==================== srt_normalizer
==> srt_normalizer/ff_map.png <==
The bar under the picture is 50 um long. Other sequential cells in the stronger gray, the rest of the logic in the fainter gray.
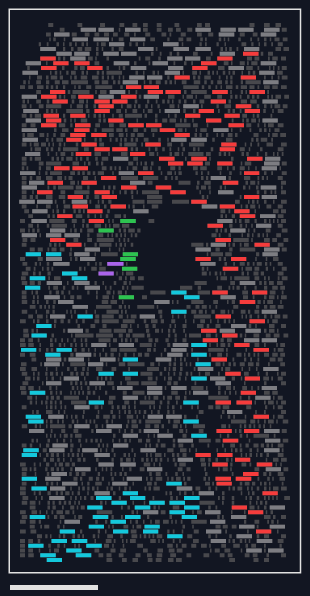

`config.mk`:
```
export PLATFORM = sky130hd
export DESIGN_NAME = srt_normalizer
export DESIGN_NICKNAME = d
export VERILOG_FILES = /design/src/rtl/srt_normalizer.sv
export SDC_FILE = /design/constraint.sdc
export NUM_CORES = 1
export LEC_CHECK = 0
export ABC_AREA = 1
export CELL_PAD_IN_SITES_DETAIL_PLACEMENT = 1
export CELL_PAD_IN_SITES_GLOBAL_PLACEMENT = 1
export CORE_AREA = 5 5 160 315
export CTS_CLUSTER_DIAMETER = 150
export CTS_CLUSTER_SIZE = 28
export DETAILED_ROUTE_END_ITERATION = 8
export DIE_AREA = 0 0 165 320
export PLACE_DENSITY_LB_ADDON = 0.1
export RECOVER_POWER = 50
export SETUP_SLACK_MARGIN = 0.2
export SLEW_MARGIN = 20
export SYNTH_ARGS = -nofsm -noshare
export SYNTH_HDL_FRONTEND = slang
export SYNTH_SLANG_ARGS = --single-unit
export TNS_END_PERCENT = 5
```
`constraint.sdc`:
```
create_clock -name clk -period 2.1 [get_ports clk]
set_input_delay 0.42 -clock clk [delete_from_list [all_inputs] [get_ports clk]]
set_output_delay 0.42 -clock clk [all_outputs]
set_load 0.03 [all_outputs]
```
`src/rtl/srt_normalizer.sv`:
```
// ---------------------------------------------------------------------------
// srt_normalizer
//   Operand pre-normalization stage in front of the SRT divider. It accepts
//   an unsigned dividend/divisor pair. It then left-shifts the divisor until
//   its MSB is set. The dividend is shifted by the same amount into a 2W-wide
//   partial-remainder image. The shift count is reported so the divider can
//   denormalize the remainder. A zero divisor is flagged through div0.
//
//   The divisor is normalized by a multi-cycle scan. While the top STEP bits
//   are all zero, the scan takes coarse steps of STEP bits. After that it
//   takes single-bit steps.
//
// Ports
//   clk        in   1     clock, rising edge
//   rst_n      in   1     asynchronous active-low reset
//   in_valid   in   1     dvd/dsr valid
//   in_ready   out  1     block idle, can accept an operand pair
//   dvd        in   W     dividend, unsigned
//   dsr        in   W     divisor, unsigned
//   out_valid  out  1     normalized result valid, held until accepted
//   out_ready  in   1     downstream divider accepts the result
//   ndvd       out  2W    {W'b0,dvd} << shift
//   ndsr       out  W     dsr << shift, MSB set unless div0
//   shift      out  SW    leading-zero count of dsr (0..W-1)
//   div0       out  1     dsr was zero
// ---------------------------------------------------------------------------
module srt_normalizer #(
  parameter int W    = 64,
  parameter int STEP = 8,
  parameter int SW   = $clog2(W)
) (
  input  logic            clk,
  input  logic            rst_n,
  input  logic            in_valid,
  output logic            in_ready,
  input  logic [W-1:0]    dvd,
  input  logic [W-1:0]    dsr,
  output logic            out_valid,
  input  logic            out_ready,
  output logic [2*W-1:0]  ndvd,
  output logic [W-1:0]    ndsr,
  output logic [SW-1:0]   shift,
  output logic            div0
);

  typedef enum logic [1:0] {
    IDLE = 2'd0,
    SCAN = 2'd1,
    DONE = 2'd2
  } state_t;

  state_t state;
  state_t state_next;

  logic [2*W-1:0] dvd_r;
  logic [W-1:0]   dsr_r;

  logic dsr_zero;
  logic dsr_norm;
  logic top_clear;

  // Scan decisions on the working divisor. top_clear is only acted on when
  // dsr_r is nonzero. So a coarse step can never push set bits out of the top.
  assign dsr_zero  = (dsr_r == '0);
  assign dsr_norm  = dsr_r[W-1];
  assign top_clear = (dsr_r[W-1 -: STEP] == '0);

  // State register.
  always_ff @(posedge clk or negedge rst_n) begin
    if (!rst_n) begin
      state <= IDLE;
    end else begin
      state <= state_next;
    end
  end

  // Next-state and handshake outputs. in_ready is purely combinational from
  // the state. So it reads 1 while reset is held.
  always_comb begin
    state_next = state;
    in_ready   = 1'b0;
    out_valid  = 1'b0;
    case (state)
      IDLE: begin
        in_ready = 1'b1;
        if (in_valid) begin
          state_next = SCAN;
        end
      end
      SCAN: begin
        if (dsr_zero || dsr_norm) begin
          state_next = DONE;
        end
      end
      DONE: begin
        out_valid = 1'b1;
        if (out_ready) begin
          state_next = IDLE;
        end
      end
      default: begin
        state_next = IDLE;
      end
    endcase
  end

  // Datapath. Operands are captured on acceptance and shifted during SCAN.
  // ndvd/ndsr are loaded only on the final SCAN edge. The published result
  // therefore stays frozen for the whole DONE phase.
  always_ff @(posedge clk or negedge rst_n) begin
    if (!rst_n) begin
      dvd_r <= '0;
      dsr_r <= '0;
      ndvd  <= '0;
      ndsr  <= '0;
      shift <= '0;
      div0  <= 1'b0;
    end else begin
      case (state)
        IDLE: begin
          if (in_valid) begin
            dvd_r <= {{W{1'b0}}, dvd};
            dsr_r <= dsr;
            shift <= '0;
            div0  <= 1'b0;
          end
        end
        SCAN: begin
          if (dsr_zero) begin
            div0  <= 1'b1;
            ndsr  <= '0;
            ndvd  <= dvd_r;
            shift <= '0;
          end else if (dsr_norm) begin
            ndsr <= dsr_r;
            ndvd <= dvd_r;
          end else if (top_clear) begin
            dsr_r <= dsr_r << STEP;
            dvd_r <= dvd_r << STEP;
            shift <= shift + SW'(STEP);
          end else begin
            dsr_r <= dsr_r << 1;
            dvd_r <= dvd_r << 1;
            shift <= shift + SW'(1);
          end
        end
        default: begin
        end
      endcase
    end
  end

endmodule

```
==================== imem_loader
--- src/rtl/imem_loader.sv ---
// imem_loader: boot-time loader that assembles little-endian words from a byte stream into instruction memory.
// Latency: 4 accepted bytes + 1 WRITE cycle per word; RUN (CPU released) the cycle after the last write.
// Backpressure: in_ready low during WRITE and RUN; in_valid gaps stall assembly with partial state preserved.
module imem_loader #(
  parameter int WORD  = 32,
  parameter int DEPTH = 64,
  parameter int CNT_W = 8
) (
  input  logic             clk,
  input  logic             rst,
  input  logic             in_valid,
  input  logic [7:0]       in_byte,
  output logic             in_ready,
  input  logic             reload,
  output logic             imem_we,
  output logic [WORD-1:0]  imem_addr,
  output logic [WORD-1:0]  imem_wdata,
  output logic             cpu_rst,
  output logic             done,
  output logic [CNT_W-1:0] word_count
);

  typedef enum logic [1:0] {HEADER, LOAD, WRITE, RUN} state_t;

  state_t           state;
  state_t           stateNext;
  logic [CNT_W-1:0] numWords;
  logic [CNT_W-1:0] wordIdx;
  logic [CNT_W-1:0] wordIdxInc;
  logic [CNT_W-1:0] wordCnt;
  logic [CNT_W-1:0] hdrClamp;
  logic [1:0]       byteIdx;
  logic [WORD-1:0]  asmWord;
  logic [WORD-1:0]  addrReg;
  logic [WORD-1:0]  wdataReg;
  logic             accept;

  assign accept     = in_valid & in_ready;
  assign wordIdxInc = wordIdx + CNT_W'(1);
  // Header counts above capacity are clamped so the address can never wrap.
  assign hdrClamp   = (int'(in_byte) > DEPTH) ? CNT_W'(DEPTH) : CNT_W'(in_byte);

  // State register.
  always_ff @(posedge clk or negedge rst) begin
    if (!rst) state <= HEADER;
    else      state <= stateNext;
  end

  // Next-state logic.
  always_comb begin
    stateNext = state;
    case (state)
      HEADER: if (accept) stateNext = (hdrClamp == '0) ? RUN : LOAD;
      LOAD:   if (accept && byteIdx == 2'd3) stateNext = WRITE;
      WRITE:  stateNext = (wordIdxInc == numWords) ? RUN : LOAD;
      RUN:    if (reload) stateNext = HEADER;
      default: stateNext = HEADER;
    endcase
  end

  // Control outputs decoded from the state register only (glitch-free CPU reset).
  always_comb begin
    in_ready = rst & ((state == HEADER) | (state == LOAD));
    imem_we  = (state == WRITE);
    cpu_rst  = (state != RUN);
    done     = (state == RUN);
  end

  // Datapath: header capture, byte assembly, write address/data staging, counters.
  always_ff @(posedge clk or negedge rst) begin
    if (!rst) begin
      numWords <= '0;
      wordIdx  <= '0;
      wordCnt  <= '0;
      byteIdx  <= '0;
      asmWord  <= '0;
      addrReg  <= '0;
      wdataReg <= '0;
    end else begin
      case (state)
        HEADER: begin
          if (accept) begin
            numWords <= hdrClamp;
            wordIdx  <= '0;
            byteIdx  <= '0;
          end
        end
        LOAD: begin
          if (accept) begin
            asmWord[{byteIdx, 3'b000} +: 8] <= in_byte;
            byteIdx <= byteIdx + 2'd1;
            // Stage the write so addr/data are stable registers during WRITE and hold afterwards.
            if (byteIdx == 2'd3) begin
              addrReg  <= WORD'(wordIdx) << 2;
              wdataReg <= {in_byte, asmWord[23:0]};
            end
          end
        end
        WRITE: begin
          wordIdx <= wordIdxInc;
          wordCnt <= wordCnt + CNT_W'(1);
          byteIdx <= '0;
        end
        RUN: begin
          if (reload) begin
            wordCnt <= '0;
            wordIdx <= '0;
            byteIdx <= '0;
            asmWord <= '0;
          end
        end
        default: ;
      endcase
    end
  end

  assign imem_addr  = addrReg;
  assign imem_wdata = wdataReg;
  assign word_count = wordCnt;

endmodule

--- config.mk ---
export PLATFORM = sky130hd
export DESIGN_NAME = imem_loader
export DESIGN_NICKNAME = d
export VERILOG_FILES = /design/src/rtl/imem_loader.sv
export SDC_FILE = /design/constraint.sdc
export NUM_CORES = 1
export LEC_CHECK = 0
export ABC_AREA = 0
export CAP_MARGIN = 15
export CORE_ASPECT_RATIO = 1.4
export CORE_MARGIN = 5
export CORE_UTILIZATION = 51
export DETAILED_ROUTE_END_ITERATION = 6
export PLACE_DENSITY = 0.8
export SETUP_SLACK_MARGIN = 0.05
export SYNTH_ARGS = -nofsm -noshare
export SYNTH_HDL_FRONTEND = slang
export SYNTH_SLANG_ARGS = --single-unit
--- constraint.sdc ---
create_clock -name clk -period 1.74 [get_ports clk]
set_input_delay 0.348 -clock clk [delete_from_list [all_inputs] [get_ports clk]]
set_output_delay 0.348 -clock clk [all_outputs]
set_load 0.01 [all_outputs]
==================== vram_write_sched
<file path="src/rtl/vram_write_sched.sv">
// vram_write_sched
//   Shares the single 256x256x24 VRAM write port between a host pixel-write
//   stream and an internal rectangle-fill engine. The fill engine walks an
//   axis-aligned rectangle in raster order from one start command. Host and
//   fill contend through a round-robin pointer, so contention gives strict
//   alternation.
//
// Ports
//   iCLK, iRST_N             clock, synchronous active-low reset
//   host_valid/host_ready    host handshake (ready is the combinational grant)
//   host_x/y/r/g/b           host pixel coordinate and colour
//   fill_start, fill_abort   fill command pulse and terminate request
//   fill_x0/y0/x1/y1         opposite rectangle corners, inclusive
//   fill_r/g/b               fill colour
//   fill_busy, fill_done     engine running, one-cycle pulse with last write
//   write_x/y/r/g/b, write_en registered VRAM write port
module vram_write_sched (
  input  logic       iCLK,
  input  logic       iRST_N,
  input  logic       host_valid,
  output logic       host_ready,
  input  logic [7:0] host_x,
  input  logic [7:0] host_y,
  input  logic [7:0] host_r,
  input  logic [7:0] host_g,
  input  logic [7:0] host_b,
  input  logic       fill_start,
  input  logic       fill_abort,
  input  logic [7:0] fill_x0,
  input  logic [7:0] fill_y0,
  input  logic [7:0] fill_x1,
  input  logic [7:0] fill_y1,
  input  logic [7:0] fill_r,
  input  logic [7:0] fill_g,
  input  logic [7:0] fill_b,
  output logic       fill_busy,
  output logic       fill_done,
  output logic [7:0] write_x,
  output logic [7:0] write_y,
  output logic [7:0] write_r,
  output logic [7:0] write_g,
  output logic [7:0] write_b,
  output logic       write_en
);

  localparam logic [0:0] ST_IDLE = 1'b0;
  localparam logic [0:0] ST_RUN  = 1'b1;

  // Priority pointer encoding: 0 favours host, 1 favours fill.
  localparam logic PTR_HOST = 1'b0;
  localparam logic PTR_FILL = 1'b1;

  logic [0:0] state;
  logic       ptr;

  logic [7:0] xmin, xmax, ymin, ymax;
  logic [7:0] cx, cy;
  logic [7:0] col_r, col_g, col_b;

  logic fill_req;
  logic grant_host;
  logic grant_fill;
  logic last_px;
  logic start_ok;

  // Grants are masked while reset is asserted so no host beat is accepted
  // during reset.
  assign fill_req   = (state == ST_RUN) && !fill_abort;
  assign grant_host = iRST_N && host_valid && (!fill_req || ptr == PTR_HOST);
  assign grant_fill = iRST_N && fill_req && (!host_valid || ptr == PTR_FILL);
  assign host_ready = grant_host;

  // Comparing the cursor before incrementing keeps xmax/ymax = 255 from wrapping.
  assign last_px  = (cx == xmax) && (cy == ymax);
  assign start_ok = (state == ST_IDLE) && fill_start && !fill_abort;

  assign fill_busy = (state == ST_RUN);

  // Control, arbitration pointer and registered write port.
  always_ff @(posedge iCLK) begin
    if (!iRST_N) begin
      state     <= ST_IDLE;
      ptr       <= PTR_HOST;
      fill_done <= 1'b0;
      write_en  <= 1'b0;
      write_x   <= 8'd0;
      write_y   <= 8'd0;
      write_r   <= 8'd0;
      write_g   <= 8'd0;
      write_b   <= 8'd0;
    end else begin
      fill_done <= 1'b0;
      write_en  <= grant_host || grant_fill;

      // Without a grant the address/data hold, so an always-enabled VRAM
      // just rewrites the same pixel with the same colour.
      if (grant_host) begin
        write_x <= host_x;
        write_y <= host_y;
        write_r <= host_r;
        write_g <= host_g;
        write_b <= host_b;
        ptr     <= PTR_FILL;
      end else if (grant_fill) begin
        write_x <= cx;
        write_y <= cy;
        write_r <= col_r;
        write_g <= col_g;
        write_b <= col_b;
        ptr     <= PTR_HOST;
      end

      case (state)
        ST_IDLE: begin
          if (start_ok) state <= ST_RUN;
        end
        ST_RUN: begin
          if (fill_abort) begin
            state <= ST_IDLE;
          end else if (grant_fill && last_px) begin
            state     <= ST_IDLE;
            fill_done <= 1'b1;
          end
        end
        default: state <= ST_IDLE;
      endcase
    end
  end

  // Rectangle bounds, colour and raster cursor; pure data, no reset needed.
  always_ff @(posedge iCLK) begin
    if (start_ok) begin
      xmin  <= (fill_x0 < fill_x1) ? fill_x0 : fill_x1;
      xmax  <= (fill_x0 < fill_x1) ? fill_x1 : fill_x0;
      ymin  <= (fill_y0 < fill_y1) ? fill_y0 : fill_y1;
      ymax  <= (fill_y0 < fill_y1) ? fill_y1 : fill_y0;
      cx    <= (fill_x0 < fill_x1) ? fill_x0 : fill_x1;
      cy    <= (fill_y0 < fill_y1) ? fill_y0 : fill_y1;
      col_r <= fill_r;
      col_g <= fill_g;
      col_b <= fill_b;
    end else if (grant_fill && !last_px) begin
      if (cx < xmax) begin
        cx <= cx + 8'd1;
      end else begin
        cx <= xmin;
        cy <= cy + 8'd1;
      end
    end
  end

endmodule

</file>
<file path="config.mk">
export PLATFORM = sky130hd
export DESIGN_NAME = vram_write_sched
export DESIGN_NICKNAME = d
export VERILOG_FILES = /design/src/rtl/vram_write_sched.sv
export SDC_FILE = /design/constraint.sdc
export NUM_CORES = 1
export LEC_CHECK = 0
export CAP_MARGIN = 40
export CORE_MARGIN = 2
export CORE_UTILIZATION = 45
export CTS_BUF_LIST = sky130_fd_sc_hd__clkbuf_2 sky130_fd_sc_hd__clkbuf_4 sky130_fd_sc_hd__clkbuf_8
export DETAILED_ROUTE_END_ITERATION = 12
export GPL_TIMING_DRIVEN = 1
export PLACE_DENSITY = 0.83
export SLEW_MARGIN = 20
export SYNTH_ARGS = -nofsm -noshare
export SYNTH_HDL_FRONTEND = slang
export SYNTH_SLANG_ARGS = --single-unit
</file>
<file path="constraint.sdc">
create_clock -name iCLK -period 3 [get_ports iCLK]
set_clock_uncertainty 0.1 [all_clocks]
set_input_delay 0.6 -clock iCLK [delete_from_list [all_inputs] [get_ports iCLK]]
set_output_delay 0.6 -clock iCLK [all_outputs]
set_load 0.005 [all_outputs]
</file>
==================== instruction_fetch_controller
<file path="src/rtl/instruction_fetch_controller.sv">
// rtl/instruction_fetch_controller.sv - instruction fetch sequencer with 2-entry decode buffer
//
// Purpose: owns the program counter, drives a synchronous instruction memory,
// captures the returned word one cycle after issue and presents it, tagged
// with its PC, to decode through a valid/ready interface backed by a 2-entry
// FIFO. Handles redirects (epoch-based flush) and level-sensitive halt.
//
// Ports:
//   clock, reset_n       single rising-edge clock, asynchronous active-low reset
//   AddressBus           registered fetch address (word index)
//   InstructionReg       memory data, holds mem[A] the cycle after AddressBus=A
//   redirect_valid/_pc   load new PC and flush
//   halt                 stop issuing new fetches while high
//   instr_valid/_ready   decode handshake; instr_data/instr_pc show the head entry
//   busy                 a fetch is in flight or the buffer is non-empty
//   fetch_count          (FETCH_PERF_COUNTERS_EN) saturating count of pops
//   stall_count          (FETCH_PERF_COUNTERS_EN) saturating count of FETCH cycles without issue
//
// Build option: define FETCH_PERF_COUNTERS_EN to add the performance counters.

module instruction_fetch_controller #(
  parameter int unsigned           ADDR_WIDTH = 32,
  parameter int unsigned           DATA_WIDTH = 32,
  parameter logic [ADDR_WIDTH-1:0] RESET_PC   = '0
) (
  input  logic                  clock,
  input  logic                  reset_n,
  output logic [ADDR_WIDTH-1:0] AddressBus,
  input  logic [DATA_WIDTH-1:0] InstructionReg,
  input  logic                  redirect_valid,
  input  logic [ADDR_WIDTH-1:0] redirect_pc,
  input  logic                  halt,
  output logic                  instr_valid,
  input  logic                  instr_ready,
  output logic [DATA_WIDTH-1:0] instr_data,
  output logic [ADDR_WIDTH-1:0] instr_pc,
`ifdef FETCH_PERF_COUNTERS_EN
  output logic [31:0]           fetch_count,
  output logic [31:0]           stall_count,
`endif
  output logic                  busy
);

  localparam logic [ADDR_WIDTH-1:0] ADDR_ONE = {{(ADDR_WIDTH-1){1'b0}}, 1'b1};

  typedef enum logic [1:0] {
    IDLE   = 2'd0,
    FETCH  = 2'd1,
    DRAIN  = 2'd2,
    HALTED = 2'd3
  } stateT;

  stateT state;
  stateT nextState;

  // pc is the address that follows the candidate currently on AddressBus.
  logic [ADDR_WIDTH-1:0] pc;
  logic                  epoch;

  // Fetch issued last cycle; its data is on InstructionReg this cycle.
  logic                  respValid;
  logic                  respEpoch;
  logic [ADDR_WIDTH-1:0] respPc;

  // Two-entry FIFO, entry 0 is the head.
  logic [1:0]            count;
  logic [DATA_WIDTH-1:0] data0, data1;
  logic [ADDR_WIDTH-1:0] pc0, pc1;

  logic       issue;
  logic       popEn;
  logic       pushEn;
  logic [1:0] committed;

  // State register
  always_ff @(posedge clock or negedge reset_n) begin
    if (!reset_n) begin
      state <= IDLE;
    end else begin
      state <= nextState;
    end
  end

  // Next-state logic
  always_comb begin
    nextState = state;
    case (state)
      IDLE:    nextState = FETCH;
      FETCH:   if (halt) nextState = DRAIN;
      DRAIN: begin
        if (!halt)           nextState = FETCH;
        else if (!respValid) nextState = HALTED;
      end
      HALTED:  if (!halt) nextState = FETCH;
      default: nextState = IDLE;
    endcase
  end

  // Output / control logic
  always_comb begin
    instr_valid = (count != 2'd0);
    instr_data  = data0;
    instr_pc    = pc0;
    popEn       = instr_valid & instr_ready;
    // A redirect discards whatever returns at the same edge.
    pushEn      = respValid & (respEpoch == epoch) & ~redirect_valid;
    // Slots already claimed after this cycle's pop; the departing head frees
    // its slot in time for a new issue, which keeps one word per cycle.
    committed   = count - {1'b0, popEn} + {1'b0, respValid};
    issue       = (state == FETCH) & ~halt & (committed < 2'd2);
    busy        = respValid | (count != 2'd0);
  end

  // PC, address bus and in-flight tracking
  always_ff @(posedge clock or negedge reset_n) begin
    if (!reset_n) begin
      AddressBus <= RESET_PC;
      pc         <= RESET_PC + ADDR_ONE;
      epoch      <= 1'b0;
      respValid  <= 1'b0;
      respEpoch  <= 1'b0;
      respPc     <= '0;
    end else begin
      respValid <= issue;
      if (issue) begin
        // Tagged with the pre-redirect epoch so a same-cycle redirect drops it.
        respEpoch <= epoch;
        respPc    <= AddressBus;
      end
      if (redirect_valid) begin
        epoch      <= ~epoch;
        AddressBus <= redirect_pc;
        pc         <= redirect_pc + ADDR_ONE;
      end else if (issue) begin
        AddressBus <= pc;
        pc         <= pc + ADDR_ONE;
      end
    end
  end

  // Output buffer
  always_ff @(posedge clock or negedge reset_n) begin
    if (!reset_n) begin
      count <= 2'd0;
      data0 <= '0;
      data1 <= '0;
      pc0   <= '0;
      pc1   <= '0;
    end else if (redirect_valid) begin
      count <= 2'd0;
    end else begin
      case ({pushEn, popEn})
        2'b10: begin
          if (count == 2'd0) begin
            data0 <= InstructionReg;
            pc0   <= respPc;
          end else begin
            data1 <= InstructionReg;
            pc1   <= respPc;
          end
          count <= count + 2'd1;
        end
        2'b01: begin
          data0 <= data1;
          pc0   <= pc1;
          count <= count - 2'd1;
        end
        2'b11: begin
          if (count == 2'd1) begin
            data0 <= InstructionReg;
            pc0   <= respPc;
          end else begin
            data0 <= data1;
            pc0   <= pc1;
            data1 <= InstructionReg;
            pc1   <= respPc;
          end
        end
        default: begin
        end
      endcase
    end
  end

`ifdef FETCH_PERF_COUNTERS_EN
  logic [31:0] fetchCount;
  logic [31:0] stallCount;

  always_ff @(posedge clock or negedge reset_n) begin
    if (!reset_n) begin
      fetchCount <= '0;
      stallCount <= '0;
    end else begin
      if (popEn && (fetchCount != '1)) begin
        fetchCount <= fetchCount + 32'd1;
      end
      if ((state == FETCH) && !issue && (stallCount != '1)) begin
        stallCount <= stallCount + 32'd1;
      end
    end
  end

  assign fetch_count = fetchCount;
  assign stall_count = stallCount;
`endif

endmodule

</file>
<file path="config.mk">
export PLATFORM = sky130hd
export DESIGN_NAME = instruction_fetch_controller
export DESIGN_NICKNAME = d
export VERILOG_FILES = /design/src/rtl/instruction_fetch_controller.sv
export SDC_FILE = /design/constraint.sdc
export NUM_CORES = 1
export LEC_CHECK = 0
export ABC_AREA = 1
export CORE_MARGIN = 8
export CORE_UTILIZATION = 45
export CTS_BUF_LIST = sky130_fd_sc_hd__clkbuf_8 sky130_fd_sc_hd__clkbuf_16
export DETAILED_ROUTE_END_ITERATION = 8
export GPL_TIMING_DRIVEN = 0
export PLACE_DENSITY = 0.68
export REMOVE_ABC_BUFFERS = 1
export SLEW_MARGIN = 15
export SYNTH_ARGS = -nofsm -noshare
export SYNTH_HDL_FRONTEND = slang
export SYNTH_SLANG_ARGS = --single-unit
</file>
<file path="constraint.sdc">
create_clock -name clock -period 3.65 [get_ports clock]
set_input_delay 0.73 -clock clock [delete_from_list [all_inputs] [get_ports clock]]
set_output_delay 0.73 -clock clock [all_outputs]
set_load 0.03 [all_outputs]
</file>
==================== dmem_access_unit
`config.mk`:
```
export PLATFORM = sky130hd
export DESIGN_NAME = dmem_access_unit
export DESIGN_NICKNAME = d
export VERILOG_FILES = /design/src/rtl/dmem_access_unit.sv
export SDC_FILE = /design/constraint.sdc
export NUM_CORES = 1
export LEC_CHECK = 0
export CAP_MARGIN = 0
export CORE_MARGIN = 3
export CORE_UTILIZATION = 25
export DETAILED_ROUTE_END_ITERATION = 6
export GPL_ROUTABILITY_DRIVEN = 0
export PLACE_DENSITY = 0.63
export SYNTH_ARGS = -nofsm -noshare
export SYNTH_HDL_FRONTEND = slang
export SYNTH_SLANG_ARGS = --single-unit
```
`constraint.sdc`:
```
create_clock -name clk -period 1.7 [get_ports clk]
set_input_delay 0.34 -clock clk [delete_from_list [all_inputs] [get_ports clk]]
set_output_delay 0.34 -clock clk [all_outputs]
set_load 0.02 [all_outputs]
```
`src/rtl/dmem_access_unit.sv`:
```
// Data-memory access sequencer between the MEM stage and the D-cache port: word/byte/indirect accesses.
// Optional performance counters are built only when DMEM_PERF_EN is defined.
module dmem_access_unit #(
  parameter int PERF_W = 16
) (
  input  logic              clk,
  input  logic              reset,
  input  logic              req_read,
  input  logic              req_write,
  input  logic              req_indirect,
  input  logic              req_byte,
  input  logic [15:0]       req_addr,
  input  logic [15:0]       req_wdata,
  output logic [15:0]       req_rdata,
  output logic              done,
  output logic              stall,
  output logic [15:0]       dc_address,
  output logic              dc_read,
  output logic              dc_write,
  output logic [1:0]        dc_byte_enable,
  output logic [15:0]       dc_wdata,
  input  logic [15:0]       dc_rdata,
  input  logic              dc_resp,
  output logic [PERF_W-1:0] perf_accesses,
  output logic [PERF_W-1:0] perf_stall_cycles
);

  localparam logic [1:0] ST_IDLE = 2'd0;
  localparam logic [1:0] ST_PTR  = 2'd1;
  localparam logic [1:0] ST_ACC  = 2'd2;
  localparam logic [1:0] ST_DONE = 2'd3;

  logic [1:0]  state_q, state_d;
  logic [15:0] ptr_q, ptr_d;
  logic [15:0] rdata_q, rdata_d;
  logic [15:0] ea;
  logic [7:0]  lane;
  logic        req;

  assign req       = req_read | req_write;
  assign ea        = req_indirect ? ptr_q : req_addr;
  assign lane      = ea[0] ? dc_rdata[15:8] : dc_rdata[7:0];
  assign stall     = req && (state_q != ST_DONE);
  assign done      = (state_q == ST_DONE);
  assign req_rdata = rdata_q;

  // Strobes decode from the registered state only, so they drop as soon as reset clears the state.
  always_comb begin
    state_d        = state_q;
    ptr_d          = ptr_q;
    rdata_d        = rdata_q;
    dc_read        = 1'b0;
    dc_write       = 1'b0;
    dc_address     = '0;
    dc_byte_enable = '0;
    dc_wdata       = '0;
    case (state_q)
      ST_IDLE: if (req) state_d = req_indirect ? ST_PTR : ST_ACC;
      ST_PTR: begin
        dc_read        = 1'b1;
        dc_address     = {req_addr[15:1], 1'b0};
        dc_byte_enable = 2'b11;
        if (dc_resp) begin
          ptr_d   = dc_rdata;
          state_d = ST_ACC;
        end
      end
      ST_ACC: begin
        // A dropped request still completes as a read so the cache handshake is not abandoned.
        dc_read  = !req_write;
        dc_write = req_write;
        if (req_byte) begin
          dc_address     = ea;
          dc_byte_enable = ea[0] ? 2'b10 : 2'b01;
          dc_wdata       = {req_wdata[7:0], req_wdata[7:0]};
        end else begin
          dc_address     = {ea[15:1], 1'b0};
          dc_byte_enable = 2'b11;
          dc_wdata       = req_wdata;
        end
        if (dc_resp) begin
          state_d = ST_DONE;
          if (!req_write) rdata_d = req_byte ? {{8{lane[7]}}, lane} : dc_rdata;
        end
      end
      default: state_d = ST_IDLE;
    endcase
  end

  always_ff @(posedge clk or posedge reset) begin
    if (reset) begin
      state_q <= ST_IDLE;
      ptr_q   <= '0;
      rdata_q <= '0;
    end else begin
      state_q <= state_d;
      ptr_q   <= ptr_d;
      rdata_q <= rdata_d;
    end
  end

`ifdef DMEM_PERF_EN
  logic [PERF_W-1:0] perf_acc_q, perf_acc_d;
  logic [PERF_W-1:0] perf_stl_q, perf_stl_d;

  // Saturating counters: hold at all-ones instead of wrapping.
  always_comb begin
    perf_acc_d = perf_acc_q;
    perf_stl_d = perf_stl_q;
    if (done && !(&perf_acc_q))  perf_acc_d = perf_acc_q + {{(PERF_W-1){1'b0}}, 1'b1};
    if (stall && !(&perf_stl_q)) perf_stl_d = perf_stl_q + {{(PERF_W-1){1'b0}}, 1'b1};
  end

  always_ff @(posedge clk or posedge reset) begin
    if (reset) begin
      perf_acc_q <= '0;
      perf_stl_q <= '0;
    end else begin
      perf_acc_q <= perf_acc_d;
      perf_stl_q <= perf_stl_d;
    end
  end

  assign perf_accesses     = perf_acc_q;
  assign perf_stall_cycles = perf_stl_q;
`else
  assign perf_accesses     = '0;
  assign perf_stall_cycles = '0;
`endif

endmodule
```
==> dmem_access_unit/sizing.png <==
The bar under the picture is 20 um long.
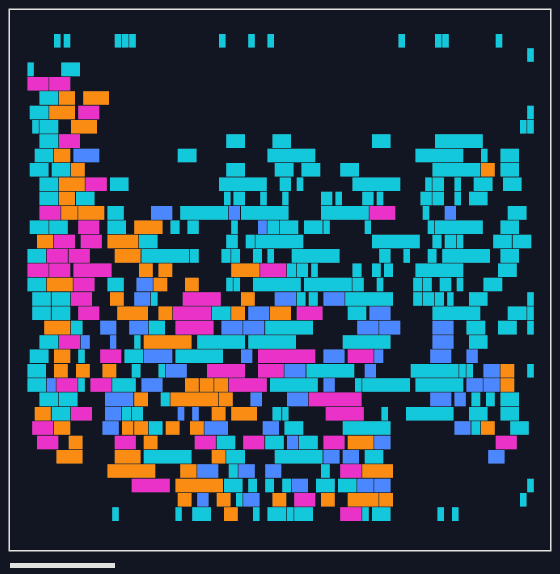
blue -> x2  # cells 61, share 15%
orange -> x3 and x4  # cells 67, share 17%
magenta -> x6 and larger  # cells 46, share 11%
cyan -> x1 and smaller  # cells 229, share 57%

==> dmem_access_unit/clock_nets.png <==
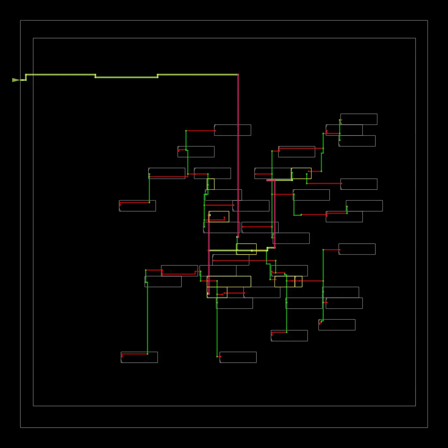
seq_cells: 34
Power Clock: 0.000739 W
clk latency of the worst-skew pair: 290 ps
TritonCTS sink count: 34
clock buffer count from CTS: 5

==> results.py, dmem_access_unit <==
# Synthesis and PnR figures
metrics = {
    "status": {
        "status": "finished with violations",
        "violations": "setup timing",
    },
    "route": {
        "drt_first_pass_iters": 4,
        "drtAntennaViolNets": 0,
    },
    "timing": {
        "setup_viol": 37,
        "grt_setup_unrepaired": "true",
        "max_clock_freq_ghz": 0.501,
        "layout_setup_ws_ps": -297,
    },
    "floorplan": {
        "die_w_um": 102,
        "ios": 141,
    },
    "final_layout": {
        "nFillCells": 869,
        "antennaDiodeCount": 0,
        "layout_top_cell": "clkdlybuf4s50_1",
        "clock_area_share_pct": 2.59,
    },
    "logic_synthesis": {
        "yosysTopAreaCellShare_pct": 36.6,
    },
    "placement": {
        "port_buffers": 108,
    },
    "power_and_ir_drop": {
        "seq-power_w": 0.00149,
    },
}
==> dmem_access_unit: worst paths after layout <==
check                                        from  slack, ps                        end  cells past startpoint
setup / recovery           state_q[1]$_DFFE_PP0P_       -300             dc_address[13]                      7
hold / removal                              reset        450  req_rdata[13]$_DFFE_PP0P_                      3
setup reg to reg           state_q[0]$_DFFE_PP0P_          0      ptr_q[13]$_DFFE_PP0P_                      7
hold reg to reg             ptr_q[10]$_DFFE_PP0P_        510      ptr_q[10]$_DFFE_PP0P_                      1
max in group asynchronous                   reset        910       ptr_q[9]$_DFFE_PP0P_                      3
min in group clk            ptr_q[10]$_DFFE_PP0P_        510      ptr_q[10]$_DFFE_PP0P_                      1
==> dmem_access_unit: timing repair <==
item | CTS | global route
setup endpoints to repair | 61 | 55
pin swaps | 6 | 2
buffers inserted | 6 | 2
resized | 266 | 35
cloned | 4 | 0
==> dmem_access_unit: routing by layer <==
layer	vias to the layer above	part of all wire (%)	GRT usage, %
met5	-	0	0
met4	0	1.3	4.44
met3	9	9.1	5.19
met2	96	52	26.9
met1	1117	37	16.1
li1	1120	-	-
==> instruction_fetch_controller/closeup.png <==
Window x 71 to 101, y 71 to 101 um. Cells in gray, sequential cells in the stronger gray; small squares are vias.
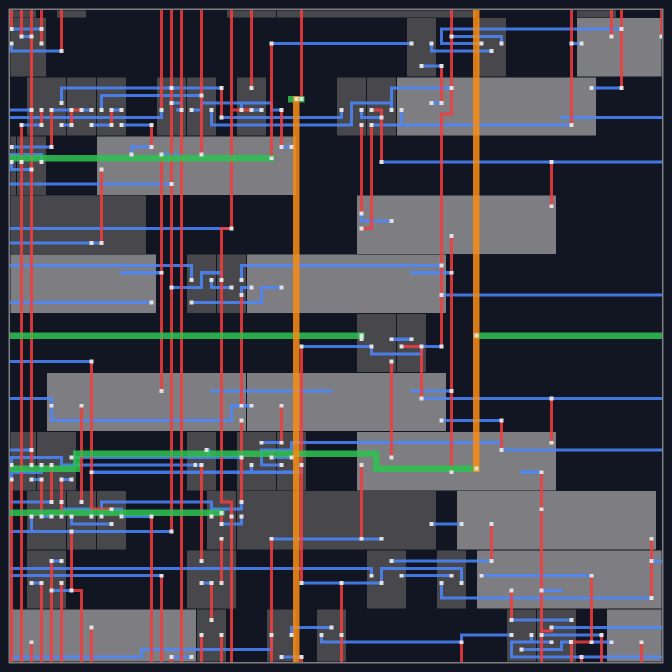
red -> M2
orange -> M4
green -> M3
blue -> M1
cells with their middle in the window = 47
netlist names of flops here include = AddressBus (6), pc (4)
sequential cells in the window = 11
most frequent = nand2_1 (20), dfrtp_1 (11), o21ai_0 (6)

==> results.py, instruction_fetch_controller <==
# Synthesis and PnR figures
metrics = {
    "status": {
        "status": "finished clean",
    },
    "power_and_ir_drop": {
        "total_power_w": 0.0110,
        "power.switching_w": 0.00417,
        "peakVddDrop_mv": 0.530,
    },
    "route": {
        "wl_per_cell_um": 14.2,
    },
    "grt": {
        "met3_usage_pct": 2.95,
        "grt_max_degree": 101,
        "grt_pass1_vias": 8549,
    },
    "logic_synthesis": {
        "xor_share_pct": 0.320,
        "yosys_area_um2": 10900,
        "yosysTopAreaCellShare_pct": 52.6,
    },
    "critical_path": {
        "critical_path_arrival_ps": 3730,
    },
    "timing": {
        "tightest_slew_ps": 694,
        "period_needed_ps": 3270,
    },
    "placement": {
        "port_buffers": 166,
    },
    "floorplan": {
        "dieArea_um2": 29500,
    },
}
-- instruction_fetch_controller: final timing paths --
kind | endpoint | slack, ps
setup / recovery | pc[17]$_DFFE_PN0P_ | 380
hold / removal | instr_data[6]$_DFFE_PN0P_ | 70
setup reg to reg | pc[17]$_DFFE_PN0P_ | 380
hold reg to reg | pc[10]$_DFFE_PN0P_ | 480
max in group asynchronous | AddressBus[16]$_DFFE_PN0P_ | 2750
min in group clock | pc[10]$_DFFE_PN0P_ | 480
-- instruction_fetch_controller: through the flow --
stage | setup slack [ps] | instance area (um2)
3_5_place_dp | -796 | 12900
5_1_grt | 78.8 | 13800
3_3_place_gp | -8320 | 12600
6_report | 378 | 13800
4_1_cts | 67.2 | 13700
2_1_floorplan | -110 | 10500
-- instruction_fetch_controller: cell usage in the layout, fill, tap and decap left out, drive strengths merged, types with 4 or more instances in the layout --
master,count
nand2,501
dfrtp,230
inv,192
o21ai,191
clkdlybuf4s50,164
o211ai,64
nor2,55
nand3,34
clkbuf,31
buf,12
ha,7
a31oi,4
clkinv,4
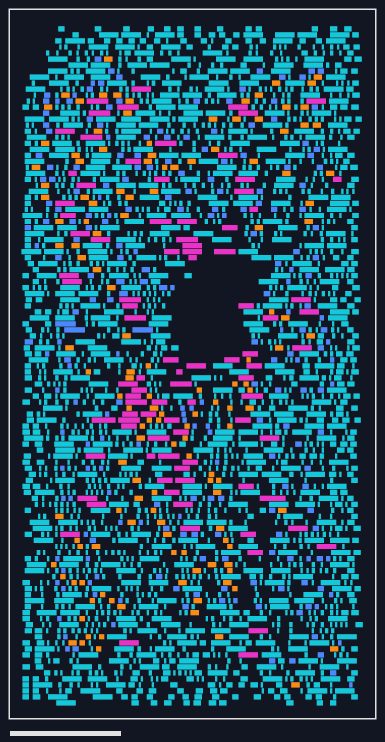
(srt_normalizer/sizing.png)
The bar under the picture is 50 um long.
orange -> x3 and x4  # cells 138, share 5.4%
magenta -> x6 and larger  # cells 90, share 3.5%
cyan -> x1 and smaller  # cells 2105, share 82%
blue -> x2  # cells 227, share 8.9%

==> srt_normalizer/clock_nets.png <==
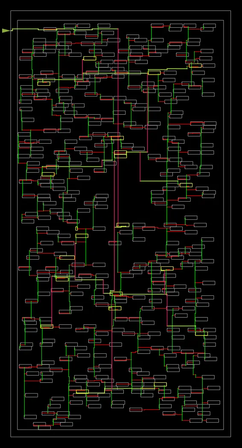
Power Clock: 0.00425 W
skew final: 42.5 ps

Notes on srt_normalizer/ff_map.png above:
purple -> state  # placed flops 2
green -> shift  # placed flops 6, where center
cyan -> ndsr  # placed flops 64
red -> dvd_r  # placed flops 128, where all over the die
not colored = 193

==> results.py, srt_normalizer <==
# Synthesis and PnR figures
metrics = {
    "placement": {
        "port_buffers": 332,
        "dpl.cell_count": 3109,
        "pre_cts_ws_ps": -5.38,
    },
    "final_layout": {
        "layout_top_cell": "nand2_1",
        "fin_util_pct": 52.4,
        "stdcell_area_um2": 24900,
    },
    "power_and_ir_drop": {
        "seq-power_w": 0.0116,
        "p_int_w": 0.0184,
    },
    "logic_synthesis": {
        "synth_area_um2": 18800,
        "topCellsByArea": "dfrtp_1 (52%), nand2_1 (11%), o21ai_0 (6.8%)",
        "ys_seq_share_pct": 52.4,
        "synth_warnings": 0,
    },
    "floorplan": {
        "die_w_um": 165,
    },
    "route": {
        "avgViaCountPerCell": 5.29,
        "drc_errors": 0,
        "dr_wl_met3_um": 3400,
    },
    "timing": {
        "period_needed_ps": 2050,
        "holdWs_ps": 456,
        "post-route-period-util_pct": 97.6,
    },
    "critical_path": {
        "start_kind": "flip-flop",
        "worstSetupPathType": "reg2reg",
        "ff2ff_setup_slack_ps": 50,
        "slowest_delay_ps": 440,
        "cp-startpoint": "dsr_r[58]$_DFFE_PN0P_",
        "cpMaxStageDelayCell": "dfrtp_1",
    },
    "clocking": {
        "clock_sinks": 393,
    },
    "status": {
        "status": "finished clean",
    },
}
-- srt_normalizer: synth_stat cells, types with 2 or more instances --
master	count
nand2_1	569
dfrtp_1	393
o21ai_0	254
o21ai_1	253
inv_1	197
nor2_1	159
o21ai_2	140
nand3_1	77
clkbuf_1	62
buf_6	47
buf_2	37
a21oi_1	7
a22o_1	7
o22ai_1	7
buf_1	5
nand2_2	5
nand2_4	3
nand4_1	3
buf_4	2
ha_1	2
nor2_2	2
-- srt_normalizer: what timing repair did --
item                       in CTS  in global routing
cloned                          6                 20
hold endpoints to repair       26                  0
gates resized                 473                 53
buffers inserted               12                 23
setup endpoints to repair     579                389
pin swaps                     110                 10
hold buffers                    1                  0
-- srt_normalizer: cell type report --
cell class,instances,area [um2]
Clock buffer,20,479
Clock inverter,1,30.0
Fill cell,5645,22600
Inverter,198,752
Multi-Input combinational cell,1497,8100
Sequential cell,393,9840
Tap cell,632,791
Timing Repair Buffer,451,4890
-- srt_normalizer: registers in the layout, summed over array words and instances, names as in the netlist --
name   flops
dvd_r    128
div0       1
ndsr      64
ndvd     128
dsr_r     64
shift      6
state      2
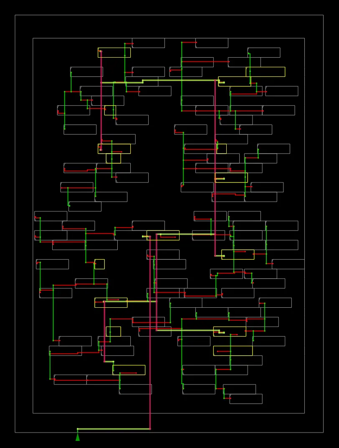
(imem_loader/clock_nets.png)
clock buffer count from CTS: 9
TritonCTS sink count: 92
Power Clock: 0.00216 W
skew final: 9.29 ps
clock buf count: 9

==> results.py, imem_loader <==
# Synthesis and PnR figures
metrics = {
    "clocking": {
        "clk_latency_ps": 350,
        "cts_tree": "done",
        "cts_setup_buffers": 2,
    },
    "critical_path": {
        "cpMaxStageDelayCell": "clkdlybuf4s50_1",
        "rr_startpoint": "byteIdx[0]$_DFFE_PN0P_",
        "path_delay_family": "buffers and inverters",
        "r2r_end": "imem_wdata[24]$_DFFE_PN0P_",
    },
    "timing": {
        "tightest_slew_ps": 821,
        "post-route-period-util_pct": 94.6,
        "period_needed_ps": 1650,
    },
    "placement": {
        "dp_hpwl_um": 7060,
        "port_buffers": 63,
        "placed_area_um2": 5090,
    },
    "status": {
        "status": "finished clean",
    },
    "floorplan": {
        "core_area_um2": 8150,
        "die_height_um": 118,
    },
    "final_layout": {
        "antennaDiodeCount": 0,
        "layout_top_cell": "dfrtp_1",
    },
    "power_and_ir_drop": {
        "p_clk_share_pct": 26.4,
        "total_power_w": 0.00820,
        "swShare_pct": 32.1,
        "p_leak_nw": 2.56,
        "seq_power_share_pct": 39.6,
    },
    "route": {
        "drt_iter0_markers": 128,
        "totalWireLength_um": 10100,
        "wl_per_cell_um": 17.1,
        "drc_errors": 0,
    },
    "grt": {
        "antenna_found_initial": 0,
        "grt_pass1_wl_um": 16200,
    },
}
==> imem_loader: state kept, by name, summed over array words and instances (netlist names) <==
signal,cells
asmWord,24
byteIdx,2
imem_addr,8
imem_wdata,32
numWords,8
state,2
wordIdx,8
word_count,8
==> imem_loader: cell type report <==
class                           count  area [um2]  area share, %
Multi-Input combinational cell    273        1760           31.8
Clock buffer                        9         225           4.07
Tap cell                          102         128           2.30
Clock inverter                      7         106           1.92
Sequential cell                    92        2300           41.6
Inverter                            6        22.5          0.407
Timing Repair Buffer              101         992           17.9
==> imem_loader: layer usage <==
metal	GRT usage, %	wire length, um	vias to the layer above
met5	0	0	-
met4	12.8	352	0
met3	2.80	453	26
met2	34.5	5400	86
met1	23.7	3890	1569
li1	-	-	1483
==> imem_loader: cell families after synthesis <==
kind of cell | synth area share (%)
AOI/OAI and AO/OA | 10.8
xor gates and xnor gates | 1.85
adders and majority gates | 1.76
buffers and inverters | 7.12
DFF | 54.1
muxes | 11.6
other | 0.0882
and+or+nand+nor | 12.6
==> vram_write_sched/closeup.png <==
Window x 42 to 72, y 42 to 72 um. Cells in gray, sequential cells in the stronger gray; small squares are vias.
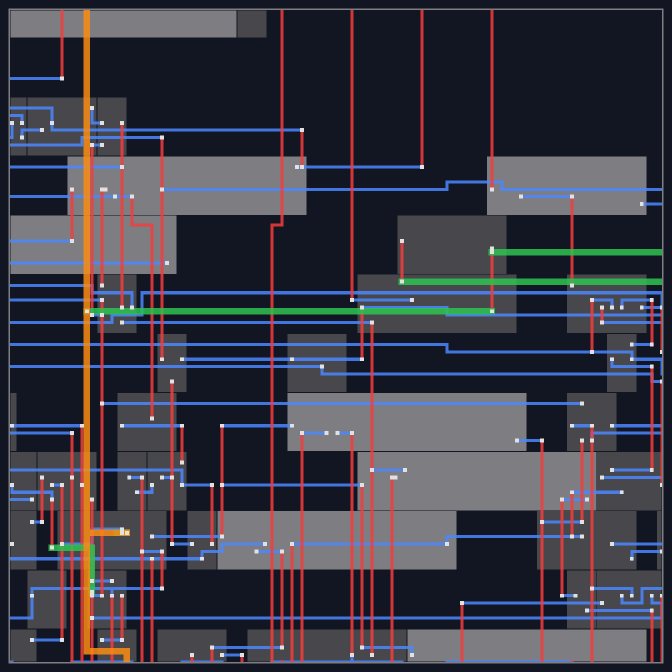
green -> M3
orange -> M4
red -> M2
blue -> M1
cells with their middle in the window = 33
sequential cells in the window = 7
netlist names of flops here include = cy (2), xmax (2)
most frequent = edfxtp_1 (6), a21oi_1 (3), nand2_1 (3)

==> results.py, vram_write_sched <==
# Synthesis and PnR figures
metrics = {
    "final_layout": {
        "n_all_buffers": 164,
        "comb_area_share_pct": 32.8,
        "nMultiInputCombCells": 298,
        "seq_area_um2": 2800,
        "antennaDiodeCount": 0,
    },
    "logic_synthesis": {
        "simple_gate_area_share_pct": 8.47,
    },
    "placement": {
        "pre_cts_ws_ps": -191,
        "placed_area_um2": 7110,
        "dp_hpwl_um": 9320,
        "dpl.cell_count": 742,
        "port_buffers": 144,
    },
    "critical_path": {
        "cp-startpoint": "fill_x1[6]",
        "required_ps": 3030,
        "crit_path_cell_trace": "clkdlybuf4s50_1 > inv_1 > ha_1 > a21o_1 > a21oi_1 > o21ai_0 > a21oi_2 > buf_12 > mux2_2 > a211o_1",
        "worstSetupEndpointType": "flip-flop",
        "path_delay_family": "AND-OR/OR-AND gates",
    },
    "route": {
        "avgViaCountPerCell": 5.34,
        "top_layer_used": "met4",
        "drtAntennaViolNets": 0,
        "drt_first_pass_iters": 4,
    },
    "grt": {
        "antenna_found_initial": 0,
        "grt_max_degree": 81,
        "grt_usage_pct": 19.3,
    },
    "timing": {
        "max_clock_freq_ghz": 0.358,
        "slew_headroom_pct": 48.3,
        "grt_setup_unrepaired": "false",
        "final_hold_viol_count": 0,
    },
    "hold_path": {
        "whs_path_depth": 1,
    },
    "status": {
        "status": "finished clean",
    },
    "floorplan": {
        "placementRows": 40,
    },
}
-- vram_write_sched: layout by cell type, fill, tap and decap left out, types with 4 or more instances in the layout --
cell / netlist / layout
dfxtp_1: 44 / 44
xor2_1: 12 / 12
o211a_1: 40 / 40
clkdlybuf4s50_1: 0 / 143
buf_12: 1 / 4
and3_1: 10 / 9
nand3_1: 13 / 12
ha_1: 24 / 24
xnor2_1: 8 / 8
inv_1: 25 / 24
mux2i_1: 49 / 49
edfxtp_1: 64 / 64
buf_4: 4 / 16
nor2_1: 10 / 10
a211o_1: 7 / 7
nand2_1: 50 / 50
mux2_2: 30 / 30
a21oi_1: 15 / 15
clkbuf_8: 0 / 10
nor3_1: 6 / 6
o21ai_0: 5 / 5
clkinv_2: 0 / 4
-- vram_write_sched: kinds of logic (layout without fill, tap and decap cells) --
kind of cell    count (synthesis)  in the layout
fa+ha+maj                      24             24
xor+xnor                       20             20
buf+inv                        49            205
compound gates                 74             74
simple gates                  101            101
mux                            79             79
flops                         108            108
-- vram_write_sched: where the power goes --
group | internal [W] | switching (W)
Clock | 0.000330 | 0.000476
Sequential | 0.00168 | 0.0000571
Combinational | 0.000402 | 0.000279

==> layout pictures side by side <==
Wiring by layer.
panel A
The bar under the picture is 50 um long.
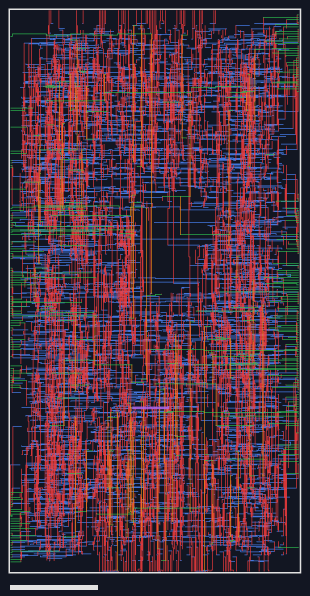
panel B
The bar under the picture is 20 um long.
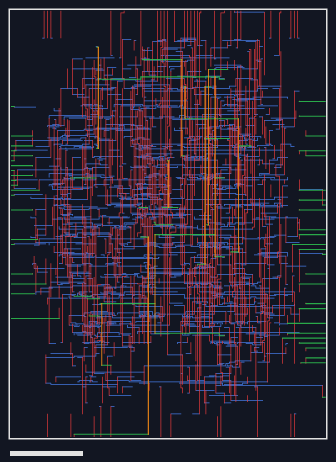
panel C
The bar under the picture is 20 um long.
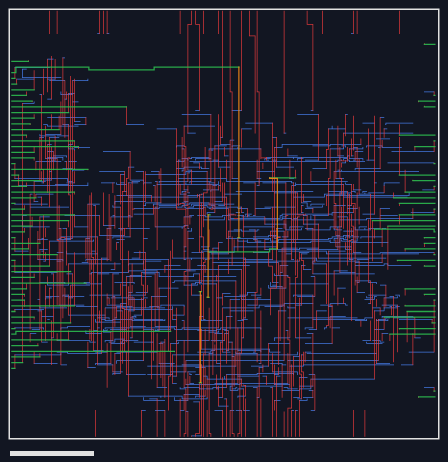
panel D
The bar under the picture is 50 um long.
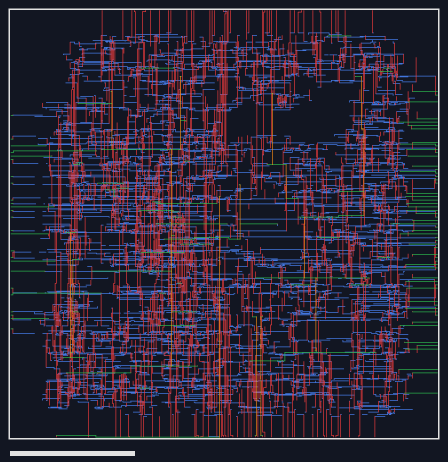
panel E
The bar under the picture is 20 um long.
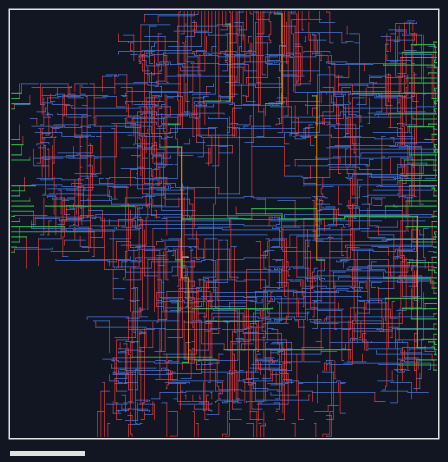
Of these, most wire: panel A
Panel D comes from instruction_fetch_controller.
Panel E comes from vram_write_sched.
Panel C comes from dmem_access_unit.
Panel B comes from imem_loader.
Panel A comes from srt_normalizer.


==================== ternary_stream_driver
==> ternary_stream_driver/layers.png <==
The bar under the picture is 50 um long.
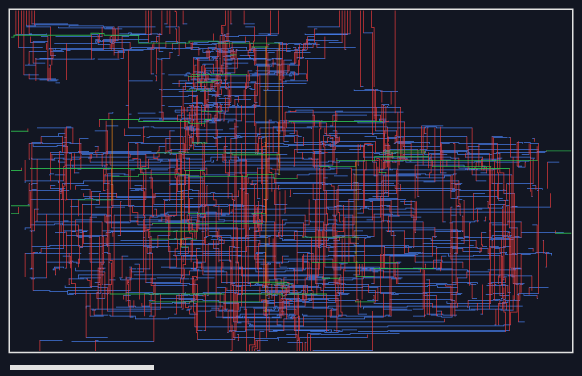

===== src/rtl/ternary_stream_driver.sv =====
// Ternary MAC neuron stream driver: buffers a vector, streams it, captures the result.
// Build option: SKIP_ZERO_EN suppresses valid_out on zero-weight beats.
module ternary_stream_driver #(
  parameter int N_MAX = 16,
  parameter int IDX_W = 4
) (
  input  logic             clk,
  input  logic             rst_n,
  input  logic             wr_en,
  input  logic [IDX_W-1:0] wr_addr,
  input  logic [7:0]       wr_act,
  input  logic [1:0]       wr_wt,
  input  logic             start,
  input  logic [IDX_W:0]   vec_len,
  output logic [7:0]       act_out,
  output logic [1:0]       wt_out,
  output logic             valid_out,
  output logic             clear_out,
  input  logic [7:0]       result_in,
  output logic [7:0]       result,
  output logic             busy,
  output logic             done
);

  localparam logic [2:0] S_IDLE   = 3'd0;
  localparam logic [2:0] S_CLEAR  = 3'd1;
  localparam logic [2:0] S_STREAM = 3'd2;
  localparam logic [2:0] S_WAIT   = 3'd3;
  localparam logic [2:0] S_DONE   = 3'd4;

  localparam logic [IDX_W:0] LP_MAX = (IDX_W+1)'(N_MAX);

  logic [7:0]       r_act_mem [N_MAX];
  logic [1:0]       r_wt_mem  [N_MAX];
  logic [2:0]       r_state;
  logic [IDX_W:0]   r_len;
  logic [IDX_W:0]   r_idx;
  logic [7:0]       r_act;
  logic [1:0]       r_wt;
  logic             r_valid;
  logic             r_clear;
  logic [7:0]       r_result;
  logic             r_busy;
  logic             r_done;

  logic [IDX_W-1:0] w_ridx;
  logic [7:0]       w_act;
  logic [1:0]       w_code;
  logic             w_zero;
  logic [7:0]       w_bact;
  logic [1:0]       w_bwt;
  logic             w_bvalid;
  logic [IDX_W:0]   w_len_c;

  // Buffer is deliberately not reset; writes land whenever no run is active.
  always_ff @(posedge clk) begin
    if (wr_en && !r_busy) begin
      r_act_mem[wr_addr] <= wr_act;
      r_wt_mem[wr_addr]  <= wr_wt;
    end
  end

  assign w_ridx  = r_idx[IDX_W-1:0];
  assign w_act   = r_act_mem[w_ridx];
  assign w_code  = r_wt_mem[w_ridx];
  assign w_zero  = (w_code == 2'b00) || (w_code == 2'b11);
  assign w_bwt   = w_zero ? 2'b00 : w_code;
  assign w_len_c = (vec_len > LP_MAX) ? LP_MAX : vec_len;

`ifdef SKIP_ZERO_EN
  assign w_bvalid = !w_zero;
  assign w_bact   = w_zero ? 8'd0 : w_act;
`else
  assign w_bvalid = 1'b1;
  assign w_bact   = w_act;
`endif

  always_ff @(posedge clk) begin
    if (!rst_n) begin
      r_state  <= S_IDLE;
      r_len    <= '0;
      r_idx    <= '0;
      r_act    <= '0;
      r_wt     <= '0;
      r_valid  <= 1'b0;
      r_clear  <= 1'b0;
      r_result <= '0;
      r_busy   <= 1'b0;
      r_done   <= 1'b0;
    end else begin
      case (r_state)
        S_IDLE: begin
          if (start) begin
            r_len   <= w_len_c;
            r_idx   <= '0;
            r_clear <= 1'b1;
            r_busy  <= 1'b1;
            r_state <= S_CLEAR;
          end
        end
        S_CLEAR: begin
          r_clear <= 1'b0;
          if (r_len != '0) begin
            r_act   <= w_bact;
            r_wt    <= w_bwt;
            r_valid <= w_bvalid;
            r_idx   <= r_idx + 1'b1;
            r_state <= S_STREAM;
          end else begin
            r_state <= S_WAIT;
          end
        end
        S_STREAM: begin
          if (r_idx == r_len) begin
            r_act   <= '0;
            r_wt    <= '0;
            r_valid <= 1'b0;
            r_idx   <= '0;
            r_state <= S_WAIT;
          end else begin
            r_act   <= w_bact;
            r_wt    <= w_bwt;
            r_valid <= w_bvalid;
            r_idx   <= r_idx + 1'b1;
          end
        end
        S_WAIT: begin
          r_result <= result_in;
          r_done   <= 1'b1;
          r_busy   <= 1'b0;
          r_state  <= S_DONE;
        end
        S_DONE: begin
          r_done  <= 1'b0;
          r_state <= S_IDLE;
        end
        default: begin
          r_state <= S_IDLE;
        end
      endcase
    end
  end

  assign act_out   = r_act;
  assign wt_out    = r_wt;
  assign valid_out = r_valid;
  assign clear_out = r_clear;
  assign result    = r_result;
  assign busy      = r_busy;
  assign done      = r_done;

endmodule

===== config.mk =====
export PLATFORM = sky130hd
export DESIGN_NAME = ternary_stream_driver
export DESIGN_NICKNAME = d
export VERILOG_FILES = /design/src/rtl/ternary_stream_driver.sv
export SDC_FILE = /design/constraint.sdc
export NUM_CORES = 1
export LEC_CHECK = 0
export CORE_ASPECT_RATIO = 0.6
export CORE_MARGIN = 2
export CORE_UTILIZATION = 35
export DETAILED_ROUTE_END_ITERATION = 6
export HOLD_SLACK_MARGIN = 0.05
export PLACE_DENSITY = 0.56
export RECOVER_POWER = 50
export SYNTH_ARGS = -nofsm -noshare
export SYNTH_HDL_FRONTEND = slang
export SYNTH_SLANG_ARGS = --single-unit

===== constraint.sdc =====
create_clock -name clk -period 5.1 [get_ports clk]
set_input_delay 0.51 -clock clk [delete_from_list [all_inputs] [get_ports clk]]
set_output_delay 0.51 -clock clk [all_outputs]
set_load 0.1 [all_outputs]

==================== cache_fill_fsm
==> src/rtl/cache_fill_fsm.sv <==
// cache_fill_fsm: cache miss refill controller.
//
// On a miss it stalls the pipeline, reads one 16-byte block from main memory
// as eight 16-bit words, writes each returned word into the cache data array,
// and writes the tag along with the final word.
//
// Ports:
//   clk, rst             - clock; synchronous active-high reset
//   miss_detected        - cache lookup missed this cycle (sampled in IDLE only)
//   miss_address         - byte address of the missing access
//   memory_data_valid    - memory_data carries a returned word this cycle
//   memory_data          - read data from main memory
//   fsm_busy             - refill in progress (pipeline stall)
//   mem_req              - one-word read request to main memory
//   memory_address       - byte address of the current request
//   write_data_array     - data array write enable
//   data_array_word      - word offset within the block being written
//   fill_data            - data to write into the data array
//   write_tag_array      - tag/valid array write enable
//   fill_base_address    - block-aligned address of the fill
module cache_fill_fsm #(
  parameter int unsigned WORDS   = 8,
  parameter int          MEM_LAT = 4  // informational; the FSM does not depend on it
) (
  input  logic        clk,
  input  logic        rst,
  input  logic        miss_detected,
  input  logic [15:0] miss_address,
  input  logic        memory_data_valid,
  input  logic [15:0] memory_data,
  output logic        fsm_busy,
  output logic        mem_req,
  output logic [15:0] memory_address,
  output logic        write_data_array,
  output logic [2:0]  data_array_word,
  output logic [15:0] fill_data,
  output logic        write_tag_array,
  output logic [15:0] fill_base_address
);

  // The counters are 3 bits wide and rely on wrapping at 8.
  if (WORDS != 8 || MEM_LAT < 0) begin : g_param_check
    $error("cache_fill_fsm: WORDS must be 8 and MEM_LAT non-negative");
  end

  localparam logic [2:0] LastWord = 3'(WORDS - 1);

  typedef enum logic {StIdle, StFill} state_e;

  state_e      state_q, state_d;
  logic [15:0] base_q, base_d;
  logic [2:0]  issue_cnt_q, issue_cnt_d;
  logic        issue_done_q, issue_done_d;
  logic [2:0]  recv_cnt_q, recv_cnt_d;

  // State register
  always_ff @(posedge clk) begin
    if (rst) begin
      state_q      <= StIdle;
      base_q       <= '0;
      issue_cnt_q  <= '0;
      issue_done_q <= 1'b0;
      recv_cnt_q   <= '0;
    end else begin
      state_q      <= state_d;
      base_q       <= base_d;
      issue_cnt_q  <= issue_cnt_d;
      issue_done_q <= issue_done_d;
      recv_cnt_q   <= recv_cnt_d;
    end
  end

  // Next-state logic
  always_comb begin
    state_d      = state_q;
    base_d       = base_q;
    issue_cnt_d  = issue_cnt_q;
    issue_done_d = issue_done_q;
    recv_cnt_d   = recv_cnt_q;
    case (state_q)
      StIdle: begin
        // Returns arriving in IDLE are strays and are deliberately ignored.
        if (miss_detected) begin
          state_d      = StFill;
          base_d       = miss_address & 16'hFFF0;
          issue_cnt_d  = '0;
          issue_done_d = 1'b0;
          recv_cnt_d   = '0;
        end
      end
      StFill: begin
        if (!issue_done_q) begin
          issue_cnt_d = issue_cnt_q + 3'd1;
          if (issue_cnt_q == LastWord) begin
            issue_done_d = 1'b1;
          end
        end
        // Returns are counted independently of issue, so a same-cycle
        // (zero-latency) return is still accepted.
        if (memory_data_valid) begin
          recv_cnt_d = recv_cnt_q + 3'd1;
          if (recv_cnt_q == LastWord) begin
            state_d = StIdle;
          end
        end
      end
      default: state_d = StIdle;
    endcase
  end

  // Output decode
  always_comb begin
    fsm_busy          = (state_q == StFill);
    mem_req           = (state_q == StFill) && !issue_done_q;
    // base_q is block aligned, so adding at most 14 never carries out of the block.
    memory_address    = mem_req ? (base_q + {12'b0, issue_cnt_q, 1'b0}) : 16'h0000;
    write_data_array  = (state_q == StFill) && memory_data_valid;
    data_array_word   = recv_cnt_q;
    fill_data         = memory_data;
    write_tag_array   = write_data_array && (recv_cnt_q == LastWord);
    fill_base_address = base_q;
  end

endmodule

==> config.mk <==
export PLATFORM = sky130hd
export DESIGN_NAME = cache_fill_fsm
export DESIGN_NICKNAME = d
export VERILOG_FILES = /design/src/rtl/cache_fill_fsm.sv
export SDC_FILE = /design/constraint.sdc
export NUM_CORES = 1
export LEC_CHECK = 0
export CORE_MARGIN = 3
export CORE_UTILIZATION = 36
export CTS_BUF_LIST = sky130_fd_sc_hd__clkbuf_8
export DETAILED_ROUTE_END_ITERATION = 10
export PLACE_DENSITY = 0.95
export SYNTH_ARGS = -nofsm -noshare
export SYNTH_HDL_FRONTEND = slang
export SYNTH_SLANG_ARGS = --single-unit
==> constraint.sdc <==
create_clock -name clk -period 2.5 [get_ports clk]
set_input_delay 0.625 -clock clk [delete_from_list [all_inputs] [get_ports clk]]
set_output_delay 0.625 -clock clk [all_outputs]
set_load 0.01 [all_outputs]
==================== md_ctrl_flat
[src/rtl/md_pkg.sv]
// md_pkg: shared types and helpers for the HI/LO multiply/divide sequencer.
//   md_op_t    - E-stage HI/LO opcode encoding
//   mu_op_t    - operation codes understood by the `mult` unit
//   md_state_t - sequencer state encoding
package md_pkg;

  typedef enum logic [3:0] {
    OP_NONE  = 4'd0,
    OP_MULT  = 4'd1,
    OP_MULTU = 4'd2,
    OP_DIV   = 4'd3,
    OP_DIVU  = 4'd4,
    OP_MFHI  = 4'd5,
    OP_MFLO  = 4'd6,
    OP_MTHI  = 4'd7,
    OP_MTLO  = 4'd8
  } md_op_t;

  typedef enum logic [2:0] {
    MU_NONE  = 3'd0,
    MU_MULT  = 3'd1,
    MU_MULTU = 3'd2,
    MU_DIV   = 3'd3,
    MU_DIVU  = 3'd4
  } mu_op_t;

  typedef enum logic [1:0] {
    ST_IDLE   = 2'd0,
    ST_LAUNCH = 2'd1,
    ST_WAIT   = 2'd2
  } md_state_t;

  function automatic logic is_md_launch(input logic [3:0] op);
    return (op == OP_MULT) || (op == OP_MULTU) || (op == OP_DIV) || (op == OP_DIVU);
  endfunction

  function automatic logic is_div(input logic [3:0] op);
    return (op == OP_DIV) || (op == OP_DIVU);
  endfunction

  // Launch opcodes 1..4 map one-to-one onto the unit codes 1..4.
  function automatic mu_op_t to_mu_op(input logic [3:0] op);
    return mu_op_t'(op[2:0]);
  endfunction

endpackage

[src/rtl/md_ctrl_if.sv]
// md_ctrl_if: bus between the sequencer and the multi-cycle `mult` unit.
//   mu_start        - one-cycle start pulse (sequencer -> unit)
//   mu_op           - unit operation code (sequencer -> unit)
//   mu_a, mu_b      - operands (sequencer -> unit)
//   mu_busy         - unit busy (unit -> sequencer)
//   mu_hi, mu_lo    - results, valid once busy drops (unit -> sequencer)
interface md_ctrl_if;
  logic        mu_start;
  logic [2:0]  mu_op;
  logic [31:0] mu_a;
  logic [31:0] mu_b;
  logic        mu_busy;
  logic [31:0] mu_hi;
  logic [31:0] mu_lo;

  modport master (output mu_start, mu_op, mu_a, mu_b,
                  input  mu_busy, mu_hi, mu_lo);
  modport slave  (input  mu_start, mu_op, mu_a, mu_b,
                  output mu_busy, mu_hi, mu_lo);
endinterface

[src/rtl/md_ctrl.sv]
// md_ctrl: sequencer between the E stage and the multiply/divide unit.
// Decodes E-stage HI/LO ops, launches the unit with a one-cycle start,
// owns architectural HI/LO, and stalls dependent D-stage HI/LO ops.
// Ports:
//   clk, reset            - clock, async active-high reset
//   e_valid/e_flush       - E-stage instruction valid / killed
//   e_md_op, e_rs, e_rt   - E-stage opcode and operands
//   d_md_use              - D-stage instruction is a HI/LO op
//   stall, md_busy        - pipeline freeze, sequencer not idle
//   rd_data               - mfhi/mflo result
//   hi, lo                - architectural HI/LO
//   md_err                - sticky timeout / protocol-violation flag
//   mu                    - master side of the `mult` bus
//
// state     | meaning
// ST_IDLE   | ready; launches, mthi/mtlo accepted
// ST_LAUNCH | mu_start high for exactly one cycle
// ST_WAIT   | waiting for mu_busy low, bounded by TIMEOUT
module md_ctrl
  import md_pkg::*;
#(
  parameter int TIMEOUT = 64
) (
  input  logic        clk,
  input  logic        reset,
  input  logic        e_valid,
  input  logic        e_flush,
  input  logic [3:0]  e_md_op,
  input  logic [31:0] e_rs,
  input  logic [31:0] e_rt,
  input  logic        d_md_use,
  output logic        stall,
  output logic        md_busy,
  output logic [31:0] rd_data,
  output logic [31:0] hi,
  output logic [31:0] lo,
  output logic        md_err,
  md_ctrl_if.master   mu
);

  localparam int CW = (TIMEOUT > 1) ? $clog2(TIMEOUT) : 1;
  localparam logic [CW-1:0] CNT_LAST = CW'(TIMEOUT - 1);

  md_state_t     state, state_next;
  logic [CW-1:0] cnt;
  logic          op_live, launch, cnt_last, timeout_hit;

  assign op_live     = e_valid & ~e_flush & (e_md_op != OP_NONE);
  assign launch      = op_live & (state == ST_IDLE) & is_md_launch(e_md_op)
                     & ~(is_div(e_md_op) & (e_rt == 32'd0));
  assign cnt_last    = (cnt == CNT_LAST);
  assign timeout_hit = (state == ST_WAIT) & mu.mu_busy & cnt_last;

  assign md_busy = (state != ST_IDLE);
  assign stall   = d_md_use & (md_busy | launch);

  always_comb begin
    rd_data = 32'd0;
    if (e_md_op == OP_MFHI)      rd_data = hi;
    else if (e_md_op == OP_MFLO) rd_data = lo;
  end

  always_ff @(posedge clk or posedge reset) begin
    if (reset) state <= ST_IDLE;
    else       state <= state_next;
  end

  always_comb begin
    state_next = state;
    case (state)
      ST_IDLE:   if (launch) state_next = ST_LAUNCH;
      ST_LAUNCH: state_next = ST_WAIT;
      ST_WAIT:   if (!mu.mu_busy || cnt_last) state_next = ST_IDLE;
      default:   state_next = ST_IDLE;
    endcase
  end

  always_ff @(posedge clk or posedge reset) begin
    if (reset) begin
      mu.mu_start <= 1'b0;
      mu.mu_op    <= 3'd0;
      mu.mu_a     <= 32'd0;
      mu.mu_b     <= 32'd0;
      cnt         <= '0;
      hi          <= 32'd0;
      lo          <= 32'd0;
      md_err      <= 1'b0;
    end else begin
      mu.mu_start <= launch;
      if (launch) begin
        mu.mu_op <= to_mu_op(e_md_op);
        mu.mu_a  <= e_rs;
        mu.mu_b  <= e_rt;
      end

      if (state == ST_LAUNCH)
        cnt <= '0;
      else if ((state == ST_WAIT) && mu.mu_busy && !cnt_last)
        cnt <= cnt + 1'b1;

      if ((state == ST_WAIT) && !mu.mu_busy) begin
        hi <= mu.mu_hi;
        lo <= mu.mu_lo;
      end else if ((state == ST_IDLE) && e_valid && !e_flush) begin
        if (e_md_op == OP_MTHI) hi <= e_rs;
        if (e_md_op == OP_MTLO) lo <= e_rs;
      end

      // Any live op issued while an operation is in flight is dropped and flagged.
      if (timeout_hit || (op_live && (state != ST_IDLE)))
        md_err <= 1'b1;
    end
  end

endmodule

[src/flat_wrapper.sv]
// flat-port wrapper written by rule: the top's interface ports become plain ports
module md_ctrl_flat import md_pkg::*;
#(
  parameter int TIMEOUT = 64
)
  (clk, reset, e_valid, e_flush, e_md_op, e_rs, e_rt, d_md_use, stall, md_busy, rd_data, hi, lo, md_err, mu_mu_start, mu_mu_op, mu_mu_a, mu_mu_b, mu_mu_busy, mu_mu_hi, mu_mu_lo);
  md_ctrl_if mu_i ();
  input  logic clk;
  input  logic reset;
  input  logic e_valid;
  input  logic e_flush;
  input  logic [3:0] e_md_op;
  input  logic [31:0] e_rs;
  input  logic [31:0] e_rt;
  input  logic d_md_use;
  output logic stall;
  output logic md_busy;
  output logic [31:0] rd_data;
  output logic [31:0] hi;
  output logic [31:0] lo;
  output logic md_err;
  output wire logic [$bits(mu_i.mu_start)-1:0] mu_mu_start;
  output wire logic [$bits(mu_i.mu_op)-1:0] mu_mu_op;
  output wire logic [$bits(mu_i.mu_a)-1:0] mu_mu_a;
  output wire logic [$bits(mu_i.mu_b)-1:0] mu_mu_b;
  input wire logic [$bits(mu_i.mu_busy)-1:0] mu_mu_busy;
  input wire logic [$bits(mu_i.mu_hi)-1:0] mu_mu_hi;
  input wire logic [$bits(mu_i.mu_lo)-1:0] mu_mu_lo;
  assign mu_mu_start = mu_i.mu_start;
  assign mu_mu_op = mu_i.mu_op;
  assign mu_mu_a = mu_i.mu_a;
  assign mu_mu_b = mu_i.mu_b;
  assign mu_i.mu_busy = mu_mu_busy;
  assign mu_i.mu_hi = mu_mu_hi;
  assign mu_i.mu_lo = mu_mu_lo;
  md_ctrl #(.TIMEOUT(TIMEOUT)) u_core (.clk(clk), .reset(reset), .e_valid(e_valid), .e_flush(e_flush), .e_md_op(e_md_op), .e_rs(e_rs), .e_rt(e_rt), .d_md_use(d_md_use), .stall(stall), .md_busy(md_busy), .rd_data(rd_data), .hi(hi), .lo(lo), .md_err(md_err), .mu(mu_i));
endmodule
[config.mk]
export PLATFORM = sky130hd
export DESIGN_NAME = md_ctrl_flat
export DESIGN_NICKNAME = d
export VERILOG_FILES = /design/src/rtl/md_pkg.sv /design/src/rtl/md_ctrl_if.sv /design/src/rtl/md_ctrl.sv /design/src/flat_wrapper.sv
export SDC_FILE = /design/constraint.sdc
export NUM_CORES = 1
export LEC_CHECK = 0
export ABC_AREA = 1
export CORE_ASPECT_RATIO = 1.5
export CORE_MARGIN = 2
export CORE_UTILIZATION = 42
export DETAILED_ROUTE_END_ITERATION = 12
export HOLD_SLACK_MARGIN = 0.1
export PLACE_DENSITY = 0.81
export SETUP_SLACK_MARGIN = 0.02
export SKIP_CTS_REPAIR_TIMING = 1
export SLEW_MARGIN = 5
export SYNTH_ARGS = -nofsm -noshare
export SYNTH_HDL_FRONTEND = slang
export SYNTH_SLANG_ARGS = --single-unit
[constraint.sdc]
create_clock -name clk -period 6 [get_ports clk]
set_input_delay 1.2 -clock clk [delete_from_list [all_inputs] [get_ports clk]]
set_output_delay 1.2 -clock clk [all_outputs]
set_load 0.02 [all_outputs]
==================== elastic_rr_merge
--- config.mk ---
export PLATFORM = sky130hd
export DESIGN_NAME = elastic_rr_merge
export DESIGN_NICKNAME = d
export VERILOG_FILES = /design/src/rtl/elastic_rr_merge_pkg.sv /design/src/rtl/elastic_rr_merge_rr_pick.sv /design/src/rtl/elastic_rr_merge.sv
export SDC_FILE = /design/constraint.sdc
export NUM_CORES = 1
export LEC_CHECK = 0
export CAP_MARGIN = 20
export CORE_AREA = 8 8 229 231
export CTS_CLUSTER_DIAMETER = 40
export DETAILED_ROUTE_END_ITERATION = 6
export DIE_AREA = 0 0 237 239
export RECOVER_POWER = 25
export SLEW_MARGIN = 20
export SYNTH_ARGS = -nofsm -noshare
export SYNTH_HDL_FRONTEND = slang
export SYNTH_SLANG_ARGS = --single-unit
export TNS_END_PERCENT = 20
--- constraint.sdc ---
create_clock -name clk -period 10.8 [get_ports clk]
set_input_delay 2.16 -clock clk [delete_from_list [all_inputs] [get_ports clk]]
set_output_delay 2.16 -clock clk [all_outputs]
set_load 0.01 [all_outputs]
--- src/rtl/elastic_rr_merge_pkg.sv ---
// Shared constants and helpers for the elastic round-robin merge block.
package elastic_rr_merge_pkg;

    localparam int DEF_N      = 32'sd4;
    localparam int DEF_DATA_W = 32'sd8;

    // Number of bits needed to index 'value' distinct items (minimum 1).
    function automatic int clog2(input int value);
        int r;
        r = 32'sd1;
        for (int i = 1; i < 32; i++) begin
            r = ((32'sd1 << i) < value) ? i + 32'sd1 : r;
        end
        return r;
    endfunction

endpackage

--- src/rtl/elastic_rr_merge_rr_pick.sv ---
// Combinational round-robin selector: first set request at or after ptr, wrapping modulo N.
module rr_pick
    import elastic_rr_merge_pkg::*;
#(
    parameter int N     = DEF_N,
    parameter int IDX_W = clog2(N)
) (
    input  logic [N-1:0]     req,
    input  logic [IDX_W-1:0] ptr,
    output logic [N-1:0]     grant,
    output logic [IDX_W-1:0] idx,
    output logic             any
);

    // Scan offsets from farthest to nearest so the nearest hit to ptr is kept last.
    always_comb begin
        logic [IDX_W:0] pos_v;
        logic           hit_v;
        grant = '0;
        idx   = '0;
        any   = 1'b0;
        for (int k = N - 1; k >= 0; k--) begin
            pos_v = {1'b0, ptr} + (IDX_W+1)'(k);
            pos_v = (pos_v >= (IDX_W+1)'(N)) ? pos_v - (IDX_W+1)'(N) : pos_v;
            hit_v = req[pos_v[IDX_W-1:0]];
            grant = hit_v ? (N'(1) << pos_v[IDX_W-1:0]) : grant;
            idx   = hit_v ? pos_v[IDX_W-1:0] : idx;
            any   = hit_v | any;
        end
    end

endmodule

--- src/rtl/elastic_rr_merge.sv ---
// N-to-1 elastic merge: round-robin grant into a single registered output slot
// that can emit and refill in the same cycle.
module elastic_rr_merge
    import elastic_rr_merge_pkg::*;
#(
    parameter int N      = DEF_N,
    parameter int DATA_W = DEF_DATA_W,
    parameter int IDX_W  = clog2(N)
) (
    input  logic                clk,
    input  logic                rstn,
    input  logic [N*DATA_W-1:0] data_in,
    input  logic [N-1:0]        pvalid_in,
    output logic [N-1:0]        ready_out,
    output logic [DATA_W-1:0]   data_out,
    output logic [IDX_W-1:0]    index_out,
    output logic                valid_out,
    input  logic                nready_in
);

    logic [N-1:0]      grant_s;
    logic [IDX_W-1:0]  pick_idx_s;
    logic              any_s;
    logic              free_s;
    logic              accept_s;
    logic [IDX_W-1:0]  ptr_next_s;
    logic [DATA_W-1:0] pick_data_s;

    logic              full_r;
    logic [DATA_W-1:0] data_r;
    logic [IDX_W-1:0]  index_r;
    logic [IDX_W-1:0]  ptr_r;

    rr_pick #(
        .N     (N),
        .IDX_W (IDX_W)
    ) u_pick (
        .req   (pvalid_in),
        .ptr   (ptr_r),
        .grant (grant_s),
        .idx   (pick_idx_s),
        .any   (any_s)
    );

    // Handshake: the slot is free when empty or draining this cycle; nothing is accepted in reset.
    always_comb begin
        free_s    = ~full_r | nready_in;
        ready_out = grant_s & {N{free_s & rstn}};
        accept_s  = any_s & free_s & rstn;
    end

    // Pointer moves just past the winner so every other requester is ahead of it next time.
    always_comb begin
        if (pick_idx_s == IDX_W'(N - 1)) begin
            ptr_next_s = '0;
        end else begin
            ptr_next_s = pick_idx_s + IDX_W'(1);
        end
    end

    // One-hot AND-OR mux of the granted channel's data.
    always_comb begin
        pick_data_s = '0;
        for (int i = 0; i < N; i++) begin
            pick_data_s = pick_data_s | (data_in[i*DATA_W +: DATA_W] & {DATA_W{grant_s[i]}});
        end
    end

    // Output slot and round-robin pointer state.
    always_ff @(posedge clk) begin
        if (!rstn) begin
            full_r  <= 1'b0;
            data_r  <= '0;
            index_r <= '0;
            ptr_r   <= '0;
        end else if (accept_s) begin
            full_r  <= 1'b1;
            data_r  <= pick_data_s;
            index_r <= pick_idx_s;
            ptr_r   <= ptr_next_s;
        end else if (nready_in) begin
            full_r  <= 1'b0;
        end
    end

    assign valid_out = full_r;
    assign data_out  = data_r;
    assign index_out = index_r;

endmodule

==> elastic_rr_merge/clock_nets.png <==
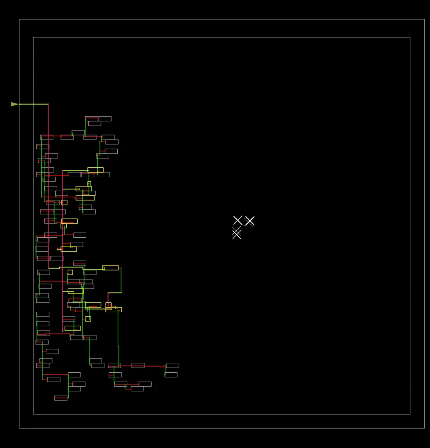
TritonCTS sink count: 73
skew final: 10.0 ps

==> elastic_rr_merge/ff_map.png <==
The bar under the picture is 50 um long. Other sequential cells in the stronger gray, the rest of the logic in the fainter gray.
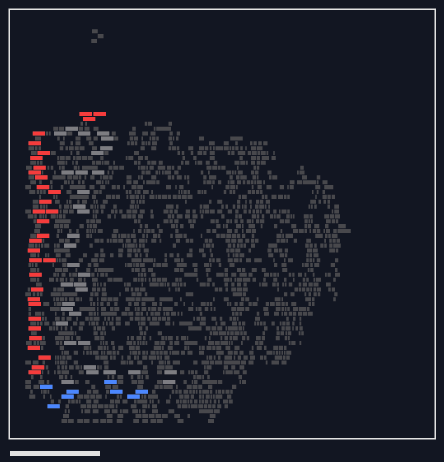
blue -> data_out  # placed flops 8, where lower left
red -> index_out  # placed flops 32
not colored = 33

==> results.py, elastic_rr_merge <==
# Synthesis and PnR figures
metrics = {
    "status": {
        "status": "finished with violations",
        "violations": "DRC",
    },
    "hold_path": {
        "worstHoldStart": "index_out[14]$_SDFFE_PN0P_",
    },
    "placement": {
        "gp_congestion": 1.22,
        "pre_cts_ws_ps": 1630,
    },
    "timing": {
        "slew_headroom_pct": 29.3,
        "slew_violations": 0,
        "setup_viol": 0,
    },
    "final_layout": {
        "drive_above_1_share_pct": 9.61,
        "clkbuf_count": 9,
    },
    "critical_path": {
        "cp-endpoint": "ready_out[3]",
    },
    "power_and_ir_drop": {
        "seq_power_share_pct": 11.5,
        "total_power_w": 0.00478,
    },
    "floorplan": {
        "die_height_um": 239,
    },
    "route": {
        "drt_iter0_markers": 2260,
        "avgViaCountPerCell": 6.29,
        "route.met2.wl_um": 25300,
        "drc_errors": 12,
    },
    "grt": {
        "grt_pass1_wl_um": 89000,
    },
    "logic_synthesis": {
        "top_cell": "nand2_1",
        "synth_area_um2": 12000,
        "synth.distinct_cells": 108,
    },
    "clocking": {
        "path_clk_slew_ps": 60,
    },
}
==> elastic_rr_merge: layout by cell type, fill, tap and decap left out, types with 13 or more instances in the layout <==
cell and instances:
and2_1 29, nand2_1 179, a211oi_1 32, nor4_2 13, xnor2_1 112, dfxtp_1 73, nand4_1 72, and4_1 23
inv_1 27, o21ai_0 74, o31ai_1 15, or2_2 17, nor4_1 55, or4_1 21, xor2_1 59, a31oi_1 27
nor2_1 144, dlygate4sd3_1 29, or3_1 30, a21oi_1 56, a21boi_0 13, clkdlybuf4s50_1 54, a22o_1 19, nand3_1 106
a221oi_1 15, ha_1 16, and3_1 22, nor3_1 73, buf_4 50
==> elastic_rr_merge: worst max-delay path: stages (launching register included) <==
cell	delay [ps]
dfxtp_1	800
ha_1	620
nand3_1	460
nor4_1	680
a21boi_1	240
nor4_1	450
nand4_1	380
nor4_4	980
nand2_1	290
o21ai_0	170
o2111ai_1	150
or4_1	740
nor4_1	280
a211o_1	380
nor2b_1	180
clkdlybuf4s50_1	550
==> elastic_rr_merge: sequential cells by signal, summed over array words and instances (netlist names) <==
| signal | flops |
|---|---|
| ptr_r | 32 |
| index_out | 32 |
| valid_out | 1 |
| data_out | 8 |
==> ternary_stream_driver/port_trees.png <==
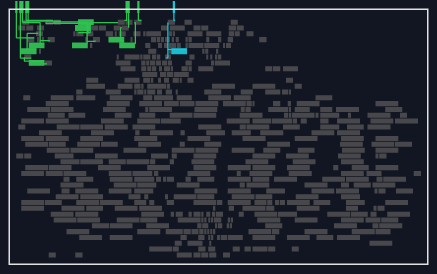
green -> result  # direction output, edge top, end cells 8, buffers 8, wire 266 um
cyan -> valid_out  # direction output, edge top, end cells 1, buffers 1, wire 30.9 um

## Picture notes: ternary_stream_driver/layers.png
green -> M3  # wire length 903 um
orange -> M4  # wire length 231 um
red -> M2  # wire length 7480 um
blue -> M1  # wire length 9080 um

==> results.py, ternary_stream_driver <==
# Synthesis and PnR figures
metrics = {
    "clocking": {
        "clock_sinks": 199,
        "numCtsBuffers": 17,
        "ctsResizeCount": 0,
    },
    "hold_path": {
        "min_path_type": "reg2reg",
    },
    "critical_path": {
        "cp-endpoint": "act_out[6]$_SDFFE_PN0P_",
        "r2r_cells": 4,
        "slowest_delay_ps": 960,
        "worstSetupEndpointType": "flip-flop",
        "critical_path_arrival_ps": 3180,
        "start_kind": "flip-flop",
        "path_depth": 4,
        "cpMostUsedCell": "mux4_2",
    },
    "final_layout": {
        "layout_top_cell": "edfxtp_1",
        "stdcell_area_um2": 9130,
        "largestClassByArea": "flip-flops and latches",
        "seq_share_pct": 61.2,
        "buf_share_pct": 6.32,
    },
    "timing": {
        "skew_ps": 9.37,
        "slew_violations": 0,
    },
    "floorplan": {
        "core_area_um2": 21200,
    },
    "run": {
        "cap_violations": 0,
    },
    "status": {
        "status": "finished clean",
    },
    "logic_synthesis": {
        "synthMuxAreaShare_pct": 14.4,
        "syn_nets": 457,
        "top_cell": "edfxtp_1",
    },
    "placement": {
        "dp_hpwl_um": 11600,
    },
    "grt": {
        "grt_pass1_vias": 4029,
    },
}
==> ternary_stream_driver: sequential cells by signal, summed over array words and instances, names as in the netlist, named ones only <==
| register | count |
|---|---|
| r_state | 3 |
| r_wt_mem | 32 |
| valid_out | 1 |
| done | 1 |
| r_len | 5 |
| result | 8 |
| clear_out | 1 |
| wt_out | 2 |
| r_idx | 5 |
| busy | 1 |
| act_out | 8 |
| r_act_mem | 128 |
==> ternary_stream_driver: worst register-to-register path, delay by kind of cell (launching register included) <==
kind | cells | cell delay (ps)
compound gates | 1 | 240
buf+inv | 1 | 470
flops | 1 | 960
mux | 2 | 1080
==> ternary_stream_driver: power by group through the flow <==
stage | clock network (W) | logic (W) | registers, W
6_report | 0.00137 | 0.000516 | 0.00186
5_1_grt | 0.00147 | 0.000549 | 0.00188
4_1_cts | 0.00140 | 0.000523 | 0.00187
3_5_place_dp | 0 | 0.000520 | 0.00190
3_3_place_gp | 0 | 0.000514 | 0.00190
2_1_floorplan | 0 | 0.000285 | 0.00197
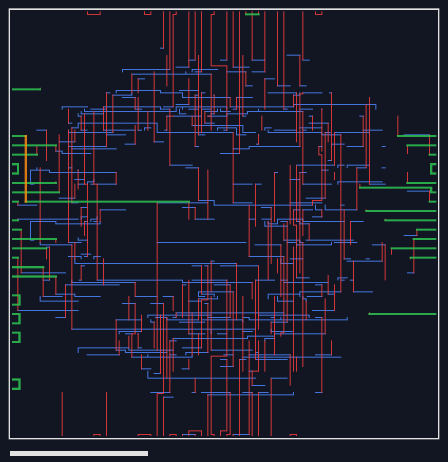
(cache_fill_fsm/layers.png)
The bar under the picture is 20 um long.
red -> M2  # wire length 1230 um
green -> M3  # wire length 166 um
blue -> M1  # wire length 1030 um
orange -> M4  # wire length 9.50 um

==> results.py, cache_fill_fsm <==
# Synthesis and PnR figures
metrics = {
    "status": {
        "status": "finished clean",
    },
    "critical_path": {
        "crit_path_cell_trace": "clkdlybuf4s50_1 > and3_2 > clkdlybuf4s50_1",
        "cp-endpoint": "write_tag_array",
        "cpMostUsedCell": "clkdlybuf4s50_1",
    },
    "final_layout": {
        "area_delta_synth_final_pct": 36.7,
        "antennaDiodeCount": 0,
        "clkbuf_count": 3,
    },
    "clocking": {
        "path_clk_slew_ps": 80,
        "ctsResizeCount": 0,
    },
    "grt": {
        "gr-usage-met1_pct": 12.9,
    },
    "logic_synthesis": {
        "synth_area_um2": 1140,
        "synth_warnings": 0,
    },
    "timing": {
        "post-route-period-util_pct": 98.1,
        "period_needed_ps": 2450,
    },
    "route": {
        "via_count": 895,
    },
}
==> cache_fill_fsm: kinds of logic (layout without fill, tap and decap cells) <==
group / count (synthesis) / count (layout) / synth area share [%]
compound gates: 21 / 21 / 10.2
fa+ha+maj: 4 / 4 / 4.41
buf+inv: 28 / 55 / 20.3
flops: 20 / 20 / 35.2
mux: 2 / 2 / 1.76
other cells: 1 / 5 / 0.330
simple gates: 54 / 54 / 27.8
==> cache_fill_fsm: critical path, delay by kind of cell <==
| family | cells | cell delay (ps) |
|---|---|---|
| buffers and inverters | 2 | 1010 |
| AND/OR/NAND/NOR | 1 | 190 |
==> cache_fill_fsm: stage by stage <==
step                      area, um2  power (W)
after floorplan                1150   0.000460
after global placement         1480   0.000490
after detailed placement       1480   0.000495
after CTS                      1550   0.000811
after global routing           1550   0.000841
final                          1550   0.000806
==> cache_fill_fsm: state kept, by name (all words and copies together), names as in the netlist <==
name,flops
fsm_busy,1
issue_done_q,1
issue_cnt_q,3
fill_base_address,12
data_array_word,3
==> cache_fill_fsm: where the power goes <==
group,switching (W),internal [W],total [W]
Clock,0.000108,0.000213,0.000321
Combinational,0.0000622,0.0000791,0.000141
Sequential,0.0000103,0.000333,0.000344
==> md_ctrl_flat/clock_nets.png <==
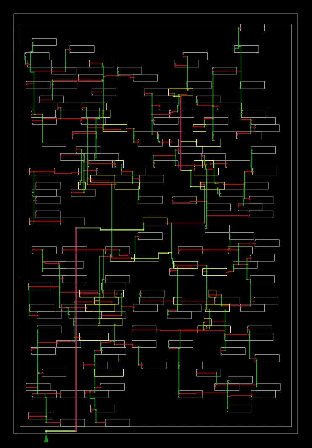
clock buf count: 18
clk latency of the worst-skew pair: 410 ps
clock buffer count from CTS: 17

==> md_ctrl_flat/port_trees.png <==
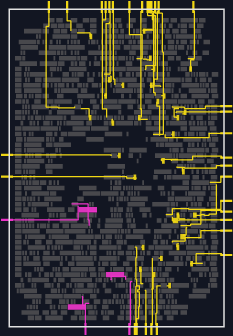
yellow -> mu_mu_hi  # direction input, edge 14 top, 11 right, 5 bottom, 2 left, end cells 32, buffers 32, wire 1290 um
magenta -> mu_mu_op  # direction output, edge 2 bottom, 1 left, end cells 3, buffers 3, wire 118 um

==> results.py, md_ctrl_flat <==
# Synthesis and PnR figures
metrics = {
    "status": {
        "status": "finished clean",
    },
    "logic_synthesis": {
        "compound_area_share_pct": 10.9,
        "postSynthCellCount": 840,
        "syn_avg_cell_area_um2": 7.99,
        "topCellsByArea": "dfrtp_1 (53%), nand2_1 (18%), nand3_1 (5.4%)",
    },
    "timing": {
        "skew_ps": 14.5,
        "timing.setup.tns_ps": 0,
        "max_clock_freq_ghz": 0.202,
    },
    "placement": {
        "port_buffers": 304,
    },
    "power_and_ir_drop": {
        "peakVddDrop_mv": 0.192,
        "seq_power_share_pct": 35.4,
        "p_leak_nw": 4.81,
    },
    "final_layout": {
        "mi_logic_area_um2": 2570,
        "final_layout_top_logic_cells": "nand2_1 (319), clkdlybuf4s50_1 (304), dfrtp_1 (141)",
        "drive_above_1_share_pct": 4.67,
    },
    "route": {
        "avgViaCountPerCell": 5.04,
        "drc_errors": 0,
        "wl_per_cell_um": 17.4,
    },
    "critical_path": {
        "worstSetupPathType": "in2out",
    },
    "clocking": {
        "cts_tree": "done",
    },
    "floorplan": {
        "die_w_um": 107,
    },
}
-- md_ctrl_flat: through the flow --
stage	std cells	total power, W	instance area, um2	hold WS [ps]	setup slack, ps
detailed placement	1306	0.00293	9780	457	1080
floorplan	840	0.00210	6720	491	1020
global placement	1306	0.00291	9780	453	1180
finish	1339	0.00402	10400	468	1050
CTS	1338	0.00405	10400	473	1080
global route	1338	0.00423	10400	488	886
-- md_ctrl_flat: worst max-delay path, stage by stage --
cell             delay (ps)
clkdlybuf4s50_1         500
inv_1                    80
nor2_2                  150
nand2_1                 680
o22ai_1                 440
clkdlybuf4s50_1         670
-- md_ctrl_flat: metal layers --
layer | part of all wire (%) | wire length, um | track usage [%] | vias to the layer above
met5 | 0 | 0 | 0 | -
met4 | 3.2 | 754 | 10.9 | 0
met3 | 6.5 | 1520 | 6.61 | 44
met2 | 51 | 11800 | 46.1 | 282
met1 | 40 | 9270 | 34.5 | 3156
li1 | - | - | - | 3262
-- md_ctrl_flat: cell type report --
class	instances	area share (%)
tap	203	2.44
timing repair buffer	312	29.8
multi-input combinational	563	24.7
sequential	141	33.9
antenna	1	0.0240
inverter	87	3.19
clock buffer	18	4.22
clock inverter	14	1.74

==> screenshots <==
Cells by drive strength.
(a)
The bar under the picture is 50 um long.
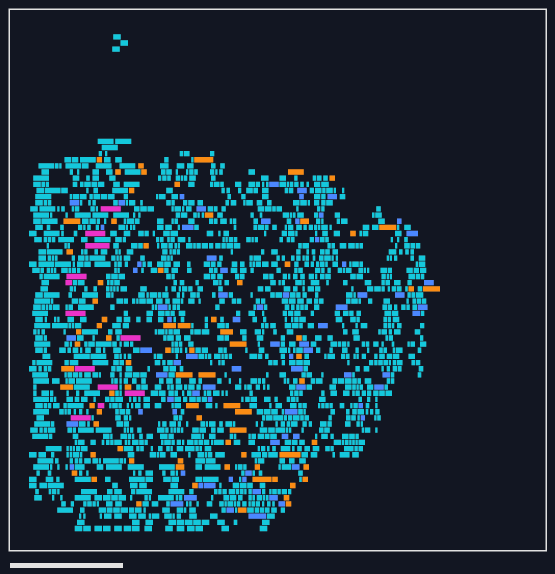
(b)
The bar under the picture is 50 um long.
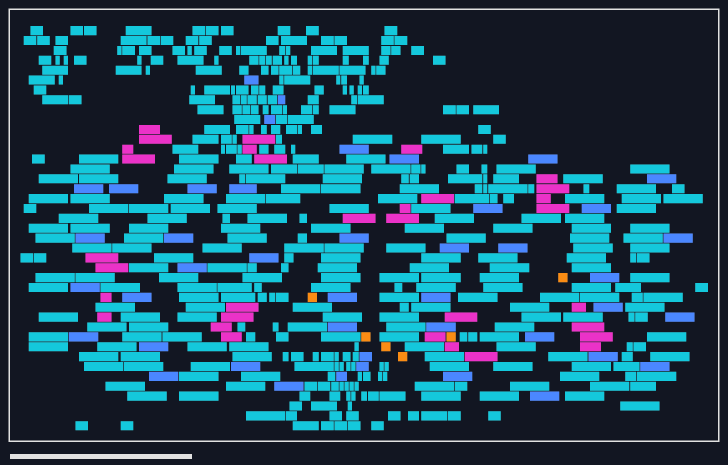
(c)
The bar under the picture is 20 um long.
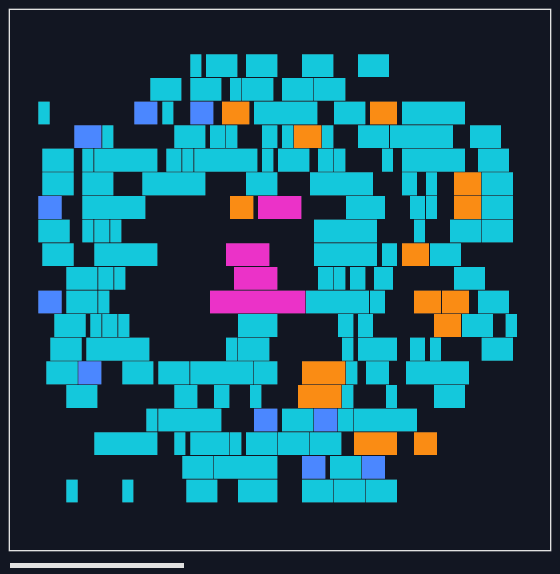
(d)
The bar under the picture is 20 um long.
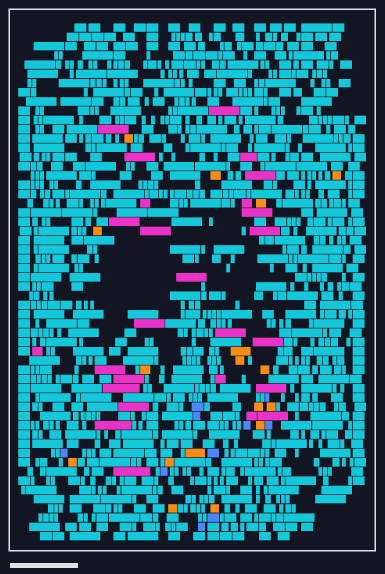
- cache_fill_fsm = (c)
- elastic_rr_merge = (a)
- md_ctrl_flat = (d)
- ternary_stream_driver = (b)

Key to (d):
orange -> x3 and x4  # cells 17, share 1.5%
cyan -> x1 and smaller  # cells 1082, share 95%
magenta -> x6 and larger  # cells 26, share 2.3%
blue -> x2  # cells 10, share 0.88%


==================== fsm_seq_tx
==> fsm_seq_tx/port_trees.png <==
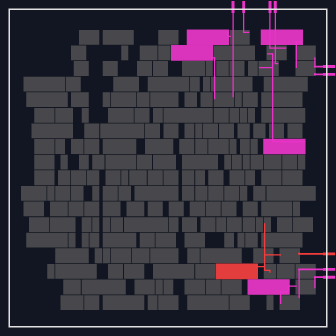

==> config.mk <==
export PLATFORM = sky130hd
export DESIGN_NAME = fsm_seq_tx
export DESIGN_NICKNAME = d
export VERILOG_FILES = /design/src/rtl/fsm_seq_pkg.sv /design/src/rtl/fsm_seq_tx.sv
export SDC_FILE = /design/constraint.sdc
export NUM_CORES = 1
export LEC_CHECK = 0
export CAP_MARGIN = 10
export CORE_MARGIN = 1.5
export CORE_UTILIZATION = 49
export CTS_BUF_LIST = sky130_fd_sc_hd__clkbuf_8
export CTS_CLUSTER_SIZE = 16
export DETAILED_ROUTE_END_ITERATION = 8
export PLACE_DENSITY = 0.84
export SLEW_MARGIN = 20
export SYNTH_ARGS = -nofsm -noshare
export SYNTH_HDL_FRONTEND = slang
export SYNTH_SLANG_ARGS = --single-unit
==> constraint.sdc <==
create_clock -name clk -period 1.9 [get_ports clk]
set_clock_uncertainty 0.1 [all_clocks]
set_input_delay 0.38 -clock clk [delete_from_list [all_inputs] [get_ports clk]]
set_output_delay 0.38 -clock clk [all_outputs]
set_load 0.005 [all_outputs]
==> src/rtl/fsm_seq_pkg.sv <==
// Shared definitions for the unlock-sequence transmitter and detector:
// one-hot state codes, beat bytes, detector status codes and the beat lookup.
package fsm_seq_pkg;

  localparam int          N_STATES = 7;
  localparam logic [6:0]  S_IDLE   = 7'b0000001;
  localparam logic [6:0]  S_B0     = 7'b0000010;
  localparam logic [6:0]  S_B1     = 7'b0000100;
  localparam logic [6:0]  S_B2     = 7'b0001000;
  localparam logic [6:0]  S_B3     = 7'b0010000;
  localparam logic [6:0]  S_HOLD   = 7'b0100000;
  localparam logic [6:0]  S_CHECK  = 7'b1000000;

  localparam logic [7:0]  BEAT0     = 8'h81;
  localparam logic [7:0]  BEAT1     = 8'h42;
  localparam logic [7:0]  BEAT2     = 8'h24;
  localparam logic [7:0]  BEAT3     = 8'h18;
  localparam logic [7:0]  BEAT_HOLD = 8'h1C;

  localparam logic [7:0]  STATUS_IDLE = 8'h01;
  localparam logic [7:0]  STATUS_S1   = 8'h03;
  localparam logic [7:0]  STATUS_S2   = 8'h05;
  localparam logic [7:0]  STATUS_S3   = 8'h09;
  localparam logic [7:0]  STATUS_OPEN = 8'h11;

  localparam logic [7:0]  IDLE_BYTE_DEFAULT = 8'h00;

  function automatic logic [7:0] beat_of(input logic [6:0] st, input logic [7:0] idle_byte);
    case (st)
      S_B0:    beat_of = BEAT0;
      S_B1:    beat_of = BEAT1;
      S_B2:    beat_of = BEAT2;
      S_B3:    beat_of = BEAT3;
      S_HOLD:  beat_of = BEAT_HOLD;
      default: beat_of = idle_byte;
    endcase
  endfunction

endpackage

==> src/rtl/fsm_seq_tx.sv <==
// Unlock-sequence transmitter: 0x81,0x42,0x24,0x18 then hold_cnt x 0x1C on a valid/ready bus.
// Optional SEQ_TX_CHECK_EN adds a CHECK state that samples the detector status after the last beat.
module fsm_seq_tx
  import fsm_seq_pkg::*;
#(
  parameter logic [7:0] IDLE_BYTE     = IDLE_BYTE_DEFAULT,
  parameter int         CHECK_LAT     = 1,
  parameter logic [7:0] EXPECT_STATUS = STATUS_OPEN
) (
  input  logic       clk,
  input  logic       rstn,
  input  logic       start,
  input  logic       abort,
  input  logic [7:0] hold_cnt,
  output logic [7:0] tx_data,
  output logic       tx_valid,
  input  logic       tx_ready,
  output logic       busy,
  output logic       done
`ifdef SEQ_TX_CHECK_EN
  ,
  input  logic [7:0] status_in,
  output logic       err
`endif
);

  if (CHECK_LAT < 1 || CHECK_LAT > 15) begin : g_bad_lat
    $error("CHECK_LAT out of range 1..15");
  end

  logic [6:0] state_reg, state_next;
  logic [7:0] hold_reg, hold_next;
  logic [7:0] tx_data_reg, tx_data_next;
  logic       tx_valid_reg, tx_valid_next;
  logic       busy_reg, busy_next;
  logic       done_reg, done_next;
  logic       hs;
  logic       last_beat;
`ifdef SEQ_TX_CHECK_EN
  logic [3:0] chk_reg, chk_next;
  logic       err_reg, err_next;
`endif

  assign hs = tx_valid_reg & tx_ready;

  always_ff @(posedge clk) begin
    if (!rstn) begin
      state_reg    <= S_IDLE;
      hold_reg     <= '0;
      tx_data_reg  <= IDLE_BYTE;
      tx_valid_reg <= 1'b0;
      busy_reg     <= 1'b0;
      done_reg     <= 1'b0;
`ifdef SEQ_TX_CHECK_EN
      chk_reg      <= '0;
      err_reg      <= 1'b0;
`endif
    end else begin
      state_reg    <= state_next;
      hold_reg     <= hold_next;
      tx_data_reg  <= tx_data_next;
      tx_valid_reg <= tx_valid_next;
      busy_reg     <= busy_next;
      done_reg     <= done_next;
`ifdef SEQ_TX_CHECK_EN
      chk_reg      <= chk_next;
      err_reg      <= err_next;
`endif
    end
  end

  // Transitions; abort overrides everything, including a start in IDLE.
  always_comb begin
    state_next = state_reg;
    hold_next  = hold_reg;
    done_next  = 1'b0;
    last_beat  = 1'b0;
`ifdef SEQ_TX_CHECK_EN
    chk_next   = chk_reg;
    err_next   = err_reg;
`endif
    if (abort) begin
      state_next = S_IDLE;
    end else begin
      case (state_reg)
        S_IDLE: if (start) begin
          state_next = S_B0;
          hold_next  = hold_cnt;
`ifdef SEQ_TX_CHECK_EN
          err_next   = 1'b0;
`endif
        end
        S_B0: if (hs) state_next = S_B1;
        S_B1: if (hs) state_next = S_B2;
        S_B2: if (hs) state_next = S_B3;
        S_B3: if (hs) begin
          if (hold_reg != 8'd0) state_next = S_HOLD;
          else                  last_beat  = 1'b1;
        end
        S_HOLD: if (hs) begin
          // Counter stops at zero rather than wrapping.
          if (hold_reg <= 8'd1) begin
            hold_next = 8'd0;
            last_beat = 1'b1;
          end else begin
            hold_next = hold_reg - 8'd1;
          end
        end
`ifdef SEQ_TX_CHECK_EN
        S_CHECK: begin
          if (chk_reg <= 4'd1) begin
            state_next = S_IDLE;
            done_next  = 1'b1;
            err_next   = (status_in != EXPECT_STATUS);
          end else begin
            chk_next = chk_reg - 4'd1;
          end
        end
`endif
        default: state_next = S_IDLE;
      endcase
      if (last_beat) begin
`ifdef SEQ_TX_CHECK_EN
        state_next = S_CHECK;
        chk_next   = 4'(CHECK_LAT);
`else
        state_next = S_IDLE;
        done_next  = 1'b1;
`endif
      end
    end
  end

  // Outputs are registered images of the next state.
  always_comb begin
    tx_data_next  = beat_of(state_next, IDLE_BYTE);
    tx_valid_next = (state_next & (S_B0 | S_B1 | S_B2 | S_B3 | S_HOLD)) != 7'd0;
    busy_next     = (state_next != S_IDLE);
  end

  assign tx_data  = tx_data_reg;
  assign tx_valid = tx_valid_reg;
  assign busy     = busy_reg;
  assign done     = done_reg;
`ifdef SEQ_TX_CHECK_EN
  assign err      = err_reg;
`endif

endmodule

==================== rf_output_supervisor
### src/rtl/rf_sup_pkg.sv
`default_nettype none
// ============================================================================
// Module   : rf_sup_pkg
// Purpose  : Shared types and widths for the RF output supervisor.
//            Holds the FSM state encoding plus state and gain widths.
// Ports    : none (package)
// Revision : 1.0 - initial release
// ============================================================================
package rf_sup_pkg;

  localparam int STATE_W = 3;
  localparam int GAIN_W  = 8;

  typedef enum logic [STATE_W-1:0] {
    ST_IDLE      = 3'd0,
    ST_RAMP_UP   = 3'd1,
    ST_RUN       = 3'd2,
    ST_RAMP_DOWN = 3'd3,
    ST_FAULT     = 3'd4
  } state_t;

endpackage : rf_sup_pkg
`default_nettype wire

### src/rtl/rf_output_supervisor_gain_ramp.sv
`default_nettype none
// ============================================================================
// Module   : gain_ramp
// Purpose  : Step prescaler plus saturating up/down gain counter.
//            The mode inputs describe the state the FSM is entering on this
//            clock, so a change of mode restarts the prescaler at 0.
// Ports    : clk, rst        - clock, synchronous active-high reset
//            up, down        - ramp direction for the coming cycle
//            hold_zero       - force gain and prescaler to 0
//            gain            - registered gain value
//            at_max, at_zero - gain is at 255 / at 0
// Revision : 1.0 - initial release
// ============================================================================
module gain_ramp
  import rf_sup_pkg::*;
#(
  parameter int STEP_CYCLES = 1250
) (
  input  logic              clk,
  input  logic              rst,
  input  logic              up,
  input  logic              down,
  input  logic              hold_zero,
  output logic [GAIN_W-1:0] gain,
  output logic              at_max,
  output logic              at_zero
);

  localparam int PW = (STEP_CYCLES > 1) ? $clog2(STEP_CYCLES) : 1;
  localparam logic [PW-1:0] c_PRESC_LAST = PW'(STEP_CYCLES - 1);

  logic [PW-1:0]     r_presc;
  logic [GAIN_W-1:0] r_gain;
  logic [1:0]        r_mode;
  logic [1:0]        w_mode;
  logic              w_step;

  assign w_mode = {up, down};
  assign w_step = (r_presc == c_PRESC_LAST);

  always_ff @(posedge clk) begin
    if (rst) begin
      r_presc <= '0;
      r_gain  <= '0;
      r_mode  <= 2'b00;
    end else begin
      r_mode <= w_mode;
      if (hold_zero) begin
        r_presc <= '0;
        r_gain  <= '0;
      end else if (w_mode != r_mode) begin
        // Entering a new state: restart the step timer, keep the gain.
        r_presc <= '0;
      end else if (up || down) begin
        if (w_step) begin
          r_presc <= '0;
          if (up && (r_gain != {GAIN_W{1'b1}})) begin
            r_gain <= r_gain + GAIN_W'(1);
          end else if (down && (r_gain != '0)) begin
            r_gain <= r_gain - GAIN_W'(1);
          end
        end else begin
          r_presc <= r_presc + PW'(1);
        end
      end else begin
        r_presc <= '0;
      end
    end
  end

  assign gain    = r_gain;
  assign at_max  = (r_gain == {GAIN_W{1'b1}});
  assign at_zero = (r_gain == '0);

endmodule : gain_ramp
`default_nettype wire

### src/rtl/rf_output_supervisor.sv
`default_nettype none
// ============================================================================
// Module   : rf_output_supervisor
// Purpose  : Arms/disarms the RF DAC output with gain ramps, feeds the
//            external watchdog and latches watchdog faults.
// Ports    : clk, rst                      - clock, sync active-high reset
//            arm, disarm, clear            - one-cycle host requests
//            hb_req[1:0], hb_src_en[1:0]   - heartbeat pulses and mask
//            wd_triggered, wd_warning      - watchdog status inputs
//            wd_enable, wd_heartbeat,
//            wd_force_reset                - watchdog controls
//            rf_enable, rf_gain[7:0]       - RF DAC controls
//            state[2:0], warn, fault,
//            fault_count[7:0]              - status
// Revision : 1.0 - initial release
// ============================================================================
module rf_output_supervisor
  import rf_sup_pkg::*;
#(
  parameter int CLK_FREQ    = 125_000_000,
  parameter int STEP_CYCLES = 1250
) (
  input  logic               clk,
  input  logic               rst,
  input  logic               arm,
  input  logic               disarm,
  input  logic               clear,
  input  logic [1:0]         hb_req,
  input  logic [1:0]         hb_src_en,
  input  logic               wd_triggered,
  input  logic               wd_warning,
  output logic               wd_enable,
  output logic               wd_heartbeat,
  output logic               wd_force_reset,
  output logic               rf_enable,
  output logic [GAIN_W-1:0]  rf_gain,
  output logic [STATE_W-1:0] state,
  output logic               warn,
  output logic               fault,
  output logic [7:0]         fault_count
);

  state_t            r_state;
  state_t            w_next;
  logic              r_fault_pend;
  logic              r_wd_en;
  logic              r_hb;
  logic              r_force;
  logic              r_rf_en;
  logic              r_warn;
  logic              r_fault;
  logic [7:0]        r_fault_count;
  logic [GAIN_W-1:0] w_gain;
  logic              w_at_max;
  logic              w_at_zero;
  logic              w_wd_en_next;
  logic              w_rf_en_next;
  logic              w_up;
  logic              w_down;
  logic              w_hold_zero;

  // ---------------------------------------------------------------- FSM
  always_ff @(posedge clk) begin
    if (rst) begin
      r_state <= ST_IDLE;
    end else begin
      r_state <= w_next;
    end
  end

  always_comb begin
    w_next = r_state;
    case (r_state)
      ST_IDLE: begin
        if (arm) w_next = ST_RAMP_UP;
      end
      ST_RAMP_UP: begin
        if (wd_triggered || disarm) w_next = ST_RAMP_DOWN;
        else if (w_at_max)          w_next = ST_RUN;
      end
      ST_RUN: begin
        if (wd_triggered || disarm) w_next = ST_RAMP_DOWN;
      end
      ST_RAMP_DOWN: begin
        if (w_at_zero) w_next = r_fault_pend ? ST_FAULT : ST_IDLE;
      end
      ST_FAULT: begin
        if (clear) w_next = ST_IDLE;
      end
      default: w_next = ST_IDLE;
    endcase
  end

  // Outputs are decoded from the next state and registered, so every
  // output changes on the same edge as the state code.
  assign w_wd_en_next = (w_next == ST_RAMP_UP) || (w_next == ST_RUN);
  assign w_rf_en_next = w_wd_en_next || (w_next == ST_RAMP_DOWN);
  assign w_up         = (w_next == ST_RAMP_UP);
  assign w_down       = (w_next == ST_RAMP_DOWN);
  assign w_hold_zero  = (w_next == ST_IDLE) || (w_next == ST_FAULT);

  always_ff @(posedge clk) begin
    if (rst) begin
      r_wd_en       <= 1'b0;
      r_rf_en       <= 1'b0;
      r_hb          <= 1'b0;
      r_warn        <= 1'b0;
      r_force       <= 1'b0;
      r_fault       <= 1'b0;
      r_fault_count <= 8'd0;
      r_fault_pend  <= 1'b0;
    end else begin
      r_wd_en <= w_wd_en_next;
      r_rf_en <= w_rf_en_next;
      r_hb    <= w_wd_en_next & (|(hb_req & hb_src_en));
      r_warn  <= w_wd_en_next & wd_warning;
      r_force <= (r_state == ST_FAULT) && (w_next == ST_IDLE);
      r_fault <= (w_next == ST_FAULT);
      if ((w_next == ST_FAULT) && (r_state != ST_FAULT) && (r_fault_count != 8'hFF)) begin
        r_fault_count <= r_fault_count + 8'd1;
      end
      // fault_pend remembers why the ramp-down started.
      case (r_state)
        ST_RAMP_UP, ST_RUN: begin
          if (wd_triggered)  r_fault_pend <= 1'b1;
          else if (disarm)   r_fault_pend <= 1'b0;
        end
        ST_RAMP_DOWN: begin
          if (w_at_zero) r_fault_pend <= 1'b0;
        end
        default: r_fault_pend <= 1'b0;
      endcase
    end
  end

  // ------------------------------------------------------- gain ramp
  // A non-positive step count or clock rate is not a usable build; the
  // fallback parks the gain at zero so the RF stage stays silent.
  if ((STEP_CYCLES >= 1) && (CLK_FREQ > 0)) begin : g_ramp_ok
    gain_ramp #(
      .STEP_CYCLES (STEP_CYCLES)
    ) u_gain_ramp (
      .clk       (clk),
      .rst       (rst),
      .up        (w_up),
      .down      (w_down),
      .hold_zero (w_hold_zero),
      .gain      (w_gain),
      .at_max    (w_at_max),
      .at_zero   (w_at_zero)
    );
  end else begin : g_ramp_bad
    assign w_gain    = '0;
    assign w_at_max  = 1'b0;
    assign w_at_zero = 1'b1;
  end

  assign state          = r_state;
  assign rf_gain        = w_gain;
  assign rf_enable      = r_rf_en;
  assign wd_enable      = r_wd_en;
  assign wd_heartbeat   = r_hb;
  assign wd_force_reset = r_force;
  assign warn           = r_warn;
  assign fault          = r_fault;
  assign fault_count    = r_fault_count;

endmodule : rf_output_supervisor
`default_nettype wire
### config.mk
export PLATFORM = sky130hd
export DESIGN_NAME = rf_output_supervisor
export DESIGN_NICKNAME = d
export VERILOG_FILES = /design/src/rtl/rf_sup_pkg.sv /design/src/rtl/rf_output_supervisor_gain_ramp.sv /design/src/rtl/rf_output_supervisor.sv
export SDC_FILE = /design/constraint.sdc
export NUM_CORES = 1
export LEC_CHECK = 0
export CORE_ASPECT_RATIO = 0.75
export CORE_UTILIZATION = 50
export CTS_CLUSTER_SIZE = 10
export DETAILED_ROUTE_END_ITERATION = 12
export PLACE_DENSITY_LB_ADDON = 0.1
export SLEW_MARGIN = 20
export SYNTH_ARGS = -nofsm -noshare
export SYNTH_HDL_FRONTEND = slang
export SYNTH_SLANG_ARGS = --single-unit
### constraint.sdc
create_clock -name clk -period 4.9 [get_ports clk]
set_input_delay 0.98 -clock clk [delete_from_list [all_inputs] [get_ports clk]]
set_output_delay 0.98 -clock clk [all_outputs]
set_load 0.02 [all_outputs]

==> layout pictures side by side <==
Cells by drive strength.
The bar under the picture is 20 um long.
shot_01.png
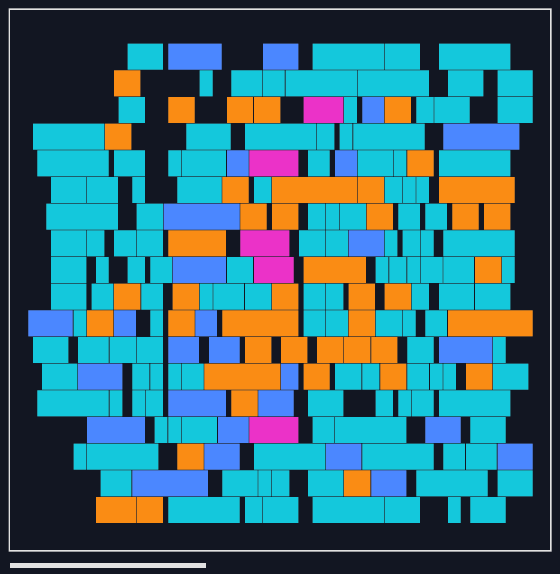
shot_02.png
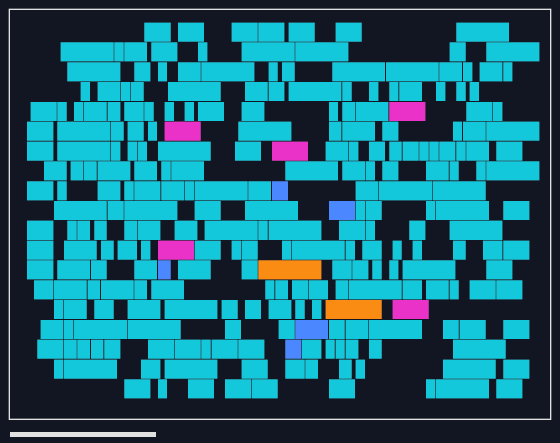
The one with the largest die is shot_02.png.
The one with the most cells is shot_02.png.
- rf_output_supervisor = shot_02.png
- fsm_seq_tx = shot_01.png

Key to shot_01.png:
orange -> x3 and x4  # cells 43, share 20%
blue -> x2  # cells 27, share 13%
cyan -> x1 and smaller  # cells 136, share 64%
magenta -> x6 and larger  # cells 5, share 2.4%

==> fsm_seq_tx/clock_nets.png <==
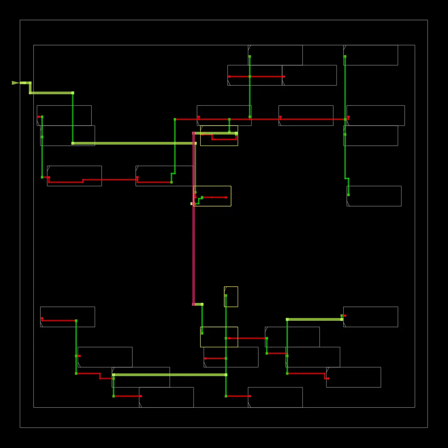
clock buf count: 3
clk latency of the worst-skew pair: 270 ps
Power Clock: 0.000306 W
TritonCTS sink count: 23

==> fsm_seq_tx/ff_map.png <==
The bar under the picture is 20 um long. Other sequential cells in the stronger gray, the rest of the logic in the fainter gray.
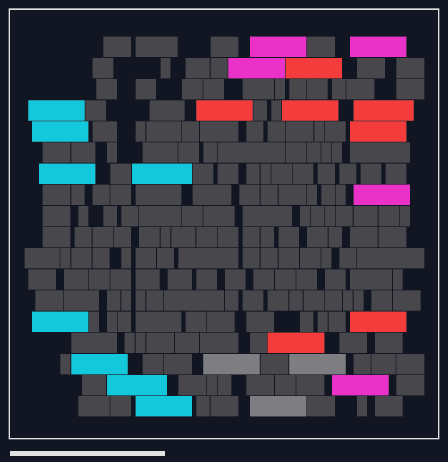
red -> state_reg  # placed flops 7
cyan -> hold_reg  # placed flops 8
magenta -> tx_data  # placed flops 5
not colored = 3

## Picture notes: fsm_seq_tx/port_trees.png
magenta -> tx_data  # direction output, edge 4 right, 4 top, end cells 5, buffers 8, wire 99.4 um
red -> tx_valid  # direction output, edge right, end cells 1, buffers 1, wire 18.1 um

==> results.py, fsm_seq_tx <==
# Synthesis and PnR figures
metrics = {
    "placement": {
        "gp_congestion": 0.895,
        "dp_hpwl_um": 2640,
    },
    "status": {
        "violations": "setup timing",
        "status": "finished with violations",
    },
    "route": {
        "drc_errors": 0,
        "top_layer_used": "met4",
        "dr_wl_met3_um": 312,
    },
    "final_layout": {
        "layout_top_cell": "buf_4",
    },
    "logic_synthesis": {
        "syn_avg_cell_area_um2": 8.68,
        "synth_area_um2": 1330,
        "postSynthCellCount": 153,
        "ys_seq_share_pct": 34.7,
        "ff_type": "dfxtp_1",
        "yosys_area_um2": 1330,
        "yosys_cells": 153,
        "yosysTopAreaCell": "dfxtp_1",
    },
    "critical_path": {
        "rr_startpoint": "hold_reg[6]$_SDFFE_PN0P_",
        "cp-endpoint": "state_reg[2]$_SDFF_PN0_",
        "worstSetupEndpointType": "flip-flop",
        "crit_path_cell_trace": "or4_4 > nor3_4 > nand4_1 > buf_4 > nand4b_4 > a311oi_2",
    },
    "timing": {
        "setup_viol": 9,
        "layout_setup_ws_ps": -46.3,
        "period_needed_ps": 1950,
        "grt_setup_unrepaired": "true",
    },
    "floorplan": {
        "placementRows": 18,
        "die_w_um": 55.1,
    },
    "hold_path": {
        "worstHoldStart": "hold_reg[7]$_SDFFE_PN0P_",
    },
    "grt": {
        "grt-ovfl-total": 0,
    },
}
-- fsm_seq_tx: stage by stage --
stage | power, W | setup TNS, ps | util, % | hold WS [ps]
2_1_floorplan | 0.000605 | 0 | - | 359
3_3_place_gp | 0.000682 | -32.1 | 70.4 | 397
3_5_place_dp | 0.000689 | -835 | 70.4 | 402
4_1_cts | 0.000986 | 0 | 72.2 | 413
5_1_grt | 0.00108 | -1510 | 79.4 | 459
6_report | 0.00104 | -287 | 79.4 | 433
-- fsm_seq_tx: power groups by stage --
stage	combinational [W]	sequential [W]	clock (W)
after detailed placement	0.000174	0.000515	0
after global placement	0.000168	0.000514	0
after CTS	0.000176	0.000503	0.000307
after floorplan	0.0000907	0.000514	0
final	0.000225	0.000505	0.000306
after global routing	0.000237	0.000506	0.000333
-- fsm_seq_tx: area by class of cell --
cell class,count,area (um2)
clock buffers,3,41.3
clock inverters,1,5.00
fillers,173,520
inverters,5,18.8
multi-input cells,119,920
flip-flops and latches,23,464
well taps,30,37.5
repair buffers,60,515
-- fsm_seq_tx: worst reg2reg max path: cells and delay by family, from the launching register on --
family	cells	cell delay [ps]
flops	1	330
simple gates	4	1120
buf+inv	1	220
compound gates	1	60
==> rf_output_supervisor/port_trees.png <==
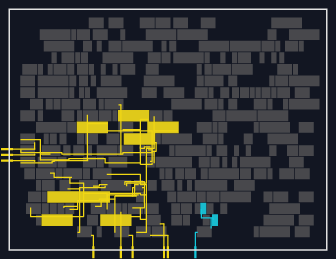
cyan -> arm  # direction input, edge bottom, end cells 2, buffers 1, wire 11.7 um
yellow -> rf_gain  # direction output, edge 5 bottom, 3 left, end cells 8, buffers 8, wire 404 um

==> results.py, rf_output_supervisor <==
# Synthesis and PnR figures
metrics = {
    "clocking": {
        "holdBufCountCts": 0,
        "h-tree-depth": 2,
    },
    "logic_synthesis": {
        "top_cell": "dfxtp_1",
        "synth_warnings": 0,
        "synth_area_um2": 1950,
        "yosysTopAreaCellShare_pct": 40.1,
        "synth-edff-count": 0,
    },
    "power_and_ir_drop": {
        "swShare_pct": 30.0,
        "comb-power_w": 0.000176,
        "power_frac_comb_pct": 24.2,
        "seq_power_share_pct": 47.5,
    },
    "critical_path": {
        "crit_path_cell_trace": "clkdlybuf4s50_1 > nor2_2 > o211ai_2 > a22oi_4 > nand4b_4 > ha_1 > a21o_1 > a21oi_1 > o21ai_0 > nand2_1 > xor2_1 > or3_1 > a21oi_1",
        "rr_startpoint": "g_ramp_ok.u_gain_ramp.gain[1]$_SDFFE_PP0P_",
        "worstSetupPathType": "in2reg",
    },
    "route": {
        "wl_per_cell_um": 12.8,
        "avgViaCountPerCell": 5.19,
    },
    "final_layout": {
        "nNonClkInverters": 9,
        "largestClassByArea": "combinational gates",
        "fin_nets": 279,
        "drive_above_1_share_pct": 4.67,
        "seq_area_um2": 781,
        "largest_reg_flops": 11,
    },
    "floorplan": {
        "placementRows": 19,
    },
    "timing": {
        "skew_ps": 3.88,
        "post-route-period-util_pct": 73.0,
    },
    "status": {
        "status": "finished clean",
    },
}
rf_output_supervisor: stage by stage:
step / cells / utilization (%) / hold slack (ps) / cell area (um2)
after detailed placement: 301 / 63.6 / 471 / 2340
final: 309 / 65.8 / 488 / 2420
after global routing: 309 / 65.8 / 507 / 2420
after CTS: 309 / 65.8 / 492 / 2420
after floorplan: 219 / - / 445 / 1950
after global placement: 301 / 63.6 / 463 / 2340
rf_output_supervisor: how the worst max path moves through the flow:
stage | to | slack, ps | cells past startpoint
3_5_place_dp | g_ramp_ok.u_gain_ramp.gain[7]$_SDFFE_PP0P_ | 1040 | 13
2_1_floorplan | g_ramp_ok.u_gain_ramp.gain[7]$_SDFFE_PP0P_ | 1740 | 12
4_1_cts | g_ramp_ok.u_gain_ramp.gain[7]$_SDFFE_PP0P_ | 1330 | 13
3_3_place_gp | g_ramp_ok.u_gain_ramp.gain[7]$_SDFFE_PP0P_ | 1140 | 13
6_report | g_ramp_ok.u_gain_ramp.gain[7]$_SDFFE_PP0P_ | 1320 | 13
5_1_grt | g_ramp_ok.u_gain_ramp.gain[7]$_SDFFE_PP0P_ | 1150 | 13

==================== sprite_blitter
==> sprite_blitter/clock_nets.png <==
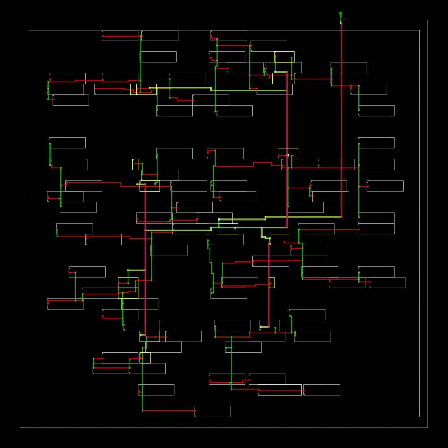

[config.mk]
export PLATFORM = sky130hd
export DESIGN_NAME = sprite_blitter
export DESIGN_NICKNAME = d
export VERILOG_FILES = /design/src/rtl/chip8_pkg.sv /design/src/rtl/sprite_blitter_coord.sv /design/src/rtl/sprite_blitter.sv
export SDC_FILE = /design/constraint.sdc
export NUM_CORES = 1
export LEC_CHECK = 0
export CAP_MARGIN = 20
export CORE_MARGIN = 2
export CORE_UTILIZATION = 47
export CTS_BUF_LIST = sky130_fd_sc_hd__clkbuf_8
export CTS_CLUSTER_DIAMETER = 100
export DETAILED_ROUTE_END_ITERATION = 8
export PLACE_DENSITY = 0.79
export SLEW_MARGIN = 20
export SYNTH_ARGS = -nofsm -noshare
export SYNTH_HDL_FRONTEND = slang
export SYNTH_SLANG_ARGS = --single-unit
[constraint.sdc]
create_clock -name clk -period 4.45 [get_ports clk]
set_input_delay 0.89 -clock clk [delete_from_list [all_inputs] [get_ports clk]]
set_output_delay 0.89 -clock clk [all_outputs]
set_load 0.02 [all_outputs]
[src/rtl/chip8_pkg.sv]
// Shared state encoding and screen geometry for the CHIP-8 sprite blitter.
package chip8_pkg;

    typedef enum logic [2:0] {
        IDLE,
        PLANE,
        FETCH,
        LATCH,
        BIT,
        RD,
        WR,
        DONE
    } state_t;

    localparam int LORES_W         = 64;
    localparam int LORES_H         = 32;
    localparam int HIRES_W         = 128;
    localparam int HIRES_H         = 64;
    localparam int BIG_SPRITE_ROWS = 16;

endpackage

[src/rtl/sprite_blitter_coord.sv]
// blit_coord: maps a sprite pixel (row, col, sub-cell) to a vram cell and a clip flag.
// SPRITE_BLITTER_WRAP_EN: off-screen pixels wrap instead of being clipped.
module blit_coord
    import chip8_pkg::*;
#(
    parameter int VRAM_W = HIRES_W,
    parameter int VRAM_H = HIRES_H
) (
    input  logic       hires,
    input  logic [6:0] x,
    input  logic [5:0] y,
    input  logic [3:0] row,
    input  logic [3:0] col,
    input  logic [1:0] sub,
    output logic [6:0] hpos,
    output logic [5:0] vpos,
    output logic       clip
);

    logic [7:0] w_lim;
    logic [6:0] h_lim;
    logic [6:0] x0;
    logic [5:0] y0;
    logic [7:0] px;
    logic [6:0] py;
    logic [6:0] pxw;
    logic [5:0] pyw;

    // Start position and overflow both stay below twice the limit, so one
    // conditional subtract is a full modulo.
    always_comb begin
        w_lim = hires ? 8'(VRAM_W) : 8'(VRAM_W / 2);
        h_lim = hires ? 7'(VRAM_H) : 7'(VRAM_H / 2);
        x0    = 7'(({1'b0, x} >= w_lim) ? ({1'b0, x} - w_lim) : {1'b0, x});
        y0    = 6'(({1'b0, y} >= h_lim) ? ({1'b0, y} - h_lim) : {1'b0, y});
        px    = {1'b0, x0} + {4'b0, col};
        py    = {1'b0, y0} + {3'b0, row};
        pxw   = 7'((px >= w_lim) ? (px - w_lim) : px);
        pyw   = 6'((py >= h_lim) ? (py - h_lim) : py);
`ifdef SPRITE_BLITTER_WRAP_EN
        clip  = 1'b0;
`else
        clip  = (px >= w_lim) || (py >= h_lim);
`endif
        hpos  = hires ? pxw : {pxw[5:0], sub[0]};
        vpos  = hires ? pyw : {pyw[4:0], sub[1]};
    end

endmodule

[src/rtl/sprite_blitter.sv]
// CHIP-8 DXYN sequencer: fetches sprite bytes and XORs them into 2-plane vram.
// SPRITE_BLITTER_WRAP_EN (in blit_coord) selects edge wrap instead of clipping.
module sprite_blitter
    import chip8_pkg::*;
#(
    parameter int ADDR_W = 12,
    parameter int VRAM_W = 128,
    parameter int VRAM_H = 64
) (
    input  logic              clk,
    input  logic              reset,
    input  logic              start,
    input  logic              hires,
    input  logic [6:0]        x,
    input  logic [5:0]        y,
    input  logic [3:0]        n,
    input  logic [1:0]        plane_mask,
    input  logic [ADDR_W-1:0] i_addr,
    output logic [ADDR_W-1:0] ram_addr,
    input  logic [7:0]        ram_dout,
    output logic [6:0]        vram_hpos,
    output logic [5:0]        vram_vpos,
    input  logic [1:0]        vram_pixelo,
    output logic [1:0]        vram_pixeli,
    output logic              vram_we,
    output logic              busy,
    output logic              done,
    output logic              collision
);

    state_t            state, nstate;
    logic              hires_q;
    logic [6:0]        x_q;
    logic [5:0]        y_q;
    logic [3:0]        n_q;
    logic              plane0_set;
    logic [1:0]        mask_left;
    logic [ADDR_W-1:0] base_q, addr_q, plane_off;
    logic [7:0]        shift;
    logic [2:0]        bitcnt;
    logic              byte_idx;
    logic [3:0]        row, rows_last;
    logic [1:0]        sub, sub_sel, pbit;
    logic              plane;
    logic [6:0]        hpos_q, c_hpos;
    logic [5:0]        vpos_q, c_vpos;
    logic              c_clip;
    logic              collision_q;
    logic              two_bytes, bit_last, byte_last, row_last;
    logic              draw_bit, more_cells, adv;

    assign two_bytes  = (n_q == 4'd0);
    assign rows_last  = two_bytes ? 4'(BIG_SPRITE_ROWS - 1) : n_q - 4'd1;
    assign plane_off  = two_bytes ? ADDR_W'(BIG_SPRITE_ROWS * 2) : ADDR_W'(n_q);
    assign bit_last   = &bitcnt;
    assign byte_last  = !two_bytes || byte_idx;
    assign row_last   = (row == rows_last);
    assign draw_bit   = shift[7] && !c_clip;
    assign more_cells = !hires_q && (sub != 2'd3);
    assign adv        = ((state == BIT) && !draw_bit) || ((state == WR) && !more_cells);
    assign sub_sel    = (state == WR) ? sub + 2'd1 : 2'd0;
    assign pbit       = plane ? 2'b10 : 2'b01;

    assign ram_addr   = addr_q;
    assign vram_hpos  = hpos_q;
    assign vram_vpos  = vpos_q;
    assign collision  = collision_q;

    blit_coord #(
        .VRAM_W(VRAM_W),
        .VRAM_H(VRAM_H)
    ) u_coord (
        .hires(hires_q),
        .x    (x_q),
        .y    (y_q),
        .row  (row),
        .col  ({byte_idx, bitcnt}),
        .sub  (sub_sel),
        .hpos (c_hpos),
        .vpos (c_vpos),
        .clip (c_clip)
    );

    always_ff @(posedge clk or posedge reset) begin
        if (reset) state <= IDLE;
        else       state <= nstate;
    end

    always_comb begin
        nstate      = state;
        busy        = (state != IDLE) && (state != DONE);
        done        = (state == DONE);
        vram_we     = (state == WR);
        vram_pixeli = (state == WR) ? (vram_pixelo ^ pbit) : 2'b00;
        case (state)
            IDLE:    if (start) nstate = PLANE;
            PLANE:   nstate = (|mask_left) ? FETCH : DONE;
            FETCH:   nstate = LATCH;
            LATCH:   nstate = BIT;
            BIT:     if (draw_bit) nstate = RD;
            RD:      nstate = WR;
            WR:      if (more_cells) nstate = RD;
            DONE:    nstate = IDLE;
            default: nstate = IDLE;
        endcase
        if (adv) begin
            if (!bit_last)                   nstate = BIT;
            else if (!byte_last || !row_last) nstate = FETCH;
            else                             nstate = PLANE;
        end
    end

    always_ff @(posedge clk or posedge reset) begin
        if (reset) begin
            hires_q     <= 1'b0;
            x_q         <= '0;
            y_q         <= '0;
            n_q         <= '0;
            plane0_set  <= 1'b0;
            mask_left   <= '0;
            base_q      <= '0;
            addr_q      <= '0;
            shift       <= '0;
            bitcnt      <= '0;
            byte_idx    <= 1'b0;
            row         <= '0;
            sub         <= '0;
            plane       <= 1'b0;
            hpos_q      <= '0;
            vpos_q      <= '0;
            collision_q <= 1'b0;
        end else begin
            case (state)
                IDLE: if (start) begin
                    hires_q     <= hires;
                    x_q         <= x;
                    y_q         <= y;
                    n_q         <= n;
                    plane0_set  <= plane_mask[0];
                    mask_left   <= plane_mask;
                    base_q      <= i_addr;
                    collision_q <= 1'b0;
                end
                // Plane 1 data sits after plane 0 data only when plane 0 is drawn.
                PLANE: if (|mask_left) begin
                    plane     <= !mask_left[0];
                    mask_left <= {mask_left[1] & mask_left[0], 1'b0};
                    row       <= '0;
                    byte_idx  <= 1'b0;
                    addr_q    <= base_q + ((!mask_left[0] && plane0_set) ? plane_off : '0);
                end
                LATCH: begin
                    shift  <= ram_dout;
                    bitcnt <= '0;
                    addr_q <= addr_q + ADDR_W'(1);
                end
                BIT: if (draw_bit) begin
                    sub    <= '0;
                    hpos_q <= c_hpos;
                    vpos_q <= c_vpos;
                end
                WR: begin
                    if (|(vram_pixelo & pbit)) collision_q <= 1'b1;
                    if (more_cells) begin
                        sub    <= sub + 2'd1;
                        hpos_q <= c_hpos;
                        vpos_q <= c_vpos;
                    end
                end
                default: ;
            endcase
            if (adv) begin
                shift  <= {shift[6:0], 1'b0};
                bitcnt <= bitcnt + 3'd1;
                if (bit_last) begin
                    if (!byte_last) begin
                        byte_idx <= 1'b1;
                    end else begin
                        byte_idx <= 1'b0;
                        row      <= row + 4'd1;
                    end
                end
            end
        end
    end

endmodule

==================== src_byte_reader
===== src/rtl/src_byte_reader.sv =====
// Byte serializer between a 64-bit source FIFO and the encoder core.
// Optional macro LZS_RDR_PREFETCH_EN adds a one-word prefetch for gapless output.
module src_byte_reader #(
  parameter int LZF_WIDTH = 20
) (
  input  logic                 clk,
  input  logic                 rst,
  input  logic                 src_empty,
  input  logic [63:0]          fi,
  input  logic                 m_last,
  input  logic [LZF_WIDTH-1:0] fi_cnt,
  output logic                 m_src_getn,
  output logic [7:0]           bo,
  output logic                 bo_valid,
  input  logic                 bo_ready,
  output logic                 bo_last,
  output logic                 m_endn,
  output logic [LZF_WIDTH-1:0] bo_cnt
);
  typedef enum logic [2:0] {S_IDLE, S_REQ, S_WAIT, S_SHIFT, S_DONE} state_t;

  state_t               state, nxt_state;
  logic [63:0]          word_q;
  logic [2:0]           idx;
  logic [LZF_WIDTH-1:0] cnt_q;
  logic                 more, xfer, word_end;

  assign more = bo_cnt < cnt_q;
  assign xfer = bo_valid && bo_ready;
  // A word is finished after its last byte, after the final payload byte,
  // or immediately once the payload is complete (the word is then padding).
  assign word_end = (state == S_SHIFT) &&
                    (!more || (xfer && (idx == 3'd7 || bo_cnt + LZF_WIDTH'(1) == cnt_q)));

`ifdef LZS_RDR_PREFETCH_EN
  logic        pf_rd, pf_pend, pf_vld, pf_last, take_next;
  logic [63:0] pf_word;

  assign pf_rd     = (state == S_SHIFT) && (idx >= 3'd5) && !src_empty && !pf_pend && !pf_vld;
  // Data returning this edge can be used directly instead of parking it first.
  assign take_next = word_end && (pf_vld || pf_pend);

  always_ff @(posedge clk) begin
    if (rst) begin
      pf_pend <= 1'b0;
      pf_vld  <= 1'b0;
      pf_last <= 1'b0;
      pf_word <= '0;
    end else begin
      pf_pend <= pf_rd && !word_end;
      if (take_next) begin
        pf_vld <= 1'b0;
      end else if (pf_pend) begin
        pf_vld  <= 1'b1;
        pf_word <= fi;
        pf_last <= m_last;
      end
    end
  end
`endif

  always_ff @(posedge clk) begin
    if (rst) state <= S_IDLE;
    else     state <= nxt_state;
  end

  always_comb begin
    nxt_state = state;
    case (state)
      S_IDLE:  nxt_state = S_REQ;
      S_REQ:   if (!src_empty) nxt_state = S_WAIT;
      S_WAIT:  nxt_state = m_last ? S_DONE : S_SHIFT;
      S_SHIFT: begin
        if (word_end) begin
`ifdef LZS_RDR_PREFETCH_EN
          if (take_next)  nxt_state = (pf_vld ? pf_last : m_last) ? S_DONE : S_SHIFT;
          else if (pf_rd) nxt_state = S_WAIT;
          else            nxt_state = S_REQ;
`else
          nxt_state = S_REQ;
`endif
        end
      end
      S_DONE:  nxt_state = S_DONE;
      default: nxt_state = S_IDLE;
    endcase
  end

  always_comb begin
    m_src_getn = 1'b1;
    bo_valid   = (state == S_SHIFT) && more;
    bo_last    = bo_valid && (bo_cnt == cnt_q - LZF_WIDTH'(1));
    bo         = bo_valid ? word_q[{idx, 3'b000} +: 8] : 8'h00;
    m_endn     = (state != S_DONE);
    case (state)
      S_REQ:   m_src_getn = src_empty;
      S_SHIFT: begin
`ifdef LZS_RDR_PREFETCH_EN
        m_src_getn = !pf_rd;
`endif
      end
      default: ;
    endcase
  end

  always_ff @(posedge clk) begin
    if (rst) begin
      cnt_q  <= '0;
      bo_cnt <= '0;
      idx    <= 3'd0;
      word_q <= '0;
    end else begin
      case (state)
        S_IDLE: begin
          cnt_q  <= fi_cnt;
          bo_cnt <= '0;
          idx    <= 3'd0;
        end
        S_WAIT: begin
          word_q <= fi;
          idx    <= 3'd0;
        end
        S_SHIFT: begin
          if (xfer) begin
            bo_cnt <= bo_cnt + LZF_WIDTH'(1);
            idx    <= idx + 3'd1;
          end
`ifdef LZS_RDR_PREFETCH_EN
          if (take_next) begin
            word_q <= pf_vld ? pf_word : fi;
            idx    <= 3'd0;
          end
`endif
        end
        default: ;
      endcase
    end
  end
endmodule


===== config.mk =====
export PLATFORM = sky130hd
export DESIGN_NAME = src_byte_reader
export DESIGN_NICKNAME = d
export VERILOG_FILES = /design/src/rtl/src_byte_reader.sv
export SDC_FILE = /design/constraint.sdc
export NUM_CORES = 1
export LEC_CHECK = 0
export CAP_MARGIN = 20
export CORE_MARGIN = 3
export CORE_UTILIZATION = 53
export DETAILED_ROUTE_END_ITERATION = 7
export MAX_ROUTING_LAYER = met4
export PLACE_DENSITY = 0.85
export SYNTH_ARGS = -nofsm -noshare
export SYNTH_HDL_FRONTEND = slang
export SYNTH_SLANG_ARGS = --single-unit

===== constraint.sdc =====
create_clock -name clk -period 4.8 [get_ports clk]
set_input_delay 0.96 -clock clk [delete_from_list [all_inputs] [get_ports clk]]
set_output_delay 0.96 -clock clk [all_outputs]
set_load 0.01 [all_outputs]

==================== seg7_bcd_counter
<file path="config.mk">
export PLATFORM = sky130hd
export DESIGN_NAME = seg7_bcd_counter
export DESIGN_NICKNAME = d
export VERILOG_FILES = /design/src/rtl/seg7_pkg.sv /design/src/rtl/seg7_bcd_digit.sv /design/src/rtl/seg7_bcd_counter.sv
export SDC_FILE = /design/constraint.sdc
export NUM_CORES = 1
export LEC_CHECK = 0
export ABC_AREA = 1
export CAP_MARGIN = 20
export CORE_MARGIN = 2
export CORE_UTILIZATION = 60
export CTS_BUF_LIST = sky130_fd_sc_hd__clkbuf_2
export DETAILED_ROUTE_END_ITERATION = 8
export GPL_TIMING_DRIVEN = 0
export PLACE_DENSITY = 0.8
export SLEW_MARGIN = 15
export SYNTH_ARGS = -nofsm -noshare
export SYNTH_HDL_FRONTEND = slang
export SYNTH_HIERARCHICAL = 1
export SYNTH_SLANG_ARGS = --single-unit
</file>
<file path="constraint.sdc">
create_clock -name CLK -period 7.9 [get_ports CLK]
set_clock_uncertainty 0.2 [all_clocks]
set_input_delay 1.185 -clock CLK [delete_from_list [all_inputs] [get_ports CLK]]
set_output_delay 1.185 -clock CLK [all_outputs]
set_load 0.02 [all_outputs]
</file>
<file path="src/rtl/seg7_pkg.sv">
// Shared constants for the Segment7 display path: BCD digit geometry, board clock
// and the direction encoding used by the counter and the scanner.
package seg7_pkg;

    localparam int          BCD_W   = 4;
    localparam logic [3:0]  BCD_MAX = 4'd9;
    localparam int          NDIG    = 3;
    localparam int unsigned CLK_HZ  = 40_000_000;
    localparam logic        DIR_UP  = 1'b0;
    localparam logic        DIR_DN  = 1'b1;

endpackage

</file>
<file path="src/rtl/seg7_bcd_digit.sv">
// One BCD decade of the Segment7 counter: registered 0-9 digit that steps up or down
// on step_en and reports carry/borrow to the next decade through cy.
module bcd_digit
    import seg7_pkg::*;
(
    input  logic             clk,
    input  logic             rst_n,
    input  logic             step_en,
    input  logic             dir,
    output logic [BCD_W-1:0] d,
    output logic             cy
);

    logic [BCD_W-1:0] d_r;
    logic [BCD_W-1:0] d_nxt_s;
    logic             at_end_s;

    // Next value and terminal detect; an out-of-range code falls back into 0-9 on the next step.
    always_comb begin
        at_end_s = 1'b0;
        d_nxt_s  = d_r;
        case (dir)
            DIR_UP: begin
                at_end_s = (d_r == BCD_MAX);
                if (d_r >= BCD_MAX) begin
                    d_nxt_s = BCD_W'(0);
                end else begin
                    d_nxt_s = d_r + BCD_W'(1);
                end
            end
            DIR_DN: begin
                at_end_s = (d_r == BCD_W'(0));
                if ((d_r == BCD_W'(0)) || (d_r > BCD_MAX)) begin
                    d_nxt_s = BCD_MAX;
                end else begin
                    d_nxt_s = d_r - BCD_W'(1);
                end
            end
            default: begin
                at_end_s = 1'b0;
                d_nxt_s  = d_r;
            end
        endcase
    end

    assign cy = step_en & at_end_s;

    // Digit register.
    always_ff @(posedge clk or negedge rst_n) begin
        if (!rst_n) begin
            d_r <= BCD_W'(0);
        end else if (step_en) begin
            d_r <= d_nxt_s;
        end else begin
            d_r <= d_r;
        end
    end

    assign d = d_r;

endmodule

</file>
<file path="src/rtl/seg7_bcd_counter.sv">
// Three-digit BCD up/down counter feeding the Segment7 scanner: prescaled tick,
// synchronized REVERSE switch, optional switch debounce under `SEG7_DEBOUNCE_EN`.
module seg7_bcd_counter
    import seg7_pkg::*;
#(
    parameter int unsigned TICK_DIV   = CLK_HZ,
    parameter int unsigned DEB_CYCLES = 400_000
)
(
    input  logic             CLK,
    input  logic             RESET,
    input  logic             REVERSE,
    input  logic             ENABLE,
    output logic [BCD_W-1:0] DIG0,
    output logic [BCD_W-1:0] DIG1,
    output logic [BCD_W-1:0] DIG2,
    output logic             UPD,
    output logic             WRAP
);

    localparam int               PRE_W    = $clog2(TICK_DIV);
    localparam logic [PRE_W-1:0] PRE_LAST = PRE_W'(TICK_DIV - 32'd1);

    if ((TICK_DIV < 32'd2) || (TICK_DIV > 32'd67_108_864) || (DEB_CYCLES < 32'd1)) begin : g_param_check
        $error("seg7_bcd_counter: TICK_DIV must be 2..2^26 and DEB_CYCLES at least 1");
    end

    logic [PRE_W-1:0] pre_r;
    logic             tick_s;
    logic [1:0]       sync_r;
    logic             dir_r;
    logic             upd_r;
    logic             wrap_r;
    logic [NDIG:0]    cy_s;
    logic [BCD_W-1:0] dig_s [NDIG];

    // Prescaler: free-runs while enabled and simply pauses otherwise, so the phase survives ENABLE=0.
    always_ff @(posedge CLK or negedge RESET) begin
        if (!RESET) begin
            pre_r <= PRE_W'(0);
        end else if (ENABLE) begin
            if (pre_r == PRE_LAST) begin
                pre_r <= PRE_W'(0);
            end else begin
                pre_r <= pre_r + PRE_W'(1);
            end
        end else begin
            pre_r <= pre_r;
        end
    end

    assign tick_s = ENABLE & (pre_r == PRE_LAST);

    // Two-flop synchronizer for the asynchronous REVERSE switch.
    always_ff @(posedge CLK or negedge RESET) begin
        if (!RESET) begin
            sync_r <= 2'b00;
        end else begin
            sync_r <= {sync_r[0], REVERSE};
        end
    end

`ifdef SEG7_DEBOUNCE_EN
    localparam int               DEB_W    = $clog2(DEB_CYCLES + 32'd1);
    localparam logic [DEB_W-1:0] DEB_LAST = DEB_W'(DEB_CYCLES - 32'd1);

    logic [DEB_W-1:0] deb_cnt_r;

    // Accept a new direction only after it has disagreed with dir for DEB_CYCLES cycles in a row.
    always_ff @(posedge CLK or negedge RESET) begin
        if (!RESET) begin
            deb_cnt_r <= DEB_W'(0);
            dir_r     <= DIR_UP;
        end else if (sync_r[1] == dir_r) begin
            deb_cnt_r <= DEB_W'(0);
            dir_r     <= dir_r;
        end else if (deb_cnt_r == DEB_LAST) begin
            deb_cnt_r <= DEB_W'(0);
            dir_r     <= sync_r[1];
        end else begin
            deb_cnt_r <= deb_cnt_r + DEB_W'(1);
            dir_r     <= dir_r;
        end
    end
`else
    // Direction register follows the synchronizer directly.
    always_ff @(posedge CLK or negedge RESET) begin
        if (!RESET) begin
            dir_r <= DIR_UP;
        end else begin
            dir_r <= sync_r[1];
        end
    end
`endif

    // Decade chain: ones steps on tick, each higher decade steps on the carry/borrow below it.
    assign cy_s[0] = tick_s;

    for (genvar i = 0; i < NDIG; i++) begin : g_dig
        bcd_digit u_dig (
            .clk     (CLK),
            .rst_n   (RESET),
            .step_en (cy_s[i]),
            .dir     (dir_r),
            .d       (dig_s[i]),
            .cy      (cy_s[i+1])
        );
    end

    // UPD/WRAP registered in the same edge as the digits so all outputs change together.
    always_ff @(posedge CLK or negedge RESET) begin
        if (!RESET) begin
            upd_r  <= 1'b0;
            wrap_r <= 1'b0;
        end else begin
            upd_r  <= tick_s;
            wrap_r <= cy_s[NDIG];
        end
    end

    assign DIG0 = dig_s[0];
    assign DIG1 = dig_s[1];
    assign DIG2 = dig_s[2];
    assign UPD  = upd_r;
    assign WRAP = wrap_r;

endmodule

</file>
==================== clkdiv_ctrl
`config.mk`:
```
export PLATFORM = sky130hd
export DESIGN_NAME = clkdiv_ctrl
export DESIGN_NICKNAME = d
export VERILOG_FILES = /design/src/rtl/clkdiv_ctrl.sv
export SDC_FILE = /design/constraint.sdc
export NUM_CORES = 1
export LEC_CHECK = 0
export CAP_MARGIN = 20
export CORE_UTILIZATION = 42
export CTS_CLUSTER_DIAMETER = 200
export DETAILED_ROUTE_END_ITERATION = 6
export PLACE_DENSITY = 0.68
export SLEW_MARGIN = 20
export SYNTH_ARGS = -nofsm -noshare
export SYNTH_HDL_FRONTEND = slang
export SYNTH_SLANG_ARGS = --single-unit
export TNS_END_PERCENT = 100
```
`constraint.sdc`:
```
create_clock -name clk -period 5.1 [get_ports clk]
set_input_delay 1.02 -clock clk [delete_from_list [all_inputs] [get_ports clk]]
set_output_delay 1.02 -clock clk [all_outputs]
set_load 0.05 [all_outputs]
```
`src/rtl/clkdiv_ctrl.sv`:
```
// Run/stop and ratio controller for a programmable integer clock divider.
// Ratio changes, start and stop land only on output-period boundaries; all outputs registered.
module clkdiv_ctrl #(
  parameter int CNT_W   = 8,
  parameter int DEF_DIV = 2
) (
  input  logic             clk,
  input  logic             rst,
  input  logic             en,
  input  logic             cfg_valid,
  input  logic [CNT_W-1:0] cfg_div,
  output logic             cfg_ready,
  output logic             cfg_err,
  output logic             div_out,
  output logic             tick,
  output logic             running,
  output logic [CNT_W-1:0] cur_div
);

  typedef enum logic {IDLE, RUN} state_t;

  localparam logic [CNT_W-1:0] ONE = CNT_W'(1);
  localparam logic [CNT_W-1:0] TWO = CNT_W'(2);
  localparam logic [CNT_W-1:0] DEF = CNT_W'(DEF_DIV);

  state_t           state, nxt_state;
  logic [CNT_W-1:0] cnt, nxt_cnt;
  logic [CNT_W-1:0] pend_div, nxt_pend_div;
  logic             pend_valid, nxt_pend_valid;
  logic [CNT_W-1:0] nxt_cur_div;
  logic             xfer, bad, good, boundary;

  assign xfer     = cfg_valid & cfg_ready;
  assign bad      = xfer & (cfg_div < TWO);
  assign good     = xfer & ~bad;
  assign boundary = (state == RUN) && (cnt == cur_div - ONE);

  always_comb begin
    nxt_state      = state;
    nxt_cnt        = cnt;
    nxt_cur_div    = cur_div;
    nxt_pend_div   = pend_div;
    nxt_pend_valid = pend_valid;
    case (state)
      IDLE: begin
        nxt_cnt = '0;
        if (good) nxt_cur_div = cfg_div;
        if (en) nxt_state = RUN;
      end
      RUN: begin
        if (boundary) begin
          nxt_cnt = '0;
          // A pending ratio and a same-cycle transfer are exclusive since cfg_ready = ~pend_valid.
          if (pend_valid) begin
            nxt_cur_div    = pend_div;
            nxt_pend_valid = 1'b0;
          end else if (good) begin
            nxt_cur_div = cfg_div;
          end
          if (!en) nxt_state = IDLE;
        end else begin
          nxt_cnt = cnt + ONE;
          if (good) begin
            nxt_pend_div   = cfg_div;
            nxt_pend_valid = 1'b1;
          end
        end
      end
      default: nxt_state = IDLE;
    endcase
  end

  always_ff @(posedge clk) begin
    if (rst) begin
      state      <= IDLE;
      cnt        <= '0;
      cur_div    <= DEF;
      pend_div   <= '0;
      pend_valid <= 1'b0;
      cfg_ready  <= 1'b1;
      cfg_err    <= 1'b0;
      div_out    <= 1'b0;
      tick       <= 1'b0;
      running    <= 1'b0;
    end else begin
      state      <= nxt_state;
      cnt        <= nxt_cnt;
      cur_div    <= nxt_cur_div;
      pend_div   <= nxt_pend_div;
      pend_valid <= nxt_pend_valid;
      cfg_ready  <= ~nxt_pend_valid;
      cfg_err    <= bad;
      running    <= (nxt_state == RUN);
      tick       <= (nxt_state == RUN) && (nxt_cnt == '0);
      div_out    <= (nxt_state == RUN) && (nxt_cnt < (nxt_cur_div >> 1));
    end
  end

endmodule
```

==> notes/layouts.md <==
Pictures saved along the way, in no particular order.

Where the registers sit.
The bar under the picture is 20 um long. Other sequential cells in the stronger gray, the rest of the logic in the fainter gray.
image #1
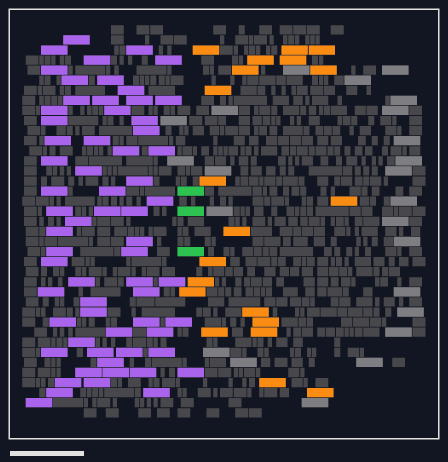
image #2
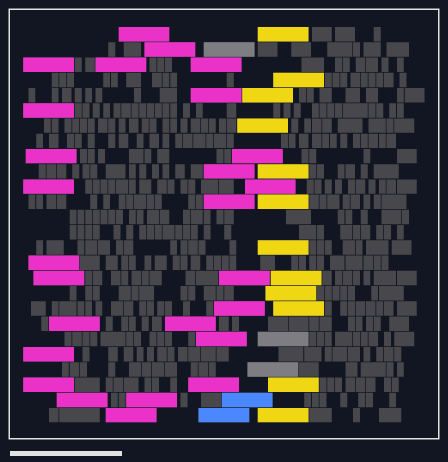
image #3
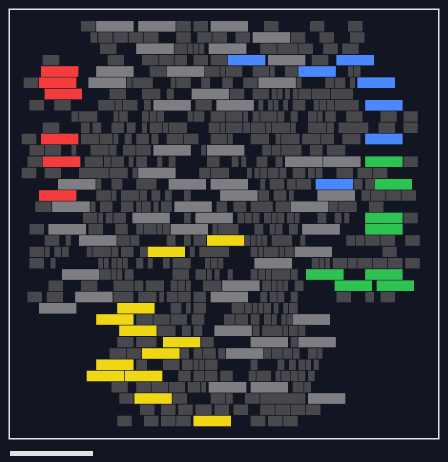
| from | picture |
|---|---|
| sprite_blitter | image #3 |
| src_byte_reader | image #1 |
| seg7_bcd_counter | image #2 |
The one with the fewest cells is image #2.

==> sprite_blitter/layers.png <==
The bar under the picture is 20 um long.
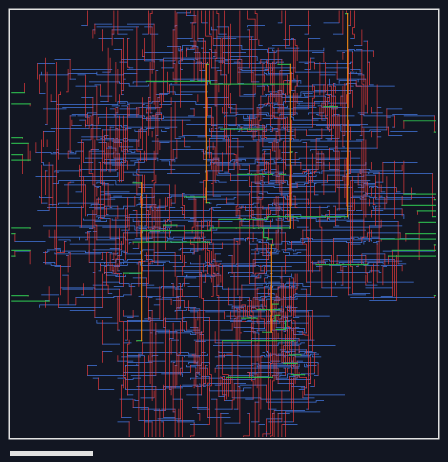
green -> M3  # wire length 359 um
orange -> M4  # wire length 181 um
red -> M2  # wire length 4760 um
blue -> M1  # wire length 4830 um

==> sprite_blitter/port_trees.png <==
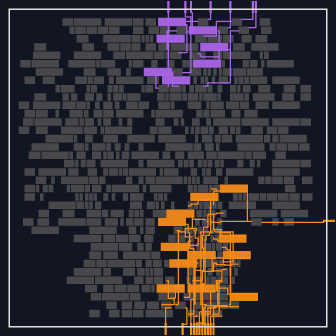
orange -> ram_addr  # direction output, edge 11 bottom, 1 right, end cells 12, buffers 12, wire 592 um
purple -> vram_hpos  # direction output, edge top, end cells 7, buffers 7, wire 201 um

## Picture notes: sprite_blitter/clock_nets.png
TritonCTS sink count: 81
Power Clock: 0.000529 W
clock buffer count from CTS: 9
clk latency of the worst-skew pair: 360 ps
clock buf count: 10

==> results.py, sprite_blitter <==
# Synthesis and PnR figures
metrics = {
    "power_and_ir_drop": {
        "maxPowerGroup": "combinational logic",
        "comb-power_w": 0.00218,
    },
    "floorplan": {
        "initial_utilization_pct": 47.8,
        "die_w_um": 103,
    },
    "route": {
        "drt_iter0_markers": 187,
        "drt_first_pass_iters": 4,
        "drc_errors": 0,
        "drtAntennaViolNets": 0,
        "totalWireLength_um": 10100,
    },
    "logic_synthesis": {
        "yosysTopAreaCell": "dfrtp_1",
        "synth-edff-count": 0,
        "synth_area_um2": 4630,
        "synth_warnings": 0,
        "postSynthCellCount": 458,
    },
    "grt": {
        "grtUsageMet2_pct": 32.3,
        "antenna_found_initial": 0,
        "met3_usage_pct": 3.43,
    },
    "final_layout": {
        "drive_above_1_share_pct": 13.3,
        "layout_top_cell": "dfrtp_1",
        "nNonClkInverters": 20,
        "comb_area_share_pct": 43.2,
    },
    "run": {
        "openroad.warnings": 26,
    },
    "status": {
        "status": "finished clean",
    },
    "timing": {
        "setup_viol": 0,
        "max_clock_freq_ghz": 0.262,
    },
    "placement": {
        "pre_cts_ws_ps": 641,
        "placed_area_um2": 5530,
    },
}
sprite_blitter: cell families (layout without fill, tap and decap cells):
group | after synthesis | count (layout) | synth area share, %
DFF | 81 | 81 | 43.8
adders and majority gates | 27 | 27 | 7.79
and+or+nand+nor | 144 | 144 | 15.1
xor gates and xnor gates | 25 | 25 | 4.90
buffers and inverters | 33 | 116 | 2.92
AOI/OAI and AO/OA | 100 | 100 | 14.0
muxes | 48 | 48 | 11.5
sprite_blitter: worst max-delay path, stage by stage, from the launching register on:
cell	delay, ps
dfrtp_1	410
ha_1	240
fa_1	410
a21o_1	180
a21oi_1	210
nor2_1	90
xor2_1	170
ha_1	280
nor4bb_1	190
nand2_1	90
nor4_2	370
o31ai_1	120
nand3_1	510
mux2_2	410
sprite_blitter: flip-flops by register name (all words and copies together), names as in the netlist, 2 cells and up:
name / count
y_q: 6
bitcnt: 3
sub: 2
state: 3
x_q: 7
row: 4
ram_addr: 12
shift: 8
vram_vpos: 6
base_q: 12
mask_left: 2
vram_hpos: 7
n_q: 4
==> clkdiv_ctrl/layers.png <==
The bar under the picture is 20 um long.
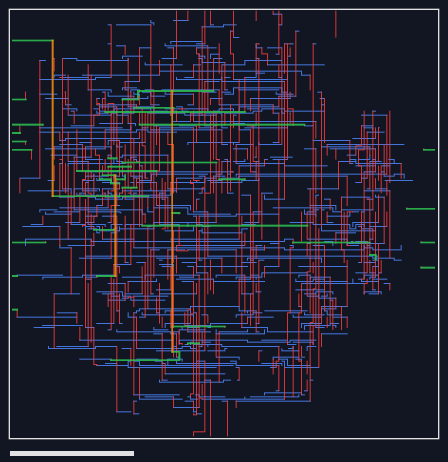
blue -> M1  # wire length 2190 um
green -> M3  # wire length 243 um
orange -> M4  # wire length 83.6 um
red -> M2  # wire length 2020 um

==> results.py, clkdiv_ctrl <==
# Synthesis and PnR figures
metrics = {
    "critical_path": {
        "crit_buf_inv": 1,
        "cp_max_fo": 9,
        "critical_path_arrival_ps": 4140,
    },
    "floorplan": {
        "placementRows": 24,
        "ios": 25,
    },
    "clocking": {
        "clk_latency_ps": 290,
    },
    "placement": {
        "gp_congestion": 0.824,
    },
    "final_layout": {
        "reg_top3": "cnt (8), cur_div (8), pend_div (8)",
        "clock_area_share_pct": 4.84,
        "drive_above_1_share_pct": 8.00,
        "mi_logic_area_um2": 1210,
        "fin_util_pct": 51.6,
    },
    "hold_path": {
        "whs_path_depth": 2,
    },
    "status": {
        "status": "finished clean",
    },
    "logic_synthesis": {
        "yosys_cells": 233,
    },
    "grt": {
        "grt-ovfl-total": 0,
    },
}
-- clkdiv_ctrl: synthesized netlist by cell type (all sizes together), types with 3 or more instances --
cell	count	area share, %
nor3	14	3.7
inv	5	0.99
a211oi	5	2.5
nor4	4	1.3
nor2	37	8.1
xor2	4	1.8
nand2	19	3.8
and3	4	1.3
dfxtp	30	32
a32o	3	1.6
o21ai	7	2.2
a22oi	4	1.6
clkbuf	10	2.0
nand3	7	1.8
xnor2	11	5.1
mux2i	11	5.8
a31oi	4	1.3
buf	6	1.7
ha	8	5.3
and2	3	0.99
a21oi	12	3.8
nand2b	5	1.6
-- clkdiv_ctrl: layer usage --
layer	vias up	routed length, um	GRT usage [%]
li1	866	-	-
met1	816	2190	26.5
met2	57	2020	32.1
met3	8	243	3.92
met4	0	83	8.62
met5	-	0	0
-- clkdiv_ctrl: cell families after synthesis --
logic type | share of synthesized area (%)
and+or+nand+nor | 25.6
AOI/OAI and AO/OA | 20.1
DFF | 31.7
buffers and inverters | 4.68
xor gates and xnor gates | 6.93
muxes | 5.80
adders and majority gates | 5.28
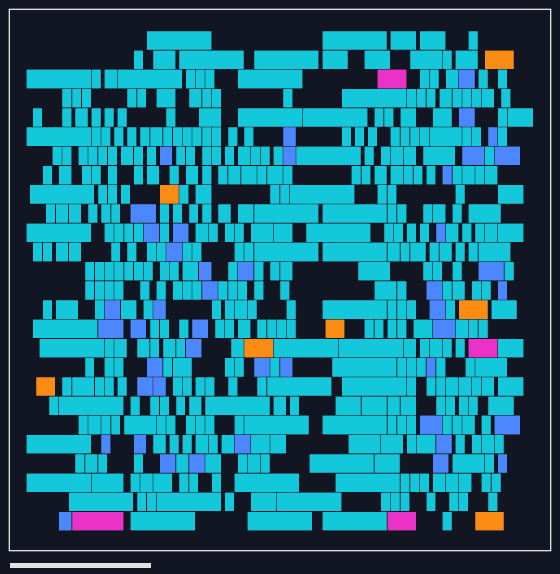
(seg7_bcd_counter/sizing.png)
The bar under the picture is 20 um long.
blue -> x2  # cells 45, share 8.9%
magenta -> x6 and larger  # cells 4, share 0.79%
cyan -> x1 and smaller  # cells 449, share 89%
orange -> x3 and x4  # cells 7, share 1.4%

==> results.py, seg7_bcd_counter <==
# Synthesis and PnR figures
metrics = {
    "floorplan": {
        "placementRows": 26,
    },
    "grt": {
        "grt-ovfl-total": 0,
        "grt_pass1_wl_um": 11600,
    },
    "timing": {
        "setup_viol": 0,
        "grt_setup_unrepaired": "false",
    },
    "power_and_ir_drop": {
        "p_int_w": 0.000295,
        "p_leak_nw": 1.76,
    },
    "hold_path": {
        "worstHoldStart": "sync_r[0]$_DFF_PN0_",
    },
    "logic_synthesis": {
        "synth_warnings": 6,
        "yosysTopAreaCellShare_pct": 34.2,
        "yosysTopAreaCell": "dfrtp_1",
    },
    "status": {
        "status": "finished clean",
    },
    "final_layout": {
        "layout_top_cell": "nand2_1",
    },
    "clocking": {
        "cts-root-buf": "clkbuf_2",
        "cts_setup_buffers": 0,
    },
    "route": {
        "wl_per_cell_um": 11.3,
    },
    "critical_path": {
        "critical_path_arrival_ps": 3920,
        "cpMaxStageDelayCell": "nor3b_1",
    },
    "run": {
        "cap_violations": 0,
    },
}
## seg7_bcd_counter: metrics by stage
step | power [W] | instance area [um2] | cells
3_3_place_gp | 0.000355 | 3390 | 566
4_1_cts | 0.000453 | 3450 | 575
2_1_floorplan | 0.000335 | 3150 | 480
6_report | 0.000447 | 3450 | 575
3_5_place_dp | 0.000360 | 3410 | 567
5_1_grt | 0.000480 | 3450 | 575
## seg7_bcd_counter: logic make-up after synthesis
family	share of synthesized area, %
buf+inv	9.94
flops	34.2
compound gates	3.22
xor+xnor	2.23
simple gates	46.0
fa+ha+maj	4.38
## seg7_bcd_counter: area by class of cell
type                            instances  area, um2
Inverter                               69        259
Tap cell                               70       87.6
Sequential cell                        43       1080
Clock inverter                          2       12.5
Buffer                                  6       53.8
Multi-Input combinational cell        362       1760
Fill cell                             466       1620
Timing Repair Buffer                   17        175
Clock buffer                            6       30.0
## seg7_bcd_counter: sequential cells by signal (all words and copies together), names as in the netlist
name / cells
WRAP: 1
g_dig.u_dig/d: 12
pre_r: 26
dir_r: 1
sync_r: 2
UPD: 1
==> src_byte_reader/port_trees.png <==
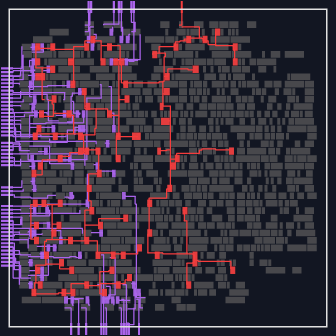
red -> rst  # direction input, edge top, end cells 92, buffers 2, wire 794 um
purple -> fi  # direction input, edge 46 left, 11 bottom, 7 top, end cells 64, buffers 64, wire 1290 um

==> results.py, src_byte_reader <==
# Synthesis and PnR figures
metrics = {
    "final_layout": {
        "clock_area_share_pct": 3.65,
        "flop-count": 110,
        "largestClassByArea": "combinational gates",
    },
    "clocking": {
        "numCtsBuffers": 9,
        "clockBufferDepth": 2,
        "clk_latency_ps": 350,
    },
    "floorplan": {
        "ios": 121,
    },
    "timing": {
        "setup_viol": 0,
        "timing.setup.tns_ps": 0,
    },
    "grt": {
        "grt_usage_pct": 26.7,
        "met3_usage_pct": 6.32,
    },
    "logic_synthesis": {
        "synth-edff-count": 0,
        "postSynthCellCount": 820,
        "syn_nets": 933,
        "topCellsByArea": "dfxtp_1 (35%), nand2_1 (12%), a21oi_1 (8.0%)",
        "yosys_area_um2": 6360,
        "synthTopLogicFamily": "simple AND/OR/NAND/NOR gates",
    },
    "critical_path": {
        "slowest_delay_ps": 640,
        "ff2ff_setup_slack_ps": 1430,
        "start_kind": "flip-flop",
        "cp_max_fo": 9,
    },
    "status": {
        "status": "finished clean",
    },
    "power_and_ir_drop": {
        "peakVddDrop_mv": 0.217,
        "total_power_w": 0.00215,
    },
    "route": {
        "dr_wl_met3_um": 1350,
        "wl_met1_um": 6820,
        "via_count": 6088,
    },
}
[src_byte_reader: where the power goes]
group          leakage [nW]  switching (W)  internal (W)
Combinational          1.69       0.000225      0.000198
Clock                 0.143       0.000361      0.000379
Sequential            0.893      0.0000388      0.000950
Total                  2.72       0.000625       0.00153
[src_byte_reader: what timing repair did]
action | CTS | global route
buffers inserted | 0 | 0
endpoints found under the setup margin | 1 | 0
gates resized | 4 | 0
[src_byte_reader: logic make-up after synthesis]
family          after synthesis
compound gates              158
xor+xnor                     56
fa+ha+maj                    24
buf+inv                      86
flops                       110
mux                          27
simple gates                359
[src_byte_reader: state kept, by name, summed over array words and instances, names as in the netlist]
name    cells
state       3
bo_cnt     20
cnt_q      20
word_q     64
idx         3
[src_byte_reader: through the flow]
stage               std cells  instance area, um2  utilization (%)  worst slack [ps]
finish                   1051                7920             68.5               202
global route             1051                7920             68.5              22.2
CTS                      1049                7880             68.1               242
detailed placement       1033                7580             65.5               225
global placement         1033                7580             65.5               263
floorplan                 820                6360                -               954


==> gallery <==
Cells by drive strength.
Plate I
The bar under the picture is 20 um long.
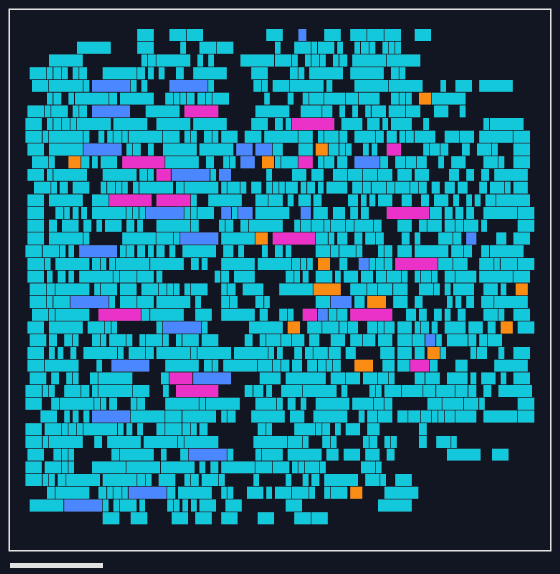
Plate II
The bar under the picture is 20 um long.
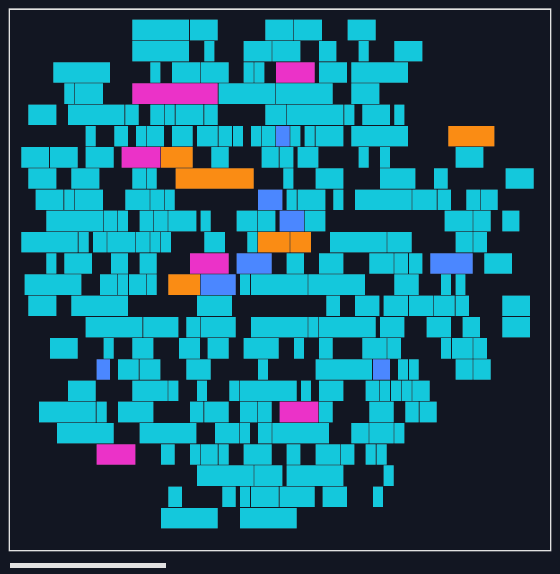
Plate III
The bar under the picture is 20 um long.
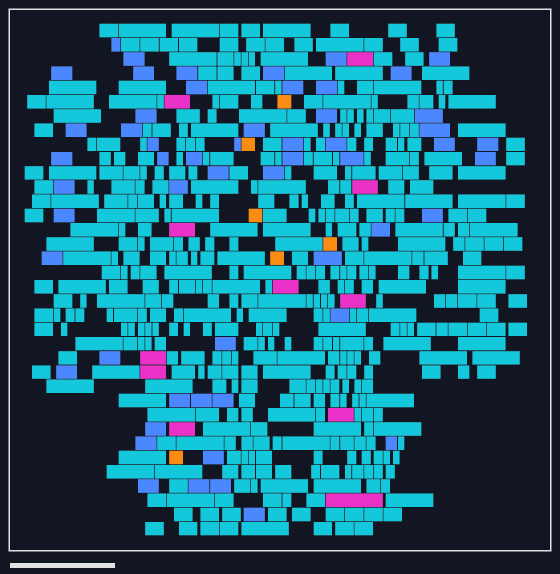
Plate IV
The bar under the picture is 20 um long.
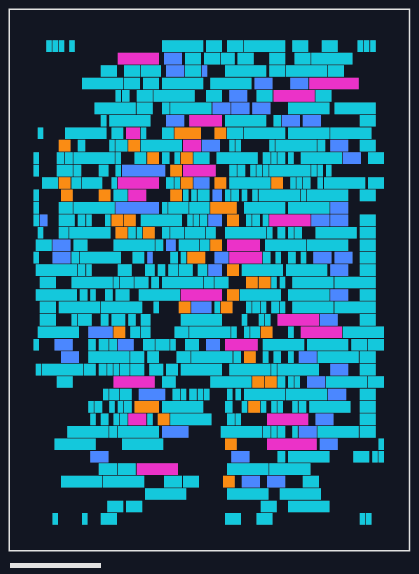
Plate V
The bar under the picture is 50 um long.
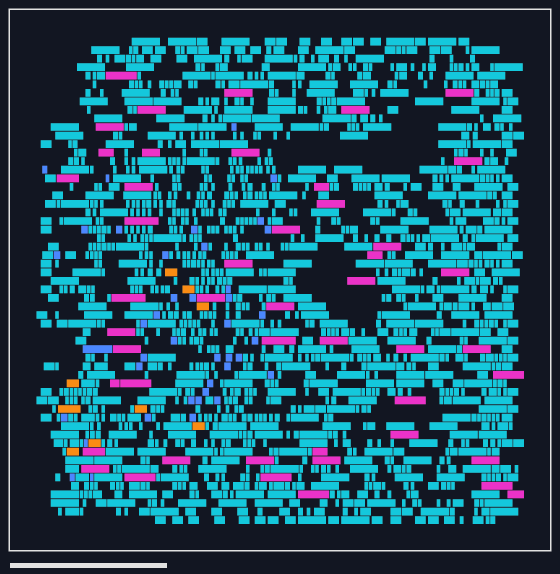
Plate VI
The bar under the picture is 20 um long.
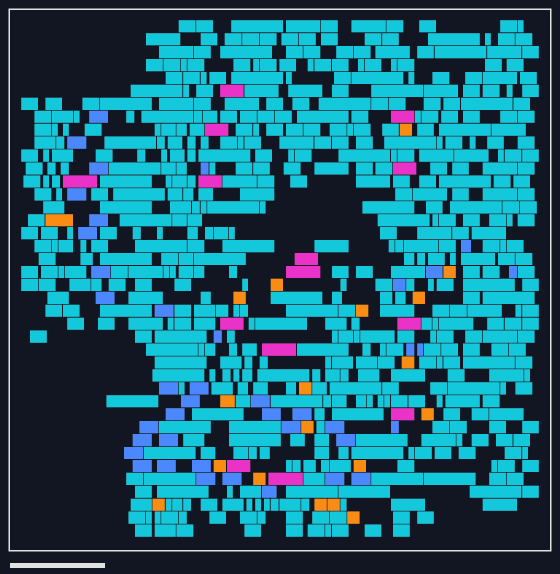
| from | picture |
|---|---|
| clkdiv_ctrl | Plate II |
| vram_write_sched | Plate VI |
| imem_loader | Plate IV |
| src_byte_reader | Plate I |
| instruction_fetch_controller | Plate V |
| sprite_blitter | Plate III |

Key to Plate IV:
magenta -> x6 and larger  # cells 21, share 4.3%
cyan -> x1 and smaller  # cells 375, share 77%
blue -> x2  # cells 54, share 11%
orange -> x3 and x4  # cells 38, share 7.8%


## Gallery

Wiring by layer.
picture 1
The bar under the picture is 20 um long.
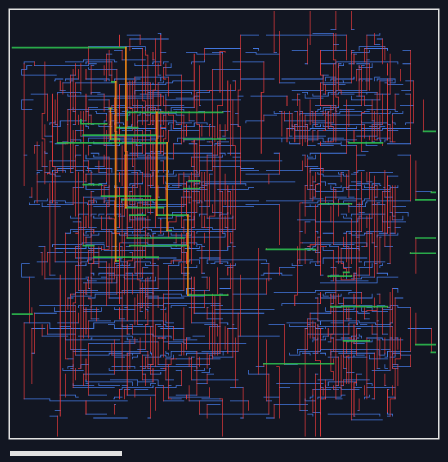
picture 2
The bar under the picture is 50 um long.
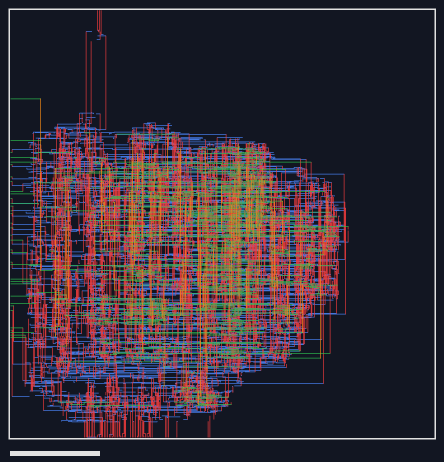
picture 3
The bar under the picture is 20 um long.
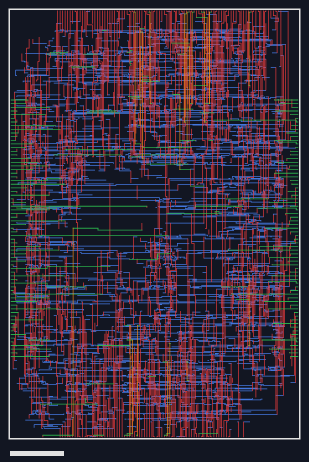
picture 4
The bar under the picture is 20 um long.
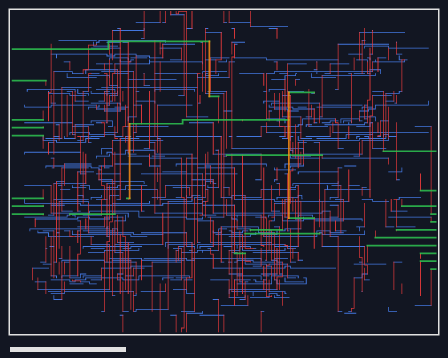
picture 5
The bar under the picture is 20 um long.
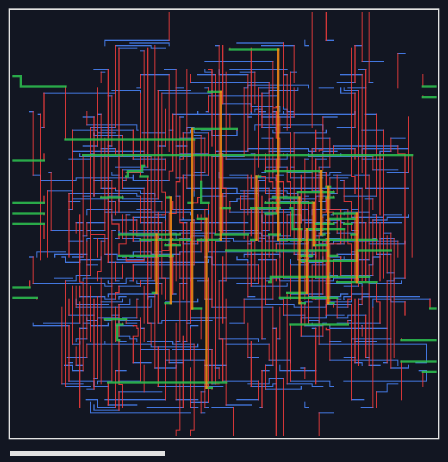
picture 6
The bar under the picture is 20 um long.
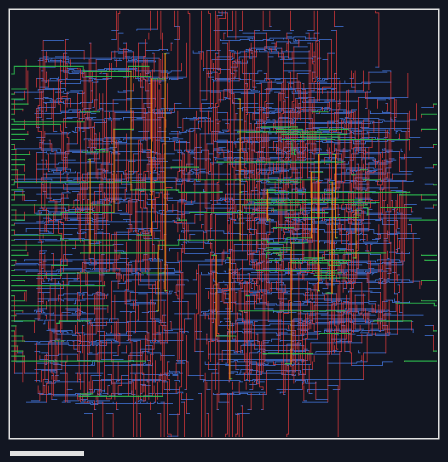
- rf_output_supervisor = picture 4
- src_byte_reader = picture 6
- elastic_rr_merge = picture 2
- fsm_seq_tx = picture 5
- md_ctrl_flat = picture 3
- seg7_bcd_counter = picture 1
Of these, largest die: picture 2
Of these, smallest die: picture 5

Key to picture 1:
blue -> M1  # wire length 2970 um
red -> M2  # wire length 3140 um
green -> M3  # wire length 245 um
orange -> M4  # wire length 114 um

Power figures rest on the tool's default switching activity, not on a simulated workload.
